==================== block 1
### Floorplan with the power grid, block 1

Bar = 20 µm. Pins as bars on the die edge.
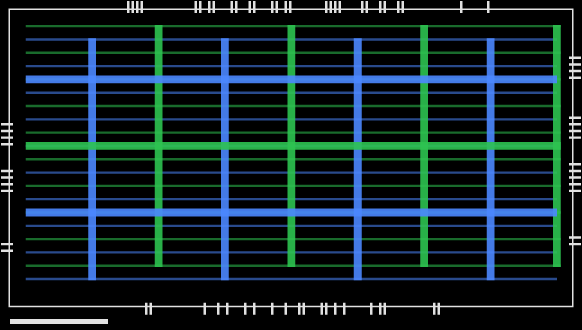

===== src/rtl/pipe_stage_buf_pkg.sv =====
// Shared pipeline types and per-stage elastic buffer depths.
// Stage payloads travel through pipe_stage_buf as opaque packed bits.
package pipe_stage_buf_pkg;

    localparam int unsigned XLEN = 32;

    // Per-stage buffer depths, tuned here only.
    localparam int unsigned IFID_DEPTH  = 2;
    localparam int unsigned IDEX_DEPTH  = 2;
    localparam int unsigned EXMEM_DEPTH = 2;
    localparam int unsigned MEMWB_DEPTH = 2;

    typedef enum logic [1:0] {
        WB_NONE = 2'd0,
        WB_ALU  = 2'd1,
        WB_MEM  = 2'd2,
        WB_PC4  = 2'd3
    } wb_sel_e;

    typedef struct packed {
        logic [XLEN-1:0] pc;
        logic [31:0]     instr;
    } ifid_reg_t;

    typedef struct packed {
        logic [XLEN-1:0] pc;
        logic [XLEN-1:0] rs1_val;
        logic [XLEN-1:0] rs2_val;
        logic [XLEN-1:0] imm;
        logic [4:0]      rd;
        logic [3:0]      alu_op;
        logic            mem_rd;
        logic            mem_wr;
        wb_sel_e         wb_sel;
    } idex_reg_t;

    typedef struct packed {
        logic [XLEN-1:0] pc;
        logic [XLEN-1:0] alu_res;
        logic [XLEN-1:0] st_data;
        logic [4:0]      rd;
        logic            mem_rd;
        logic            mem_wr;
        wb_sel_e         wb_sel;
    } exmem_reg_t;

    typedef struct packed {
        logic [XLEN-1:0] wb_data;
        logic [4:0]      rd;
        logic            wb_en;
    } memwb_reg_t;

    // Pointer width for a modulo-d index, never narrower than one bit.
    function automatic int unsigned ptr_width(input int unsigned d);
        return (d <= 1) ? 1 : $clog2(d);
    endfunction

endpackage


===== src/rtl/pipe_stage_buf_wrap_ctr.sv =====
// Modulo-Depth pointer with increment enable and synchronous clear.
// Wraps from Depth-1 to 0 for any depth, power of two or not.
module pipe_wrap_ctr #(
    parameter int unsigned Depth = 2,
    parameter int unsigned PtrW  = 1
) (
    input  logic            clk_i,
    input  logic            rst_ni,
    input  logic            clr_i,
    input  logic            inc_i,
    output logic [PtrW-1:0] ptr_o
);

    localparam logic [PtrW-1:0] Last = PtrW'(Depth - 1);

    logic [PtrW-1:0] ptr_q;
    logic [PtrW-1:0] ptr_d;

    always_comb begin
        ptr_d = ptr_q;
        unique case (1'b1)
            clr_i: ptr_d = '0;
            inc_i: ptr_d = (ptr_q == Last) ? '0 : ptr_q + PtrW'(1);
            default: ;
        endcase
    end

    always_ff @(posedge clk_i or negedge rst_ni) begin
        if (!rst_ni) begin
            ptr_q <= '0;
        end else begin
            ptr_q <= ptr_d;
        end
    end

    assign ptr_o = ptr_q;

endmodule


===== src/rtl/pipe_stage_buf.sv =====
// Elastic pipeline stage: circular buffer with registered valid/ready.
// Outputs depend only on held state; nothing from the inputs reaches them.
module pipe_stage_buf
    import pipe_stage_buf_pkg::*;
#(
    parameter int unsigned      Width        = 32,
    parameter int unsigned      Depth        = 2,
    parameter logic [Width-1:0] ResetPayload = '0
) (
    input  logic                       clk_i,
    input  logic                       rst_ni,
    input  logic                       flush_i,
    input  logic                       in_valid_i,
    output logic                       in_ready_o,
    input  logic [Width-1:0]           in_data_i,
    output logic                       out_valid_o,
    input  logic                       out_ready_i,
    output logic [Width-1:0]           out_data_o,
    output logic [$clog2(Depth+1)-1:0] count_o
);

    localparam int unsigned PtrW = ptr_width(Depth);
    localparam int unsigned CntW = $clog2(Depth + 1);

    logic [PtrW-1:0]  rd_ptr;
    logic [PtrW-1:0]  wr_ptr;
    logic [CntW-1:0]  count_q;
    logic [CntW-1:0]  count_d;
    logic [Width-1:0] mem_q [Depth];

    logic full;
    logic empty;
    logic push;
    logic pop;

    assign full  = (count_q == CntW'(Depth));
    assign empty = (count_q == '0);

    // Ready comes from the count register alone, so full stays not-ready
    // even when the head is being drained in the same cycle.
    assign push = in_valid_i & ~full & ~flush_i;
    assign pop  = ~empty & out_ready_i & ~flush_i;

    always_comb begin
        count_d = count_q;
        unique case (1'b1)
            flush_i:       count_d = '0;
            push & ~pop:   count_d = count_q + CntW'(1);
            pop  & ~push:  count_d = count_q - CntW'(1);
            default: ;
        endcase
    end

    always_ff @(posedge clk_i or negedge rst_ni) begin
        if (!rst_ni) begin
            count_q <= '0;
        end else begin
            count_q <= count_d;
        end
    end

    always_ff @(posedge clk_i or negedge rst_ni) begin
        if (!rst_ni) begin
            for (int i = 0; i < int'(Depth); i++) begin
                mem_q[i] <= ResetPayload;
            end
        end else if (push) begin
            mem_q[wr_ptr] <= in_data_i;
        end
    end

    pipe_wrap_ctr #(
        .Depth (Depth),
        .PtrW  (PtrW)
    ) u_wr_ctr (
        .clk_i  (clk_i),
        .rst_ni (rst_ni),
        .clr_i  (flush_i),
        .inc_i  (push),
        .ptr_o  (wr_ptr)
    );

    pipe_wrap_ctr #(
        .Depth (Depth),
        .PtrW  (PtrW)
    ) u_rd_ctr (
        .clk_i  (clk_i),
        .rst_ni (rst_ni),
        .clr_i  (flush_i),
        .inc_i  (pop),
        .ptr_o  (rd_ptr)
    );

    assign in_ready_o  = ~full;
    assign out_valid_o = ~empty;
    assign out_data_o  = mem_q[rd_ptr];
    assign count_o     = count_q;

endmodule


===== config.mk =====
export PLATFORM = sky130hd
export DESIGN_NAME = pipe_stage_buf
export DESIGN_NICKNAME = d
export VERILOG_FILES = /design/src/rtl/pipe_stage_buf_pkg.sv /design/src/rtl/pipe_stage_buf_wrap_ctr.sv /design/src/rtl/pipe_stage_buf.sv
export SDC_FILE = /design/constraint.sdc
export NUM_CORES = 1
export LEC_CHECK = 0
export CAP_MARGIN = 5
export CORE_ASPECT_RATIO = 0.5
export CORE_MARGIN = 3
export CORE_UTILIZATION = 54
export DETAILED_ROUTE_END_ITERATION = 12
export GPL_TIMING_DRIVEN = 0
export PLACE_DENSITY = 0.85
export SYNTH_ARGS = -nofsm -noshare
export SYNTH_HDL_FRONTEND = slang
export SYNTH_SLANG_ARGS = --single-unit

===== constraint.sdc =====
create_clock -name clk_i -period 4.45 [get_ports clk_i]
set_clock_uncertainty 0.15 [all_clocks]
set_input_delay 0.445 -clock clk_i [delete_from_list [all_inputs] [get_ports clk_i]]
set_output_delay 0.445 -clock clk_i [all_outputs]
set_load 0.005 [all_outputs]

==================== block 2
File: src/rtl/morra_pkg.sv
// Shared types and constants for the Morra Cinese match tracker.
//   manche_t : round result code, reused as the match result code
//   state_t  : tracker FSM states
//   MIN_MANCHE, LEAD_WIN, MAX_OFFSET : match decision constants
package morra_pkg;

    typedef enum logic [1:0] {
        M_NONE = 2'b00,
        M_P1   = 2'b01,
        M_P2   = 2'b10,
        M_DRAW = 2'b11
    } manche_t;

    typedef enum logic [1:0] {
        IDLE = 2'b00,
        PLAY = 2'b01,
        DONE = 2'b10
    } state_t;

    // Rounds that must be played before a lead can end the match early.
    localparam int MIN_MANCHE = 4;
    // Round-win lead that ends the match early.
    localparam int LEAD_WIN   = 2;
    // Added to the 4-bit configuration code to form the round limit.
    localparam int MAX_OFFSET = 4;

endpackage

File: src/rtl/morra_match_judge.sv
// Combinational match judge.
// Looks at the post-update round count and scores and decides whether the
// match ends on this round, and with which result.
// Ports:
//   cnt_i    : round count including the current round
//   s1_i     : player 1 score including the current round
//   s2_i     : player 2 score including the current round
//   limit_i  : configured round limit
//   decide_o : match ends on this round
//   result_o : match result when decide_o is high (M_NONE otherwise)
module morra_match_judge
    import morra_pkg::*;
#(
    parameter int CNT_W = 5
) (
    input  logic [CNT_W-1:0] cnt_i,
    input  logic [CNT_W-1:0] s1_i,
    input  logic [CNT_W-1:0] s2_i,
    input  logic [CNT_W-1:0] limit_i,
    output logic             decide_o,
    output manche_t          result_o
);

    logic signed [CNT_W:0] diff;
    logic        [CNT_W:0] mag;
    logic                  lead_ok;
    logic                  at_limit;

    always_comb begin
        // One extra bit keeps the difference signed without overflow.
        diff     = $signed({1'b0, s1_i}) - $signed({1'b0, s2_i});
        mag      = diff[CNT_W] ? (CNT_W+1)'(-diff) : (CNT_W+1)'(diff);
        lead_ok  = (cnt_i >= CNT_W'(MIN_MANCHE)) && (mag >= (CNT_W+1)'(LEAD_WIN));
        at_limit = (cnt_i == limit_i);

        decide_o = lead_ok || at_limit;
        result_o = M_NONE;
        if (lead_ok) begin
            result_o = diff[CNT_W] ? M_P2 : M_P1;
        end else if (at_limit) begin
            if (diff == '0) begin
                result_o = M_DRAW;
            end else if (diff[CNT_W]) begin
                result_o = M_P2;
            end else begin
                result_o = M_P1;
            end
        end
    end

endmodule

File: src/rtl/morra_partita_tracker.sv
// Morra Cinese match tracker.
// Counts rounds and round wins from the per-round result strobe and decides
// the match result under the round limit captured from the configuration.
// Optional feature: define MORRA_MATCH_TALLY_EN to add per-player match-win
// counters (partite_p1 / partite_p2), cleared only by reset.
// Ports:
//   clk, rst_n    : clock, asynchronous active-low reset
//   cfg_valid     : load new match configuration and start a match
//   cfg_max       : round-limit code, limit = cfg_max + MAX_OFFSET
//   manche_valid  : round result strobe
//   manche        : round result code
//   partita       : match result (held until next configuration)
//   partita_valid : one-cycle pulse on the deciding edge
//   busy          : match in progress
//   manche_count  : rounds counted in current match
//   score_p1/p2   : rounds won per player in current match
//   partite_p1/p2 : matches won per player (tally build only)
//
// state | meaning
// IDLE  | no match configured, rounds ignored
// PLAY  | match in progress, counting rounds
// DONE  | match decided, result held, rounds ignored
module morra_partita_tracker
    import morra_pkg::*;
#(
    parameter int CNT_W = 5
) (
    input  logic             clk,
    input  logic             rst_n,
    input  logic             cfg_valid,
    input  logic [3:0]       cfg_max,
    input  logic             manche_valid,
    input  logic [1:0]       manche,
    output logic [1:0]       partita,
    output logic             partita_valid,
    output logic             busy,
    output logic [CNT_W-1:0] manche_count,
    output logic [CNT_W-1:0] score_p1,
    output logic [CNT_W-1:0] score_p2
`ifdef MORRA_MATCH_TALLY_EN
    ,
    output logic [CNT_W-1:0] partite_p1,
    output logic [CNT_W-1:0] partite_p2
`endif
);

    state_t           state_q, state_d;
    logic [CNT_W-1:0] limit_q, limit_d;
    logic [CNT_W-1:0] count_q, count_d;
    logic [CNT_W-1:0] s1_q, s1_d;
    logic [CNT_W-1:0] s2_q, s2_d;
    manche_t          partita_q, partita_d;
    logic             pvalid_q, pvalid_d;

    logic [CNT_W-1:0] count_nxt, s1_nxt, s2_nxt;
    logic             round_ok;
    logic             decide;
    manche_t          result;

    // Candidate post-round values; only committed when a round is counted.
    always_comb begin
        round_ok  = manche_valid && (manche != M_NONE);
        count_nxt = count_q + CNT_W'(1);
        s1_nxt    = (manche == M_P1) ? s1_q + CNT_W'(1) : s1_q;
        s2_nxt    = (manche == M_P2) ? s2_q + CNT_W'(1) : s2_q;
    end

    morra_match_judge #(
        .CNT_W (CNT_W)
    ) u_judge (
        .cnt_i    (count_nxt),
        .s1_i     (s1_nxt),
        .s2_i     (s2_nxt),
        .limit_i  (limit_q),
        .decide_o (decide),
        .result_o (result)
    );

    always_comb begin
        state_d   = state_q;
        limit_d   = limit_q;
        count_d   = count_q;
        s1_d      = s1_q;
        s2_d      = s2_q;
        partita_d = partita_q;
        pvalid_d  = 1'b0;

        // Configuration wins over any round strobe in the same cycle.
        if (cfg_valid) begin
            limit_d   = CNT_W'(cfg_max) + CNT_W'(MAX_OFFSET);
            count_d   = '0;
            s1_d      = '0;
            s2_d      = '0;
            partita_d = M_NONE;
            state_d   = PLAY;
        end else begin
            case (state_q)
                PLAY: begin
                    if (round_ok) begin
                        count_d = count_nxt;
                        s1_d    = s1_nxt;
                        s2_d    = s2_nxt;
                        if (decide) begin
                            partita_d = result;
                            pvalid_d  = 1'b1;
                            state_d   = DONE;
                        end
                    end
                end
                default: ;
            endcase
        end
    end

    always_ff @(posedge clk or negedge rst_n) begin
        if (!rst_n) begin
            state_q   <= IDLE;
            limit_q   <= CNT_W'(MAX_OFFSET);
            count_q   <= '0;
            s1_q      <= '0;
            s2_q      <= '0;
            partita_q <= M_NONE;
            pvalid_q  <= 1'b0;
        end else begin
            state_q   <= state_d;
            limit_q   <= limit_d;
            count_q   <= count_d;
            s1_q      <= s1_d;
            s2_q      <= s2_d;
            partita_q <= partita_d;
            pvalid_q  <= pvalid_d;
        end
    end

    assign partita       = partita_q;
    assign partita_valid = pvalid_q;
    assign busy          = (state_q == PLAY);
    assign manche_count  = count_q;
    assign score_p1      = s1_q;
    assign score_p2      = s2_q;

`ifdef MORRA_MATCH_TALLY_EN
    logic [CNT_W-1:0] tally1_q, tally1_d;
    logic [CNT_W-1:0] tally2_q, tally2_d;

    // Tallies advance on the same edge that raises partita_valid.
    always_comb begin
        tally1_d = tally1_q;
        tally2_d = tally2_q;
        if (pvalid_d && (partita_d == M_P1) && (tally1_q != '1)) begin
            tally1_d = tally1_q + CNT_W'(1);
        end
        if (pvalid_d && (partita_d == M_P2) && (tally2_q != '1)) begin
            tally2_d = tally2_q + CNT_W'(1);
        end
    end

    always_ff @(posedge clk or negedge rst_n) begin
        if (!rst_n) begin
            tally1_q <= '0;
            tally2_q <= '0;
        end else begin
            tally1_q <= tally1_d;
            tally2_q <= tally2_d;
        end
    end

    assign partite_p1 = tally1_q;
    assign partite_p2 = tally2_q;
`endif

endmodule
File: config.mk
export PLATFORM = sky130hd
export DESIGN_NAME = morra_partita_tracker
export DESIGN_NICKNAME = d
export VERILOG_FILES = /design/src/rtl/morra_pkg.sv /design/src/rtl/morra_match_judge.sv /design/src/rtl/morra_partita_tracker.sv
export SDC_FILE = /design/constraint.sdc
export NUM_CORES = 1
export LEC_CHECK = 0
export CAP_MARGIN = 20
export CORE_ASPECT_RATIO = 0.9
export CORE_MARGIN = 3
export CORE_UTILIZATION = 53
export DETAILED_ROUTE_END_ITERATION = 8
export PLACE_DENSITY_LB_ADDON = 0.3
export SYNTH_ARGS = -nofsm -noshare
export SYNTH_HDL_FRONTEND = slang
export SYNTH_SLANG_ARGS = --single-unit
export TNS_END_PERCENT = 100
File: constraint.sdc
create_clock -name clk -period 4.2 [get_ports clk]
set_clock_uncertainty 0.05 [all_clocks]
set_input_delay 0.84 -clock clk [delete_from_list [all_inputs] [get_ports clk]]
set_output_delay 0.84 -clock clk [all_outputs]
set_load 0.005 [all_outputs]

==> layout pictures side by side <==
Wires at chosen ports, followed through buffers.
Bar = 20 µm.
Plate I
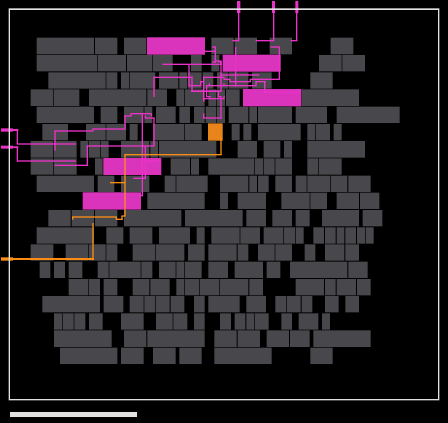
Plate II
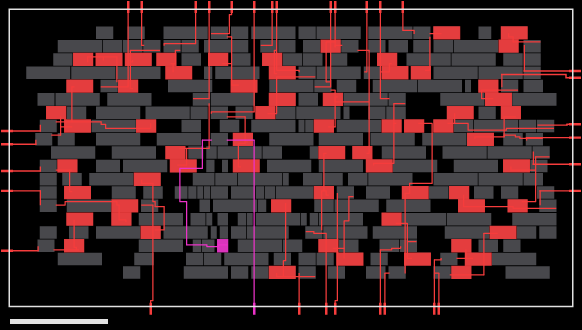
The one with the largest die is Plate II.
| from | picture |
|---|---|
| block 2 | Plate I |
| block 1 | Plate II |

### Routing congestion, block 1

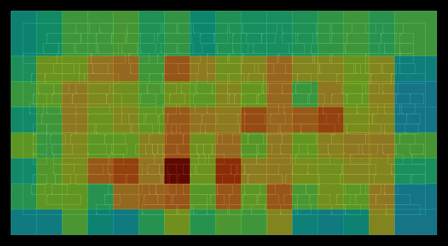
GR Util All Layers: 20.0%
GRT busiest layer: met2

About 'Floorplan with the power grid' of block 1:
Blue is VSS. Green is VDD.
The core has 19 rows. 3 straps on met5. 73 signal pins sit on the boundary. 8 straps on met4.
Core Region: 5610 µm²
die width: 115 µm
maximum VDD drop: 340 µV

==> flow_metrics.env, block 1 <==
# physical design summary
export IMPL_relSlewSlack_pct=42.3
export IMPL_status="completed"
export IMPL_dp_cells=348
export IMPL_antenna_found_initial=0
export IMPL_chipArea_um2=6940
export IMPL_reg2regPathDepth=7
export IMPL_wl_met3_um=264
export IMPL_cp_data_arrival_time_ps=2050
export IMPL_netSwitchingFraction_pct=26.1
export IMPL_end_kind="output pin"
export IMPL_simple_gate_area_share_pct=3.52
export IMPL_insertion_delay_ps=320
export IMPL_p_seq_uw=1070
export IMPL_rr_endpoint="count_o[1]"
export IMPL_synth_area_um2=3200
export IMPL_pre_cts_ws_ps=1900
export IMPL_place_area_um2=4010
export IMPL_grt_max_degree=69
export IMPL_met2_length_um=3130
export IMPL_wl_per_cell_um=17.5
export IMPL_grt_pass1_wl_um=10400
export IMPL_switchingPower_uw=788
export IMPL_antenna_left=0
export IMPL_holdWs_ps=78.4
export IMPL_top_area_cell="dfrtp_1"
export IMPL_clk_pin_slew_ps=50
export IMPL_pg_clk_uw=661
export IMPL_top_area_share_pct=53.2
export IMPL_h_tree_depth=3
export IMPL_grt_overflow=0
export IMPL_met1_usage_pct=26.2
export IMPL_seq_power_share_pct=35.6
export IMPL_cts_setup_buffers=0
export IMPL_crit_start="u_rd_ctr.ptr_o"
export IMPL_power_leader="combinational logic"
export IMPL_layout_top_cell="clkdlybuf4s50_1"
## block 1: sequential cells by signal, summed over array words and instances (netlist names)
| register | count |
|---|---|
| u_rd_ctr.ptr_o | 1 |
| count_o | 2 |
| mem_q | 64 |
| u_wr_ctr.ptr_o | 1 |
## block 1: area by class of cell
type / instances / area (µm²)
Timing Repair Buffer: 72 / 718
Fill cell: 373 / 1320
Clock inverter: 1 / 5.00
Buffer: 10 / 86.3
Clock buffer: 15 / 278
Multi-Input combinational cell: 120 / 1390
Inverter: 5 / 18.8
Tap cell: 73 / 91.3
Sequential cell: 68 / 1700
## block 1: synthesized netlist by cell type
library cell,count
a21o_1,1
a21oi_1,2
a22o_1,1
buf_2,3
buf_6,6
clkbuf_1,1
dfrtp_1,68
ha_1,2
inv_1,4
inv_2,1
mux2_1,2
mux2_2,64
mux2_4,30
nand2b_1,2
nand4b_4,1
nor2_1,2
nor2b_4,1
nor3_1,3
nor4_4,1
o211ai_1,1
o21ai_0,2
or2_2,2
or3_1,1
xor2_1,2
## block 1: critical path: stages (launching register included)
cell	delay [ps]
dfrtp_1	320
clkbuf_1	230
buf_2	340
mux2_2	380
clkdlybuf4s50_1	450
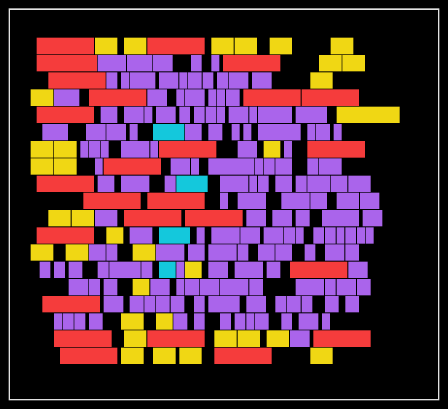
*Placed cells, one color a class, block 2*
Purple is combinational and other logic, cells 160. Yellow is other buffers and delay cells, cells 34. Red is flops, cells 25. Cyan is clock drivers and dummy loads, cells 4.

==> flow_metrics.env, block 2 <==
# physical design summary
export IMPL_aoi_share_pct=18.6
export IMPL_whs_path_depth=1
export IMPL_fin_setup_tns_ps=0
export IMPL_antenna_left=0
export IMPL_p_total_uw=621
export IMPL_busiest_layer="met2"
export IMPL_top_cells_by_count="24 x dfrtp_1, 15 x nor2_1, 15 x xnor2_1"
export IMPL_warnings=29
export IMPL_slew_violations=0
export IMPL_timing_fmax_ghz=0.251
export IMPL_timing_worst_slew_pin_value_ps=1050
export IMPL_hold_viol=0
export IMPL_gp_congestion=0.837
export IMPL_h_tree_depth=1
export IMPL_wl_per_cell_um=15.8
export IMPL_routed_wl_um=4180
export IMPL_ys_area_um2=1810
export IMPL_clk_pin_slew_ps=90
export IMPL_status="completed"
export IMPL_layout_nets=246
export IMPL_die_size_y_um=61.4
export IMPL_max_cap_violations=0
export IMPL_dp_cells=261
export IMPL_first_global_vias=1509
export IMPL_dpl_hpwl_um=3100
export IMPL_power_density_nw_per_um2=280
export IMPL_min_to="state_q[0]"
export IMPL_ys_types=50
export IMPL_pre_cts_ws_ps=-87.7
export IMPL_logic_family="simple AND/OR/NAND/NOR gates"
export IMPL_syn_nets=215
export IMPL_die_x_um=67.6
export IMPL_synth_top_cell_by_count="dfrtp_1"
export IMPL_viasPerCell=6.03
export IMPL_grt_max_degree=28
## block 2: state kept, by name (all words and copies together) (netlist names)
signal	count
partita_valid	1
manche_count	5
partita	2
limit_q	5
score_p1	5
state_q	2
score_p2	5
## block 2: power groups by stage
stage / Combinational [µW] / Sequential (µW) / Clock, µW
after floorplan: 136 / 268 / 0
after global placement: 190 / 270 / 0
after detailed placement: 201 / 270 / 0
after CTS: 205 / 265 / 153
after global routing: 227 / 268 / 165
final: 207 / 266 / 148
## block 2: cell type report
class                      count  area [µm²]
fill                         240         941
inverter                       7        26.3
sequential                    25         627
timing repair buffer          34         345
tap                           42        52.6
multi-input combinational    153        1120
clock inverter                 1        7.51
clock buffer                   3        41.3
## block 2: kinds of logic (layout without fill, tap and decap cells)
kind of cell,Yosys count,count (layout)
AOI/OAI and AO/OA,47,47
buffers and inverters,15,45
and+or+nand+nor,64,64
xor gates and xnor gates,22,22
adders and majority gates,12,12
muxes,8,8
DFF,25,25
## block 2: timing repair
item | 4_1_cts | 5_1_grt
gates resized | 0 | 2
setup endpoints to repair | 0 | 1
hold endpoints to repair | 0 | 0

==================== block 3
### Placement density heat map, block 3

Bar = 20 µm. 7 x 7 tiles, from black (low) to pale yellow (high), 0 to 100% covered.
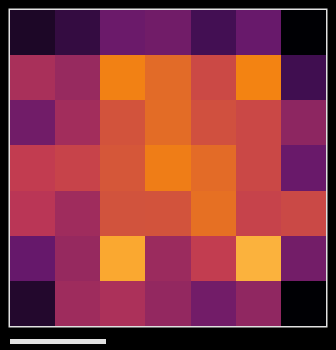

$ cat src/rtl/adder_result_fifo_if.sv
// Handshake bundle between an adder-result producer/consumer and the FIFO.
// The master side drives pushes and pop acceptance; the slave side is the FIFO.
interface adder_result_fifo_if #(
  parameter int WIDTH = 5,
  parameter int DEPTH = 4
);
  localparam int CNT_W = $clog2(DEPTH) + 1;

  logic             in_valid;
  logic [WIDTH-1:0] in_data;
  logic             in_ready;
  logic             out_valid;
  logic [WIDTH-1:0] out_data;
  logic             out_ready;
  logic [CNT_W-1:0] count;
  logic             full;
  logic             empty;
  logic [7:0]       carry_cnt;

  modport master (
    output in_valid, in_data, out_ready,
    input  in_ready, out_valid, out_data, count, full, empty, carry_cnt
  );

  modport slave (
    input  in_valid, in_data, out_ready,
    output in_ready, out_valid, out_data, count, full, empty, carry_cnt
  );
endinterface

$ cat src/rtl/adder_result_fifo.sv
// Small register-array FIFO buffering 4-bit adder results {cout, sum}.
// Ready/valid are derived from occupancy only, so no combinational path
// exists from out_ready to in_ready. Also counts carry-out results seen.
// DEPTH must be a power of two and at least 2 so pointers wrap naturally.
module adder_result_fifo #(
  parameter int WIDTH = 5,
  parameter int DEPTH = 4
) (
  input  logic                clk,
  input  logic                rst,
  adder_result_fifo_if.slave  bus
);
  localparam int PTR_W = $clog2(DEPTH);
  localparam int CNT_W = PTR_W + 1;

  typedef enum logic [1:0] {ST_EMPTY, ST_PARTIAL, ST_FULL} status_t;

  logic [WIDTH-1:0] r_mem [DEPTH];
  logic [PTR_W-1:0] r_wr_ptr;
  logic [PTR_W-1:0] r_rd_ptr;
  logic [CNT_W-1:0] r_count;
  logic [7:0]       r_carry_cnt;

  status_t w_status;
  logic    w_push;
  logic    w_pop;

  // Occupancy class decoded from the registered count (glitch-free source).
  always_comb begin
    w_status = ST_PARTIAL;
    if (r_count == '0) begin
      w_status = ST_EMPTY;
    end else if (r_count == CNT_W'(DEPTH)) begin
      w_status = ST_FULL;
    end
  end

  assign bus.full      = (w_status == ST_FULL);
  assign bus.empty     = (w_status == ST_EMPTY);
  assign bus.in_ready  = (w_status != ST_FULL);
  assign bus.out_valid = (w_status != ST_EMPTY);
  assign bus.out_data  = r_mem[r_rd_ptr];
  assign bus.count     = r_count;
  assign bus.carry_cnt = r_carry_cnt;

  assign w_push = bus.in_valid && (w_status != ST_FULL);
  assign w_pop  = bus.out_ready && (w_status != ST_EMPTY);

  // Storage is not reset; each entry captures data when the write pointer selects it.
  generate
    for (genvar gi = 0; gi < DEPTH; gi++) begin : g_mem
      always_ff @(posedge clk) begin
        if (w_push && (r_wr_ptr == PTR_W'(gi))) begin
          r_mem[gi] <= bus.in_data;
        end
      end
    end
  endgenerate

  // Pointers and occupancy; simultaneous push and pop leaves count unchanged.
  always_ff @(posedge clk or posedge rst) begin
    if (rst) begin
      r_wr_ptr <= '0;
      r_rd_ptr <= '0;
      r_count  <= '0;
    end else begin
      if (w_push) r_wr_ptr <= r_wr_ptr + 1'b1;
      if (w_pop)  r_rd_ptr <= r_rd_ptr + 1'b1;
      case ({w_push, w_pop})
        2'b10:   r_count <= r_count + 1'b1;
        2'b01:   r_count <= r_count - 1'b1;
        default: r_count <= r_count;
      endcase
    end
  end

  // Saturating count of accepted entries carrying a carry-out; pops ignored.
  always_ff @(posedge clk or posedge rst) begin
    if (rst) begin
      r_carry_cnt <= '0;
    end else if (w_push && bus.in_data[WIDTH-1] && (r_carry_cnt != 8'hFF)) begin
      r_carry_cnt <= r_carry_cnt + 1'b1;
    end
  end
endmodule

$ cat src/flat_wrapper.sv
// flat-port wrapper written by rule: the top's interface ports become plain ports
module adder_result_fifo_flat 
#(
  parameter int WIDTH = 5,
  parameter int DEPTH = 4
)
  (clk, rst, bus_in_valid, bus_in_data, bus_out_ready, bus_in_ready, bus_out_valid, bus_out_data, bus_count, bus_full, bus_empty, bus_carry_cnt);
  adder_result_fifo_if #(.WIDTH(WIDTH), .DEPTH(DEPTH)) bus_i ();
  input  logic clk;
  input  logic rst;
  input wire logic [$bits(bus_i.in_valid)-1:0] bus_in_valid;
  input wire logic [$bits(bus_i.in_data)-1:0] bus_in_data;
  input wire logic [$bits(bus_i.out_ready)-1:0] bus_out_ready;
  output wire logic [$bits(bus_i.in_ready)-1:0] bus_in_ready;
  output wire logic [$bits(bus_i.out_valid)-1:0] bus_out_valid;
  output wire logic [$bits(bus_i.out_data)-1:0] bus_out_data;
  output wire logic [$bits(bus_i.count)-1:0] bus_count;
  output wire logic [$bits(bus_i.full)-1:0] bus_full;
  output wire logic [$bits(bus_i.empty)-1:0] bus_empty;
  output wire logic [$bits(bus_i.carry_cnt)-1:0] bus_carry_cnt;
  assign bus_i.in_valid = bus_in_valid;
  assign bus_i.in_data = bus_in_data;
  assign bus_i.out_ready = bus_out_ready;
  assign bus_in_ready = bus_i.in_ready;
  assign bus_out_valid = bus_i.out_valid;
  assign bus_out_data = bus_i.out_data;
  assign bus_count = bus_i.count;
  assign bus_full = bus_i.full;
  assign bus_empty = bus_i.empty;
  assign bus_carry_cnt = bus_i.carry_cnt;
  adder_result_fifo #(.WIDTH(WIDTH), .DEPTH(DEPTH)) u_core (.clk(clk), .rst(rst), .bus(bus_i));
endmodule
$ cat config.mk
export PLATFORM = sky130hd
export DESIGN_NAME = adder_result_fifo_flat
export DESIGN_NICKNAME = d
export VERILOG_FILES = /design/src/rtl/adder_result_fifo_if.sv /design/src/rtl/adder_result_fifo.sv /design/src/flat_wrapper.sv
export SDC_FILE = /design/constraint.sdc
export NUM_CORES = 1
export LEC_CHECK = 0
export CAP_MARGIN = 20
export CELL_PAD_IN_SITES_DETAIL_PLACEMENT = 1
export CELL_PAD_IN_SITES_GLOBAL_PLACEMENT = 2
export CORE_UTILIZATION = 38
export CTS_CLUSTER_DIAMETER = 30
export DETAILED_ROUTE_END_ITERATION = 6
export MAX_ROUTING_LAYER = met4
export PLACE_DENSITY = 0.79
export SYNTH_ARGS = -nofsm -noshare
export SYNTH_HDL_FRONTEND = slang
export SYNTH_SLANG_ARGS = --single-unit
$ cat constraint.sdc
create_clock -name clk -period 2.85 [get_ports clk]
set_input_delay 0.57 -clock clk [delete_from_list [all_inputs] [get_ports clk]]
set_output_delay 0.57 -clock clk [all_outputs]
set_load 0.05 [all_outputs]
==================== block 4
--- src/rtl/mem_port_arbiter_pkg.sv ---
// -----------------------------------------------------------------------------
// mem_port_arbiter_pkg
// Shared definitions for the unified-memory port arbiter:
//   owner_e  - tag recording which requester owns the read response in flight
//   state_e  - arbiter FSM states (free arbitration / data port locked)
//   MAX_WAIT_DEFAULT - default starvation limit for the fetch port
// -----------------------------------------------------------------------------
package mem_port_arbiter_pkg;

    typedef enum logic [1:0] {
        OWN_NONE = 2'd0,
        OWN_IF   = 2'd1,
        OWN_D    = 2'd2
    } owner_e;

    typedef enum logic {
        ST_ARB   = 1'b0,
        ST_DLOCK = 1'b1
    } state_e;

    localparam int unsigned MAX_WAIT_DEFAULT = 4;

endpackage : mem_port_arbiter_pkg

--- src/rtl/mem_port_arbiter_starve_counter.sv ---
// -----------------------------------------------------------------------------
// mem_port_arbiter_starve_counter
// 4-bit saturating counter of consecutive denied fetch cycles.
// Priority: hold > clear > increment.
// Ports:
//   clk, rst_n  - clock, asynchronous active-low reset
//   inc_i       - count one more denied cycle (saturates at MAX_VAL)
//   clr_i       - return to zero
//   hold_i      - freeze the current value
//   cnt_o       - current count
// -----------------------------------------------------------------------------
module mem_port_arbiter_starve_counter #(
    parameter int unsigned MAX_VAL = 4
) (
    input  logic       clk,
    input  logic       rst_n,
    input  logic       inc_i,
    input  logic       clr_i,
    input  logic       hold_i,
    output logic [3:0] cnt_o
);

    localparam logic [3:0] MAX_C = 4'(MAX_VAL);

    logic [3:0] cnt_q;
    logic [3:0] cnt_d;

    // NOTE: default assignment first so every path drives cnt_d -> no latch.
    always_comb begin
        cnt_d = cnt_q;
        if (hold_i) begin
            cnt_d = cnt_q;
        end else if (clr_i) begin
            cnt_d = '0;
        end else if (inc_i && (cnt_q < MAX_C)) begin
            cnt_d = cnt_q + 4'd1;
        end
    end

    // NOTE: sequential state uses non-blocking assignments only.
    always_ff @(posedge clk or negedge rst_n) begin
        if (!rst_n) begin
            cnt_q <= '0;
        end else begin
            cnt_q <= cnt_d;
        end
    end

    assign cnt_o = cnt_q;

endmodule : mem_port_arbiter_starve_counter

--- src/rtl/mem_port_arbiter.sv ---
// -----------------------------------------------------------------------------
// mem_port_arbiter
// Shares one single-port synchronous SRAM between the instruction-fetch port
// and the load/store port. Data has fixed priority over fetch, except when
// fetch has been denied MAX_WAIT consecutive cycles. A locked data access
// keeps the memory owned by the data port until an unlocking data access.
// Read data is returned to the owning port one cycle after its grant.
// Ports:
//   clk, rst_n                     - clock, asynchronous active-low reset
//   if_req_i/if_addr_i             - fetch request and byte address
//   if_gnt_o                       - fetch accepted this cycle
//   if_rvalid_o/if_rdata_o         - fetch response (one-cycle pulse)
//   d_req_i/d_we_i/d_lock_i        - data request, store flag, lock flag
//   d_addr_i/d_wdata_i/d_be_i      - data byte address, store data, byte enables
//   d_gnt_o                        - data access accepted this cycle
//   d_rvalid_o/d_rdata_o           - load response (one-cycle pulse)
//   mem_en_o/mem_we_o/mem_be_o     - SRAM enable, write enable, byte enables
//   mem_addr_o/mem_wdata_o         - SRAM word address, write data
//   mem_rdata_i                    - SRAM read data (cycle after read enable)
// -----------------------------------------------------------------------------
module mem_port_arbiter
    import mem_port_arbiter_pkg::*;
#(
    parameter int unsigned ADDR_W   = 32,
    parameter int unsigned DATA_W   = 32,
    parameter int unsigned MAX_WAIT = MAX_WAIT_DEFAULT
) (
    input  logic                  clk,
    input  logic                  rst_n,
    input  logic                  if_req_i,
    input  logic [ADDR_W-1:0]     if_addr_i,
    output logic                  if_gnt_o,
    output logic                  if_rvalid_o,
    output logic [DATA_W-1:0]     if_rdata_o,
    input  logic                  d_req_i,
    input  logic                  d_we_i,
    input  logic                  d_lock_i,
    input  logic [ADDR_W-1:0]     d_addr_i,
    input  logic [DATA_W-1:0]     d_wdata_i,
    input  logic [DATA_W/8-1:0]   d_be_i,
    output logic                  d_gnt_o,
    output logic                  d_rvalid_o,
    output logic [DATA_W-1:0]     d_rdata_o,
    output logic                  mem_en_o,
    output logic                  mem_we_o,
    output logic [DATA_W/8-1:0]   mem_be_o,
    output logic [ADDR_W-3:0]     mem_addr_o,
    output logic [DATA_W-1:0]     mem_wdata_o,
    input  logic [DATA_W-1:0]     mem_rdata_i
);

    localparam logic [3:0] MAX_WAIT_C = 4'(MAX_WAIT);

    state_e     state_q, state_d;
    owner_e     owner_q, owner_d;
    logic [3:0] starve_cnt;
    logic       fetch_starved;
    logic       if_gnt, d_gnt;

    // Byte-offset bits are not used for word addressing.
    logic unused_addr_lsbs;
    assign unused_addr_lsbs = ^{if_addr_i[1:0], d_addr_i[1:0]};

    assign fetch_starved = (starve_cnt == MAX_WAIT_C);

    // ---------------------------------------------------------------- grants
    // Grants are also gated by rst_n so every output reads 0 while reset is
    // held, even with requests present.
    always_comb begin
        if_gnt  = 1'b0;
        d_gnt   = 1'b0;
        state_d = state_q;
        if (rst_n) begin
            if (state_q == ST_DLOCK) begin
                d_gnt = d_req_i;
            end else if (d_req_i && !(fetch_starved && if_req_i)) begin
                d_gnt = 1'b1;
            end else if (if_req_i) begin
                if_gnt = 1'b1;
            end
        end
        // Every data grant decides whether the data port keeps ownership.
        if (d_gnt) begin
            state_d = d_lock_i ? ST_DLOCK : ST_ARB;
        end
    end

    assign if_gnt_o = if_gnt;
    assign d_gnt_o  = d_gnt;

    // ---------------------------------------------------------- starvation
    mem_port_arbiter_starve_counter #(
        .MAX_VAL (MAX_WAIT)
    ) u_starve_counter (
        .clk    (clk),
        .rst_n  (rst_n),
        .inc_i  (if_req_i && !if_gnt),
        .clr_i  (if_gnt || !if_req_i),
        .hold_i (state_q == ST_DLOCK),
        .cnt_o  (starve_cnt)
    );

    // ------------------------------------------------------------- mem mux
    always_comb begin
        mem_en_o    = 1'b0;
        mem_we_o    = 1'b0;
        mem_be_o    = '0;
        mem_addr_o  = '0;
        mem_wdata_o = '0;
        if (d_gnt) begin
            mem_en_o    = 1'b1;
            mem_we_o    = d_we_i;
            mem_be_o    = d_we_i ? d_be_i : '1;
            mem_addr_o  = d_addr_i[ADDR_W-1:2];
            mem_wdata_o = d_wdata_i;
        end else if (if_gnt) begin
            mem_en_o    = 1'b1;
            mem_be_o    = '1;
            mem_addr_o  = if_addr_i[ADDR_W-1:2];
        end
    end

    // ------------------------------------------------------------ response
    // Stores complete at grant, so only reads claim the response slot.
    always_comb begin
        owner_d = OWN_NONE;
        if (if_gnt) begin
            owner_d = OWN_IF;
        end else if (d_gnt && !d_we_i) begin
            owner_d = OWN_D;
        end
    end

    always_ff @(posedge clk or negedge rst_n) begin
        if (!rst_n) begin
            state_q <= ST_ARB;
            owner_q <= OWN_NONE;
        end else begin
            state_q <= state_d;
            owner_q <= owner_d;
        end
    end

    assign if_rvalid_o = (owner_q == OWN_IF);
    assign d_rvalid_o  = (owner_q == OWN_D);
    assign if_rdata_o  = if_rvalid_o ? mem_rdata_i : '0;
    assign d_rdata_o   = d_rvalid_o  ? mem_rdata_i : '0;

endmodule : mem_port_arbiter

--- config.mk ---
export PLATFORM = sky130hd
export DESIGN_NAME = mem_port_arbiter
export DESIGN_NICKNAME = d
export VERILOG_FILES = /design/src/rtl/mem_port_arbiter_pkg.sv /design/src/rtl/mem_port_arbiter_starve_counter.sv /design/src/rtl/mem_port_arbiter.sv
export SDC_FILE = /design/constraint.sdc
export NUM_CORES = 1
export LEC_CHECK = 0
export CORE_AREA = 3 3 106 108
export CTS_BUF_LIST = sky130_fd_sc_hd__clkbuf_16
export CTS_CLUSTER_DIAMETER = 200
export DETAILED_ROUTE_END_ITERATION = 10
export DIE_AREA = 0 0 109 111
export PLACE_DENSITY = 0.66
export RECOVER_POWER = 50
export SYNTH_ARGS = -nofsm -noshare
export SYNTH_HDL_FRONTEND = slang
export SYNTH_SLANG_ARGS = --single-unit
--- constraint.sdc ---
create_clock -name clk -period 6.92 [get_ports clk]
set_input_delay 2.076 -clock clk [delete_from_list [all_inputs] [get_ports clk]]
set_output_delay 2.076 -clock clk [all_outputs]
set_load 0.005 [all_outputs]
### Routing congestion, block 4

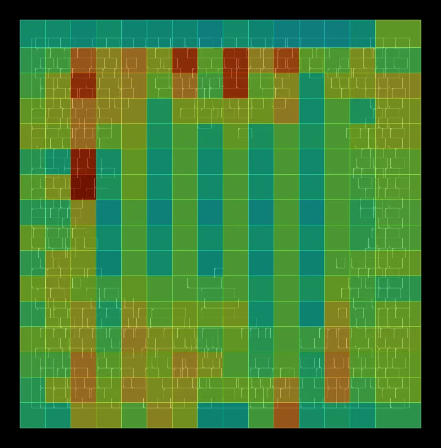
Final Util: 41.6%
met1 Use GR: 11.9%
GRT met2 Usage: 26.0%

==> flow_metrics.env, block 4 <==
# physical design summary
export IMPL_status="completed"
export IMPL_die_size_y_um=111
export IMPL_drive_gt1_share_pct=3.13
export IMPL_finalCritPeriodShare_pct=92.1
export IMPL_p_leak_uw=0.00184
export IMPL_holdWs_ps=542
export IMPL_pre_cts_ws_ps=509
export IMPL_crit_top_cell="clkdlybuf4s50_1"
export IMPL_cts_root_buf="clkbuf_16"
export IMPL_async_flop_share_pct=100
export IMPL_layout_nets=588
export IMPL_cp_data_arrival_time_ps=4300
export IMPL_power_density_nw_per_um2=83.4
export IMPL_topCellsByArea="and2_1 45%, a22o_1 19%, dfrtp_1 13%"
export IMPL_critPathBufInv=4
export IMPL_floorplanUtilization_pct=13.1
export IMPL_layout_top_cells="209 x clkdlybuf4s50_1, 96 x and2_1, 60 x dlygate4sd3_1, 30 x a22o_1, 7 x dfrtp_1"
export IMPL_tritoncts="built"
export IMPL_path_cells="clkdlybuf4s50_1 > inv_1 > o311a_2 > buf_4 > a22o_1 > clkdlybuf4s50_1"
export IMPL_synthCells=182
export IMPL_crit_family="buffers and inverters"
export IMPL_hp_start="u_starve_counter.cnt_o[3]"
export IMPL_max_cap_violations=0
export IMPL_cts_inserted_buffers=3
export IMPL_grt_overflow=0
export IMPL_layout_top_cell="clkdlybuf4s50_1"
export IMPL_crit_type="input port to output pin"
block 4: power breakdown:
group	internal, µW	switching, µW
clock	74.9	19.5
combinational	145	64.5
sequential	48.3	5.72
block 4: final cells by class:
class	count	area (µm²)	share of cell area [%]
sequential	7	175	4.08
tap	136	170	3.97
clock buffer	3	75.1	1.75
multi-input combinational	153	1090	25.3
timing repair buffer	278	2760	64.4
clock inverter	1	3.75	0.0875
inverter	5	18.8	0.437
block 4: cell families (layout without fill, tap and decap cells):
logic type,Yosys count,after routing,share of synthesized area (%)
simple gates,108,108,49.4
compound gates,39,39,25.7
buf+inv,22,287,6.76
flops,7,7,13.0
mux,4,4,3.24
fa+ha+maj,2,2,1.85
block 4: stage by stage:
stage,cells,instance area [µm²]
after floorplan,182,1350
after global placement,579,4220
after detailed placement,579,4220
after CTS,583,4300
after global routing,583,4290
final,583,4290
block 4: sequential cells by signal (all words and copies together), names as in the netlist:
name / count
owner_q: 2
state_q: 1
u_starve_counter.cnt_o: 4
block 4: metal layers:
layer	track usage (%)	share of wire [%]
met5	0	0
met4	2.78	1.5
met3	4.02	13
met2	26.0	53
met1	11.9	32
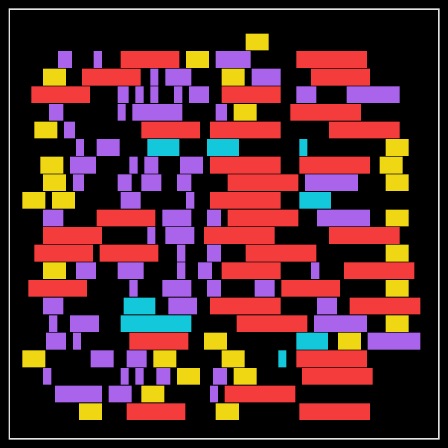
*Placed cells, one color a class, block 3*
Purple is combinational and other logic, cells 67. Cyan is clock drivers and dummy loads, cells 8. Red is flops, cells 35. Yellow is other buffers and delay cells, cells 28.
Final Util: 52.7%
number of cell rows: 22
Core Region: 3800 µm²

About 'Placement density heat map' of block 3:
The mean over all tiles is 44%. The densest ninth of the die: middle. 4.1% of the tiles are over 75% full. 4.1% of the tiles are nearly empty.

==> flow_metrics.env, block 3 <==
# physical design summary
export IMPL_inverters=9
export IMPL_ys_types=31
export IMPL_drt_met1_wl_um=1340
export IMPL_final_cells=186
export IMPL_clk_pin_slew_ps=70
export IMPL_p_total_uw=2460
export IMPL_rsz0062_at_grt="no"
export IMPL_netSwitchingFraction_pct=42.8
export IMPL_synth_top_flop_cell="edfxtp_1"
export IMPL_nonClkBufAreaFrac_pct=14.0
export IMPL_final_cell_area_um2=2000
export IMPL_cts_sinks=35
export IMPL_edf_count=20
export IMPL_period_minus_slack_ps=2680
export IMPL_timing_fmax_ghz=0.373
export IMPL_busiest_layer="met2"
export IMPL_place_area_um2=1890
export IMPL_fin_ws_ps=169
export IMPL_status="completed"
export IMPL_hold_viol=0
export IMPL_min_path_type="flop to flop"
export IMPL_comb_share_pct=27.2
export IMPL_die_size_y_um=66.1
export IMPL_hp_start="u_core.bus.count[0]"
export IMPL_pre_cts_ws_ps=448
export IMPL_cp_start_kind="flop"
export IMPL_r2r_slack_ps=840
export IMPL_power_density_nw_per_um2=1230
export IMPL_cts_inserted_buffers=5
-- block 3: layout by cell type (no fill, tap or decap), drive strengths merged, types with 5 or more instances in the layout --
cell,instances
ha,6
inv,9
nand2,8
clkbuf,7
mux4,5
dfrtp,15
clkdlybuf4s50,28
xnor2,6
edfxtp,20
-- block 3: registers in the layout (all words and copies together), names as in the netlist --
signal                flops
u_core.bus.carry_cnt      8
u_core.bus.count          3
u_core.r_mem             20
u_core.r_rd_ptr           2
u_core.r_wr_ptr           2
-- block 3: power groups by stage --
stage                     logic [µW]  registers, µW  clock network (µW)
after global routing            1260            878                 464
final                           1180            845                 435
after CTS                       1190            851                 446
after global placement          1160            848                   0
after detailed placement        1190            859                   0
after floorplan                  673           1000                   0
-- block 3: cells by family (layout without fill, tap and decap cells) --
kind of cell    Yosys count  count (layout)  share of synthesized area (%)
buf+inv                  11              45                           2.72
xor+xnor                 10              10                           5.60
fa+ha+maj                 7               7                           6.08
simple gates             29              29                           11.9
compound gates            3               3                           1.04
mux                       9               9                           10.2
flops                    35              35                           62.5
-- block 3: worst max-delay path: stages (launching register included) --
cell and delay (ps):
dfrtp_1 570, mux4_2 550, clkdlybuf4s50_1 710

## Gallery

Wires at chosen ports, followed through buffers.
Bar = 20 µm.
panel A
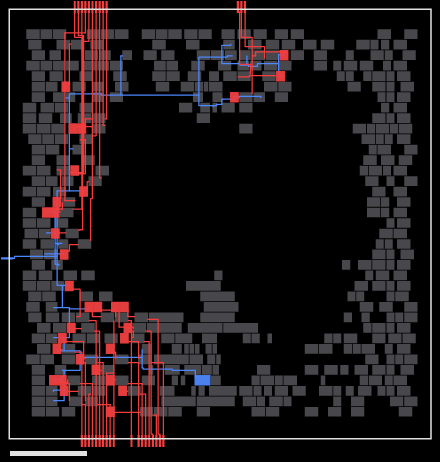
panel B
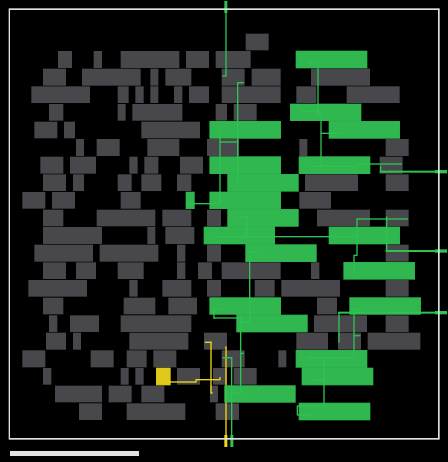
block 3 -> panel B
block 4 -> panel A
The one with the most cells is panel A.


==================== block 5
### Placement density heat map, block 5

Bar = 10 µm. 9 x 9 tiles, from black (low) to pale yellow (high), 0 to 100% covered.
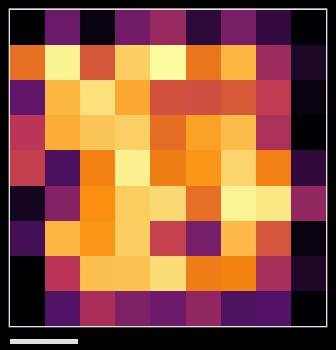

==> config.mk <==
export PLATFORM = sky130hd
export DESIGN_NAME = updown_count_arbiter
export DESIGN_NICKNAME = d
export VERILOG_FILES = /design/src/rtl/updown_count_arbiter.sv
export SDC_FILE = /design/constraint.sdc
export NUM_CORES = 1
export LEC_CHECK = 0
export CAP_MARGIN = 10
export CORE_MARGIN = 1
export CORE_UTILIZATION = 40
export CTS_BUF_LIST = sky130_fd_sc_hd__clkbuf_4 sky130_fd_sc_hd__clkbuf_8
export DETAILED_ROUTE_END_ITERATION = 8
export PLACE_DENSITY = 0.67
export SETUP_SLACK_MARGIN = 0.2
export SKIP_LAST_GASP = 1
export SLEW_MARGIN = 25
export SYNTH_ARGS = -nofsm -noshare
export SYNTH_HDL_FRONTEND = slang
export SYNTH_SLANG_ARGS = --single-unit
==> constraint.sdc <==
create_clock -name clk -period 1.7 [get_ports clk]
set_input_delay 0.17 -clock clk [delete_from_list [all_inputs] [get_ports clk]]
set_output_delay 0.17 -clock clk [all_outputs]
set_load 0.02 [all_outputs]
==> src/rtl/updown_count_arbiter.sv <==
// rtl/updown_count_arbiter.sv - shared 3-bit up/down burst counter with two-client arbiter (option: ARB_FIXED_PRIO_EN)
module updown_count_arbiter (
    input  logic       clk,
    input  logic       rst,
    input  logic       req0,
    input  logic       dir0,
    input  logic [2:0] steps0,
    input  logic       req1,
    input  logic       dir1,
    input  logic [2:0] steps1,
    input  logic       hold,
    output logic       gnt0,
    output logic       gnt1,
    output logic       done0,
    output logic       done1,
    output logic [2:0] count,
    output logic       busy,
    output logic       owner
);

    typedef enum logic [1:0] {
        S_IDLE = 2'd0,
        S_RUN  = 2'd1,
        S_DONE = 2'd2
    } state_t;

    state_t     r_state;
    state_t     w_next;
    logic       r_rr_last;
    logic       r_owner;
    logic       r_dir;
    logic [2:0] r_rem;
    logic [2:0] r_count;
    logic       r_done0;
    logic       r_done1;

    logic       w_any;
    logic       w_pick;
    logic       w_pick_dir;
    logic [2:0] w_pick_steps;
    logic       w_burst_owner;

    assign w_any = req0 | req1;

`ifdef ARB_FIXED_PRIO_EN
    // Client 0 wins every tie; rr_last is still tracked but not consulted.
    assign w_pick = req1 & ~req0;
`else
    // On a tie, serve the client that did not finish the previous burst.
    assign w_pick = (req0 & req1) ? ~r_rr_last : req1;
`endif

    assign w_pick_dir   = w_pick ? dir1   : dir0;
    assign w_pick_steps = w_pick ? steps1 : steps0;

    // Owner of the burst heading into DONE: the new winner when leaving IDLE.
    assign w_burst_owner = (r_state == S_IDLE) ? w_pick : r_owner;

    // Next-state and grant decode; grants only exist in IDLE outside reset.
    always_comb begin
        w_next = r_state;
        gnt0   = 1'b0;
        gnt1   = 1'b0;
        case (r_state)
            S_IDLE: begin
                if (rst && w_any) begin
                    gnt0   = ~w_pick;
                    gnt1   = w_pick;
                    w_next = (w_pick_steps != 3'd0) ? S_RUN : S_DONE;
                end
            end
            S_RUN: begin
                if (!hold && r_rem == 3'd1) begin
                    w_next = S_DONE;
                end
            end
            S_DONE: begin
                w_next = S_IDLE;
            end
            default: begin
                w_next = S_IDLE;
            end
        endcase
    end

    // State register; reset abandons any burst in flight.
    always_ff @(posedge clk) begin
        if (!rst) begin
            r_state <= S_IDLE;
        end else begin
            r_state <= w_next;
        end
    end

    // Burst datapath: latch fields on grant, step the counter while not held.
    always_ff @(posedge clk) begin
        if (!rst) begin
            r_count   <= 3'd0;
            r_owner   <= 1'b0;
            r_rr_last <= 1'b1;
            r_dir     <= 1'b0;
            r_rem     <= 3'd0;
        end else begin
            case (r_state)
                S_IDLE: begin
                    if (w_any) begin
                        r_owner <= w_pick;
                        r_dir   <= w_pick_dir;
                        r_rem   <= w_pick_steps;
                    end
                end
                S_RUN: begin
                    if (!hold) begin
                        r_count <= r_dir ? (r_count + 3'd1) : (r_count - 3'd1);
                        r_rem   <= r_rem - 3'd1;
                    end
                end
                S_DONE: begin
                    r_rr_last <= r_owner;
                end
                default: begin
                    r_rem <= 3'd0;
                end
            endcase
        end
    end

    // Completion pulses are registered so they coincide with the DONE cycle.
    always_ff @(posedge clk) begin
        if (!rst) begin
            r_done0 <= 1'b0;
            r_done1 <= 1'b0;
        end else begin
            r_done0 <= (w_next == S_DONE) && (r_state != S_DONE) && !w_burst_owner;
            r_done1 <= (w_next == S_DONE) && (r_state != S_DONE) &&  w_burst_owner;
        end
    end

    assign done0 = r_done0;
    assign done1 = r_done1;
    assign count = r_count;
    assign owner = r_owner;
    assign busy  = (r_state != S_IDLE);

endmodule

==================== block 6
File: config.mk
export PLATFORM = sky130hd
export DESIGN_NAME = fifo_pixel_reader
export DESIGN_NICKNAME = d
export VERILOG_FILES = /design/src/rtl/fifo_pixel_reader.sv
export SDC_FILE = /design/constraint.sdc
export NUM_CORES = 1
export LEC_CHECK = 0
export ABC_AREA = 1
export CAP_MARGIN = 20
export CORE_ASPECT_RATIO = 2
export CORE_MARGIN = 2
export CORE_UTILIZATION = 51
export CTS_BUF_LIST = sky130_fd_sc_hd__clkbuf_4 sky130_fd_sc_hd__clkbuf_8 sky130_fd_sc_hd__clkbuf_16
export DETAILED_ROUTE_END_ITERATION = 10
export GPL_TIMING_DRIVEN = 0
export HOLD_SLACK_MARGIN = 0.06
export PLACE_DENSITY_LB_ADDON = 0.05
export SYNTH_ARGS = -nofsm -noshare
export SYNTH_HDL_FRONTEND = slang
export SYNTH_SLANG_ARGS = --single-unit
File: constraint.sdc
create_clock -name clk -period 1.95 [get_ports clk]
set_input_delay 0.195 -clock clk [delete_from_list [all_inputs] [get_ports clk]]
set_output_delay 0.195 -clock clk [all_outputs]
set_load 0.01 [all_outputs]
File: src/rtl/fifo_pixel_reader.sv
// Reads one frame from an AL422-style FIFO and pairs bytes into RGB565 pixels.
// It also drives the FIFO read clock, the read-pointer reset and output enable, and tags each pixel with x/y.
module fifo_pixel_reader #(
  parameter int H_ACTIVE = 640,
  parameter int V_ACTIVE = 480,
  parameter int CLK_DIV  = 2,
  parameter int RRST_PER = 2,
  parameter int XW       = 10,
  parameter int YW       = 9
) (
  input  logic          clk,
  input  logic          reset,
  input  logic          start,
  input  logic          abort,
  input  logic [7:0]    din,
  output logic          fifo_rdclk,
  output logic          fifo_rrst,
  output logic          fifo_oe,
  output logic [15:0]   pixel,
  output logic          pixel_valid,
  output logic [XW-1:0] x,
  output logic [YW-1:0] y,
  output logic          busy,
  output logic          frame_done
);

  localparam int DW = (CLK_DIV > 1) ? $clog2(CLK_DIV) : 1;
  localparam int RW = (RRST_PER > 1) ? $clog2(RRST_PER) : 1;

  typedef enum logic [1:0] {IDLE, RRST, READ, DONE} state_t;

  state_t          state, state_next;
  logic [DW-1:0]   div, div_next;
  logic [RW-1:0]   fall_cnt, fall_cnt_next;
  logic [7:0]      hold, hold_next;
  logic            phase, phase_next;
  logic            rdclk_next, rrst_next, oe_next, valid_next, busy_next, done_next;
  logic [15:0]     pixel_next;
  logic [XW-1:0]   x_next;
  logic [YW-1:0]   y_next;
  logic            tick, fall, at_last;

  assign tick    = (div == DW'(CLK_DIV - 1));
  assign fall    = tick && fifo_rdclk;
  assign at_last = (x == XW'(H_ACTIVE - 1)) && (y == YW'(V_ACTIVE - 1));

  always_comb begin
    state_next    = state;
    div_next      = div;
    fall_cnt_next = fall_cnt;
    hold_next     = hold;
    phase_next    = phase;
    rdclk_next    = fifo_rdclk;
    rrst_next     = fifo_rrst;
    oe_next       = fifo_oe;
    pixel_next    = pixel;
    valid_next    = 1'b0;
    x_next        = x;
    y_next        = y;
    busy_next     = busy;
    done_next     = 1'b0;

    unique case (state)
      IDLE: begin
        div_next   = '0;
        rdclk_next = 1'b0;
        if (start && !abort) begin
          state_next    = RRST;
          rrst_next     = 1'b1;
          oe_next       = 1'b1;
          busy_next     = 1'b1;
          fall_cnt_next = '0;
          phase_next    = 1'b0;
        end
      end
      RRST: begin
        if (tick) begin
          div_next   = '0;
          rdclk_next = ~fifo_rdclk;
        end else begin
          div_next = div + DW'(1);
        end
        if (fall) begin
          if (fall_cnt == RW'(RRST_PER - 1)) begin
            state_next = READ;
            rrst_next  = 1'b0;
            oe_next    = 1'b0;
            div_next   = '0;
            rdclk_next = 1'b0;
            phase_next = 1'b0;
          end else begin
            fall_cnt_next = fall_cnt + RW'(1);
          end
        end
      end
      READ: begin
        // The read clock stays low while the final pixel is presented, so no extra FIFO byte is consumed.
        if (!(pixel_valid && at_last)) begin
          if (tick) begin
            div_next   = '0;
            rdclk_next = ~fifo_rdclk;
          end else begin
            div_next = div + DW'(1);
          end
        end
        if (fall) begin
          if (!phase) begin
            hold_next  = din;
            phase_next = 1'b1;
          end else begin
            pixel_next = {hold, din};
            valid_next = 1'b1;
            phase_next = 1'b0;
          end
        end
        if (pixel_valid) begin
          if (x == XW'(H_ACTIVE - 1)) begin
            x_next = '0;
            if (y == YW'(V_ACTIVE - 1)) begin
              y_next     = '0;
              state_next = DONE;
              done_next  = 1'b1;
              busy_next  = 1'b0;
              oe_next    = 1'b1;
              rdclk_next = 1'b0;
              div_next   = '0;
            end else begin
              y_next = y + YW'(1);
            end
          end else begin
            x_next = x + XW'(1);
          end
        end
      end
      DONE: begin
        state_next = IDLE;
        busy_next  = 1'b0;
        oe_next    = 1'b1;
        rdclk_next = 1'b0;
        div_next   = '0;
      end
      default: state_next = IDLE;
    endcase

    // An abort discards any half-assembled pixel and returns every output to its idle value.
    if (abort && (state == RRST || state == READ)) begin
      state_next    = IDLE;
      div_next      = '0;
      fall_cnt_next = '0;
      phase_next    = 1'b0;
      rdclk_next    = 1'b0;
      rrst_next     = 1'b0;
      oe_next       = 1'b1;
      pixel_next    = '0;
      valid_next    = 1'b0;
      x_next        = '0;
      y_next        = '0;
      busy_next     = 1'b0;
      done_next     = 1'b0;
    end
  end

  always_ff @(posedge clk) begin
    if (!reset) begin
      state       <= IDLE;
      div         <= '0;
      fall_cnt    <= '0;
      hold        <= '0;
      phase       <= 1'b0;
      fifo_rdclk  <= 1'b0;
      fifo_rrst   <= 1'b0;
      fifo_oe     <= 1'b1;
      pixel       <= '0;
      pixel_valid <= 1'b0;
      x           <= '0;
      y           <= '0;
      busy        <= 1'b0;
      frame_done  <= 1'b0;
    end else begin
      state       <= state_next;
      div         <= div_next;
      fall_cnt    <= fall_cnt_next;
      hold        <= hold_next;
      phase       <= phase_next;
      fifo_rdclk  <= rdclk_next;
      fifo_rrst   <= rrst_next;
      fifo_oe     <= oe_next;
      pixel       <= pixel_next;
      pixel_valid <= valid_next;
      x           <= x_next;
      y           <= y_next;
      busy        <= busy_next;
      frame_done  <= done_next;
    end
  end

endmodule

==================== block 7
### src/rtl/imem_boot_loader.sv
// imem_boot_loader: receives a framed program image over a byte stream,
// assembles little-endian 32-bit words, writes them into instruction memory
// and keeps the core in reset until the image checksum has been verified.
//
// Frame: 0xA5, LEN_LO, LEN_HI, 4*N data bytes, CSUM (XOR of all data bytes).
//
// Handshake: a byte transfers on a rising edge where rx_valid && rx_ready.
// rx_ready is a pure function of the registered state and is low only in
// WRITE; rx_valid may stay high across that cycle and the byte is simply
// held off until the next cycle, so nothing is lost or duplicated.
module imem_boot_loader #(
    parameter int ADDR_W    = 8,
    parameter int MAX_WORDS = 256,
    parameter int TIMEOUT   = 100000
) (
    input  logic              clk,
    input  logic              reset,
    input  logic              rx_valid,
    input  logic [7:0]        rx_data,
    output logic              rx_ready,
    output logic              im_we,
    output logic [ADDR_W-1:0] im_addr,
    output logic [31:0]       im_wdata,
    output logic              core_reset,
    output logic              load_done,
    output logic              load_error,
    output logic [ADDR_W:0]   words_loaded,
    output logic [2:0]        dbg_state
);

    localparam logic [7:0] SYNC_BYTE = 8'hA5;
    localparam int         TW        = (TIMEOUT > 1) ? $clog2(TIMEOUT) : 1;

    localparam logic [TW-1:0]     TMO_LAST  = TW'(TIMEOUT - 1);
    localparam logic [TW-1:0]     TMO_ONE   = TW'(1);
    localparam logic [ADDR_W-1:0] ADDR_LAST = ADDR_W'(MAX_WORDS - 1);
    localparam logic [ADDR_W-1:0] ADDR_ONE  = ADDR_W'(1);
    localparam logic [ADDR_W:0]   WL_ONE    = (ADDR_W + 1)'(1);
    localparam logic [15:0]       MAX_LEN   = 16'(MAX_WORDS);

    typedef enum logic [2:0] {
        IDLE   = 3'd0,
        LEN_LO = 3'd1,
        LEN_HI = 3'd2,
        DATA   = 3'd3,
        WRITE  = 3'd4,
        CSUM   = 3'd5,
        DONE   = 3'd6,
        ERROR  = 3'd7
    } state_t;

    state_t          state;
    state_t          next_state;
    logic [7:0]      len_lo;
    logic [15:0]     len;
    logic [7:0]      csum;
    logic [TW-1:0]   tmo_cnt;
    logic [1:0]      byte_idx;

    logic            accept;
    logic            is_sync;
    logic            counting;
    logic            tmo_fire;
    logic            last_word;
    logic [15:0]     len_n;
    logic [15:0]     wl_ext;

    assign rx_ready  = (state != WRITE);
    assign dbg_state = state;

    // Decode helpers: byte transfer, timeout expiry and end-of-image detection.
    always_comb begin
        accept    = rx_valid && rx_ready;
        is_sync   = (rx_data == SYNC_BYTE);
        counting  = (state == LEN_LO) || (state == LEN_HI) ||
                    (state == DATA)   || (state == CSUM);
        tmo_fire  = counting && !accept && (tmo_cnt == TMO_LAST);
        len_n     = {rx_data, len_lo};
        wl_ext    = 16'(words_loaded) + 16'd1;
        last_word = (wl_ext == len);
    end

    // State register.
    always_ff @(posedge clk or negedge reset) begin
        if (!reset) begin
            state <= IDLE;
        end else begin
            state <= next_state;
        end
    end

    // Next-state logic; an accepted byte always takes priority over the timeout.
    always_comb begin
        next_state = state;
        case (state)
            IDLE, DONE: begin
                if (accept && is_sync) next_state = LEN_LO;
            end
            LEN_LO: begin
                if (accept)        next_state = LEN_HI;
                else if (tmo_fire) next_state = ERROR;
            end
            LEN_HI: begin
                if (accept) begin
                    if (len_n == 16'd0 || len_n > MAX_LEN) next_state = ERROR;
                    else                                    next_state = DATA;
                end else if (tmo_fire) begin
                    next_state = ERROR;
                end
            end
            DATA: begin
                if (accept) begin
                    if (byte_idx == 2'd3) next_state = WRITE;
                end else if (tmo_fire) begin
                    next_state = ERROR;
                end
            end
            WRITE: begin
                next_state = last_word ? CSUM : DATA;
            end
            CSUM: begin
                if (accept)        next_state = (rx_data == csum) ? DONE : ERROR;
                else if (tmo_fire) next_state = ERROR;
            end
            ERROR: begin
                next_state = IDLE;
            end
            default: next_state = IDLE;
        endcase
    end

    // Datapath: length capture, word assembly, checksum, address/count and status flags.
    always_ff @(posedge clk or negedge reset) begin
        if (!reset) begin
            core_reset   <= 1'b1;
            load_done    <= 1'b0;
            load_error   <= 1'b0;
            im_we        <= 1'b0;
            im_addr      <= '0;
            im_wdata     <= '0;
            words_loaded <= '0;
            csum         <= '0;
            len_lo       <= '0;
            len          <= '0;
            byte_idx     <= '0;
        end else begin
            // Write strobe is high exactly for the single WRITE cycle.
            im_we <= (next_state == WRITE);

            case (state)
                IDLE, DONE: begin
                    if (accept && is_sync) begin
                        core_reset   <= 1'b1;
                        load_done    <= 1'b0;
                        load_error   <= 1'b0;
                        im_addr      <= '0;
                        words_loaded <= '0;
                        csum         <= '0;
                        byte_idx     <= '0;
                    end
                end
                LEN_LO: begin
                    if (accept) len_lo <= rx_data;
                end
                LEN_HI: begin
                    if (accept) len <= len_n;
                end
                DATA: begin
                    if (accept) begin
                        im_wdata[{byte_idx, 3'b000} +: 8] <= rx_data;
                        csum     <= csum ^ rx_data;
                        byte_idx <= byte_idx + 2'd1;
                    end
                end
                WRITE: begin
                    // The length check keeps N <= MAX_WORDS, so this wrap only
                    // matters after the final word of a full-size image.
                    im_addr      <= (im_addr == ADDR_LAST) ? '0 : im_addr + ADDR_ONE;
                    words_loaded <= words_loaded + WL_ONE;
                end
                CSUM: begin
                    if (accept && rx_data == csum) begin
                        load_done  <= 1'b1;
                        core_reset <= 1'b0;
                    end
                end
                default: ;
            endcase

            // Any failure path flags the error and keeps the core held.
            if (next_state == ERROR) begin
                load_error <= 1'b1;
                core_reset <= 1'b1;
                load_done  <= 1'b0;
            end
        end
    end

    // Inter-byte timeout: cleared by every accepted byte and outside a frame,
    // frozen while a word is being written.
    always_ff @(posedge clk or negedge reset) begin
        if (!reset) begin
            tmo_cnt <= '0;
        end else if (counting) begin
            if (accept || tmo_fire) tmo_cnt <= '0;
            else                    tmo_cnt <= tmo_cnt + TMO_ONE;
        end else if (state != WRITE) begin
            tmo_cnt <= '0;
        end
    end

endmodule

### config.mk
export PLATFORM = sky130hd
export DESIGN_NAME = imem_boot_loader
export DESIGN_NICKNAME = d
export VERILOG_FILES = /design/src/rtl/imem_boot_loader.sv
export SDC_FILE = /design/constraint.sdc
export NUM_CORES = 1
export LEC_CHECK = 0
export CORE_MARGIN = 4
export CORE_UTILIZATION = 47
export DETAILED_ROUTE_END_ITERATION = 6
export PLACE_DENSITY_LB_ADDON = 0.08
export SLEW_MARGIN = 10
export SYNTH_ARGS = -nofsm -noshare
export SYNTH_HDL_FRONTEND = slang
export SYNTH_SLANG_ARGS = --single-unit
### constraint.sdc
create_clock -name clk -period 4.66 [get_ports clk]
set_input_delay 0.932 -clock clk [delete_from_list [all_inputs] [get_ports clk]]
set_output_delay 0.932 -clock clk [all_outputs]
set_load 0.1 [all_outputs]
==================== block 8
File: src/rtl/fetch_stage_if.sv
// Instruction-memory request/ready bus between the fetch stage and imem.
// imem_data is valid for the imem_addr of the same cycle when imem_ready=1.
interface fetch_stage_if;
    logic        imem_req;
    logic [15:0] imem_addr;
    logic        imem_ready;
    logic [15:0] imem_data;

    modport master (
        output imem_req,
        output imem_addr,
        input  imem_ready,
        input  imem_data
    );

    modport slave (
        input  imem_req,
        input  imem_addr,
        output imem_ready,
        output imem_data
    );
endinterface

File: src/rtl/fetch_stage.sv
// IF stage of the 16-bit pipeline: owns the PC, talks to imem and
// feeds the IF/ID register, with stall buffering, redirects and HLT.
module fetch_stage #(
    parameter logic [15:0] RESET_PC    = 16'h0000,
    parameter logic [3:0]  HALT_OPCODE = 4'hF
) (
    input  logic                 clk,
    input  logic                 rst,
    input  logic                 stall,
    input  logic                 redirect,
    input  logic [15:0]          redirect_pc,
    fetch_stage_if.master        imem_bus,
    output logic                 ifid_en,
    output logic [15:0]          instr,
    output logic [15:0]          nextpc,
    output logic                 flush,
    output logic                 halted,
    output logic [15:0]          pc
);

    typedef enum logic [1:0] {
        FETCH  = 2'd0,
        HOLD   = 2'd1,
        HALTED = 2'd2
    } state_t;

    state_t      state;
    state_t      state_nxt;
    logic [15:0] pc_nxt;
    logic [15:0] hold_instr;
    logic [15:0] hold_nxt;
    logic [15:0] pc_inc;

    assign pc_inc = pc + 16'd2;
    assign imem_bus.imem_addr = pc;

    always_ff @(posedge clk) begin
        if (rst) begin
            pc         <= RESET_PC;
            state      <= FETCH;
            hold_instr <= 16'h0000;
        end else begin
            pc         <= pc_nxt;
            state      <= state_nxt;
            hold_instr <= hold_nxt;
        end
    end

    always_comb begin
        imem_bus.imem_req = 1'b0;
        ifid_en           = 1'b0;
        instr             = 16'h0000;
        nextpc            = 16'h0000;
        flush             = 1'b0;
        halted            = 1'b0;
        pc_nxt            = pc;
        state_nxt         = state;
        hold_nxt          = hold_instr;

        if (rst) begin
            state_nxt = FETCH;
        end else if (redirect) begin
            // Bubble into IF/ID; anything returned or held is dropped.
            flush     = 1'b1;
            ifid_en   = 1'b1;
            pc_nxt    = redirect_pc;
            state_nxt = FETCH;
        end else begin
            unique case (state)
                FETCH: begin
                    imem_bus.imem_req = 1'b1;
                    if (imem_bus.imem_ready && !stall) begin
                        ifid_en = 1'b1;
                        instr   = imem_bus.imem_data;
                        nextpc  = pc_inc;
                        if (imem_bus.imem_data[15:12] == HALT_OPCODE) begin
                            state_nxt = HALTED;
                        end else begin
                            pc_nxt = pc_inc;
                        end
                    end else if (imem_bus.imem_ready) begin
                        hold_nxt  = imem_bus.imem_data;
                        state_nxt = HOLD;
                    end
                end
                HOLD: begin
                    instr  = hold_instr;
                    nextpc = pc_inc;
                    if (!stall) begin
                        ifid_en = 1'b1;
                        if (hold_instr[15:12] == HALT_OPCODE) begin
                            state_nxt = HALTED;
                        end else begin
                            pc_nxt    = pc_inc;
                            state_nxt = FETCH;
                        end
                    end
                end
                HALTED: begin
                    halted  = 1'b1;
                    ifid_en = 1'b1;
                end
                default: begin
                    state_nxt = FETCH;
                end
            endcase
        end
    end

endmodule

File: src/flat_wrapper.sv
// flat-port wrapper written by rule: the top's interface ports become plain ports
module fetch_stage_flat 
#(
    parameter logic [15:0] RESET_PC    = 16'h0000,
    parameter logic [3:0]  HALT_OPCODE = 4'hF
)
  (clk, rst, stall, redirect, redirect_pc, ifid_en, instr, nextpc, flush, halted, pc, imem_bus_imem_req, imem_bus_imem_addr, imem_bus_imem_ready, imem_bus_imem_data);
  fetch_stage_if imem_bus_i ();
  input  logic clk;
  input  logic rst;
  input  logic stall;
  input  logic redirect;
  input  logic [15:0] redirect_pc;
  output logic ifid_en;
  output logic [15:0] instr;
  output logic [15:0] nextpc;
  output logic flush;
  output logic halted;
  output logic [15:0] pc;
  output wire logic [$bits(imem_bus_i.imem_req)-1:0] imem_bus_imem_req;
  output wire logic [$bits(imem_bus_i.imem_addr)-1:0] imem_bus_imem_addr;
  input wire logic [$bits(imem_bus_i.imem_ready)-1:0] imem_bus_imem_ready;
  input wire logic [$bits(imem_bus_i.imem_data)-1:0] imem_bus_imem_data;
  assign imem_bus_imem_req = imem_bus_i.imem_req;
  assign imem_bus_imem_addr = imem_bus_i.imem_addr;
  assign imem_bus_i.imem_ready = imem_bus_imem_ready;
  assign imem_bus_i.imem_data = imem_bus_imem_data;
  fetch_stage #(.RESET_PC(RESET_PC), .HALT_OPCODE(HALT_OPCODE)) u_core (.clk(clk), .rst(rst), .stall(stall), .redirect(redirect), .redirect_pc(redirect_pc), .imem_bus(imem_bus_i), .ifid_en(ifid_en), .instr(instr), .nextpc(nextpc), .flush(flush), .halted(halted), .pc(pc));
endmodule
File: config.mk
export PLATFORM = sky130hd
export DESIGN_NAME = fetch_stage_flat
export DESIGN_NICKNAME = d
export VERILOG_FILES = /design/src/rtl/fetch_stage_if.sv /design/src/rtl/fetch_stage.sv /design/src/flat_wrapper.sv
export SDC_FILE = /design/constraint.sdc
export NUM_CORES = 1
export LEC_CHECK = 0
export CAP_MARGIN = 0
export CORE_MARGIN = 1
export CORE_UTILIZATION = 38
export DETAILED_ROUTE_END_ITERATION = 7
export GPL_TIMING_DRIVEN = 0
export PLACE_DENSITY = 0.78
export SYNTH_ARGS = -nofsm -noshare
export SYNTH_HDL_FRONTEND = slang
export SYNTH_SLANG_ARGS = --single-unit
File: constraint.sdc
create_clock -name clk -period 1.81 [get_ports clk]
set_input_delay 0.362 -clock clk [delete_from_list [all_inputs] [get_ports clk]]
set_output_delay 0.362 -clock clk [all_outputs]
set_load 0.01 [all_outputs]
==================== block 9
`src/rtl/fetch_sequencer.sv`:
```
// Instruction-fetch sequencer: owns the PC, resolves JMP/JSB/RET/BR locally and forwards
// ordinary instructions through a one-entry valid/ready register. Optional return stack: FETCH_SEQ_CALL_STACK_EN.
module fetch_sequencer #(
    parameter int unsigned ADDR_W      = 12,
    parameter int unsigned INSTR_W     = 19,
    parameter int unsigned STACK_DEPTH = 8,
    parameter int unsigned RESET_PC    = 0
) (
    input  logic               clk,
    input  logic               rst,
    output logic [ADDR_W-1:0]  imem_addr,
    input  logic [INSTR_W-1:0] imem_instr,
    input  logic               flag_z,
    input  logic               flag_c,
    input  logic               exec_idle,
    output logic [INSTR_W-1:0] instr_out,
    output logic               instr_valid,
    input  logic               instr_ready,
    output logic               fault
);

    typedef enum logic [1:0] {
        S_WAIT  = 2'd0,
        S_FETCH = 2'd1,
        S_FAULT = 2'd2
    } state_t;

    state_t            state;
    logic [ADDR_W-1:0] pc;

    logic              slot_free;
    logic              is_jmp;
    logic              is_jsb;
    logic              is_ret;
    logic              is_br;
    logic              br_taken;
    logic              br_ready;
    logic [ADDR_W-1:0] pc_inc;
    logic [ADDR_W-1:0] jmp_target;
    logic [ADDR_W-1:0] br_target;

    assign imem_addr = pc;
    assign slot_free = !instr_valid || instr_ready;

    // Predecode of the word currently presented by memory
    assign is_jmp = (imem_instr[18:12] == 7'b1110011);
    assign is_jsb = (imem_instr[18:12] == 7'b1110111);
    assign is_ret = (imem_instr[18:13] == 6'b111100);
    assign is_br  = (imem_instr[18:16] == 3'b101);

    assign pc_inc     = pc + ADDR_W'(1);
    assign jmp_target = ADDR_W'(imem_instr[11:0]);

    always_comb begin
        br_taken = 1'b0;
        case (imem_instr[15:14])
            2'b00:   br_taken = flag_z;
            2'b01:   br_taken = !flag_z;
            2'b10:   br_taken = flag_c;
            default: br_taken = !flag_c;
        endcase
    end

    // Flags are only trusted once execute has drained and nothing is queued for it
    assign br_ready  = exec_idle && !instr_valid;
    assign br_target = pc_inc + (br_taken ? ADDR_W'(imem_instr[7:0]) : ADDR_W'(0));

`ifdef FETCH_SEQ_CALL_STACK_EN
    localparam int unsigned SP_W  = $clog2(STACK_DEPTH) + 1;
    localparam int unsigned IDX_W = $clog2(STACK_DEPTH);

    logic [ADDR_W-1:0] stack_mem [STACK_DEPTH];
    logic [SP_W-1:0]   sp;
    logic              stack_full;
    logic              stack_empty;
    logic              do_push;
    logic [IDX_W-1:0]  push_idx;
    logic [IDX_W-1:0]  top_idx;

    assign stack_full  = (sp == SP_W'(STACK_DEPTH));
    assign stack_empty = (sp == SP_W'(0));
    assign push_idx    = IDX_W'(sp);
    assign top_idx     = IDX_W'(sp - SP_W'(1));
    assign do_push     = (state == S_FETCH) && slot_free && is_jsb && !stack_full;

    // Stack contents need no reset; only the pointer is architectural
    always_ff @(posedge clk) begin
        if (do_push) begin
            stack_mem[push_idx] <= pc_inc;
        end
    end
`else
    assign fault = 1'b0;
`endif

    always_ff @(posedge clk or posedge rst) begin
        if (rst) begin
            state       <= S_WAIT;
            pc          <= ADDR_W'(RESET_PC);
            instr_out   <= '0;
            instr_valid <= 1'b0;
`ifdef FETCH_SEQ_CALL_STACK_EN
            fault       <= 1'b0;
            sp          <= '0;
`endif
        end else begin
            // A consumed slot empties unless refilled below in the same cycle
            if (instr_ready) begin
                instr_valid <= 1'b0;
            end
            case (state)
                S_WAIT: begin
                    state <= S_FETCH;
                end
                S_FETCH: begin
                    if (slot_free) begin
                        if (is_jmp) begin
                            pc <= jmp_target;
`ifdef FETCH_SEQ_CALL_STACK_EN
                        end else if (is_jsb) begin
                            if (stack_full) begin
                                state <= S_FAULT;
                                fault <= 1'b1;
                            end else begin
                                sp <= sp + SP_W'(1);
                                pc <= jmp_target;
                            end
                        end else if (is_ret) begin
                            if (stack_empty) begin
                                state <= S_FAULT;
                                fault <= 1'b1;
                            end else begin
                                sp <= sp - SP_W'(1);
                                pc <= stack_mem[top_idx];
                            end
`endif
                        end else if (is_br) begin
                            if (br_ready) begin
                                pc <= br_target;
                            end
                        end else begin
                            instr_out   <= imem_instr;
                            instr_valid <= 1'b1;
                            pc          <= pc_inc;
                        end
                    end
                end
                S_FAULT: begin
                    state <= S_FAULT;
                end
                default: begin
                    state <= S_FAULT;
                end
            endcase
        end
    end

`ifndef FETCH_SEQ_CALL_STACK_EN
    logic unused_ok;
    assign unused_ok = is_jsb ^ is_ret;
`endif

endmodule

```
`config.mk`:
```
export PLATFORM = sky130hd
export DESIGN_NAME = fetch_sequencer
export DESIGN_NICKNAME = d
export VERILOG_FILES = /design/src/rtl/fetch_sequencer.sv
export SDC_FILE = /design/constraint.sdc
export NUM_CORES = 1
export LEC_CHECK = 0
export CAP_MARGIN = 15
export CORE_MARGIN = 2
export CORE_UTILIZATION = 30
export DETAILED_ROUTE_END_ITERATION = 8
export PLACE_DENSITY = 0.57
export SLEW_MARGIN = 5
export SYNTH_ARGS = -nofsm -noshare
export SYNTH_HDL_FRONTEND = slang
export SYNTH_SLANG_ARGS = --single-unit
```
`constraint.sdc`:
```
create_clock -name clk -period 3.5 [get_ports clk]
set_input_delay 0.35 -clock clk [delete_from_list [all_inputs] [get_ports clk]]
set_output_delay 0.35 -clock clk [all_outputs]
set_load 0.01 [all_outputs]
```
### Floorplan with the power grid, block 5

Bar = 10 µm. Pins as bars on the die edge.
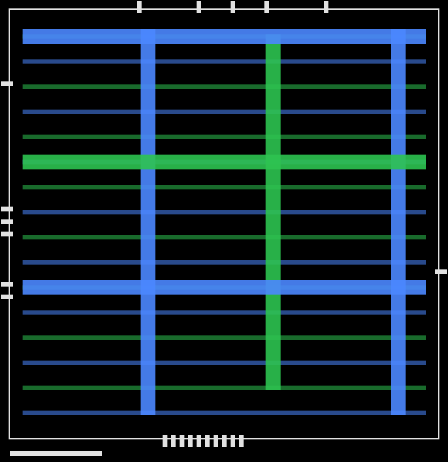
Green is VDD. Blue is VSS.
3 straps on met4. 22 signal pins sit on the boundary.
die height: 46.4 µm
Core Region: 1780 µm²

Notes on 'Placement density heat map' of block 5 above:
33% of the tiles are over 75% full. The densest ninth of the die: middle. The fullest tile reaches 99%.

==> flow_metrics.env, block 5 <==
# physical design summary
export IMPL_cp_start_kind="input port"
export IMPL_top_layer_used="met4"
export IMPL_status="completed"
export IMPL_cp_depth=8
export IMPL_postCtsHoldBufs=0
export IMPL_r2r_slack_ps=290
export IMPL_place_area_um2=1100
export IMPL_hp_start="req1"
export IMPL_min_to="r_rem[2]"
export IMPL_simple_gate_area_share_pct=24.8
export IMPL_pin_count=22
export IMPL_taps=25
export IMPL_max_cap_violations=0
export IMPL_met2_length_um=877
export IMPL_rows=15
export IMPL_tritoncts="built"
export IMPL_edf_count=0
export IMPL_holdWs_ps=504
export IMPL_min_path_type="input port to flop"
export IMPL_insertion_delay_ps=280
export IMPL_fin_skew_ps=5.69
export IMPL_setup_viol=0
export IMPL_logic_area_um2=515
export IMPL_vias=704
export IMPL_first_global_vias=680
export IMPL_area_dominant_class="combinational gates"
export IMPL_end_kind="flop"
export IMPL_gp_congestion=0.800
export IMPL_drt_met1_wl_um=862
export IMPL_layout_nets=139
export IMPL_port_buffers=21
export IMPL_synth_top_flop_cell="dfxtp_1"
export IMPL_p_total_uw=976
export IMPL_ys_types=38
export IMPL_viasPerCell=4.79
export IMPL_dpl_hpwl_um=1450
export IMPL_utilization_pct=65.3
export IMPL_layout_top_cells="14 x clkdlybuf4s50_1, 12 x dfxtp_1, 12 x buf_4, 11 x nand2_1, 6 x nor2_1"
export IMPL_grt_pass1_wl_um=3120
block 5: worst register-to-register path: stages (launching register included):
cell and delay (ps):
dfxtp_1 350, a21boi_4 200, buf_6 130, buf_4 120
mux2i_4 240, nor2_1 60, o211a_1 210
block 5: state kept, by name, summed over array words and instances, names as in the netlist:
signal     flops
owner          1
done0          1
done1          1
count          3
r_dir          1
r_rem          3
r_rr_last      1
r_state        2
block 5: timing repair:
item	CTS	global route
pin swaps	0	1
buffers inserted	0	2
setup endpoints to repair	5	10
gates resized	13	7
block 5: report_power, final:
part	internal, µW	switching [µW]
combinational	193	190
clock	107	108
sequential	344	32.6
total	645	331
block 5: synth_stat cells, types with 2 or more instances:
master | number | area (µm²)
o211a_1 | 2 | 20.0
dfxtp_1 | 13 | 260
o21ai_0 | 4 | 20.0
xnor2_1 | 2 | 17.5
ha_1 | 2 | 25.0
a21boi_1 | 3 | 22.5
nand2_1 | 11 | 41.3
mux2_1 | 2 | 22.5
nand2b_1 | 2 | 12.5
mux2i_1 | 4 | 40.0
inv_1 | 5 | 18.8
nor3_1 | 3 | 15.0
xor2_1 | 2 | 17.5
nor2_1 | 6 | 22.5
and2_1 | 2 | 12.5
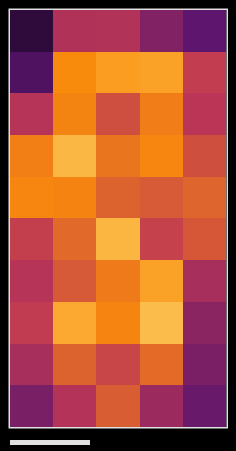
*Placement density heat map, block 6*
Bar = 20 µm. 5 x 10 tiles, from black (low) to pale yellow (high), 0 to 100% covered.
The densest ninth of the die: middle. The mean over all tiles is 57%. 14% of the tiles are over 75% full. The fullest tile reaches 85%.
Core Region: 4860 µm²
Initial Utilization: 52.6%
Final Util: 68.0%

==> flow_metrics.env, block 6 <==
# physical design summary
export IMPL_grt_max_degree=17
export IMPL_cts_root_buf="clkbuf_8"
export IMPL_synth_top_flop_cell="dfxtp_1"
export IMPL_dp_cells=459
export IMPL_max_cap_violations=0
export IMPL_relSlewSlack_pct=66.7
export IMPL_critPathBufInv=2
export IMPL_warnings=31
export IMPL_syn_nets=371
export IMPL_ys_sh_mux_pct=0
export IMPL_die_size_y_um=104
export IMPL_ys_area_um2=2560
export IMPL_drive_gt1_share_pct=9.02
export IMPL_power_density_nw_per_um2=791
export IMPL_p_total_uw=2620
export IMPL_postCtsHoldBufs=0
export IMPL_fin_skew_ps=10.9
export IMPL_status="completed"
export IMPL_reg2regPathDepth=6
export IMPL_layout_nets=430
export IMPL_r2r_slack_ps=200
export IMPL_aoi_share_pct=13.6
export IMPL_hold_viol=0
==> block 6: synth_stat cells, types with 3 or more instances <==
master / n / area (µm²)
inv_1: 48 / 180
dfxtp_1: 54 / 1080
nand2_1: 67 / 251
nor2_2: 3 / 18.8
a21oi_1: 40 / 200
ha_1: 9 / 113
nand3_1: 26 / 130
nor3_1: 5 / 25.0
nand4_1: 8 / 50.1
clkbuf_1: 5 / 18.8
inv_2: 3 / 11.3
nor2_1: 36 / 135
o21ai_0: 19 / 95.1
==> block 6: per-layer routing <==
metal	global-route usage [%]	share of wire, %
met4	9.46	2.0
met5	0	0
met1	23.7	39
met3	3.02	3.0
met2	41.3	56
==> block 6: state kept, by name (all words and copies together), names as in the netlist <==
name / flops
y: 9
div: 1
fifo_rrst: 1
state: 2
phase: 1
pixel_valid: 1
x: 10
fall_cnt: 1
busy: 1
fifo_rdclk: 1
fifo_oe: 1
hold: 8
pixel: 16
frame_done: 1
==> block 6: cell type report <==
cell class              count  area, µm²  area share [%]
plain buffers               9       48.8            1.48
clock buffers               6       82.6            2.50
clock inverters             2       60.1            1.82
inverters                  54        208            6.28
multi-input cells         233       1240            37.4
flip-flops and latches     54       1080            32.7
well taps                  57       71.3            2.16
repair buffers             52        520            15.7
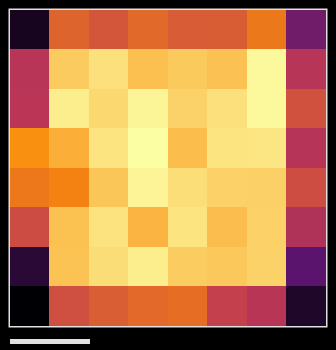
*Placement density heat map, block 8*
Bar = 20 µm. 8 x 8 tiles, from black (low) to pale yellow (high), 0 to 100% covered.
The mean over all tiles is 72%. 1.6% of the tiles are nearly empty. 56% of the tiles are over 75% full.
Final Util: 82.4%
Core Region: 5610 µm²
Initial Utilization: 40.3%

==> flow_metrics.env, block 8 <==
# physical design summary
export IMPL_status="complete, but fails checks"
export IMPL_violations="setup timing"
export IMPL_peakVddDrop_uv=482
export IMPL_setup_viol=48
export IMPL_wl_per_cell_um=20.6
export IMPL_first_global_vias=2835
export IMPL_simple_gate_area_share_pct=26.2
export IMPL_cts_root_buf="clkbuf_8"
export IMPL_cp_data_arrival_time_ps=1870
export IMPL_seq_cell_count=34
export IMPL_use_met2_pct=48.5
export IMPL_antenna_found_initial=0
export IMPL_chipArea_um2=6260
export IMPL_drt_iter0_markers=268
export IMPL_async_flop_share_pct=0
export IMPL_period_minus_slack_ps=2230
export IMPL_wl_met3_um=714
export IMPL_routed_wl_um=11100
export IMPL_fin_setup_tns_ps=-10240
export IMPL_num_multi_input_gates=212
export IMPL_fin_ws_ps=-424
export IMPL_nNonClkBuffers=193
export IMPL_met3_usage_pct=5.63
export IMPL_p_total_uw=2260
export IMPL_grt_max_degree=12
export IMPL_drive_gt1_share_pct=50.4
export IMPL_fin_skew_ps=6.94
export IMPL_finalCritPeriodShare_pct=123
export IMPL_whs_path_depth=2
export IMPL_crit_type="input port to output pin"
export IMPL_end_kind="output pin"
export IMPL_ys_area_um2=2260
export IMPL_hold_viol=0
export IMPL_firstDrtPassIters=5
export IMPL_top_cells_by_count="43 x nor2_1, 39 x nand2_1, 34 x dfxtp_1, 22 x a21oi_1, 19 x inv_1"
export IMPL_gp_congestion=0.873
export IMPL_seq_share_pct=15.6
export IMPL_area_dominant_class="non-clock buffers"
export IMPL_ys_warn_count=0
export IMPL_cpMaxStageDelayCell="or3_4"
block 8: cell usage in the layout, fill, tap and decap left out, drive strengths merged, types with 3 or more instances in the layout:
master | netlist | layout
buf | 24 | 115
clkdlybuf4s50 | 0 | 57
nor2 | 43 | 43
nand2 | 39 | 39
dfxtp | 34 | 34
a21oi | 22 | 22
inv | 19 | 18
a22oi | 17 | 17
clkbuf | 14 | 17
xnor2 | 9 | 9
o21ai | 9 | 9
a221oi | 6 | 6
a211oi | 6 | 6
nand3 | 6 | 6
and4 | 5 | 5
a2111oi | 5 | 5
dlygate4sd2 | 0 | 5
or3 | 5 | 5
nor4 | 4 | 4
nand4 | 4 | 4
clkdlybuf4s15 | 0 | 4
xor2 | 4 | 4
a311oi | 3 | 3
nor3 | 3 | 3
block 8: where the power goes:
part	switching, µW	leakage [µW]	total (µW)	internal [µW]
combinational	354	0.00147	777	423
clock	328	0.0000472	635	307
sequential	67.9	0.000287	853	785
block 8: sequential cells by signal, indices dropped and copies added, names as in the netlist:
signal	flops
u_core.imem_bus.imem_addr	16
u_core.state	2
u_core.hold_instr	16
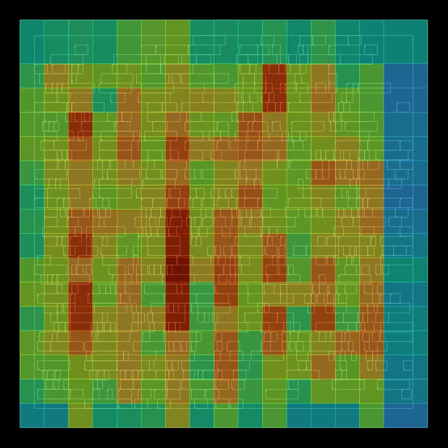
*Routing congestion, block 7*
GRT met2 Usage: 33.7%
GRT busiest layer: met2

==> flow_metrics.env, block 7 <==
# physical design summary
export IMPL_die_size_y_um=116
export IMPL_routed_wl_um=13200
export IMPL_pg_clk_uw=773
export IMPL_status="completed"
export IMPL_slew_violations=0
export IMPL_min_path_type="input port to asynchronous set/reset pin"
export IMPL_cp_max_fo=13
export IMPL_first_global_vias=4312
export IMPL_async_flop_share_pct=100
export IMPL_netSwitchingFraction_pct=50.6
export IMPL_viasPerCell=5.73
export IMPL_crit_end="words_loaded[4]"
export IMPL_rsz0062_at_grt="no"
export IMPL_fin_setup_tns_ps=0
export IMPL_floorplanUtilization_pct=48.0
export IMPL_seq_cell_count=107
export IMPL_logic_family="simple AND/OR/NAND/NOR gates"
export IMPL_synthCells=591
export IMPL_grt_overflow=0
export IMPL_cts_inserted_buffers=9
## block 7: metal layers
metal	track usage, %	up-vias	wire length [µm]
met5	0	-	0
met4	4.02	0	115
met3	5.01	10	679
met2	33.7	129	6350
met1	28.6	2205	6100
li1	-	2204	-
## block 7: stage by stage
step / utilization (%) / instances / power, µW
final: 57.4 / 794 / 4750
after global routing: 57.4 / 794 / 5030
after CTS: 57.4 / 794 / 4780
after detailed placement: 54.8 / 778 / 4000
after global placement: 54.8 / 778 / 3960
after floorplan: - / 591 / 3390
## block 7: registers in the layout, summed over array words and instances, names as in the netlist
name	flops
load_error	1
len	16
tmo_cnt	17
load_done	1
core_reset	1
im_wdata	32
len_lo	8
words_loaded	9
byte_idx	2
im_addr	8
dbg_state	3
im_we	1
csum	8
## block 7: synthesized netlist by cell type (all sizes together) (8+ instances only)
library cell,n,area share (%)
buf,12,1.1
ha,9,2.1
nor3,8,0.73
nor2,29,2.0
nand3,14,1.5
and3,10,1.2
dfrtp,106,48
clkbuf,18,1.2
a21oi,11,1.0
xnor2,9,1.4
inv,11,0.75
mux2,24,4.9
o21ai,97,8.9
xor2,13,2.1
o31ai,9,1.2
nand2,119,8.2
nand4,11,1.3
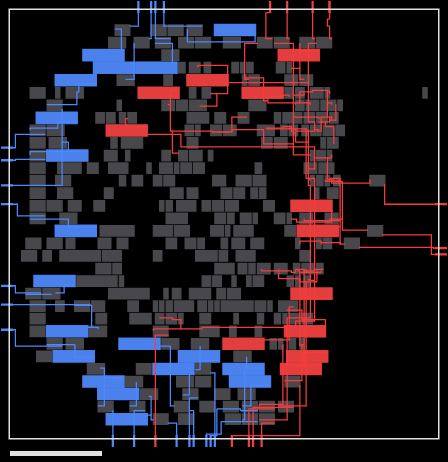
*Wires at chosen ports, followed through buffers, block 9*
Bar = 20 µm.
Red is imem_addr, bits 12, direction output, edge 5 bottom, 4 top, 3 right, end cells 12, buffers 14, wire 924 µm. Blue is instr_out, bits 19, direction output, edge 8 bottom, 7 left, 4 top, end cells 19, buffers 19, wire 436 µm.

==> flow_metrics.env, block 9 <==
# physical design summary
export IMPL_status="completed"
export IMPL_dpl_hpwl_um=4790
export IMPL_utilization_pct=41.6
export IMPL_cp_depth=13
export IMPL_logic_family="simple AND/OR/NAND/NOR gates"
export IMPL_drt_iter0_markers=123
export IMPL_flop_area_um2=851
export IMPL_wl_met3_um=246
export IMPL_period_minus_slack_ps=3090
export IMPL_ys_sh_xor_pct=4.82
export IMPL_area_dominant_class="combinational gates"
export IMPL_ys_cells=247
export IMPL_place_area_um2=3100
export IMPL_met2_length_um=3020
export IMPL_drt_met1_wl_um=2890
export IMPL_use_met2_pct=24.9
export IMPL_cts_sinks=34
export IMPL_logic_area_um2=1420
export IMPL_p_leak_uw=0.00130
export IMPL_crit_family="buffers and inverters"
export IMPL_grt_pass1_wl_um=10500
==> block 9: how the worst min path moves through the flow <==
| stage | cells after the start | startpoint | to | slack [ps] |
|---|---|---|---|---|
| after global routing | 0 | state[1] | state[1] | 420 |
| final | 0 | state[1] | state[1] | 400 |
| after global placement | 0 | state[1] | state[1] | 390 |
| after floorplan | 1 | state[1] | state[0] | 420 |
| after CTS | 0 | state[1] | state[1] | 400 |
| after detailed placement | 0 | state[1] | state[1] | 390 |
==> block 9: registers in the layout, indices dropped and copies added (netlist names) <==
signal       flops
instr_out       19
imem_addr       12
state            2
instr_valid      1
==> block 9: cell usage in the layout (no fill, tap or decap), drive strengths merged, types with 6 or more instances in the layout <==
cell and instances:
ha 9, inv 7, o21ai 12, nor2 12
a21o 6, clkdlybuf4s50 56, nand3 9, nand2b 6
a21oi 7, dfrtp 34, o211ai 6, mux2 20
a211oi 6, clkbuf 6, xnor2 9, buf 15
nand2 20, and2 8
==> block 9: cell families after synthesis <==
group / after synthesis
other: 1
adder cells (fa/ha/maj): 10
multiplexers: 22
XOR/XNOR: 13
buffers and inverters: 21
AND-OR/OR-AND: 59
AND/OR/NAND/NOR: 87
flip-flops: 34

==================== block 10
### Routing congestion, block 10

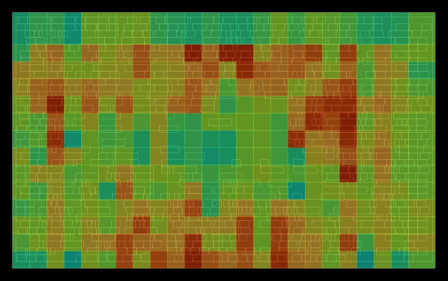

### src/rtl/mem_arb_pkg.sv
// Shared types and constants for the two-master memory bus arbiter.
// Holds the arbiter FSM state encoding, master ids and read-latency bounds.
// Imported by mem_arb_rr and mem_bus_arbiter.
package mem_arb_pkg;

  typedef enum logic [1:0] {
    IDLE  = 2'd0,
    ISSUE = 2'd1,
    WAIT  = 2'd2,
    RESP  = 2'd3
  } state_t;

  localparam logic MASTER_CORE = 1'b0;
  localparam logic MASTER_DMA  = 1'b1;

  // Legal range of the RD_LAT parameter; the wait counter is sized for the max.
  localparam int RD_LAT_MIN = 1;
  localparam int RD_LAT_MAX = 7;
  localparam int LAT_CNT_W  = 3;

endpackage

### src/rtl/mem_arb_rr.sv
// Two-way round-robin picker: a sole requester wins, a tie goes to the master
// that did not win last time. Purely combinational, zero latency.
// No backpressure of its own; the caller decides when the pick is consumed.
module mem_arb_rr
  import mem_arb_pkg::*;
(
  input  logic [1:0] req,
  input  logic       rr_last,
  output logic       winner,
  output logic       any
);

  // Pick the winner from the request pair and the last-granted master.
  always_comb begin
    winner = MASTER_CORE;
    any    = |req;
    case (req)
      2'b10:   winner = MASTER_DMA;
      2'b11:   winner = ~rr_last;
      default: winner = MASTER_CORE;
    endcase
  end

endmodule

### src/rtl/mem_bus_arbiter.sv
// Shares one single-port memory between core (m0) and DMA (m1), one transaction in flight.
// Latency: write handshake->mem_we 1 cycle; read mem_re->rvalid RD_LAT+1 cycles.
// Backpressure: gnt only in IDLE for the round-robin winner. MEM_ARB_PERF_EN adds grant counters.
module mem_bus_arbiter
  import mem_arb_pkg::*;
#(
  parameter int ADDR_W = 32,
  parameter int DATA_W = 32,
  parameter int RD_LAT = 1      // 1..7 (RD_LAT_MIN..RD_LAT_MAX)
) (
  input  logic                  clk,
  input  logic                  rst_n,
  input  logic                  m0_req,
  input  logic                  m0_we,
  input  logic [ADDR_W-1:0]     m0_addr,
  input  logic [DATA_W-1:0]     m0_wdata,
  input  logic [DATA_W/8-1:0]   m0_be,
  output logic                  m0_gnt,
  output logic                  m0_rvalid,
  output logic [DATA_W-1:0]     m0_rdata,
  input  logic                  m1_req,
  input  logic                  m1_we,
  input  logic [ADDR_W-1:0]     m1_addr,
  input  logic [DATA_W-1:0]     m1_wdata,
  input  logic [DATA_W/8-1:0]   m1_be,
  output logic                  m1_gnt,
  output logic                  m1_rvalid,
  output logic [DATA_W-1:0]     m1_rdata,
  output logic [ADDR_W-1:0]     mem_addr,
  output logic [DATA_W-1:0]     mem_wdata,
  output logic [DATA_W/8-1:0]   mem_be,
  output logic                  mem_we,
  output logic                  mem_re,
  input  logic [DATA_W-1:0]     mem_rdata
`ifdef MEM_ARB_PERF_EN
  ,
  input  logic                  perf_clr,
  output logic [31:0]           perf_gnt0,
  output logic [31:0]           perf_gnt1
`endif
);

  localparam logic [LAT_CNT_W-1:0] LAT_LOAD = LAT_CNT_W'(RD_LAT - 1);

  state_t               state, state_nxt;
  logic [LAT_CNT_W-1:0] cnt, cnt_nxt;
  logic                 rr_last;
  logic                 owner;
  logic                 we_q;
  logic                 winner;
  logic                 any;
  logic                 hs;
  logic                 last_wait;

  mem_arb_rr u_rr (
    .req     ({m1_req, m0_req}),
    .rr_last (rr_last),
    .winner  (winner),
    .any     (any)
  );

  // A handshake always happens in IDLE when anyone requests: the winner is a requester.
  assign hs        = (state == IDLE) && any;
  assign last_wait = (state == WAIT) && (cnt == '0);

  assign m0_gnt    = hs && (winner == MASTER_CORE);
  assign m1_gnt    = hs && (winner == MASTER_DMA);
  assign mem_we    = (state == ISSUE) &&  we_q;
  assign mem_re    = (state == ISSUE) && !we_q;
  assign m0_rvalid = (state == RESP) && (owner == MASTER_CORE);
  assign m1_rvalid = (state == RESP) && (owner == MASTER_DMA);

  // Next-state and wait-counter logic.
  always_comb begin
    state_nxt = state;
    cnt_nxt   = cnt;
    case (state)
      IDLE:  if (hs) state_nxt = ISSUE;
      ISSUE: begin
        if (we_q) begin
          state_nxt = IDLE;
        end else begin
          state_nxt = WAIT;
          cnt_nxt   = LAT_LOAD;
        end
      end
      WAIT: begin
        if (cnt == '0) state_nxt = RESP;
        else           cnt_nxt   = cnt - 1'b1;
      end
      RESP:    state_nxt = IDLE;
      default: state_nxt = IDLE;
    endcase
  end

  // State register and wait counter.
  always_ff @(posedge clk or negedge rst_n) begin
    if (!rst_n) begin
      state <= IDLE;
      cnt   <= '0;
    end else begin
      state <= state_nxt;
      cnt   <= cnt_nxt;
    end
  end

  // Capture the winning request; rr_last starts at DMA so the core wins the first tie.
  always_ff @(posedge clk or negedge rst_n) begin
    if (!rst_n) begin
      rr_last   <= MASTER_DMA;
      owner     <= MASTER_CORE;
      we_q      <= 1'b0;
      mem_addr  <= '0;
      mem_wdata <= '0;
      mem_be    <= '0;
    end else if (hs) begin
      rr_last   <= winner;
      owner     <= winner;
      we_q      <= winner ? m1_we    : m0_we;
      mem_addr  <= winner ? m1_addr  : m0_addr;
      mem_wdata <= winner ? m1_wdata : m0_wdata;
      mem_be    <= winner ? m1_be    : m0_be;
    end
  end

  // Read data lands in the owner's register at the end of the last WAIT cycle and is held.
  always_ff @(posedge clk or negedge rst_n) begin
    if (!rst_n) begin
      m0_rdata <= '0;
      m1_rdata <= '0;
    end else if (last_wait) begin
      if (owner == MASTER_DMA) m1_rdata <= mem_rdata;
      else                     m0_rdata <= mem_rdata;
    end
  end

`ifdef MEM_ARB_PERF_EN
  // Per-master handshake counters; clear wins over increment, wrap at 2^32.
  always_ff @(posedge clk or negedge rst_n) begin
    if (!rst_n) begin
      perf_gnt0 <= '0;
      perf_gnt1 <= '0;
    end else if (perf_clr) begin
      perf_gnt0 <= '0;
      perf_gnt1 <= '0;
    end else begin
      if (m0_req && m0_gnt) perf_gnt0 <= perf_gnt0 + 32'd1;
      if (m1_req && m1_gnt) perf_gnt1 <= perf_gnt1 + 32'd1;
    end
  end
`endif

endmodule

### config.mk
export PLATFORM = sky130hd
export DESIGN_NAME = mem_bus_arbiter
export DESIGN_NICKNAME = d
export VERILOG_FILES = /design/src/rtl/mem_arb_pkg.sv /design/src/rtl/mem_arb_rr.sv /design/src/rtl/mem_bus_arbiter.sv
export SDC_FILE = /design/constraint.sdc
export NUM_CORES = 1
export LEC_CHECK = 0
export ABC_CLOCK_PERIOD_IN_PS = 1700
export CORE_ASPECT_RATIO = 0.6
export CORE_UTILIZATION = 36
export DETAILED_ROUTE_END_ITERATION = 10
export PLACE_DENSITY = 0.77
export REMOVE_ABC_BUFFERS = 1
export SLEW_MARGIN = 40
export SYNTH_ARGS = -nofsm -noshare
export SYNTH_HDL_FRONTEND = slang
export SYNTH_HIERARCHICAL = 1
export SYNTH_SLANG_ARGS = --single-unit
export TNS_END_PERCENT = 5
### constraint.sdc
create_clock -name clk -period 1.7 [get_ports clk]
set_input_delay 0.17 -clock clk [delete_from_list [all_inputs] [get_ports clk]]
set_output_delay 0.17 -clock clk [all_outputs]
set_load 0.02 [all_outputs]
==================== block 11
`src/rtl/calc_seg_pkg.sv`:
```
// Shared definitions for the calculator entry path: active-low 7-segment
// codes, keypad key codes and the entry FSM state encoding.
package calc_seg_pkg;

    // Active-low segment codes, bit order abcdefg
    localparam logic [6:0] SEG_0     = 7'b0000001;
    localparam logic [6:0] SEG_1     = 7'b1001111;
    localparam logic [6:0] SEG_2     = 7'b0010010;
    localparam logic [6:0] SEG_3     = 7'b0000110;
    localparam logic [6:0] SEG_4     = 7'b1001100;
    localparam logic [6:0] SEG_5     = 7'b0100100;
    localparam logic [6:0] SEG_6     = 7'b0100000;
    localparam logic [6:0] SEG_7     = 7'b0001111;
    localparam logic [6:0] SEG_8     = 7'b0000000;
    localparam logic [6:0] SEG_9     = 7'b0000100;
    localparam logic [6:0] SEG_PLUS  = 7'b1101100;
    localparam logic [6:0] SEG_MIN   = 7'b1111110;
    localparam logic [6:0] SEG_MULT  = 7'b1001000;
    localparam logic [6:0] SEG_DIV   = 7'b1011011;
    localparam logic [6:0] SEG_BLANK = 7'b1111111;

    // Keypad codes above the digits
    localparam logic [3:0] KEY_PLUS  = 4'd10;
    localparam logic [3:0] KEY_MIN   = 4'd11;
    localparam logic [3:0] KEY_MULT  = 4'd12;
    localparam logic [3:0] KEY_DIV   = 4'd13;
    localparam logic [3:0] KEY_EQ    = 4'd14;
    localparam logic [3:0] KEY_CLEAR = 4'd15;

    typedef enum logic [2:0] {
        ST_NUM1 = 3'd0,
        ST_OP   = 3'd1,
        ST_NUM2 = 3'd2,
        ST_CALC = 3'd3,
        ST_SHOW = 3'd4
    } state_t;

    // Segment code for an operator key; callers only pass operator codes
    function automatic logic [6:0] op_seg(input logic [3:0] code);
        case (code)
            KEY_MIN:  return SEG_MIN;
            KEY_MULT: return SEG_MULT;
            KEY_DIV:  return SEG_DIV;
            default:  return SEG_PLUS;
        endcase
    endfunction

endpackage

```
`src/rtl/digit_to_seg.sv`:
```
// Combinational BCD digit to active-low 7-segment encoder.
// Codes 10-15 produce a blank pattern.
module digit_to_seg
    import calc_seg_pkg::*;
(
    input  logic [3:0] digit,
    output logic [6:0] seg
);

    // Table lookup of the segment pattern
    always_comb begin
        case (digit)
            4'd0:    seg = SEG_0;
            4'd1:    seg = SEG_1;
            4'd2:    seg = SEG_2;
            4'd3:    seg = SEG_3;
            4'd4:    seg = SEG_4;
            4'd5:    seg = SEG_5;
            4'd6:    seg = SEG_6;
            4'd7:    seg = SEG_7;
            4'd8:    seg = SEG_8;
            4'd9:    seg = SEG_9;
            default: seg = SEG_BLANK;
        endcase
    end

endmodule

```
`src/rtl/calc_entry_ctrl.sv`:
```
// Keypad operand entry sequencer for the calculator datapath.
// Operands are held as BCD digits and encoded to 7-segment on the way out,
// so unentered positions naturally read as seg0.
// Optional inactivity auto-clear: define CALC_TIMEOUT_EN.
module calc_entry_ctrl
    import calc_seg_pkg::*;
#(
    parameter int unsigned TIMEOUT_CYCLES = 50_000_000
)
(
    input  logic        clk,
    input  logic        rst,
    input  logic        key_valid,
    input  logic [3:0]  key_code,
    input  logic        calc_done,
    output logic [20:0] Ssegnum1,
    output logic [20:0] Ssegnum2,
    output logic [6:0]  signo1,
    output logic [6:0]  operador,
    output logic        calc_start,
    output logic        busy,
    output logic [2:0]  state_dbg
);

    state_t      state, state_n;
    logic [11:0] num1, num1_n;   // {hundreds, tens, units} BCD
    logic [11:0] num2, num2_n;
    logic [1:0]  cnt1, cnt1_n;   // digits entered so far
    logic [1:0]  cnt2, cnt2_n;
    logic [6:0]  sign, sign_n;
    logic [6:0]  op, op_n;
    logic        start_n;
    logic        timeout;
    logic        is_digit, is_oper;

    assign is_digit = (key_code <= 4'd9);
    assign is_oper  = (key_code >= KEY_PLUS) && (key_code <= KEY_DIV);

`ifdef CALC_TIMEOUT_EN
    localparam int unsigned CW = (TIMEOUT_CYCLES > 1) ? $clog2(TIMEOUT_CYCLES) : 1;
    logic [CW-1:0] idle_cnt;
    logic          entry_state;

    assign entry_state = (state == ST_NUM1) || (state == ST_OP) || (state == ST_NUM2);
    assign timeout     = entry_state && (idle_cnt == CW'(TIMEOUT_CYCLES - 1));

    // Inactivity counter: restarts on any key, holds outside the entry states
    always_ff @(posedge clk) begin
        if (rst || key_valid || timeout) begin
            idle_cnt <= '0;
        end else if (entry_state) begin
            idle_cnt <= idle_cnt + 1'b1;
        end
    end
`else
    assign timeout = 1'b0;
`endif

    // State and operand registers
    always_ff @(posedge clk) begin
        if (rst) begin
            state      <= ST_NUM1;
            num1       <= '0;
            num2       <= '0;
            cnt1       <= '0;
            cnt2       <= '0;
            sign       <= SEG_BLANK;
            op         <= SEG_PLUS;
            calc_start <= 1'b0;
        end else begin
            state      <= state_n;
            num1       <= num1_n;
            num2       <= num2_n;
            cnt1       <= cnt1_n;
            cnt2       <= cnt2_n;
            sign       <= sign_n;
            op         <= op_n;
            calc_start <= start_n;
        end
    end

    // Next-state decode; clear (key or timeout) takes priority over everything
    always_comb begin
        state_n = state;
        num1_n  = num1;
        num2_n  = num2;
        cnt1_n  = cnt1;
        cnt2_n  = cnt2;
        sign_n  = sign;
        op_n    = op;
        start_n = 1'b0;

        if ((key_valid && key_code == KEY_CLEAR) || timeout) begin
            state_n = ST_NUM1;
            num1_n  = '0;
            num2_n  = '0;
            cnt1_n  = '0;
            cnt2_n  = '0;
            sign_n  = SEG_BLANK;
            op_n    = SEG_PLUS;
        end else begin
            case (state)
                ST_NUM1: begin
                    if (key_valid) begin
                        if (is_digit) begin
                            if (cnt1 != 2'd3) begin
                                num1_n = {num1[7:0], key_code};
                                cnt1_n = cnt1 + 2'd1;
                            end
                        end else if (cnt1 == 2'd0 && key_code == KEY_MIN) begin
                            sign_n = (sign == SEG_BLANK) ? SEG_MIN : SEG_BLANK;
                        end else if (cnt1 != 2'd0 && is_oper) begin
                            op_n    = op_seg(key_code);
                            state_n = ST_OP;
                        end
                    end
                end
                ST_OP: begin
                    if (key_valid) begin
                        if (is_oper) begin
                            op_n = op_seg(key_code);
                        end else if (is_digit) begin
                            num2_n  = {8'h00, key_code};
                            cnt2_n  = 2'd1;
                            state_n = ST_NUM2;
                        end
                    end
                end
                ST_NUM2: begin
                    if (key_valid) begin
                        if (is_digit) begin
                            if (cnt2 != 2'd3) begin
                                num2_n = {num2[7:0], key_code};
                                cnt2_n = cnt2 + 2'd1;
                            end
                        end else if (key_code == KEY_EQ) begin
                            start_n = 1'b1;
                            state_n = ST_CALC;
                        end
                    end
                end
                ST_CALC: begin
                    if (calc_done) begin
                        state_n = ST_SHOW;
                    end
                end
                ST_SHOW: begin
                    if (key_valid) begin
                        if (is_digit) begin
                            num1_n  = {8'h00, key_code};
                            cnt1_n  = 2'd1;
                            num2_n  = '0;
                            cnt2_n  = '0;
                            sign_n  = SEG_BLANK;
                            op_n    = SEG_PLUS;
                            state_n = ST_NUM1;
                        end else if (is_oper) begin
                            op_n    = op_seg(key_code);
                            num2_n  = '0;
                            cnt2_n  = '0;
                            state_n = ST_OP;
                        end
                    end
                end
                default: state_n = ST_NUM1;
            endcase
        end
    end

    digit_to_seg u_n1_h (.digit(num1[11:8]), .seg(Ssegnum1[20:14]));
    digit_to_seg u_n1_t (.digit(num1[7:4]),  .seg(Ssegnum1[13:7]));
    digit_to_seg u_n1_u (.digit(num1[3:0]),  .seg(Ssegnum1[6:0]));
    digit_to_seg u_n2_h (.digit(num2[11:8]), .seg(Ssegnum2[20:14]));
    digit_to_seg u_n2_t (.digit(num2[7:4]),  .seg(Ssegnum2[13:7]));
    digit_to_seg u_n2_u (.digit(num2[3:0]),  .seg(Ssegnum2[6:0]));

    assign signo1    = sign;
    assign operador  = op;
    assign busy      = (state == ST_CALC);
    assign state_dbg = state;

endmodule

```
`config.mk`:
```
export PLATFORM = sky130hd
export DESIGN_NAME = calc_entry_ctrl
export DESIGN_NICKNAME = d
export VERILOG_FILES = /design/src/rtl/calc_seg_pkg.sv /design/src/rtl/digit_to_seg.sv /design/src/rtl/calc_entry_ctrl.sv
export SDC_FILE = /design/constraint.sdc
export NUM_CORES = 1
export LEC_CHECK = 0
export CAP_MARGIN = 20
export CORE_AREA = 2 2 90 92
export CTS_BUF_LIST = sky130_fd_sc_hd__clkbuf_8
export CTS_CLUSTER_SIZE = 24
export DETAILED_ROUTE_END_ITERATION = 8
export DIE_AREA = 0 0 92 94
export PLACE_DENSITY = 0.87
export SYNTH_ARGS = -nofsm -noshare
export SYNTH_HDL_FRONTEND = slang
export SYNTH_SLANG_ARGS = --single-unit
```
`constraint.sdc`:
```
create_clock -name clk -period 4.4 [get_ports clk]
set_input_delay 0.88 -clock clk [delete_from_list [all_inputs] [get_ports clk]]
set_output_delay 0.88 -clock clk [all_outputs]
set_load 0.02 [all_outputs]
```
==================== block 12
===== src/rtl/imm_ext_pkg.sv =====
// ----------------------------------------------------------------------------
// imm_ext_pkg
//   Shared types for the immediate extender pipeline.
//   ext_mode_e : per-transaction extension mode carried on in_mode.
//   occ_e      : occupancy of the 2-entry skid buffer.
// ----------------------------------------------------------------------------
package imm_ext_pkg;

    typedef enum logic [1:0] {
        EXT_SIGN   = 2'b00,
        EXT_ZERO   = 2'b01,
        EXT_UPPER  = 2'b10,
        EXT_BRANCH = 2'b11
    } ext_mode_e;

    typedef enum logic [1:0] {
        OCC_EMPTY = 2'b00,
        OCC_ONE   = 2'b01,
        OCC_TWO   = 2'b10
    } occ_e;

endpackage


===== src/rtl/imm_ext_skid.sv =====
// ----------------------------------------------------------------------------
// imm_ext_skid
//   Generic 2-entry valid/ready skid buffer with a registered in_ready.
//   Output is driven only from the main register; the skid register catches
//   the one extra beat that can arrive while in_ready is still high.
//
// Parameters
//   W          data width
// Ports
//   clk        clock, rising edge
//   reset      synchronous, active-low reset
//   in_valid   upstream data valid
//   in_ready   buffer can accept (registered; 0 only when both entries full)
//   in_data    upstream data
//   out_valid  main register holds data
//   out_ready  downstream accepts
//   out_data   main register contents ('0 after reset until first load)
// ----------------------------------------------------------------------------
module imm_ext_skid
    import imm_ext_pkg::*;
#(
    parameter int unsigned W = 16
) (
    input  logic         clk,
    input  logic         reset,
    input  logic         in_valid,
    output logic         in_ready,
    input  logic [W-1:0] in_data,
    output logic         out_valid,
    input  logic         out_ready,
    output logic [W-1:0] out_data
);

    occ_e         state;
    logic [W-1:0] main_data;
    logic [W-1:0] skid_data;
    logic         in_xfer;
    logic         out_xfer;

    assign in_xfer  = in_valid & in_ready;
    assign out_xfer = out_valid & out_ready;
    assign out_data = main_data;

    // in_ready is loaded with "next state is not TWO" so it never depends
    // combinationally on out_ready.
    always_ff @(posedge clk) begin
        if (!reset) begin
            state     <= OCC_EMPTY;
            main_data <= '0;
            skid_data <= '0;
            out_valid <= 1'b0;
            in_ready  <= 1'b0;
        end else begin
            case (state)
                OCC_EMPTY: begin
                    in_ready <= 1'b1;
                    if (in_xfer) begin
                        main_data <= in_data;
                        out_valid <= 1'b1;
                        state     <= OCC_ONE;
                    end
                end
                OCC_ONE: begin
                    if (in_xfer && out_xfer) begin
                        // Old beat leaves while the new one takes its place.
                        main_data <= in_data;
                        in_ready  <= 1'b1;
                    end else if (in_xfer) begin
                        skid_data <= in_data;
                        in_ready  <= 1'b0;
                        state     <= OCC_TWO;
                    end else if (out_xfer) begin
                        // main_data keeps its last value; only valid drops.
                        out_valid <= 1'b0;
                        in_ready  <= 1'b1;
                        state     <= OCC_EMPTY;
                    end else begin
                        in_ready <= 1'b1;
                    end
                end
                OCC_TWO: begin
                    if (out_xfer) begin
                        main_data <= skid_data;
                        in_ready  <= 1'b1;
                        state     <= OCC_ONE;
                    end else begin
                        in_ready <= 1'b0;
                    end
                end
                default: begin
                    state     <= OCC_EMPTY;
                    out_valid <= 1'b0;
                    in_ready  <= 1'b1;
                end
            endcase
        end
    end

endmodule


===== src/rtl/imm_extend_pipe.sv =====
// ----------------------------------------------------------------------------
// imm_extend_pipe
//   Pipelined immediate extender between decode and the ALU operand mux.
//   Widens an IN_W-bit immediate to OUT_W bits by mode (sign, zero, upper,
//   branch offset). Extension is combinational at the input; a 2-entry skid
//   buffer stores the extended values and gives full throughput with a
//   registered in_ready.
//
// Configuration macro
//   IMMEXT_STATS_EN : adds xfer_count, a wrapping count of output transfers.
//
// Parameters
//   IN_W       immediate width, 1 <= IN_W < OUT_W
//   OUT_W      extended width
//   CNT_W      transfer counter width (used only with IMMEXT_STATS_EN)
// Ports
//   clk        clock, rising edge
//   reset      synchronous, active-low reset
//   in_valid   input transaction valid
//   in_ready   block can accept input this cycle
//   in_imm     raw immediate
//   in_mode    extension mode (ext_mode_e)
//   out_valid  extended result valid
//   out_ready  downstream accepts result
//   out_data   extended result
//   xfer_count output transfers completed (IMMEXT_STATS_EN only)
// ----------------------------------------------------------------------------
module imm_extend_pipe
    import imm_ext_pkg::*;
#(
    parameter int unsigned IN_W  = 4,
    parameter int unsigned OUT_W = 16,
    parameter int unsigned CNT_W = 16
) (
    input  logic             clk,
    input  logic             reset,
    input  logic             in_valid,
    output logic             in_ready,
    input  logic [IN_W-1:0]  in_imm,
    input  ext_mode_e        in_mode,
    output logic             out_valid,
    input  logic             out_ready,
    output logic [OUT_W-1:0] out_data
`ifdef IMMEXT_STATS_EN
    ,
    output logic [CNT_W-1:0] xfer_count
`endif
);

    if ((IN_W < 1) || (IN_W >= OUT_W)) begin : g_bad_width
        $error("imm_extend_pipe: IN_W=%0d must satisfy 1 <= IN_W < OUT_W=%0d", IN_W, OUT_W);
    end

    if (CNT_W < 1) begin : g_bad_cnt
        $error("imm_extend_pipe: CNT_W must be at least 1");
    end

    localparam int unsigned PadW = OUT_W - IN_W;

    logic [OUT_W-1:0] sign_ext;
    logic [OUT_W-1:0] zero_ext;
    logic [OUT_W-1:0] upper_ext;
    logic [OUT_W-1:0] branch_ext;
    logic [OUT_W-1:0] ext_data;

    assign sign_ext   = {{PadW{in_imm[IN_W-1]}}, in_imm};
    assign zero_ext   = {{PadW{1'b0}}, in_imm};
    assign upper_ext  = {in_imm, {PadW{1'b0}}};
    // Branch offsets are halfword-scaled: drop the sign MSB, append a zero.
    assign branch_ext = {sign_ext[OUT_W-2:0], 1'b0};

    always_comb begin
        ext_data = sign_ext;
        case (in_mode)
            EXT_SIGN:   ext_data = sign_ext;
            EXT_ZERO:   ext_data = zero_ext;
            EXT_UPPER:  ext_data = upper_ext;
            EXT_BRANCH: ext_data = branch_ext;
            default:    ext_data = sign_ext;
        endcase
    end

    imm_ext_skid #(
        .W (OUT_W)
    ) u_skid (
        .clk       (clk),
        .reset     (reset),
        .in_valid  (in_valid),
        .in_ready  (in_ready),
        .in_data   (ext_data),
        .out_valid (out_valid),
        .out_ready (out_ready),
        .out_data  (out_data)
    );

`ifdef IMMEXT_STATS_EN
    // Wraps naturally at 2^CNT_W.
    always_ff @(posedge clk) begin
        if (!reset) begin
            xfer_count <= '0;
        end else if (out_valid && out_ready) begin
            xfer_count <= xfer_count + 1'b1;
        end
    end
`endif

endmodule

===== config.mk =====
export PLATFORM = sky130hd
export DESIGN_NAME = imm_extend_pipe
export DESIGN_NICKNAME = d
export VERILOG_FILES = /design/src/rtl/imm_ext_pkg.sv /design/src/rtl/imm_ext_skid.sv /design/src/rtl/imm_extend_pipe.sv
export SDC_FILE = /design/constraint.sdc
export NUM_CORES = 1
export LEC_CHECK = 0
export CORE_ASPECT_RATIO = 2
export CORE_MARGIN = 10
export CORE_UTILIZATION = 50
export DETAILED_ROUTE_END_ITERATION = 10
export PLACE_DENSITY = 0.71
export SETUP_SLACK_MARGIN = 0.5
export SLEW_MARGIN = 0
export SYNTH_ARGS = -nofsm -noshare
export SYNTH_HDL_FRONTEND = slang
export SYNTH_HIERARCHICAL = 1
export SYNTH_SLANG_ARGS = --single-unit

===== constraint.sdc =====
create_clock -name clk -period 3.7 [get_ports clk]
set_clock_uncertainty 0.1 [all_clocks]
set_input_delay 0.74 -clock clk [delete_from_list [all_inputs] [get_ports clk]]
set_output_delay 0.74 -clock clk [all_outputs]
set_load 0.05 [all_outputs]

### Placed cells, one color a class, block 10

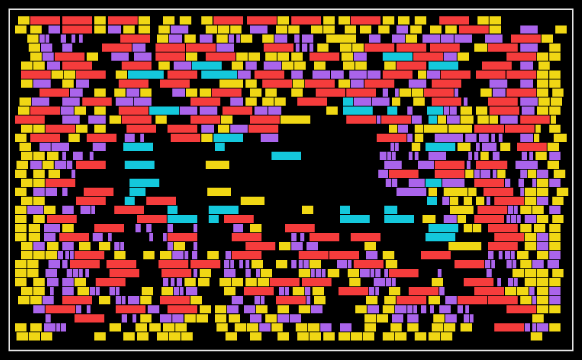
Cyan is clock drivers and dummy loads, cells 32. Yellow is other buffers and delay cells, cells 345. Purple is combinational and other logic, cells 311. Red is flops, cells 140.
flop share of the area: 33.6%
Core Region: 16,400 µm²
number of cell rows: 36
final cell area excluding filler cells: 10,400 µm²
Final Util: 63.7%

About 'Routing congestion' of block 10:
GR Util All Layers: 20.1%
Global Route met3 Usage: 6.43%
GRT met2 Usage: 34.4%
met1 Use GR: 24.3%

==> flow_metrics.env, block 10 <==
# physical design summary
export IMPL_status="complete, but fails checks"
export IMPL_violations="setup timing"
export IMPL_busiest_layer="met2"
export IMPL_flop_area_um2=3500
export IMPL_finalCritPeriodShare_pct=107
export IMPL_h_tree_depth=4
export IMPL_seq_cell_count=140
export IMPL_clock_power_share_pct=19.4
export IMPL_simple_gate_area_share_pct=6.97
export IMPL_layout_top_cell="clkdlybuf4s50_1"
export IMPL_dpl_hpwl_um=13200
export IMPL_peakVddDrop_uv=1020
export IMPL_ys_area_um2=6050
export IMPL_cp_max_fo=8
export IMPL_antenna_found_initial=0
export IMPL_synth_area_um2=6050
export IMPL_chipArea_um2=17400
export IMPL_drc=0
export IMPL_inverters=6
export IMPL_nFillCells=1258
export IMPL_switchingPower_uw=7310
export IMPL_ys_sh_xor_pct=0
export IMPL_setup_viol=43
export IMPL_period_minus_slack_ps=1830
export IMPL_clkbuf_count=20
export IMPL_area_dominant_class="non-clock buffers"
export IMPL_slew_violations=0
export IMPL_drt_met1_wl_um=7870
export IMPL_met2_length_um=8860
export IMPL_grt_overflow=0
export IMPL_slowest_delay_ps=400
export IMPL_ys_seq_share_pct=57.9
export IMPL_hold_viol=0
export IMPL_reg2regPathDepth=7
export IMPL_cp_data_arrival_time_ps=2110
export IMPL_fin_ws_ps=-126
export IMPL_nonClkBufAreaFrac_pct=33.8
export IMPL_top_area_share_pct=57.5
export IMPL_ys_cells=483
[block 10: repair_timing]
| item | 4_1_cts | 5_1_grt |
|---|---|---|
| endpoints found under the setup margin | 70 | 74 |
| cloned | 0 | 3 |
| hold buffers | 1 | 0 |
| pin swaps | 1 | 3 |
| resized | 24 | 50 |
| setup buffers | 0 | 5 |
| hold endpoints to repair | 43 | 0 |
[block 10: stage by stage]
stage	hold WS, ps	std cells	power [µW]	utilization, %	area (µm²)
after global routing	292	1056	20800	63.7	10400
after floorplan	-126	451	10500	-	5820
after CTS	278	1048	19400	62.1	10200
after detailed placement	142	1015	15400	58.3	9530
after global placement	135	1015	15100	58.3	9530
final	273	1056	19800	63.7	10400
[block 10: state kept, by name, summed over array words and instances (netlist names), named ones only]
| register | flops |
|---|---|
| cnt | 3 |
| m0_rdata | 32 |
| m1_rdata | 32 |
| mem_addr | 32 |
| mem_be | 4 |
| mem_wdata | 32 |
| owner | 1 |
| rr_last | 1 |
| state | 1 |
| we_q | 1 |
[block 10: worst register-to-register path, cell delays in order (launching register included)]
cell	delay, ps
dfrtp_1	400
inv_1	70
ha_2	190
ha_4	160
nor3b_4	190
buf_6	180
clkbuf_16	210
mux2_4	310
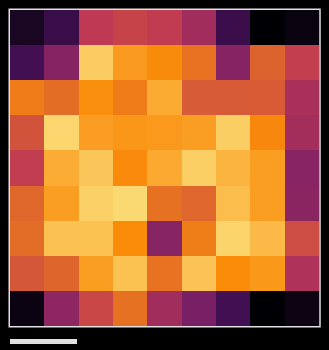
*Placement density heat map, block 11*
Bar = 20 µm. 9 x 9 tiles, from black (low) to pale yellow (high), 0 to 100% covered.
The emptiest ninth of the die: top right. 2.5% of the tiles are nearly empty. The mean over all tiles is 60%.
Core Region: 7610 µm²
Initial Utilization: 58.9%

==> flow_metrics.env, block 11 <==
# physical design summary
export IMPL_end_kind="flop"
export IMPL_finalCritPeriodShare_pct=83.3
export IMPL_synthCells=526
export IMPL_hp_start="operador[6]"
export IMPL_cts_setup_buffers=0
export IMPL_grt_max_degree=40
export IMPL_netSwitchingFraction_pct=36.0
export IMPL_crit_start="key_code[2]"
export IMPL_crit_type="input port to flop"
export IMPL_crit_required_ps=4680
export IMPL_tritoncts="built"
export IMPL_logic_family="simple AND/OR/NAND/NOR gates"
export IMPL_layout_nets=622
export IMPL_antenna_left=0
export IMPL_rr_endpoint="u_n2_u.seg[3]"
export IMPL_setup_viol=0
export IMPL_ys_sh_mux_pct=5.97
export IMPL_pin_count=69
export IMPL_whs_path_depth=1
export IMPL_drt_iter0_markers=202
export IMPL_top_cells_by_count="82 x dfxtp_1, 56 x nand2_1, 50 x a21oi_1, 46 x nor2_1, 35 x ha_1"
export IMPL_top_area_cell="dfxtp_1"
export IMPL_ys_seq_share_pct=36.6
export IMPL_peakVddDrop_uv=329
export IMPL_status="completed"
export IMPL_power_leader="combinational logic"
export IMPL_cts_sinks=82
block 11: critical path, stage by stage:
cell	delay, ps
clkdlybuf4s50_1	680
o21a_1	380
nor3b_2	100
o221ai_4	590
buf_4	330
nand2_1	70
o21ai_0	110
nand2_1	150
ha_1	340
nand2b_1	150
a21oi_1	140
block 11: registers in the layout, indices dropped and copies added, names as in the netlist, 7 cells and up:
register / count
u_n1_h.seg: 7
u_n2_t.seg: 7
u_n1_u.seg: 7
u_n1_t.seg: 7
num1: 12
num2: 12
u_n2_u.seg: 7
operador: 7
u_n2_h.seg: 7
block 11: layout make-up:
type | count | area [µm²] | share of cell area [%]
clock buffer | 9 | 124 | 2.32
multi-input combinational | 378 | 2530 | 47.4
clock inverter | 5 | 97.6 | 1.82
inverter | 38 | 143 | 2.67
timing repair buffer | 70 | 681 | 12.7
sequential | 82 | 1640 | 30.7
tap | 102 | 128 | 2.39
block 11: through the flow:
stage	utilization [%]	area [µm²]	setup slack (ps)	hold slack, ps
detailed placement	67.4	5130	407	433
global route	70.3	5350	509	485
global placement	67.4	5130	538	427
floorplan	-	4500	1260	458
CTS	70.3	5350	771	451
finish	70.3	5350	736	445
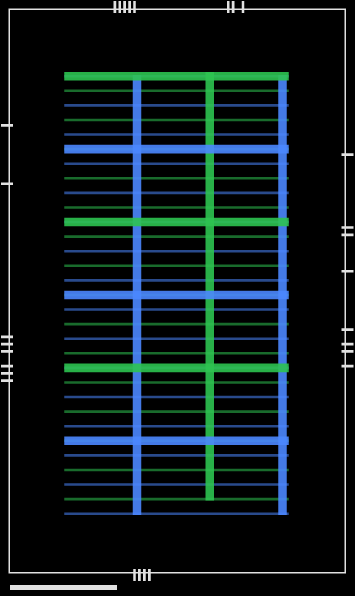
*Floorplan with the power grid, block 12*
Bar = 20 µm. Pins as bars on the die edge.
Green is VDD. Blue is VSS.
31 met1 rails follow the rows. 3 straps on met4. 28 signal pins sit on the boundary. The core has 30 rows. 6 straps on met5.
die width: 62.4 µm
Core Region: 3420 µm²

==> flow_metrics.env, block 12 <==
# physical design summary
export IMPL_status="completed"
export IMPL_gp_congestion=0.871
export IMPL_drt_met1_wl_um=1650
export IMPL_h_tree_depth=2
export IMPL_end_kind="flop"
export IMPL_routed_wl_um=4330
export IMPL_rr_endpoint="u_skid/out_data[1]"
export IMPL_min_path_type="flop to flop"
export IMPL_path_cells="clkdlybuf4s50_1 > nand2_2 > a22oi_4 > and2_1 > o211a_1"
export IMPL_cp_start_kind="input port"
export IMPL_max_cap_violations=0
export IMPL_crit_end="u_skid/out_data[1]"
export IMPL_num_multi_input_gates=143
export IMPL_layout_nets=236
export IMPL_slowest_delay_ps=580
export IMPL_ys_sh_xor_pct=0
export IMPL_grtUsageTotal_pct=13.4
block 12: metal layers:
layer  GRT usage [%]  vias up
li1                -      745
met1            12.9      741
met2            25.1       23
met3            4.60        5
met4            5.47        0
met5               0        -
block 12: how the worst min path moves through the flow:
| stage | from | end | slack, ps | depth (start not counted) |
|---|---|---|---|---|
| after floorplan | u_skid/skid_data[11] | u_skid/skid_data[11] | 330 | 2 |
| after global placement | u_skid/skid_data[11] | u_skid/skid_data[11] | 340 | 2 |
| after detailed placement | u_skid/skid_data[12] | u_skid/skid_data[12] | 350 | 2 |
| after CTS | u_skid/skid_data[12] | u_skid/skid_data[12] | 360 | 2 |
| after global routing | u_skid/skid_data[12] | u_skid/skid_data[12] | 370 | 2 |
| final | u_skid/skid_data[12] | u_skid/skid_data[12] | 360 | 2 |
block 12: critical path: cells and delay by family:
family | cells | cell delay (ps)
buf+inv | 1 | 580
compound gates | 2 | 680
simple gates | 2 | 720
block 12: registers in the layout (all words and copies together), names as in the netlist:
| signal | flops |
|---|---|
| u_skid/out_data | 16 |
| u_skid/skid_data | 16 |
| u_skid/state | 2 |
| u_skid/in_ready | 1 |
| u_skid/out_valid | 1 |

==================== block 13
### Wires at chosen ports, followed through buffers, block 13

Bar = 10 µm.
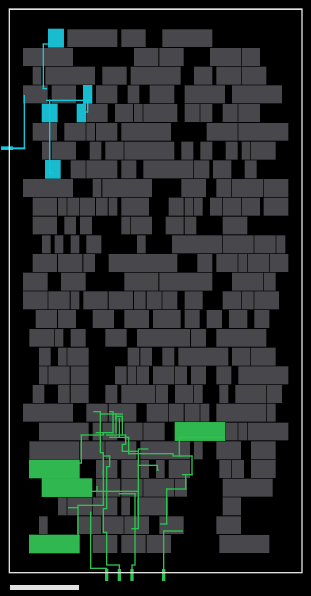

<file path="src/rtl/gray_pkg.sv">
// Shared Gray-code definitions: tracker state encoding and a width-generic
// Gray-to-binary decode reused by the tracker and by to_binary.
package gray_pkg;

  typedef enum logic {
    ST_INIT  = 1'b0,
    ST_TRACK = 1'b1
  } trk_state_e;

  localparam int GRAY_MAX_W = 32;

  // A zero-extended Gray word decodes to the zero-extended binary word, so
  // one max-width decoder serves any WIDTH <= GRAY_MAX_W; callers slice.
  function automatic logic [GRAY_MAX_W-1:0] gray2bin(input logic [GRAY_MAX_W-1:0] g);
    logic [GRAY_MAX_W-1:0] b;
    b[GRAY_MAX_W-1] = g[GRAY_MAX_W-1];
    for (int i = GRAY_MAX_W - 2; i >= 0; i--)
      b[i] = b[i+1] ^ g[i];
    return b;
  endfunction

endpackage

</file>
<file path="src/rtl/gray_tracker.sv">
// Tracks a Gray-coded position: decodes each enabled sample, classifies the
// move as stall / +1 / -1 / illegal, and keeps revolution and error counters.
module gray_tracker
  import gray_pkg::*;
#(
  parameter int WIDTH = 4,
  parameter int ERR_W = 8,
  parameter int REV_W = 8
) (
  input  logic                    clk,
  input  logic                    reset,
  input  logic                    enable,
  input  logic [WIDTH-1:0]        gray,
  input  logic                    clear_err,
  output logic [WIDTH-1:0]        binary,
  output logic                    valid,
  output logic                    step_up,
  output logic                    step_down,
  output logic                    glitch,
  output logic                    error,
  output logic [ERR_W-1:0]        error_count,
  output logic signed [REV_W-1:0] revs
);

  localparam logic [WIDTH-1:0] POS_MAX = '1;
  localparam logic [ERR_W-1:0] CNT_MAX = '1;

  trk_state_e state_q, state_d;

  logic [GRAY_MAX_W-1:0] gray_ext, bin_ext;
  logic [WIDTH-1:0]      new_bin, delta;
  logic                  cap_c, up_c, down_c, glitch_c;

  logic [WIDTH-1:0]        binary_d;
  logic                    valid_d, error_d;
  logic [ERR_W-1:0]        error_count_d;
  logic signed [REV_W-1:0] revs_d;

  assign gray_ext = GRAY_MAX_W'(gray);
  assign bin_ext  = gray2bin(gray_ext);
  assign new_bin  = bin_ext[WIDTH-1:0];
  assign delta    = new_bin - binary;

  // state register
  always_ff @(posedge clk) begin
    if (reset) state_q <= ST_INIT;
    else       state_q <= state_d;
  end

  // next state
  always_comb begin
    state_d = state_q;
    if (enable && state_q == ST_INIT) state_d = ST_TRACK;
  end

  // move classification; +1 wins when WIDTH=1 makes +1 and -1 coincide
  always_comb begin
    cap_c    = 1'b0;
    up_c     = 1'b0;
    down_c   = 1'b0;
    glitch_c = 1'b0;
    if (enable) begin
      if (state_q == ST_INIT)      cap_c    = 1'b1;
      else if (delta == WIDTH'(1)) up_c     = 1'b1;
      else if (delta == POS_MAX)   down_c   = 1'b1;
      else if (delta != '0)        glitch_c = 1'b1;
    end
  end

  always_comb begin
    binary_d      = binary;
    valid_d       = valid;
    error_d       = error;
    error_count_d = error_count;
    revs_d        = revs;

    if (cap_c || up_c || down_c || glitch_c) binary_d = new_bin;
    if (cap_c) valid_d = 1'b1;

    if (up_c && binary == POS_MAX) revs_d = revs + REV_W'(1);
    if (down_c && binary == '0)    revs_d = revs - REV_W'(1);

    // a glitch coincident with clear_err counts as the first new error
    if (clear_err) begin
      error_d       = glitch_c;
      error_count_d = glitch_c ? ERR_W'(1) : '0;
    end else if (glitch_c) begin
      error_d = 1'b1;
      if (error_count != CNT_MAX) error_count_d = error_count + ERR_W'(1);
    end
  end

  always_ff @(posedge clk) begin
    if (reset) begin
      binary      <= '0;
      valid       <= 1'b0;
      step_up     <= 1'b0;
      step_down   <= 1'b0;
      glitch      <= 1'b0;
      error       <= 1'b0;
      error_count <= '0;
      revs        <= '0;
    end else begin
      binary      <= binary_d;
      valid       <= valid_d;
      step_up     <= up_c;
      step_down   <= down_c;
      glitch      <= glitch_c;
      error       <= error_d;
      error_count <= error_count_d;
      revs        <= revs_d;
    end
  end

endmodule

</file>
<file path="config.mk">
export PLATFORM = sky130hd
export DESIGN_NAME = gray_tracker
export DESIGN_NICKNAME = d
export VERILOG_FILES = /design/src/rtl/gray_pkg.sv /design/src/rtl/gray_tracker.sv
export SDC_FILE = /design/constraint.sdc
export NUM_CORES = 1
export LEC_CHECK = 0
export CORE_ASPECT_RATIO = 2
export CORE_MARGIN = 1.5
export CORE_UTILIZATION = 56
export DETAILED_ROUTE_END_ITERATION = 10
export GPL_ROUTABILITY_DRIVEN = 0
export HOLD_SLACK_MARGIN = 0.15
export PLACE_DENSITY = 0.83
export SLEW_MARGIN = 15
export SYNTH_ARGS = -nofsm -noshare
export SYNTH_HDL_FRONTEND = slang
export SYNTH_SLANG_ARGS = --single-unit
export TNS_END_PERCENT = 100
</file>
<file path="constraint.sdc">
create_clock -name clk -period 6.55 [get_ports clk]
set_clock_uncertainty 0.15 [all_clocks]
set_input_delay 1.31 -clock clk [delete_from_list [all_inputs] [get_ports clk]]
set_output_delay 1.31 -clock clk [all_outputs]
set_load 0.01 [all_outputs]
</file>
==================== block 14
<file path="src/rtl/mem_pkg.sv">
// Shared definitions for the memory stage: SPARC load/store opcodes, RAM access
// sizes, sequencer state encoding and small opcode classification helpers.
package mem_pkg;

  localparam logic [3:0] OP_LDSB   = 4'd0;
  localparam logic [3:0] OP_LDSH   = 4'd1;
  localparam logic [3:0] OP_LDUB   = 4'd2;
  localparam logic [3:0] OP_LDUH   = 4'd3;
  localparam logic [3:0] OP_LD     = 4'd4;
  localparam logic [3:0] OP_LDD    = 4'd5;
  localparam logic [3:0] OP_STB    = 4'd6;
  localparam logic [3:0] OP_STH    = 4'd7;
  localparam logic [3:0] OP_ST     = 4'd8;
  localparam logic [3:0] OP_STD    = 4'd9;
  localparam logic [3:0] OP_LDSTUB = 4'd10;
  localparam logic [3:0] OP_SWAP   = 4'd11;

  localparam logic [1:0] SZ_BYTE = 2'b00;
  localparam logic [1:0] SZ_HALF = 2'b01;
  localparam logic [1:0] SZ_WORD = 2'b10;

  typedef enum logic [1:0] {
    ST_IDLE = 2'd0,
    ST_ACC0 = 2'd1,
    ST_ACC1 = 2'd2,
    ST_RESP = 2'd3
  } state_e;

  // Size of the first RAM access issued for an opcode.
  function automatic logic [1:0] op_size(input logic [3:0] op);
    case (op)
      OP_LDSB, OP_LDUB, OP_STB, OP_LDSTUB: op_size = SZ_BYTE;
      OP_LDSH, OP_LDUH, OP_STH:            op_size = SZ_HALF;
      default:                             op_size = SZ_WORD;
    endcase
  endfunction

  function automatic logic is_store(input logic [3:0] op);
    is_store = (op == OP_STB) || (op == OP_STH) || (op == OP_ST) || (op == OP_STD);
  endfunction

  function automatic logic is_dual(input logic [3:0] op);
    is_dual = (op == OP_LDD) || (op == OP_STD) || (op == OP_LDSTUB) || (op == OP_SWAP);
  endfunction

endpackage

</file>
<file path="src/rtl/mem_align_check.sv">
// Combinational alignment / opcode legality check for a load/store request.
// Only the low three address bits can ever make an access misaligned.
import mem_pkg::*;

module mem_align_check (
  input  logic [3:0] op_i,
  input  logic [2:0] addr_i,
  output logic       misaligned_o,
  output logic       illegal_o
);

  always_comb begin
    misaligned_o = 1'b0;
    illegal_o    = (op_i > OP_SWAP);
    case (op_i)
      OP_LDSH, OP_LDUH, OP_STH: misaligned_o = addr_i[0];
      OP_LD, OP_ST, OP_SWAP:    misaligned_o = |addr_i[1:0];
      OP_LDD, OP_STD:           misaligned_o = |addr_i[2:0];
      default:                  misaligned_o = 1'b0;
    endcase
  end

endmodule

</file>
<file path="src/rtl/load_store_unit.sv">
// Memory-stage sequencer: accepts one load/store request, drives the byte-addressed
// data RAM over one or two access cycles and returns a single registered response.
import mem_pkg::*;

module load_store_unit #(
  parameter int ADDR_W = 9,
  parameter int DATA_W = 32
) (
  input  logic              clk,
  input  logic              reset,
  input  logic              req_valid,
  output logic              req_ready,
  input  logic [3:0]        req_op,
  input  logic [ADDR_W-1:0] req_addr,
  input  logic [DATA_W-1:0] req_wdata,
  input  logic [DATA_W-1:0] req_wdata2,
  output logic [ADDR_W-1:0] ram_A,
  output logic [DATA_W-1:0] ram_DI,
  output logic [1:0]        ram_Size,
  output logic              ram_RW,
  output logic              ram_E,
  output logic              ram_SE,
  input  logic [DATA_W-1:0] ram_DO,
  output logic              rsp_valid,
  output logic [DATA_W-1:0] rsp_data,
  output logic [DATA_W-1:0] rsp_data2,
  output logic              trap_align,
  output logic              trap_illop
);

  state_e            state_q;
  logic [3:0]        op_q;
  logic [ADDR_W-1:0] addr_q;
  logic [DATA_W-1:0] wdata_q;
  logic [DATA_W-1:0] wdata2_q;
  logic [DATA_W-1:0] rsp_data_q;
  logic [DATA_W-1:0] rsp_data2_q;
  logic              trap_align_q;
  logic              trap_illop_q;

  logic              misaligned;
  logic              illegal;
  logic [DATA_W-1:0] load_d;
  logic              ram_e_raw;

  mem_align_check u_align (
    .op_i         (req_op),
    .addr_i       (req_addr[2:0]),
    .misaligned_o (misaligned),
    .illegal_o    (illegal)
  );

  // Re-extend locally so the result does not depend on the RAM honouring SE.
  function automatic logic [DATA_W-1:0] ext_load(input logic [3:0] op,
                                                 input logic [DATA_W-1:0] d);
    case (op)
      OP_LDSB:           ext_load = {{(DATA_W-8){d[7]}}, d[7:0]};
      OP_LDSH:           ext_load = {{(DATA_W-16){d[15]}}, d[15:0]};
      OP_LDUB, OP_LDSTUB: ext_load = {{(DATA_W-8){1'b0}}, d[7:0]};
      OP_LDUH:           ext_load = {{(DATA_W-16){1'b0}}, d[15:0]};
      default:           ext_load = d;
    endcase
  endfunction

  function automatic logic [DATA_W-1:0] fit_wdata(input logic [1:0] sz,
                                                  input logic [DATA_W-1:0] w);
    case (sz)
      SZ_BYTE: fit_wdata = {{(DATA_W-8){1'b0}}, w[7:0]};
      SZ_HALF: fit_wdata = {{(DATA_W-16){1'b0}}, w[15:0]};
      default: fit_wdata = w;
    endcase
  endfunction

  assign load_d = ext_load(op_q, ram_DO);

  // RAM port decode from registered state only; all zero outside the access cycles.
  always_comb begin
    ram_A     = '0;
    ram_DI    = '0;
    ram_Size  = SZ_BYTE;
    ram_RW    = 1'b0;
    ram_e_raw = 1'b0;
    ram_SE    = 1'b0;
    case (state_q)
      ST_ACC0: begin
        ram_e_raw = 1'b1;
        ram_A     = addr_q;
        ram_Size  = op_size(op_q);
        ram_SE    = (op_q == OP_LDSB) || (op_q == OP_LDSH);
        if (is_store(op_q)) begin
          ram_RW = 1'b1;
          ram_DI = fit_wdata(op_size(op_q), wdata_q);
        end
      end
      ST_ACC1: begin
        ram_e_raw = 1'b1;
        case (op_q)
          OP_LDD: begin
            ram_A    = addr_q + ADDR_W'(4);
            ram_Size = SZ_WORD;
          end
          OP_STD: begin
            ram_A    = addr_q + ADDR_W'(4);
            ram_Size = SZ_WORD;
            ram_RW   = 1'b1;
            ram_DI   = wdata2_q;
          end
          OP_LDSTUB: begin
            ram_A    = addr_q;
            ram_Size = SZ_BYTE;
            ram_RW   = 1'b1;
            ram_DI   = DATA_W'(8'hFF);
          end
          default: begin
            ram_A    = addr_q;
            ram_Size = SZ_WORD;
            ram_RW   = 1'b1;
            ram_DI   = wdata_q;
          end
        endcase
      end
      default: ;
    endcase
    ram_E = ram_e_raw & ~reset;
  end

  always_ff @(posedge clk) begin
    if (reset) begin
      state_q      <= ST_IDLE;
      op_q         <= '0;
      addr_q       <= '0;
      wdata_q      <= '0;
      wdata2_q     <= '0;
      rsp_data_q   <= '0;
      rsp_data2_q  <= '0;
      trap_align_q <= 1'b0;
      trap_illop_q <= 1'b0;
    end else begin
      case (state_q)
        ST_IDLE: begin
          if (req_valid) begin
            op_q         <= req_op;
            addr_q       <= req_addr;
            wdata_q      <= req_wdata;
            wdata2_q     <= req_wdata2;
            rsp_data_q   <= '0;
            rsp_data2_q  <= '0;
            trap_illop_q <= illegal;
            trap_align_q <= ~illegal & misaligned;
            state_q      <= (illegal || misaligned) ? ST_RESP : ST_ACC0;
          end
        end
        ST_ACC0: begin
          if (!is_store(op_q)) rsp_data_q <= load_d;
          state_q <= is_dual(op_q) ? ST_ACC1 : ST_RESP;
        end
        ST_ACC1: begin
          if (op_q == OP_LDD) rsp_data2_q <= ram_DO;
          state_q <= ST_RESP;
        end
        default: state_q <= ST_IDLE;
      endcase
    end
  end

  assign req_ready  = (state_q == ST_IDLE);
  assign rsp_valid  = (state_q == ST_RESP);
  assign rsp_data   = rsp_data_q;
  assign rsp_data2  = rsp_data2_q;
  assign trap_align = trap_align_q;
  assign trap_illop = trap_illop_q;

endmodule

</file>
<file path="config.mk">
export PLATFORM = sky130hd
export DESIGN_NAME = load_store_unit
export DESIGN_NICKNAME = d
export VERILOG_FILES = /design/src/rtl/mem_pkg.sv /design/src/rtl/mem_align_check.sv /design/src/rtl/load_store_unit.sv
export SDC_FILE = /design/constraint.sdc
export NUM_CORES = 1
export LEC_CHECK = 0
export ABC_AREA = 1
export ABC_CLOCK_PERIOD_IN_PS = 5100
export CORE_MARGIN = 5
export CORE_UTILIZATION = 32
export CTS_BUF_LIST = sky130_fd_sc_hd__clkbuf_4
export DETAILED_ROUTE_END_ITERATION = 12
export GPL_ROUTABILITY_DRIVEN = 1
export PLACE_DENSITY_LB_ADDON = 0.08
export SYNTH_ARGS = -nofsm -noshare
export SYNTH_HDL_FRONTEND = slang
export SYNTH_SLANG_ARGS = --single-unit
</file>
<file path="constraint.sdc">
create_clock -name clk -period 5.1 [get_ports clk]
set_input_delay 1.02 -clock clk [delete_from_list [all_inputs] [get_ports clk]]
set_output_delay 1.02 -clock clk [all_outputs]
set_load 0.03 [all_outputs]
</file>
==================== block 15
### src/rtl/router_pkg.sv
// Shared constants, tagged-entry type and header decode for the packet-aware router FIFO.
package router_pkg;

  localparam int DATA_W_DEF  = 8;
  localparam int LEN_LSB_DEF = 2;
  localparam int MAX_W       = 64;

  typedef struct packed {
    logic                  hdr;
    logic [DATA_W_DEF-1:0] data;
  } entry_t;

  // Callers zero-extend the header word to MAX_W and truncate the result to their field width.
  function automatic logic [MAX_W-1:0] hdr_len(input logic [MAX_W-1:0] word, input int len_lsb);
    return word >> len_lsb;
  endfunction

endpackage

### src/rtl/router_fifo_ram.sv
// Simple dual-port storage: one write port, one registered read port, no reset.
module router_fifo_ram #(
  parameter int WIDTH = 9,
  parameter int DEPTH = 16
) (
  input  logic                     clk,
  input  logic                     wr_en_i,
  input  logic [$clog2(DEPTH)-1:0] wr_addr_i,
  input  logic [WIDTH-1:0]         wr_data_i,
  input  logic [$clog2(DEPTH)-1:0] rd_addr_i,
  output logic [WIDTH-1:0]         rd_data_o
);

  logic [WIDTH-1:0] mem_q [DEPTH];

  // NOTE: storage has no reset so it maps onto RAM; every location is written before it is read.
  always_ff @(posedge clk) begin
    if (wr_en_i) mem_q[wr_addr_i] <= wr_data_i;
    rd_data_o <= mem_q[rd_addr_i];
  end

endmodule

### src/rtl/router_fifo_pkt.sv
// Packet-aware router output FIFO: tagged storage, occupancy/status flags and per-packet tracking.
module router_fifo_pkt
  import router_pkg::*;
#(
  parameter int DATA_W    = DATA_W_DEF,
  parameter int DEPTH     = 16,
  parameter int LEN_LSB   = LEN_LSB_DEF,
  parameter int AF_THRESH = DEPTH - 2,
  parameter int LFD_DELAY = 1
) (
  input  logic                          clk,
  input  logic                          resetn,
  input  logic                          soft_rst,
  input  logic                          write_enb,
  input  logic [DATA_W-1:0]             din,
  input  logic                          lfd_state,
  input  logic                          read_enb,
  output logic [DATA_W-1:0]             dout,
  output logic                          dout_valid,
  output logic                          dout_hdr,
  output logic                          empty,
  output logic                          full,
  output logic                          almost_full,
  output logic [$clog2(DEPTH):0]        count,
  output logic [DATA_W-LEN_LSB:0]       rem_cnt,
  output logic                          pkt_end,
  output logic                          pkt_err,
  output logic                          overflow,
  output logic                          underflow
);

  localparam int AW    = $clog2(DEPTH);
  localparam int PW    = AW + 1;
  localparam int LEN_W = DATA_W - LEN_LSB;
  localparam int RW    = LEN_W + 1;

  typedef struct packed {
    logic              hdr;
    logic [DATA_W-1:0] data;
  } slot_t;

  logic [PW-1:0]     wr_pt_q, wr_pt_d, rd_pt_q, rd_pt_d;
  logic              lfd_q, hdr_flag, wr_acc, rd_acc;
  logic              byp_q;
  slot_t             byp_slot_q, wr_slot, head;
  logic [DATA_W:0]   ram_rdata;
  logic [LEN_W-1:0]  len;
  logic [DATA_W-1:0] dout_q, dout_d;
  logic              dout_hdr_q, dout_hdr_d, dout_valid_q, dout_valid_d;
  logic [RW-1:0]     rem_q, rem_d;
  logic              pkt_end_q, pkt_end_d, pkt_err_q, pkt_err_d;
  logic              overflow_q, overflow_d, underflow_q, underflow_d;

  assign empty       = (wr_pt_q == rd_pt_q);
  assign full        = (wr_pt_q[AW-1:0] == rd_pt_q[AW-1:0]) && (wr_pt_q[AW] != rd_pt_q[AW]);
  assign count       = wr_pt_q - rd_pt_q;
  assign almost_full = (count >= PW'(AF_THRESH));

  assign hdr_flag = (LFD_DELAY != 0) ? lfd_q : lfd_state;
  assign wr_acc   = write_enb && !full && !soft_rst;
  assign rd_acc   = read_enb && !empty && !soft_rst;
  assign wr_slot  = '{hdr: hdr_flag, data: din};

  // The RAM is read one edge ahead at the next read pointer; a word written into that slot
  // on the same edge is forwarded so the head entry is always current when a read is accepted.
  assign head = byp_q ? byp_slot_q : slot_t'(ram_rdata);
  assign len  = LEN_W'(hdr_len(MAX_W'(head.data), LEN_LSB));

  router_fifo_ram #(
    .WIDTH (DATA_W + 1),
    .DEPTH (DEPTH)
  ) u_ram (
    .clk       (clk),
    .wr_en_i   (wr_acc),
    .wr_addr_i (wr_pt_q[AW-1:0]),
    .wr_data_i (wr_slot),
    .rd_addr_i (rd_pt_d[AW-1:0]),
    .rd_data_o (ram_rdata)
  );

  // NOTE: every variable gets a default at the top so no path leaves it unassigned (no latches).
  always_comb begin
    wr_pt_d      = wr_pt_q;
    rd_pt_d      = rd_pt_q;
    dout_d       = dout_q;
    dout_hdr_d   = dout_hdr_q;
    dout_valid_d = 1'b0;
    rem_d        = rem_q;
    pkt_end_d    = 1'b0;
    pkt_err_d    = 1'b0;
    overflow_d   = write_enb && full;
    underflow_d  = read_enb && empty;
    if (soft_rst) begin
      wr_pt_d     = '0;
      rd_pt_d     = '0;
      dout_d      = '0;
      dout_hdr_d  = 1'b0;
      rem_d       = '0;
      overflow_d  = 1'b0;
      underflow_d = 1'b0;
    end else begin
      if (wr_acc) wr_pt_d = wr_pt_q + PW'(1);
      if (rd_acc) begin
        rd_pt_d      = rd_pt_q + PW'(1);
        dout_d       = head.data;
        dout_hdr_d   = head.hdr;
        dout_valid_d = 1'b1;
        if (head.hdr) begin
          rem_d     = {1'b0, len} + RW'(1);
          pkt_err_d = (rem_q != '0);
        end else if (rem_q != '0) begin
          rem_d     = rem_q - RW'(1);
          pkt_end_d = (rem_q == RW'(1));
        end
      end
    end
  end

  // NOTE: sequential state uses non-blocking assignments so all registers update together.
  always_ff @(posedge clk or negedge resetn) begin
    if (!resetn) begin
      wr_pt_q      <= '0;
      rd_pt_q      <= '0;
      lfd_q        <= 1'b0;
      byp_q        <= 1'b0;
      dout_q       <= '0;
      dout_hdr_q   <= 1'b0;
      dout_valid_q <= 1'b0;
      rem_q        <= '0;
      pkt_end_q    <= 1'b0;
      pkt_err_q    <= 1'b0;
      overflow_q   <= 1'b0;
      underflow_q  <= 1'b0;
    end else begin
      wr_pt_q      <= wr_pt_d;
      rd_pt_q      <= rd_pt_d;
      lfd_q        <= soft_rst ? 1'b0 : lfd_state;
      byp_q        <= wr_acc && (wr_pt_q[AW-1:0] == rd_pt_d[AW-1:0]);
      dout_q       <= dout_d;
      dout_hdr_q   <= dout_hdr_d;
      dout_valid_q <= dout_valid_d;
      rem_q        <= rem_d;
      pkt_end_q    <= pkt_end_d;
      pkt_err_q    <= pkt_err_d;
      overflow_q   <= overflow_d;
      underflow_q  <= underflow_d;
    end
  end

  always_ff @(posedge clk) begin
    byp_slot_q <= wr_slot;
  end

  assign dout       = dout_q;
  assign dout_hdr   = dout_hdr_q;
  assign dout_valid = dout_valid_q;
  assign rem_cnt    = rem_q;
  assign pkt_end    = pkt_end_q;
  assign pkt_err    = pkt_err_q;
  assign overflow   = overflow_q;
  assign underflow  = underflow_q;

endmodule

### config.mk
export PLATFORM = sky130hd
export DESIGN_NAME = router_fifo_pkt
export DESIGN_NICKNAME = d
export VERILOG_FILES = /design/src/rtl/router_pkg.sv /design/src/rtl/router_fifo_ram.sv /design/src/rtl/router_fifo_pkt.sv
export SDC_FILE = /design/constraint.sdc
export NUM_CORES = 1
export LEC_CHECK = 0
export ABC_AREA = 0
export CORE_MARGIN = 4
export CORE_UTILIZATION = 40
export CTS_CLUSTER_DIAMETER = 50
export DETAILED_ROUTE_END_ITERATION = 7
export GPL_ROUTABILITY_DRIVEN = 1
export MAX_ROUTING_LAYER = met4
export PLACE_DENSITY_LB_ADDON = 0.08
export SYNTH_ARGS = -nofsm -noshare
export SYNTH_HDL_FRONTEND = slang
export SYNTH_SLANG_ARGS = --single-unit
### constraint.sdc
create_clock -name clk -period 4.06 [get_ports clk]
set_input_delay 1.015 -clock clk [delete_from_list [all_inputs] [get_ports clk]]
set_output_delay 1.015 -clock clk [all_outputs]
set_load 0.005 [all_outputs]
==================== block 16
`config.mk`:
```
export PLATFORM = sky130hd
export DESIGN_NAME = serial_tx_scheduler
export DESIGN_NICKNAME = d
export VERILOG_FILES = /design/src/rtl/serial_tx_pkg.sv /design/src/rtl/rr_arbiter.sv /design/src/rtl/serial_tx_scheduler.sv
export SDC_FILE = /design/constraint.sdc
export NUM_CORES = 1
export LEC_CHECK = 0
export CORE_ASPECT_RATIO = 0.6
export CORE_UTILIZATION = 51
export DETAILED_ROUTE_END_ITERATION = 7
export DONT_BUFFER_PORTS = 1
export GPL_TIMING_DRIVEN = 0
export HOLD_SLACK_MARGIN = 0.03
export PLACE_DENSITY = 0.76
export SLEW_MARGIN = 10
export SYNTH_ARGS = -nofsm -noshare
export SYNTH_HDL_FRONTEND = slang
export SYNTH_SLANG_ARGS = --single-unit
```
`constraint.sdc`:
```
create_clock -name clk -period 1.85 [get_ports clk]
set_clock_uncertainty 0.1 [all_clocks]
set_input_delay 0.2775 -clock clk [delete_from_list [all_inputs] [get_ports clk]]
set_output_delay 0.2775 -clock clk [all_outputs]
set_load 0.01 [all_outputs]
```
`src/rtl/serial_tx_pkg.sv`:
```
// Shared definitions for the serial transmit scheduler.
//   state_e    : frame sequencer states
//   IDLE_LEVEL : level of the serial line between frames
//   START_BIT  : level of the frame start bit
//   DEFAULT_LW : default length field width (payload width is 2**LW-1)
package serial_tx_pkg;

  typedef enum logic [2:0] {
    IDLE,
    START,
    LEN,
    DATA,
    GAP
  } state_e;

  localparam logic IDLE_LEVEL = 1'b1;
  localparam logic START_BIT  = 1'b0;
  localparam int   DEFAULT_LW = 4;

endpackage

```
`src/rtl/rr_arbiter.sv`:
```
// Combinational round-robin pick.
//   req       : request vector
//   ptr       : highest-priority index for this decision
//   win_idx   : first requesting index found from ptr upward, wrapping
//   win_valid : at least one request is set
module rr_arbiter #(
  parameter int NREQ = 4,
  parameter int PTRW = (NREQ > 1) ? $clog2(NREQ) : 1
) (
  input  logic [NREQ-1:0] req,
  input  logic [PTRW-1:0] ptr,
  output logic [PTRW-1:0] win_idx,
  output logic            win_valid
);

  logic [PTRW-1:0] cand;

  always_comb begin
    win_valid = 1'b0;
    win_idx   = '0;
    cand      = '0;
    for (int unsigned i = 0; i < NREQ; i++) begin
      cand = PTRW'((32'(ptr) + i) % NREQ);
      if (!win_valid && req[cand]) begin
        win_valid = 1'b1;
        win_idx   = cand;
      end
    end
  end

endmodule

```
`src/rtl/serial_tx_scheduler.sv`:
```
// Shares one serial line among NREQ requesters. A round-robin winner has its
// length and payload latched at grant, then is sent as: start bit (0),
// LW-bit length MSB-first, payload LSB-first, and one idle-high gap bit.
// Every bit advance is gated by step_en.
//   clk, rst  : clock, synchronous active-low reset
//   step_en   : single-cycle bit-advance enable
//   req       : per-requester request, held until ack
//   len, data : per-requester length (slice i*LW) and payload (slice i*PW)
//   ser_out   : serial line, idles high
//   ser_busy  : high from grant until return to IDLE
//   grant     : one-hot owner of the line
//   ack       : one-cycle pulse when the owner's frame is complete
//   bits_left : payload bits still to send
module serial_tx_scheduler
  import serial_tx_pkg::*;
#(
  parameter int NREQ = 4,
  parameter int LW   = DEFAULT_LW
) (
  input  logic                   clk,
  input  logic                   rst,
  input  logic                   step_en,
  input  logic [NREQ-1:0]        req,
  input  logic [NREQ*LW-1:0]     len,
  input  logic [NREQ*(2**LW-1)-1:0] data,
  output logic                   ser_out,
  output logic                   ser_busy,
  output logic [NREQ-1:0]        grant,
  output logic [NREQ-1:0]        ack,
  output logic [LW-1:0]          bits_left
);

  localparam int PW   = 2**LW - 1;
  localparam int PTRW = (NREQ > 1) ? $clog2(NREQ) : 1;

  state_e          state_q, state_d;
  logic [PTRW-1:0] ptr_q, ptr_d;
  logic [NREQ-1:0] grant_q, grant_d;
  logic [NREQ-1:0] ack_q, ack_d;
  logic            ser_q, ser_d;
  logic            busy_q, busy_d;
  logic [LW-1:0]   bits_left_q, bits_left_d;
  logic [LW-1:0]   len_q, len_d;
  logic [LW-1:0]   len_sh_q, len_sh_d;
  logic [LW-1:0]   k_q, k_d;
  logic [PW-1:0]   data_q, data_d;

  logic [PTRW-1:0] win_idx;
  logic            win_valid;

  rr_arbiter #(.NREQ(NREQ), .PTRW(PTRW)) u_arb (
    .req       (req),
    .ptr       (ptr_q),
    .win_idx   (win_idx),
    .win_valid (win_valid)
  );

  always_comb begin
    state_d     = state_q;
    ptr_d       = ptr_q;
    grant_d     = grant_q;
    ack_d       = '0;
    ser_d       = ser_q;
    busy_d      = busy_q;
    bits_left_d = bits_left_q;
    len_d       = len_q;
    len_sh_d    = len_sh_q;
    k_d         = k_q;
    data_d      = data_q;

    unique case (state_q)
      IDLE: begin
        // Arbitration ignores step_en so START always lasts a full step.
        if (win_valid) begin
          state_d = START;
          grant_d = NREQ'(1) << win_idx;
          busy_d  = 1'b1;
          ser_d   = START_BIT;
          len_d   = len[32'(win_idx)*LW +: LW];
          data_d  = data[32'(win_idx)*PW +: PW];
          ptr_d   = (win_idx == PTRW'(NREQ-1)) ? '0 : win_idx + 1'b1;
        end
      end
      START: begin
        if (step_en) begin
          state_d  = LEN;
          ser_d    = len_q[LW-1];
          len_sh_d = len_q << 1;
          k_d      = LW'(LW-1);
        end
      end
      LEN: begin
        // Length bits come from a shift copy so len_q stays intact for DATA.
        if (step_en) begin
          if (k_q == '0) begin
            if (len_q != '0) begin
              state_d     = DATA;
              ser_d       = data_q[0];
              data_d      = data_q >> 1;
              bits_left_d = len_q - 1'b1;
            end else begin
              state_d = GAP;
              ser_d   = IDLE_LEVEL;
              ack_d   = grant_q;
            end
          end else begin
            k_d      = k_q - 1'b1;
            ser_d    = len_sh_q[LW-1];
            len_sh_d = len_sh_q << 1;
          end
        end
      end
      DATA: begin
        if (step_en) begin
          if (bits_left_q == '0) begin
            state_d = GAP;
            ser_d   = IDLE_LEVEL;
            ack_d   = grant_q;
          end else begin
            ser_d       = data_q[0];
            data_d      = data_q >> 1;
            bits_left_d = bits_left_q - 1'b1;
          end
        end
      end
      GAP: begin
        if (step_en) begin
          state_d = IDLE;
          grant_d = '0;
          busy_d  = 1'b0;
        end
      end
      default: state_d = IDLE;
    endcase
  end

  always_ff @(posedge clk) begin
    if (!rst) begin
      state_q     <= IDLE;
      ptr_q       <= '0;
      grant_q     <= '0;
      ack_q       <= '0;
      ser_q       <= IDLE_LEVEL;
      busy_q      <= 1'b0;
      bits_left_q <= '0;
      len_q       <= '0;
      len_sh_q    <= '0;
      k_q         <= '0;
      data_q      <= '0;
    end else begin
      state_q     <= state_d;
      ptr_q       <= ptr_d;
      grant_q     <= grant_d;
      ack_q       <= ack_d;
      ser_q       <= ser_d;
      busy_q      <= busy_d;
      bits_left_q <= bits_left_d;
      len_q       <= len_d;
      len_sh_q    <= len_sh_d;
      k_q         <= k_d;
      data_q      <= data_d;
    end
  end

  assign ser_out   = ser_q;
  assign ser_busy  = busy_q;
  assign grant     = grant_q;
  assign ack       = ack_q;
  assign bits_left = bits_left_q;

endmodule
```
### Floorplan with the power grid, block 13

Bar = 10 µm. Pins as bars on the die edge.
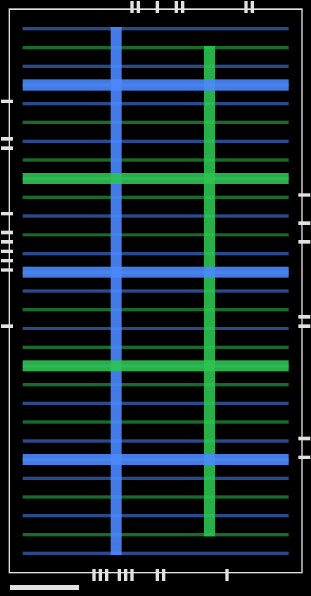
Green is VDD. Blue is VSS.
33 signal pins sit on the boundary. 2 straps on met4. 29 met1 rails follow the rows. 5 straps on met5.

Notes on 'Wires at chosen ports, followed through buffers' of block 13 above:
Green is binary, bits 4, direction output, edge bottom, end cells 4, buffers 4, wire 177 µm. Cyan is clear_err, bits 1, direction input, edge left, end cells 5, buffers 1, wire 37.4 µm.

==> flow_metrics.env, block 13 <==
# physical design summary
export IMPL_status="completed"
export IMPL_dpl_hpwl_um=3590
export IMPL_holdWs_ps=318
export IMPL_adder_share_pct=9.54
export IMPL_seq_cell_count=25
export IMPL_logic_family="simple AND/OR/NAND/NOR gates"
export IMPL_ys_sh_mux_pct=4.05
export IMPL_topCellsByArea="dfxtp_1 29%, ha_1 7.2%, mux2i_1 4.0%"
export IMPL_antenna_left=0
export IMPL_grtUsageTotal_pct=27.9
export IMPL_min_to="error"
export IMPL_cts_sinks=25
export IMPL_hp_start="error"
export IMPL_edf_count=0
export IMPL_critPathBufInv=3
export IMPL_top_area_share_pct=28.9
export IMPL_slowest_delay_ps=560
export IMPL_vias=1740
export IMPL_layout_top_cells="32 x clkdlybuf4s50_1, 25 x dfxtp_1, 14 x nor2_1, 12 x nand2_1"
export IMPL_routed_wl_um=4530
export IMPL_synthCells=195
export IMPL_cp_data_arrival_time_ps=5580
export IMPL_syn_nets=215
export IMPL_power_density_nw_per_um2=175
export IMPL_fin_setup_tns_ps=0
export IMPL_period_minus_slack_ps=5550
export IMPL_layout_nets=249
export IMPL_rsz0062_at_grt="no"
export IMPL_cpMaxStageDelayCell="clkdlybuf4s50_1"
export IMPL_floorplanUtilization_pct=58.8
export IMPL_viasPerCell=6.74
export IMPL_synth_top_flop_cell="dfxtp_1"
export IMPL_ys_types=50
export IMPL_antenna_found_initial=0
export IMPL_seq_share_pct=23.6
export IMPL_grt_pass1_wl_um=7510
export IMPL_crit_family="buffers and inverters"
export IMPL_warnings=26
export IMPL_simple_gate_area_share_pct=30.6
export IMPL_num_multi_input_gates=158
export IMPL_top_area_cell="dfxtp_1"
export IMPL_area_dominant_class="combinational gates"
export IMPL_aoi_share_pct=20.7
export IMPL_tritoncts="built"
block 13: synth_stat cells, types with 6 or more instances:
cell and count:
o21ai_0 6, ha_1 10, nor2_1 14, nand4_1 10
dfxtp_1 25, nand3_1 9, mux2i_1 7, nand2_1 12
inv_1 8, a21oi_1 8, nor3_1 9
block 13: routing by layer:
layer  vias to the layer above  GRT usage, %
met2                        58          55.5
met4                         0          16.3
met5                         -             0
li1                        823             -
met3                        18          3.08
met1                       841          26.2
block 13: report_power, final:
group	internal, µW	switching (µW)
Sequential	157	6.02
Clock	43.6	49.9
Combinational	42.3	73.5
block 13: state kept, by name, indices dropped and copies added, names as in the netlist:
signal	cells
error_count	8
state_q	1
revs	8
step_down	1
error	1
glitch	1
binary	4
step_up	1
block 13: tightest hold or removal path, stage by stage (launching register included):
cell and delay, ps:
dfxtp_1 320, nand2_1 50, o31ai_1 50
block 13: stage by stage:
step	std cells	cell area (µm²)	setup slack [ps]	util, %
after floorplan	195	1730	1820	-
after global placement	254	2080	1000	70.5
after detailed placement	254	2080	738	70.5
after CTS	258	2120	1010	72.1
after global routing	258	2120	653	72.1
final	258	2120	997	72.1
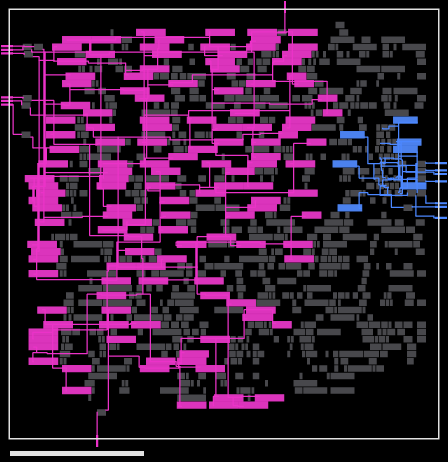
*Wires at chosen ports, followed through buffers, block 15*
Bar = 50 µm.
Magenta is din, bits 8, direction input, edge 6 left, 1 top, 1 bottom, end cells 136, buffers 8, wire 2,570 µm. Blue is rem_cnt, bits 7, direction output, edge right, end cells 7, buffers 7, wire 348 µm.

==> flow_metrics.env, block 15 <==
# physical design summary
export IMPL_final_cell_area_um2=10600
export IMPL_fin_setup_tns_ps=0
export IMPL_ys_cells=757
export IMPL_min_path_type="flop to flop"
export IMPL_crit_required_ps=3040
export IMPL_rr_endpoint="u_ram.rd_data_o[6]"
export IMPL_fin_skew_ps=10.4
export IMPL_max_cap_violations=0
export IMPL_edf_count=144
export IMPL_status="completed"
export IMPL_pg_clk_uw=1680
export IMPL_cts_setup_buffers=0
export IMPL_intPower_uw=3750
export IMPL_top_area_cell="edfxtp_1"
export IMPL_num_multi_input_gates=492
export IMPL_finalCritPeriodShare_pct=95.4
export IMPL_async_flop_share_pct=16.9
export IMPL_syn_area_per_cell_um2=12.1
export IMPL_regMostFlops="u_ram.mem_q"
export IMPL_seq_share_pct=52.2
[block 15: worst register-to-register path, stage by stage, from the launching register on]
cell,delay [ps]
dfrtp_1,530
ha_1,440
nand4_2,250
o21a_2,330
xnor2_2,570
buf_4,300
nor3b_1,60
o311ai_1,370
buf_4,170
nand4bb_1,110
[block 15: per-stage QoR]
step / power [µW] / utilization [%] / hold slack, ps / std cells / setup slack (ps)
6_report: 5410 / 46.8 / 571 / 1094 / 185
3_5_place_dp: 3780 / 44.2 / 560 / 1062 / 418
4_1_cts: 5460 / 46.8 / 574 / 1094 / 164
2_1_floorplan: 3230 / - / 506 / 757 / 1250
5_1_grt: 5700 / 46.8 / 593 / 1094 / 49.7
3_3_place_gp: 3760 / 44.2 / 559 / 1062 / 518
[block 15: cell families after synthesis]
group / Yosys count / synth area share [%]
AND-OR/OR-AND: 122 / 10.6
multiplexers: 46 / 5.57
XOR/XNOR: 20 / 1.99
AND/OR/NAND/NOR: 290 / 16.3
flip-flops: 195 / 60.2
buffers and inverters: 70 / 3.32
adder cells (fa/ha/maj): 14 / 1.99
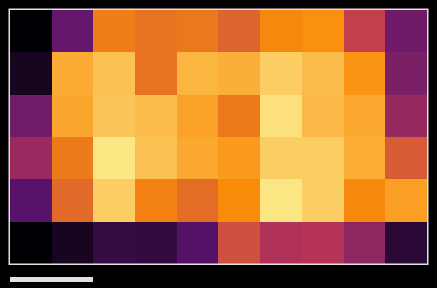
*Placement density heat map, block 16*
Bar = 20 µm. 10 x 6 tiles, from black (low) to pale yellow (high), 0 to 100% covered.
The densest ninth of the die: middle. The emptiest ninth of the die: bottom left. The fullest tile reaches 95%. 43% of the tiles are over 75% full. 3.3% of the tiles are nearly empty.

==> flow_metrics.env, block 16 <==
# physical design summary
export IMPL_path_cells="or4_4 > a22o_4 > a31o_4 > buf_6 > o21ai_2 > a41oi_1"
export IMPL_top_layer_used="met4"
export IMPL_ys_ff=45
export IMPL_routed_wl_um=10500
export IMPL_async_flop_share_pct=0
export IMPL_insertion_delay_ps=310
export IMPL_met3_usage_pct=11.8
export IMPL_setup_viol=31
export IMPL_port_buffers=0
export IMPL_min_path_type="input port to flop"
export IMPL_fin_ws_ps=-189
export IMPL_floorplanUtilization_pct=52.8
export IMPL_violations="setup timing"
export IMPL_status="complete, but fails checks"
export IMPL_comb_power_share_pct=43.8
export IMPL_cts_inserted_buffers=5
export IMPL_met2_length_um=4590
export IMPL_chipArea_um2=6090
export IMPL_rows=21
export IMPL_rsz0062_at_grt="yes"
export IMPL_area_dominant_class="combinational gates"
export IMPL_clk_pin_slew_ps=100
[block 16: registers in the layout (all words and copies together) (netlist names)]
name / flops
len_q: 4
data_q: 15
len_sh_q: 3
ser_out: 1
bits_left: 4
state_q: 3
ser_busy: 1
grant: 4
k_q: 4
ack: 4
ptr_q: 2
[block 16: power by group through the flow]
stage,clock (µW),combinational (µW),sequential (µW)
final,929,1720,1270
after global routing,961,1830,1290
after CTS,924,1390,1250
after detailed placement,0,1200,1250
after global placement,0,1160,1250
after floorplan,0,937,1210
[block 16: final timing paths]
check / from / end / slack, ps / cells past startpoint
setup / recovery: len_q[3] / data_q[12] / -190 / 6
hold / removal: data[29] / data_q[14] / 130 / 3
setup reg to reg: len_q[3] / data_q[12] / -190 / 6
hold reg to reg: len_sh_q[2] / len_sh_q[2] / 360 / 2
[block 16: cell families after synthesis]
family / Yosys count
adders and majority gates: 6
buffers and inverters: 41
muxes: 5
AOI/OAI and AO/OA: 161
and+or+nand+nor: 123
DFF: 45
[block 16: worst min-delay path, cell delays in order]
cell and delay, ps:
nand3_1 50, a21o_1 100, a31oi_1 70
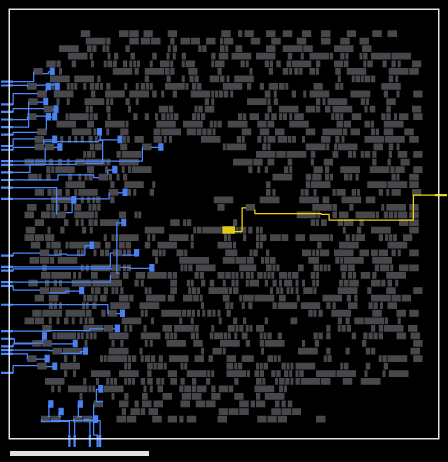
*Wires at chosen ports, followed through buffers, block 14*
Bar = 50 µm.
Blue is req_wdata2, bits 32, direction input, edge 27 left, 5 bottom, end cells 32, buffers 32, wire 838 µm. Yellow is rsp_valid, bits 1, direction output, edge right, end cells 1, buffers 1, wire 90.5 µm.
I/O Pins: 226
PortBufs: 225

==> flow_metrics.env, block 14 <==
# physical design summary
export IMPL_top_layer_used="met4"
export IMPL_grt_max_degree=103
export IMPL_min_path_type="flop to flop"
export IMPL_status="completed"
export IMPL_ys_sh_mux_pct=0
export IMPL_setup_viol=0
export IMPL_crit_end="ram_DI[3]"
export IMPL_cp_start_kind="flop"
export IMPL_routed_wl_um=22700
export IMPL_top_area_cell="dfxtp_1"
export IMPL_cts_inserted_buffers=17
export IMPL_num_multi_input_gates=705
export IMPL_grtUsageTotal_pct=18.6
export IMPL_synthCells=966
export IMPL_logic_family="simple AND/OR/NAND/NOR gates"
export IMPL_antenna_found_initial=1
export IMPL_fin_skew_ps=16.6
export IMPL_cpMaxStageDelayCell="clkdlybuf4s50_1"
export IMPL_synth_top_cell_by_count="nand2_1"
[block 14: stage by stage]
stage,setup WS (ps),utilization [%],cells,total power (µW)
floorplan,2100,-,966,2940
global placement,1470,44.6,1408,3700
detailed placement,1410,44.6,1408,3710
CTS,775,45.9,1439,4450
global route,562,45.9,1440,4730
finish,801,45.9,1440,4390
[block 14: layer usage]
metal | track usage [%] | vias to the layer above
met1 | 25.7 | 3158
met4 | 3.87 | 0
met2 | 28.4 | 208
met3 | 5.90 | 14
met5 | 0 | -
li1 | - | 3566
[block 14: cell families (layout without fill, tap and decap cells)]
kind of cell | Yosys count | count (layout)
AOI/OAI and AO/OA | 241 | 241
buffers and inverters | 116 | 319
adders and majority gates | 5 | 5
other | 0 | 1
and+or+nand+nor | 458 | 458
xor gates and xnor gates | 1 | 1
DFF | 145 | 145
[block 14: tightest hold or removal path: cells and delay by family (launching register included)]
family / cells / cell delay, ps
DFF: 1 / 330
and+or+nand+nor: 1 / 60
AOI/OAI and AO/OA: 1 / 50

==================== block 17
### Floorplan with the power grid, block 17

Bar = 20 µm. Pins as bars on the die edge.
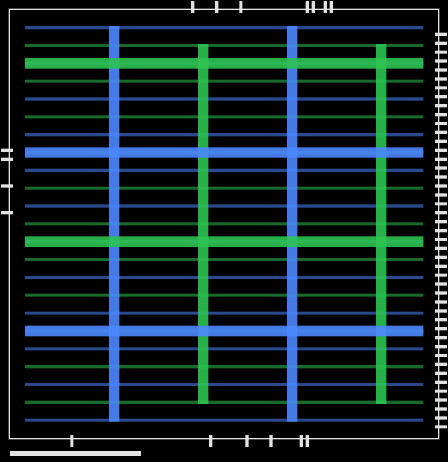

--- src/rtl/cim_arb_pkg.sv ---
// Shared types and width helpers for the CIM crossbar arbiter.
// The state enum lives here so its names cannot collide with other global state enums.
package cim_arb_pkg;

  typedef enum logic [1:0] {ARB, GRANT, START, WAIT} arb_state_t;

  localparam int DEF_NUM_REQ   = 4;
  localparam int DEF_XBAR_SIZE = 256;

  function automatic int addr_width(input int rows);
    return (rows > 1) ? $clog2(rows) : 1;
  endfunction

  // Wide enough to hold the full burst count, not just burst-1.
  function automatic int cnt_width(input int burst);
    return $clog2(burst + 1);
  endfunction

  function automatic int idx_width(input int n);
    return (n > 1) ? $clog2(n) : 1;
  endfunction

endpackage

--- src/rtl/cim_xbar_arbiter_rr_pick.sv ---
// Combinational one-hot winner selection from a request vector and a search pointer.
// CIM_ARB_FIXED_PRIO_EN selects lowest-index-wins and ignores ptr.
module rr_pick #(
  parameter int NUM_REQ = 4,
  parameter int IW      = 2
) (
  input  logic [NUM_REQ-1:0] req,
  input  logic [IW-1:0]      ptr,
  output logic [NUM_REQ-1:0] gnt,
  output logic [IW-1:0]      idx
);

  logic [IW-1:0] j;
  logic          found;

`ifdef CIM_ARB_FIXED_PRIO_EN
  // Scan from the top so the lowest requesting index is the last one written.
  always_comb begin
    gnt   = '0;
    idx   = '0;
    j     = '0;
    found = 1'b0;
    for (int i = NUM_REQ - 1; i >= 0; i--) begin
      j = IW'(i);
      if (req[j]) begin
        gnt    = '0;
        gnt[j] = 1'b1;
        idx    = j;
        found  = 1'b1;
      end
    end
  end
`else
  // Search starts at ptr and wraps at NUM_REQ-1 back to 0.
  always_comb begin
    gnt   = '0;
    idx   = '0;
    j     = '0;
    found = 1'b0;
    for (int i = 0; i < NUM_REQ; i++) begin
      j = IW'((int'(ptr) + i) % NUM_REQ);
      if (!found && req[j]) begin
        found  = 1'b1;
        gnt[j] = 1'b1;
        idx    = j;
      end
    end
  end
`endif

endmodule

--- src/rtl/cim_xbar_arbiter.sv ---
// Grants one requester at a time a write burst into the CIM crossbar, then launches and awaits compute.
// Round-robin by default; define CIM_ARB_FIXED_PRIO_EN for fixed lowest-index priority.
module cim_xbar_arbiter
  import cim_arb_pkg::*;
#(
  parameter int NUM_REQ   = DEF_NUM_REQ,
  parameter int XBAR_SIZE = DEF_XBAR_SIZE,
  parameter int BURST_LEN = XBAR_SIZE,
  localparam int AW = addr_width(XBAR_SIZE),
  localparam int CW = cnt_width(BURST_LEN),
  localparam int IW = idx_width(NUM_REQ)
) (
  input  logic                        clk,
  input  logic                        rst,
  input  logic [NUM_REQ-1:0]          i_req,
  input  logic [NUM_REQ-1:0]          i_we,
  input  logic [NUM_REQ-1:0][AW-1:0]  i_addr,
  output logic [NUM_REQ-1:0]          o_gnt,
  output logic [NUM_REQ-1:0]          o_done,
  output logic                        o_cim_we,
  output logic [AW-1:0]               o_cim_addr,
  output logic                        o_cim_start,
  input  logic                        i_cim_busy,
  output logic                        o_busy
);

  arb_state_t         state;
  logic [IW-1:0]      win;
  logic [IW-1:0]      ptr;
  logic [IW-1:0]      pick_idx;
  logic [NUM_REQ-1:0] pick_gnt;
  logic [CW-1:0]      wcnt;
  logic               first_wait;
  logic               last_wr;
  logic               wait_done;

  rr_pick #(
    .NUM_REQ (NUM_REQ),
    .IW      (IW)
  ) u_pick (
    .req (i_req),
    .ptr (ptr),
    .gnt (pick_gnt),
    .idx (pick_idx)
  );

  // Only the winner's write port reaches the crossbar, and only while granted.
  assign o_cim_we    = (state == GRANT) && i_we[win];
  assign o_cim_addr  = (state == GRANT) ? i_addr[win] : '0;
  assign o_cim_start = (state == START);
  assign o_busy      = (state != ARB);

  assign last_wr   = o_cim_we && (wcnt == CW'(BURST_LEN - 1));
  assign wait_done = (state == WAIT) && !first_wait && !i_cim_busy;

  always_comb begin
    o_done = '0;
    if (wait_done) o_done[win] = 1'b1;
  end

  // The first WAIT cycle ignores busy so the crossbar has time to raise it after the start pulse.
  always_ff @(posedge clk) begin
    if (rst) begin
      state      <= ARB;
      win        <= '0;
      ptr        <= '0;
      wcnt       <= '0;
      first_wait <= 1'b0;
      o_gnt      <= '0;
    end else begin
      case (state)
        ARB: begin
          if (|i_req && !i_cim_busy) begin
            state <= GRANT;
            win   <= pick_idx;
            o_gnt <= pick_gnt;
            wcnt  <= '0;
          end
        end
        GRANT: begin
          if (o_cim_we) wcnt <= wcnt + CW'(1);
          if (last_wr || !i_req[win]) begin
            state <= START;
            o_gnt <= '0;
          end
        end
        START: begin
          state      <= WAIT;
          first_wait <= 1'b1;
        end
        WAIT: begin
          first_wait <= 1'b0;
          if (wait_done) begin
            state <= ARB;
            wcnt  <= '0;
`ifndef CIM_ARB_FIXED_PRIO_EN
            ptr   <= (win == IW'(NUM_REQ - 1)) ? '0 : win + IW'(1);
`endif
          end
        end
        default: state <= ARB;
      endcase
    end
  end

endmodule
--- config.mk ---
export PLATFORM = sky130hd
export DESIGN_NAME = cim_xbar_arbiter
export DESIGN_NICKNAME = d
export VERILOG_FILES = /design/src/rtl/cim_arb_pkg.sv /design/src/rtl/cim_xbar_arbiter_rr_pick.sv /design/src/rtl/cim_xbar_arbiter.sv
export SDC_FILE = /design/constraint.sdc
export NUM_CORES = 1
export LEC_CHECK = 0
export CORE_MARGIN = 2
export CORE_UTILIZATION = 50
export CTS_CLUSTER_DIAMETER = 60
export CTS_CLUSTER_SIZE = 10
export DETAILED_ROUTE_END_ITERATION = 12
export PLACE_DENSITY = 0.85
export RECOVER_POWER = 100
export SLEW_MARGIN = 20
export SYNTH_ARGS = -nofsm -noshare
export SYNTH_HDL_FRONTEND = slang
export SYNTH_HIERARCHICAL = 1
export SYNTH_SLANG_ARGS = --single-unit
export TNS_END_PERCENT = 30
--- constraint.sdc ---
create_clock -name clk -period 5.5 [get_ports clk]
set_clock_uncertainty 0.2 [all_clocks]
set_input_delay 0.825 -clock clk [delete_from_list [all_inputs] [get_ports clk]]
set_output_delay 0.825 -clock clk [all_outputs]
set_load 0.01 [all_outputs]
==================== block 18
==> src/rtl/mem_port_arbiter.sv <==
// Arbitrates an i-cache and a d-cache adapter onto one burst memory port.
// Build option: define ARB_ROUND_ROBIN_EN to alternate grants on contention (default: d-cache wins).
module mem_port_arbiter #(
    parameter int BURST_BEATS = 4
) (
    input  logic        clk,
    input  logic        rst,
    input  logic        branch_mispredict,

    input  logic [31:0] ic_mem_addr,
    input  logic        ic_mem_read,
    input  logic        ic_mem_write,
    input  logic [63:0] ic_mem_wdata,
    output logic        ic_mem_ready,
    output logic [63:0] ic_mem_rdata,
    output logic [31:0] ic_mem_raddr,
    output logic        ic_mem_rvalid,

    input  logic [31:0] dc_mem_addr,
    input  logic        dc_mem_read,
    input  logic        dc_mem_write,
    input  logic [63:0] dc_mem_wdata,
    output logic        dc_mem_ready,
    output logic [63:0] dc_mem_rdata,
    output logic [31:0] dc_mem_raddr,
    output logic        dc_mem_rvalid,

    output logic [31:0] mem_addr,
    output logic        mem_read,
    output logic        mem_write,
    output logic [63:0] mem_wdata,
    input  logic        mem_ready,
    input  logic [63:0] mem_rdata,
    input  logic [31:0] mem_raddr,
    input  logic        mem_rvalid,

    output logic        busy,
    output logic        owner
);

    localparam int CNT_W = (BURST_BEATS > 1) ? $clog2(BURST_BEATS) : 1;
    localparam logic [CNT_W-1:0] LAST_BEAT = CNT_W'(BURST_BEATS - 1);

    typedef enum logic [1:0] {IDLE, READ, WRITE, DRAIN} state_t;

    state_t           state_q, state_d;
    logic [CNT_W-1:0] cnt_q, cnt_d;
    logic             owner_q, owner_d;
    logic             last_owner_q, last_owner_d;
    logic [31:0]      burst_addr_q, burst_addr_d;

    logic        ic_req, dc_req, win_dc, sel_dc;
    logic [31:0] src_addr;
    logic        src_read, src_write;
    logic [63:0] src_wdata;
    logic        beat_match, final_beat;

    // Read data and its address are broadcast; only rvalid is steered.
    assign ic_mem_rdata = mem_rdata;
    assign dc_mem_rdata = mem_rdata;
    assign ic_mem_raddr = mem_raddr;
    assign dc_mem_raddr = mem_raddr;
    assign owner        = owner_q;

    always_comb begin
        ic_req = ic_mem_read | ic_mem_write;
        dc_req = dc_mem_read | dc_mem_write;
`ifdef ARB_ROUND_ROBIN_EN
        win_dc = dc_req & (~ic_req | ~last_owner_q);
`else
        win_dc = dc_req;
`endif
        sel_dc     = (state_q == IDLE) ? win_dc : owner_q;
        src_addr   = sel_dc ? dc_mem_addr  : ic_mem_addr;
        src_read   = sel_dc ? dc_mem_read  : ic_mem_read;
        src_write  = sel_dc ? dc_mem_write : ic_mem_write;
        src_wdata  = sel_dc ? dc_mem_wdata : ic_mem_wdata;
        beat_match = mem_rvalid && (mem_raddr == burst_addr_q);
        final_beat = beat_match && (cnt_q == LAST_BEAT);
    end

    always_comb begin
        // NOTE: every output and next-state signal gets a default first so no path can infer a latch.
        state_d       = state_q;
        cnt_d         = cnt_q;
        owner_d       = owner_q;
        last_owner_d  = last_owner_q;
        burst_addr_d  = burst_addr_q;
        mem_addr      = src_addr;
        mem_wdata     = src_wdata;
        mem_read      = 1'b0;
        mem_write     = 1'b0;
        ic_mem_ready  = 1'b0;
        dc_mem_ready  = 1'b0;
        ic_mem_rvalid = 1'b0;
        dc_mem_rvalid = 1'b0;
        busy          = (state_q != IDLE);

        case (state_q)
            IDLE: begin
                if ((ic_req || dc_req) && !branch_mispredict) begin
                    mem_read     = src_read;
                    mem_write    = src_write;
                    ic_mem_ready = ~win_dc & mem_ready;
                    dc_mem_ready = win_dc & mem_ready;
                    if (mem_ready) begin
                        owner_d      = win_dc;
                        last_owner_d = win_dc;
                        burst_addr_d = src_addr;
                        if (src_write) begin
                            state_d = (BURST_BEATS == 1) ? IDLE : WRITE;
                            cnt_d   = CNT_W'(1);
                        end else begin
                            state_d = READ;
                            cnt_d   = '0;
                        end
                    end
                end
            end
            READ: begin
                ic_mem_rvalid = beat_match & ~owner_q;
                dc_mem_rvalid = beat_match & owner_q;
                if (final_beat) begin
                    state_d = IDLE;
                    cnt_d   = '0;
                end else begin
                    if (beat_match) cnt_d = cnt_q + CNT_W'(1);
                    if (branch_mispredict) state_d = DRAIN;
                end
            end
            WRITE: begin
                mem_read     = src_read;
                mem_write    = src_write;
                ic_mem_ready = ~owner_q & mem_ready;
                dc_mem_ready = owner_q & mem_ready;
                if (mem_write && mem_ready) begin
                    if (cnt_q == LAST_BEAT) begin
                        state_d = IDLE;
                        cnt_d   = '0;
                    end else begin
                        cnt_d = cnt_q + CNT_W'(1);
                    end
                end
            end
            DRAIN: begin
                if (final_beat) begin
                    state_d = IDLE;
                    cnt_d   = '0;
                end else if (beat_match) begin
                    cnt_d = cnt_q + CNT_W'(1);
                end
            end
            default: state_d = IDLE;
        endcase

        // Reset is synchronous, so the state can still read busy while rst is high; silence the port.
        if (rst) begin
            mem_read      = 1'b0;
            mem_write     = 1'b0;
            ic_mem_ready  = 1'b0;
            dc_mem_ready  = 1'b0;
            ic_mem_rvalid = 1'b0;
            dc_mem_rvalid = 1'b0;
            busy          = 1'b0;
        end
    end

    // NOTE: state registers use non-blocking assignment so all flops update together on the edge.
    always_ff @(posedge clk) begin
        if (rst) begin
            state_q      <= IDLE;
            cnt_q        <= '0;
            owner_q      <= 1'b0;
            last_owner_q <= 1'b1;
            burst_addr_q <= '0;
        end else begin
            state_q      <= state_d;
            cnt_q        <= cnt_d;
            owner_q      <= owner_d;
            last_owner_q <= last_owner_d;
            burst_addr_q <= burst_addr_d;
        end
    end

endmodule

==> config.mk <==
export PLATFORM = sky130hd
export DESIGN_NAME = mem_port_arbiter
export DESIGN_NICKNAME = d
export VERILOG_FILES = /design/src/rtl/mem_port_arbiter.sv
export SDC_FILE = /design/constraint.sdc
export NUM_CORES = 1
export LEC_CHECK = 0
export ABC_AREA = 1
export CAP_MARGIN = 0
export CORE_AREA = 2 2 231 233
export CTS_CLUSTER_SIZE = 20
export DETAILED_ROUTE_END_ITERATION = 8
export DIE_AREA = 0 0 233 235
export GPL_ROUTABILITY_DRIVEN = 0
export PLACE_DENSITY = 0.38
export SLEW_MARGIN = 20
export SYNTH_ARGS = -nofsm -noshare
export SYNTH_HDL_FRONTEND = slang
export SYNTH_SLANG_ARGS = --single-unit
==> constraint.sdc <==
create_clock -name clk -period 3.6 [get_ports clk]
set_input_delay 0.9 -clock clk [delete_from_list [all_inputs] [get_ports clk]]
set_output_delay 0.9 -clock clk [all_outputs]
set_load 0.005 [all_outputs]
==================== block 19
File: src/rtl/uart_tx_scheduler.sv
// -----------------------------------------------------------------------------
// uart_tx_scheduler
//
// Purpose:
//   Shares a single uart_tx transmitter among NUM_REQ byte requesters. A
//   round-robin arbiter picks the next requester while idle. The FSM then
//   latches the winner's byte and sequences the transmitter handshake
//   (d_in, tx_send, enable_tx). It follows the frame through the
//   transmitter's sending status and enforces an idle gap of GAP_TICKS baud
//   ticks between frames. A free-running generator produces the baud_uart
//   tick from a programmable divisor.
//
// Ports:
//   clk        in   system clock
//   rst_n      in   synchronous, active-low reset
//   req        in   [NUM_REQ-1:0]   per-requester transmit request (level)
//   req_data   in   [8*NUM_REQ-1:0] requester i byte at [8i+7:8i]
//   ack        out  [NUM_REQ-1:0]   one-cycle pulse: requester's byte latched
//   grant_id   out  [2:0]  index of the current / last granted requester
//   busy       out  high whenever the FSM is not in IDLE
//   err        out  one-cycle pulse when the transmitter never starts
//   baud_div   in   [15:0] baud tick period minus 1, in clocks
//   baud_uart  out  one-cycle baud tick to the transmitter
//   d_in       out  [7:0]  byte presented to the transmitter
//   tx_send    out  start request to the transmitter
//   enable_tx  out  transmitter enable, active-low (0 = enabled)
//   sending    in   transmitter frame-in-progress status
//   fsm_state  out  [2:0]  current FSM state encoding (debug visibility)
//
// Handshake semantics (single description for the whole block):
//   A requester raises req and holds req_data stable. While the FSM is
//   idle, the arbiter picks one requester. Two clocks after the request is
//   seen in IDLE, that requester receives exactly one ack pulse. The ack
//   cycle is the last cycle in which req_data must be valid. From the next
//   cycle on, the requester may change the data or drop req. Towards the
//   transmitter, tx_send is held high until sending is observed high (the
//   frame has started). The frame is then considered complete when sending
//   returns low.
//
// State encoding on fsm_state:
//   0 = IDLE, 1 = GRANT, 2 = START, 3 = WAIT_DONE, 4 = GAP
// -----------------------------------------------------------------------------
module uart_tx_scheduler #(
  parameter int NUM_REQ       = 4,
  parameter int GAP_TICKS     = 2,
  parameter int START_TIMEOUT = 1024
) (
  input  logic                 clk,
  input  logic                 rst_n,
  input  logic [NUM_REQ-1:0]   req,
  input  logic [8*NUM_REQ-1:0] req_data,
  output logic [NUM_REQ-1:0]   ack,
  output logic [2:0]           grant_id,
  output logic                 busy,
  output logic                 err,
  input  logic [15:0]          baud_div,
  output logic                 baud_uart,
  output logic [7:0]           d_in,
  output logic                 tx_send,
  output logic                 enable_tx,
  input  logic                 sending,
  output logic [2:0]           fsm_state
);

  // Widths derived from the parameters.
  localparam int IW       = $clog2(NUM_REQ);
  localparam int TW       = $clog2(START_TIMEOUT + 1);
  localparam int GW       = (GAP_TICKS < 2) ? 1 : $clog2(GAP_TICKS);
  localparam int GAP_LAST = (GAP_TICKS > 0) ? GAP_TICKS - 1 : 0;

  typedef enum logic [2:0] {
    IDLE      = 3'd0,
    GRANT     = 3'd1,
    START     = 3'd2,
    WAIT_DONE = 3'd3,
    GAP       = 3'd4
  } state_t;

  state_t state;
  state_t state_nxt;

  // ---------------------------------------------------------------------------
  // Baud generator. It runs free and ignores the FSM. The comparison is
  // ">=" rather than "==". When baud_div drops below the running count,
  // the next edge therefore produces a tick instead of waiting for the
  // 16-bit counter to wrap.
  // ---------------------------------------------------------------------------
  logic [15:0] baud_cnt;

  always_ff @(posedge clk) begin
    if (!rst_n) begin
      baud_cnt  <= 16'd0;
      baud_uart <= 1'b0;
    end else if (baud_cnt >= baud_div) begin
      baud_cnt  <= 16'd0;
      baud_uart <= 1'b1;
    end else begin
      baud_cnt  <= baud_cnt + 16'd1;
      baud_uart <= 1'b0;
    end
  end

  // ---------------------------------------------------------------------------
  // Round-robin arbiter. The search starts one past the last winner and
  // wraps modulo NUM_REQ. The candidate index is one bit wider than the
  // pointer so that the wrap also works when NUM_REQ is not a power of two.
  // ---------------------------------------------------------------------------
  logic [IW-1:0] ptr;
  logic [IW-1:0] win;
  logic [IW-1:0] arb_win;
  logic          arb_found;
  logic [IW:0]   cand;

  always_comb begin
    arb_found = 1'b0;
    arb_win   = ptr;
    cand      = '0;
    for (int k = 1; k <= NUM_REQ; k++) begin
      cand = {1'b0, ptr} + (IW+1)'(k);
      if (cand >= (IW+1)'(NUM_REQ)) begin
        cand = cand - (IW+1)'(NUM_REQ);
      end
      if (!arb_found && req[cand[IW-1:0]]) begin
        arb_found = 1'b1;
        arb_win   = cand[IW-1:0];
      end
    end
  end

  // Counters that qualify FSM transitions:
  //   tmo_cnt counts clocks spent in START waiting for sending to rise.
  //   gap_cnt counts baud ticks seen while in GAP.
  logic [TW-1:0] tmo_cnt;
  logic [GW-1:0] gap_cnt;

  // ---------------------------------------------------------------------------
  // FSM process 1: state register.
  // ---------------------------------------------------------------------------
  always_ff @(posedge clk) begin
    if (!rst_n) begin
      state <= IDLE;
    end else begin
      state <= state_nxt;
    end
  end

  // ---------------------------------------------------------------------------
  // FSM process 2: next-state logic.
  // ---------------------------------------------------------------------------
  always_comb begin
    state_nxt = state;
    case (state)
      IDLE: begin
        if (arb_found) begin
          state_nxt = GRANT;
        end
      end
      GRANT: begin
        state_nxt = START;
      end
      START: begin
        // A frame that starts takes priority over a timeout in the same cycle.
        if (sending) begin
          state_nxt = WAIT_DONE;
        end else if (tmo_cnt == TW'(START_TIMEOUT)) begin
          state_nxt = IDLE;
        end
      end
      WAIT_DONE: begin
        if (!sending) begin
          state_nxt = GAP;
        end
      end
      GAP: begin
        if (GAP_TICKS == 0) begin
          state_nxt = IDLE;
        end else if (baud_uart && (gap_cnt == GW'(GAP_LAST))) begin
          state_nxt = IDLE;
        end
      end
      default: begin
        state_nxt = IDLE;
      end
    endcase
  end

  // ---------------------------------------------------------------------------
  // FSM process 3: output logic. All transmitter-facing and requester-facing
  // outputs are registered, so this process computes their next values from
  // the current state and the chosen transition.
  // ---------------------------------------------------------------------------
  logic [NUM_REQ-1:0] ack_nxt;
  logic               err_nxt;
  logic               tx_send_nxt;
  logic               enable_tx_nxt;
  logic [7:0]         d_in_nxt;
  logic [2:0]         grant_nxt;

  always_comb begin
    ack_nxt       = '0;
    err_nxt       = 1'b0;
    tx_send_nxt   = 1'b0;
    enable_tx_nxt = enable_tx;
    d_in_nxt      = d_in;
    grant_nxt     = grant_id;
    case (state)
      IDLE: begin
        enable_tx_nxt = 1'b1;
      end
      GRANT: begin
        d_in_nxt      = req_data[{win, 3'b000} +: 8];
        grant_nxt     = 3'(win);
        ack_nxt       = NUM_REQ'(1) << win;
        enable_tx_nxt = 1'b0;
      end
      START: begin
        // tx_send is held only while still waiting. It drops when the
        // frame starts or when the start timeout gives up. A timeout also
        // releases the transmitter and flags the error.
        if (state_nxt == START) begin
          tx_send_nxt = 1'b1;
        end else if (state_nxt == IDLE) begin
          err_nxt       = 1'b1;
          enable_tx_nxt = 1'b1;
        end
      end
      WAIT_DONE: begin
        tx_send_nxt = 1'b0;
      end
      GAP: begin
        if (state_nxt == IDLE) begin
          enable_tx_nxt = 1'b1;
        end
      end
      default: begin
        enable_tx_nxt = 1'b1;
      end
    endcase
  end

  // Output registers.
  always_ff @(posedge clk) begin
    if (!rst_n) begin
      ack       <= '0;
      err       <= 1'b0;
      tx_send   <= 1'b0;
      enable_tx <= 1'b1;
      d_in      <= 8'd0;
      grant_id  <= 3'd0;
    end else begin
      ack       <= ack_nxt;
      err       <= err_nxt;
      tx_send   <= tx_send_nxt;
      enable_tx <= enable_tx_nxt;
      d_in      <= d_in_nxt;
      grant_id  <= grant_nxt;
    end
  end

  // ---------------------------------------------------------------------------
  // Arbitration pointer, registered winner, and transition counters.
  // The pointer resets to NUM_REQ-1 so that requester 0 is searched first.
  // ---------------------------------------------------------------------------
  always_ff @(posedge clk) begin
    if (!rst_n) begin
      ptr     <= IW'(NUM_REQ - 1);
      win     <= '0;
      tmo_cnt <= '0;
      gap_cnt <= '0;
    end else begin
      if ((state == IDLE) && arb_found) begin
        ptr <= arb_win;
        win <= arb_win;
      end

      if (state == START) begin
        tmo_cnt <= tmo_cnt + TW'(1);
      end else begin
        tmo_cnt <= '0;
      end

      if (state != GAP) begin
        gap_cnt <= '0;
      end else if (baud_uart) begin
        gap_cnt <= gap_cnt + GW'(1);
      end
    end
  end

  assign busy      = (state != IDLE);
  assign fsm_state = state;

endmodule

File: config.mk
export PLATFORM = sky130hd
export DESIGN_NAME = uart_tx_scheduler
export DESIGN_NICKNAME = d
export VERILOG_FILES = /design/src/rtl/uart_tx_scheduler.sv
export SDC_FILE = /design/constraint.sdc
export NUM_CORES = 1
export LEC_CHECK = 0
export ABC_CLOCK_PERIOD_IN_PS = 2000
export CAP_MARGIN = 10
export CORE_ASPECT_RATIO = 0.9
export CORE_MARGIN = 3
export CORE_UTILIZATION = 48
export DETAILED_ROUTE_END_ITERATION = 16
export GPL_ROUTABILITY_DRIVEN = 0
export PLACE_DENSITY = 0.78
export SKIP_LAST_GASP = 1
export SYNTH_ARGS = -nofsm -noshare
export SYNTH_HDL_FRONTEND = slang
export SYNTH_SLANG_ARGS = --single-unit
File: constraint.sdc
create_clock -name clk -period 2 [get_ports clk]
set_input_delay 0.3 -clock clk [delete_from_list [all_inputs] [get_ports clk]]
set_output_delay 0.3 -clock clk [all_outputs]
set_load 0.05 [all_outputs]
==================== block 20
$ cat src/rtl/bht_lite_pkg.sv
// bht_lite_pkg: shared frontend branch-prediction types and sizing helpers
package bht_lite_pkg;
  localparam int VLEN = 32;
  typedef struct packed {
    logic            valid;
    logic [VLEN-1:0] pc;
    logic            taken;
  } bht_update_t;
  typedef struct packed {
    logic valid;
    logic taken;
  } bht_prediction_t;
  function automatic int row_size(input int rvc);
    return (rvc != 0) ? 2 : 1;
  endfunction
  function automatic int row_bits(input int nr_entries, input int rvc);
    return $clog2(nr_entries / row_size(rvc));
  endfunction
endpackage

$ cat src/rtl/bht_lite_if.sv
// bht_lite_if: predict/update bundle between fetch, branch resolve and the BHT
interface bht_lite_if
  import bht_lite_pkg::*;
#(
  parameter int ROW_SIZE = 2
);
  logic [VLEN-1:0]                  vpc_i;
  bht_update_t                      bht_update_i;
  bht_prediction_t [ROW_SIZE-1:0]   bht_prediction_o;
  modport master(output vpc_i, bht_update_i, input bht_prediction_o);
  modport slave(input vpc_i, bht_update_i, output bht_prediction_o);
endinterface

$ cat src/rtl/bht_lite_sat_counter2.sv
// bht_lite_sat_counter2: 2-bit saturating up/down counter with weakly-biased initial load
module bht_lite_sat_counter2 (
  input  logic       clk_i,
  input  logic       rst_i,
  input  logic       en_i,
  input  logic       load_i,
  input  logic       taken_i,
  output logic [1:0] cnt_o
);
  logic [1:0] cnt_q, cnt_d;
  always_comb begin
    cnt_d = !en_i   ? cnt_q :
            load_i  ? (taken_i ? 2'b10 : 2'b01) :
            taken_i ? ((cnt_q == 2'b11) ? cnt_q : cnt_q + 2'b01) :
                      ((cnt_q == 2'b00) ? cnt_q : cnt_q - 2'b01);
  end
  always_ff @(posedge clk_i) begin
    if (rst_i) cnt_q <= 2'b00;
    else       cnt_q <= cnt_d;
  end
  assign cnt_o = cnt_q;
endmodule

$ cat src/rtl/bht_lite.sv
// bht_lite: PC-indexed 2-bit counter branch history table, untagged, one row per fetch block
module bht_lite
  import bht_lite_pkg::*;
#(
  parameter int NR_ENTRIES = 32,
  parameter int RVC        = 1
) (
  input  logic        clk_i,
  input  logic        rst_i,
  input  logic        flush_bp_i,
  input  logic        debug_mode_i,
  bht_lite_if.slave   bht
);
  localparam int ROW_SIZE = row_size(RVC);
  localparam int NR_ROWS  = NR_ENTRIES / ROW_SIZE;
  localparam int ROW_BITS = row_bits(NR_ENTRIES, RVC);
  logic [NR_ROWS-1:0][ROW_SIZE-1:0]       valid_q, valid_d;
  logic [NR_ROWS-1:0][ROW_SIZE-1:0][1:0]  cnt;
  logic [ROW_BITS-1:0]                    upd_row, pred_row;
  logic                                   upd_slot, upd_en, unused_pc;
  assign upd_row   = bht.bht_update_i.pc[ROW_BITS+1:2];
  assign upd_slot  = (RVC != 0) ? bht.bht_update_i.pc[1] : 1'b0;
  assign pred_row  = bht.vpc_i[ROW_BITS+1:2];
  // flush wins over a same-cycle update, so the update is simply dropped
  assign upd_en    = bht.bht_update_i.valid && !debug_mode_i && !flush_bp_i;
  assign unused_pc = ^{bht.vpc_i[VLEN-1:ROW_BITS+2], bht.vpc_i[1:0],
                       bht.bht_update_i.pc[VLEN-1:ROW_BITS+2], bht.bht_update_i.pc[1:0]};
  always_comb begin
    valid_d = flush_bp_i ? '0 : valid_q;
    if (upd_en) valid_d[upd_row][upd_slot] = 1'b1;
  end
  always_ff @(posedge clk_i) begin
    if (rst_i) valid_q <= '0;
    else       valid_q <= valid_d;
  end
  for (genvar r = 0; r < NR_ROWS; r++) begin : g_row
    for (genvar s = 0; s < ROW_SIZE; s++) begin : g_slot
      bht_lite_sat_counter2 u_cnt (
        .clk_i   (clk_i),
        .rst_i   (rst_i),
        .en_i    (upd_en && (upd_row == ROW_BITS'(r)) && (upd_slot == 1'(s))),
        .load_i  (!valid_q[r][s]),
        .taken_i (bht.bht_update_i.taken),
        .cnt_o   (cnt[r][s])
      );
    end
  end
  for (genvar s = 0; s < ROW_SIZE; s++) begin : g_pred
    assign bht.bht_prediction_o[s].valid = valid_q[pred_row][s];
    assign bht.bht_prediction_o[s].taken = cnt[pred_row][s][1];
  end
endmodule

$ cat src/flat_wrapper.sv
// flat-port wrapper written by rule: the top's interface ports become plain ports
module bht_lite_flat import bht_lite_pkg::*;
#(
  parameter int NR_ENTRIES = 32,
  parameter int RVC        = 1
)
  (clk_i, rst_i, flush_bp_i, debug_mode_i, bht_vpc_i, bht_bht_update_i, bht_bht_prediction_o);
  bht_lite_if #(.ROW_SIZE(2)) bht_i ();
  input  logic clk_i;
  input  logic rst_i;
  input  logic flush_bp_i;
  input  logic debug_mode_i;
  input wire logic [$bits(bht_i.vpc_i)-1:0] bht_vpc_i;
  input wire logic [$bits(bht_i.bht_update_i)-1:0] bht_bht_update_i;
  output wire logic [$bits(bht_i.bht_prediction_o)-1:0] bht_bht_prediction_o;
  assign bht_i.vpc_i = bht_vpc_i;
  assign bht_i.bht_update_i = bht_bht_update_i;
  assign bht_bht_prediction_o = bht_i.bht_prediction_o;
  bht_lite #(.NR_ENTRIES(NR_ENTRIES), .RVC(RVC)) u_core (.clk_i(clk_i), .rst_i(rst_i), .flush_bp_i(flush_bp_i), .debug_mode_i(debug_mode_i), .bht(bht_i));
endmodule
$ cat config.mk
export PLATFORM = sky130hd
export DESIGN_NAME = bht_lite_flat
export DESIGN_NICKNAME = d
export VERILOG_FILES = /design/src/rtl/bht_lite_pkg.sv /design/src/rtl/bht_lite_if.sv /design/src/rtl/bht_lite_sat_counter2.sv /design/src/rtl/bht_lite.sv /design/src/flat_wrapper.sv
export SDC_FILE = /design/constraint.sdc
export NUM_CORES = 1
export LEC_CHECK = 0
export CAP_MARGIN = 20
export CORE_ASPECT_RATIO = 1.5
export CORE_MARGIN = 2
export CORE_UTILIZATION = 55
export CTS_BUF_LIST = sky130_fd_sc_hd__clkbuf_16
export CTS_CLUSTER_DIAMETER = 40
export CTS_CLUSTER_SIZE = 14
export DETAILED_ROUTE_END_ITERATION = 8
export MAX_ROUTING_LAYER = met4
export PLACE_DENSITY_LB_ADDON = 0.12
export RECOVER_POWER = 100
export SLEW_MARGIN = 5
export SYNTH_ARGS = -nofsm -noshare
export SYNTH_HDL_FRONTEND = slang
export SYNTH_SLANG_ARGS = --single-unit
export TNS_END_PERCENT = 1
$ cat constraint.sdc
create_clock -name clk_i -period 2.75 [get_ports clk_i]
set_input_delay 0.55 -clock clk_i [delete_from_list [all_inputs] [get_ports clk_i]]
set_output_delay 0.55 -clock clk_i [all_outputs]
set_load 0.02 [all_outputs]
### Floorplan with the power grid, block 19

Bar = 20 µm. Pins as bars on the die edge.
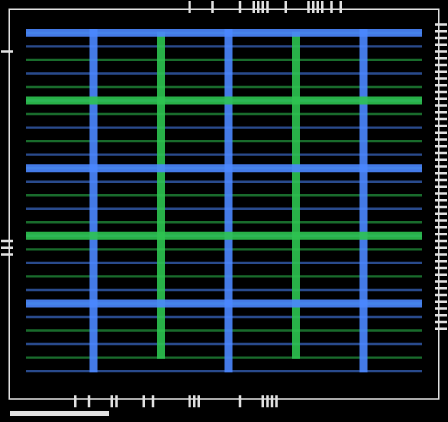
Green is VDD. Blue is VSS.
5 straps on met5. 78 signal pins sit on the boundary.

==> flow_metrics.env, block 19 <==
# physical design summary
export IMPL_slew_violations=0
export IMPL_pre_cts_ws_ps=-363
export IMPL_period_minus_slack_ps=1940
export IMPL_crit_start="baud_div[13]"
export IMPL_holdWs_ps=461
export IMPL_clk_pin_slew_ps=90
export IMPL_cp_max_fo=16
export IMPL_async_flop_share_pct=0
export IMPL_diodes=0
export IMPL_power_density_nw_per_um2=730
export IMPL_status="completed"
export IMPL_pin_count=78
export IMPL_top_cells_by_count="53 x dfxtp_1, 45 x nor2_1, 36 x nand2_1, 23 x inv_1"
export IMPL_viasPerCell=5.30
export IMPL_clockBufferDepth=2
export IMPL_drc=0
export IMPL_warnings=27
-- block 19: power groups by stage --
| stage | logic [µW] | registers, µW | clock network [µW] |
|---|---|---|---|
| after detailed placement | 813 | 1260 | 0 |
| after floorplan | 411 | 1350 | 0 |
| after global placement | 796 | 1260 | 0 |
| after CTS | 819 | 1240 | 725 |
| final | 824 | 1240 | 713 |
| after global routing | 903 | 1250 | 777 |
-- block 19: through the flow --
stage	TNS, ps	area (µm²)	cells
2_1_floorplan	0	2770	316
3_3_place_gp	-5020	3650	461
3_5_place_dp	-5660	3650	461
4_1_cts	0	3770	469
5_1_grt	-583	3800	470
6_report	0	3800	470
-- block 19: metal layers --
metal	wire length, µm	track usage (%)	up-vias
met5	0	0	-
met4	68	4.75	0
met3	465	4.62	8
met2	3310	36.1	65
met1	2710	23.0	1166
li1	-	-	1250
-- block 19: cell type report --
class	count	area (µm²)
multi-input combinational	230	1580
fill	441	1610
clock buffer	6	72.6
clock inverter	2	38.8
tap	67	83.8
timing repair buffer	89	881
sequential	53	1060
inverter	23	86.3
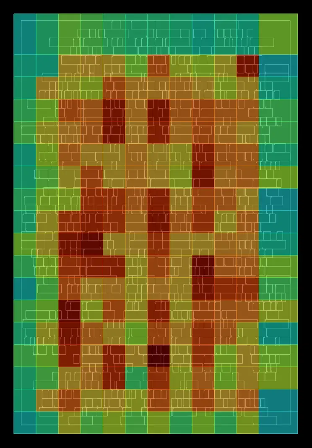
*Routing congestion, block 20*
GRT busiest layer: met2
Final Util: 62.2%
GRT met2 Usage: 50.9%
Routed wire per std cell: 19.4 µm

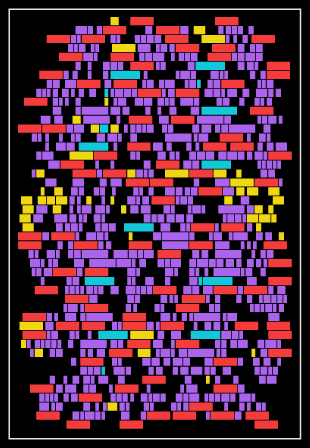
*Placed cells, one color a class, block 20*
Purple is combinational and other logic, cells 596. Cyan is clock drivers and dummy loads, cells 15. Yellow is other buffers and delay cells, cells 49. Red is flops, cells 96.
number of cell rows: 46
final cell area excluding filler cells: 6480 µm²

==> flow_metrics.env, block 20 <==
# physical design summary
export IMPL_status="complete, but fails checks"
export IMPL_area_growth_synth_to_final_pct=11.6
export IMPL_path_cells="clkdlybuf4s50_1 > buf_12 > mux4_2 > a22oi_2 > nand2_1 > buf_2"
export IMPL_period_minus_slack_ps=2760
export IMPL_simple_gate_area_share_pct=31.6
export IMPL_firstDrtPassIters=5
export IMPL_crit_required_ps=2200
export IMPL_ys_seq_share_pct=33.1
export IMPL_cts_root_buf="clkbuf_16"
export IMPL_met2_length_um=8630
export IMPL_crit_type="input port to output pin"
export IMPL_finalCritPeriodShare_pct=100
export IMPL_clk_share_pct=4.29
export IMPL_crit_end="bht_bht_prediction_o[0]"
export IMPL_diodes=0
export IMPL_cpMaxStageDelayCell="mux4_2"
export IMPL_edf_count=0
export IMPL_whs_path_depth=2
export IMPL_layout_nets=822
export IMPL_min_path_type="flop to flop"
export IMPL_aoi_share_pct=22.6
export IMPL_dpl_hpwl_um=10700
export IMPL_fin_ws_ps=-5.54
export IMPL_tritoncts="built"
export IMPL_relSlewSlack_pct=58.9
export IMPL_top_area_cell="dfxtp_1"
export IMPL_dp_cells=885
export IMPL_cts_setup_buffers=0
export IMPL_synthCells=756
export IMPL_setup_viol=2
export IMPL_routed_wl_um=17500
export IMPL_ys_sh_xor_pct=0
export IMPL_taps=144
export IMPL_ys_cells=756
export IMPL_final_cells=900
export IMPL_clock_power_share_pct=42.2
export IMPL_intPower_uw=2170
export IMPL_power_density_nw_per_um2=449
export IMPL_grtUsageTotal_pct=32.0
export IMPL_max_cap_violations=0
export IMPL_nNonClkBuffers=49
export IMPL_crit_family="buffers and inverters"
export IMPL_top_layer_used="met4"
export IMPL_cts_resized=20
export IMPL_chipArea_um2=11400
export IMPL_violations="setup timing"
export IMPL_p_seq_uw=1400
block 20: worst min-delay path, delay by kind of cell (launching register included):
| kind | cells | cell delay [ps] |
|---|---|---|
| compound gates | 1 | 50 |
| flops | 1 | 320 |
| simple gates | 1 | 60 |
block 20: placed cells by master, fill, tap and decap left out, types with 4 or more instances in the layout:
cell	n
nand4_1	28
buf_4	14
o32ai_1	9
a22oi_1	4
nand2_1	97
nor3_1	16
o21a_1	4
a22oi_2	5
mux4_2	16
nand3b_1	4
buf_2	5
nor2b_1	4
nor4_1	9
or4_1	18
o21ai_0	45
nor3b_1	10
mux2i_1	8
nand2b_1	4
nand3_1	49
nor2_1	59
clkbuf_1	6
and3_1	10
clkinv_1	4
and2_1	14
inv_1	14
or3_1	15
dfxtp_1	96
o41ai_1	20
clkbuf_16	9
o311a_1	7
a31oi_1	36
clkdlybuf4s50_1	8
a21boi_0	4
a21oi_1	55
buf_12	7
block 20: cell families (layout without fill, tap and decap cells):
kind of cell           Yosys count  after routing
and+or+nand+nor                354            354
DFF                             96             96
muxes                           24             24
buffers and inverters           78             78
AOI/OAI and AO/OA              204            204
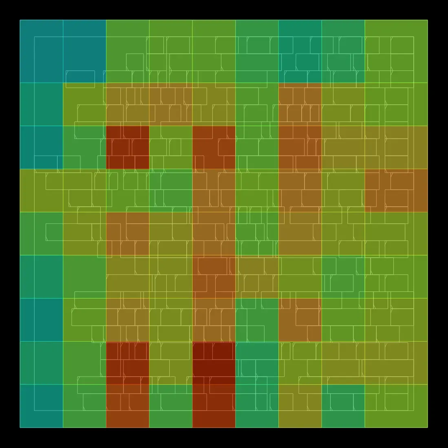
*Routing congestion, block 17*
met1 Use GR: 29.5%
Routed wire per std cell: 15.0 µm
GRT busiest layer: met2
GR Util All Layers: 22.5%
GRT met2 Usage: 37.1%

## Picture notes: 'Floorplan with the power grid' of block 17
Blue is VSS. Green is VDD.
4 straps on met5. The core has 22 rows. 4 straps on met4. 62 signal pins sit on the boundary. 23 met1 rails follow the rows.

==> flow_metrics.env, block 17 <==
# physical design summary
export IMPL_r2r_slack_ps=2370
export IMPL_tritoncts="built"
export IMPL_syn_area_per_cell_um2=9.33
export IMPL_cts_inserted_buffers=3
export IMPL_setup_viol=0
export IMPL_rsz0062_at_grt="no"
export IMPL_h_tree_depth=1
export IMPL_layout_top_cells="43 x clkdlybuf4s50_1, 20 x dfxtp_1, 18 x dlygate4sd3_1, 15 x ha_1, 14 x inv_1"
export IMPL_status="completed"
export IMPL_final_cell_area_um2=2530
export IMPL_warnings=37
export IMPL_utilization_pct=69.6
export IMPL_drt_iter0_markers=87
export IMPL_ys_warn_count=6
export IMPL_synth_area_um2=1880
export IMPL_relSlewSlack_pct=45.2
export IMPL_firstDrtPassIters=4
export IMPL_comb_cell_power_uw=345
## block 17: worst max-delay path, cell delays in order
cell and delay, ps:
dlygate4sd3_1 580, nor3b_1 600, and2_0 220, clkdlybuf4s50_1 530
## block 17: sequential cells by signal, summed over array words and instances, names as in the netlist
name,flops
o_gnt,4
state,2
win,2
wcnt,9
ptr,2
first_wait,1
## block 17: final cells by class
type,instances,area (µm²)
fillers,305,1110
inverters,15,56.3
multi-input cells,156,1350
repair buffers,61,611
well taps,48,60.1
flip-flops and latches,20,400
clock buffers,4,55.1
## block 17: metrics by stage
| stage | worst slack [ps] | hold slack (ps) |
|---|---|---|
| after detailed placement | 1810 | 277 |
| after global routing | 1480 | 310 |
| after global placement | 1850 | 262 |
| final | 1720 | 282 |
| after CTS | 1830 | 290 |
| after floorplan | 2970 | 248 |
## block 17: path summary, 6_finish.rpt
kind / start / endpoint / cells past startpoint
hold reg to reg: o_gnt[3] / o_gnt[3] / 2
setup reg to reg: ptr[0] / win[1] / 9
setup / recovery: i_cim_busy / o_done[0] / 4
hold / removal: o_gnt[3] / o_gnt[3] / 2
## block 17: cells by family after synthesis
group           Yosys count
compound gates           52
flops                    20
mux                      25
buf+inv                  25
fa+ha+maj                15
simple gates             64
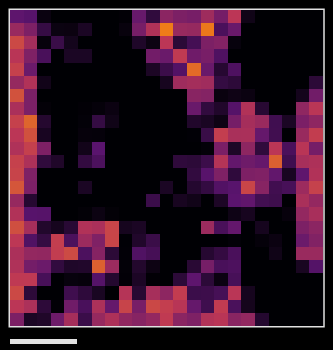
*Placement density heat map, block 18*
Bar = 50 µm. 23 x 24 tiles, from black (low) to pale yellow (high), 0 to 100% covered.
The mean over all tiles is 16%. The emptiest ninth of the die: middle. 43% of the tiles are nearly empty.
Initial Utilization: 9.35%
Final Util: 18.5%
Core Region: 52,200 µm²

==> flow_metrics.env, block 18 <==
# physical design summary
export IMPL_status="completed"
export IMPL_clock_power_share_pct=11.4
export IMPL_rr_endpoint="burst_addr_q[25]"
export IMPL_synth_top_flop_cell="dfxtp_1"
export IMPL_top_layer_used="met5"
export IMPL_clk_pin_slew_ps=60
export IMPL_firstDrtPassIters=4
export IMPL_rsz0062_at_grt="no"
export IMPL_timing_worst_slew_pin_value_ps=669
export IMPL_pin_count=593
export IMPL_synth_top_cell_by_count="buf_4"
export IMPL_met1_usage_pct=10.3
export IMPL_routed_wl_um=26900
export IMPL_hp_start="cnt_q[1]"
export IMPL_final_cell_area_um2=9670
export IMPL_end_kind="output pin"
export IMPL_max_cap_violations=0
export IMPL_fin_skew_ps=10.8
export IMPL_grt_overflow=0
export IMPL_timing_rr_start="state_q[0]"
export IMPL_adder_share_pct=0.256
export IMPL_cp_depth=7
export IMPL_holdWs_ps=467
export IMPL_dp_cells=1668
export IMPL_ys_area_um2=4880
export IMPL_drive_gt1_share_pct=28.5
export IMPL_logic_area_um2=2480
export IMPL_cp_max_fo=19
export IMPL_syn_area_per_cell_um2=7.20
export IMPL_syn_nets=976
export IMPL_drt_iter0_markers=121
export IMPL_seq_power_share_pct=11.4
export IMPL_switchingPower_uw=1780
export IMPL_fin_ws_ps=33.0
[block 18: placed cells by master (no fill, tap or decap), types with 2 or more instances in the layout]
cell type	Yosys	final
o2111a_1	2	2
nor3_4	0	2
nor2_4	2	3
a211oi_1	2	2
buf_12	0	6
clkdlybuf4s50_1	0	300
nand2_2	0	14
buf_4	201	127
o21ai_0	26	25
nor3_2	0	3
mux2_2	96	91
xnor2_2	0	2
nor2_1	41	38
inv_2	0	2
xor2_1	2	2
dlymetal6s2s_1	0	31
buf_6	1	4
nor2_2	0	2
dlygate4sd2_1	0	63
a21oi_1	35	34
buf_2	1	2
o21ai_2	2	2
nand4_1	9	9
clkbuf_16	0	5
nand2_1	115	101
mux2_4	0	5
clkbuf_2	0	3
or2_2	4	3
dfxtp_1	37	37
buf_16	0	2
inv_1	65	63
nand3b_1	2	2
nand3_1	8	7
xnor2_1	4	2
[block 18: layout make-up]
type,instances,share of cell area [%]
clock buffer,6,1.44
clock inverter,2,0.388
inverter,65,2.52
multi-input combinational,364,25.7
sequential,37,7.66
tap,688,8.90
timing repair buffer,540,53.4
[block 18: repair_timing]
action	CTS	global route
cloned	2	0
setup buffers	11	13
pin swaps	9	16
endpoints found under the setup margin	102	54
resized	110	51

## Gallery

Wires at chosen ports, followed through buffers.
(a)
Bar = 20 µm.
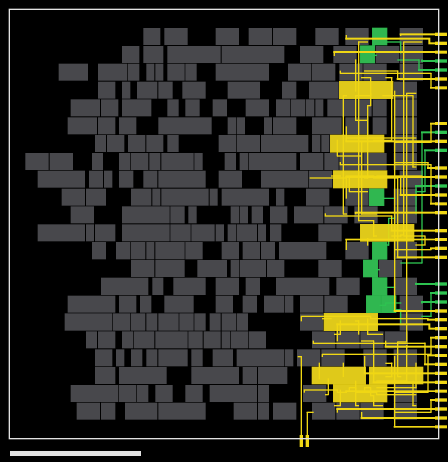
(b)
Bar = 20 µm.
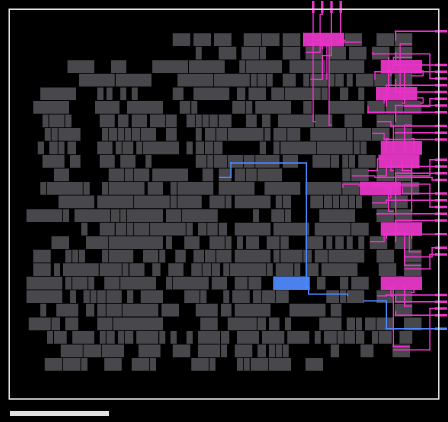
(c)
Bar = 20 µm.
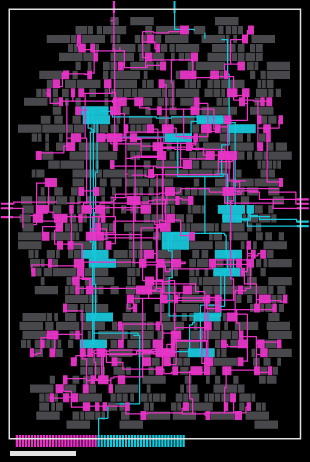
(d)
Bar = 50 µm.
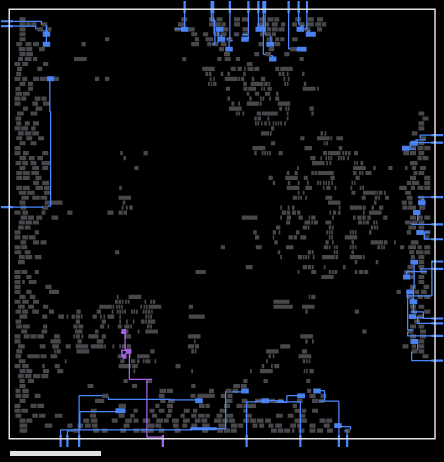
The one with the largest die is (d).
The one with the fewest cells is (a).
block 17 -> (a)
block 18 -> (d)
block 20 -> (c)
block 19 -> (b)

Key to (d):
Purple is mem_ready, bits 1, direction input, edge bottom, end cells 4, buffers 1, wire 89.3 µm. Blue is dc_mem_addr, bits 32, direction input, edge 11 right, 11 top, 7 bottom, 3 left, end cells 32, buffers 32, wire 1,010 µm.



## Gallery

Placed cells, one color a class.
image #1
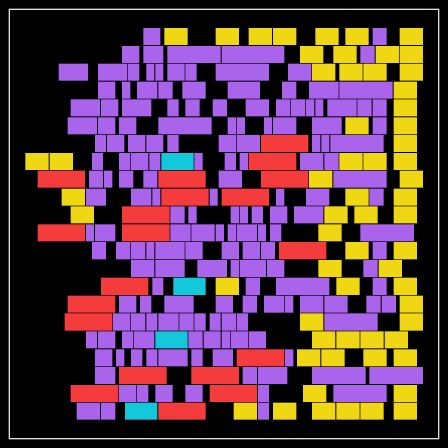
image #2
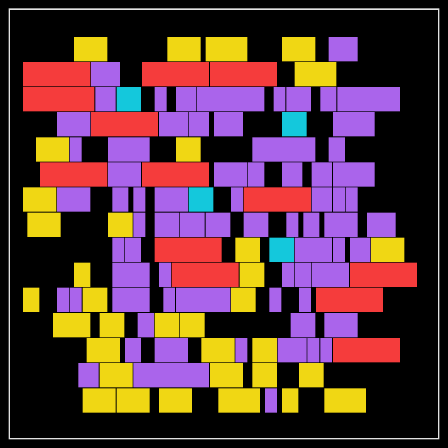
image #3
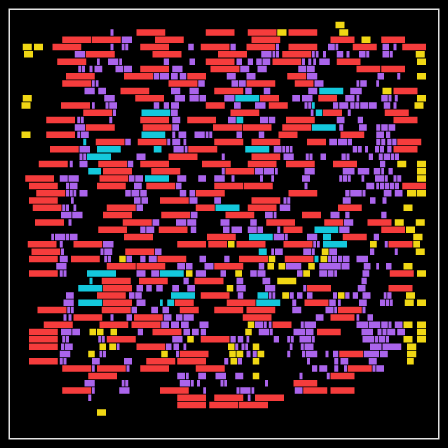
image #4
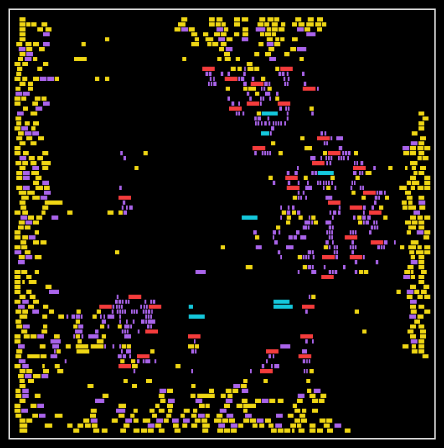
image #5
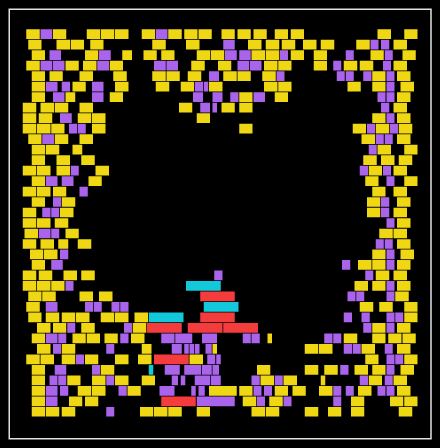
image #6
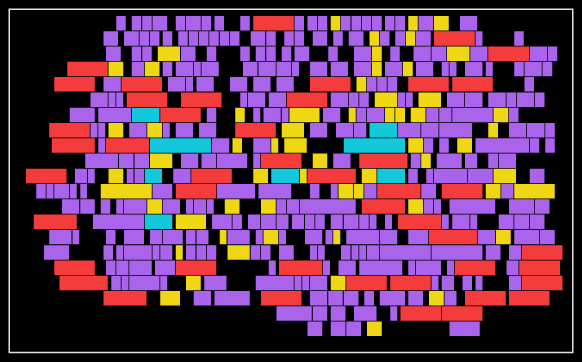
| from | picture |
|---|---|
| block 16 | image #6 |
| block 17 | image #1 |
| block 5 | image #2 |
| block 18 | image #4 |
| block 15 | image #3 |
| block 4 | image #5 |
Of these, fewest cells: image #2


==> gallery <==
Floorplan with the power grid.
picture 1
Bar = 50 µm. Pins as bars on the die edge.
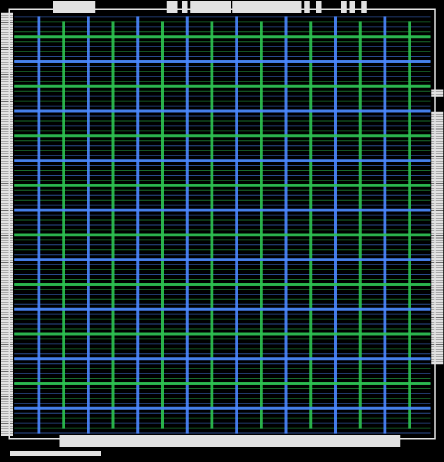
picture 2
Bar = 20 µm. Pins as bars on the die edge.
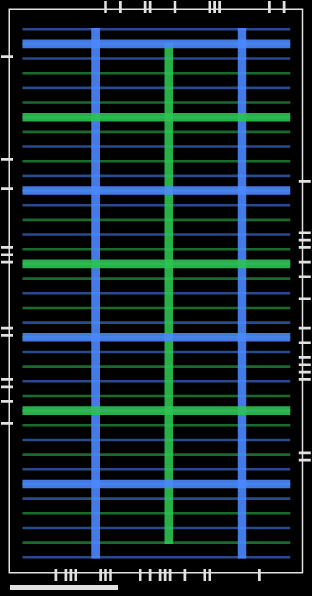
picture 3
Bar = 20 µm. Pins as bars on the die edge.
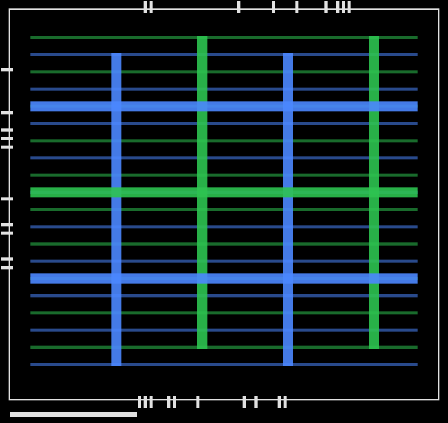
picture 4
Bar = 20 µm. Pins as bars on the die edge.
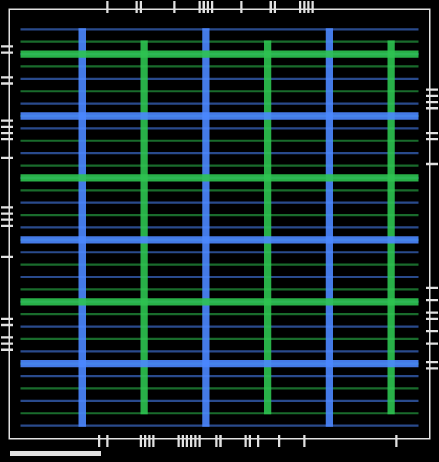
picture 5
Bar = 20 µm. Pins as bars on the die edge.
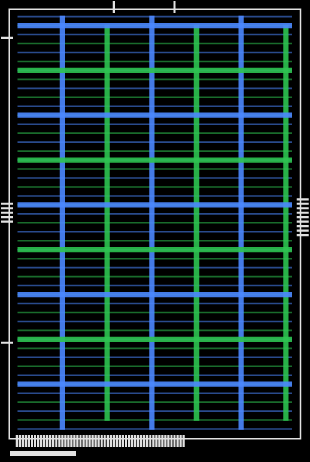
picture 6
Bar = 20 µm. Pins as bars on the die edge.
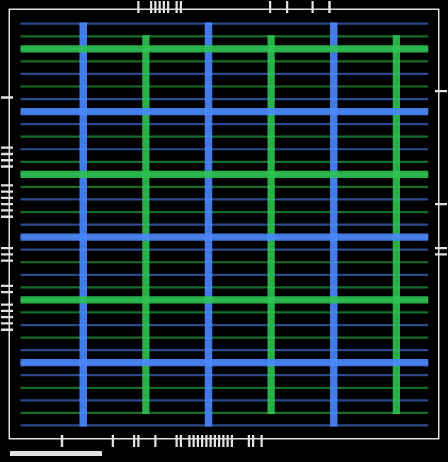
| from | picture |
|---|---|
| block 11 | picture 4 |
| block 18 | picture 1 |
| block 20 | picture 5 |
| block 9 | picture 6 |
| block 2 | picture 3 |
| block 6 | picture 2 |
Of these, smallest die: picture 3

Key to picture 4:
Green is VDD. Blue is VSS.
The core has 32 rows. 33 met1 rails follow the rows.

Power and IR drop assume default switching activity.
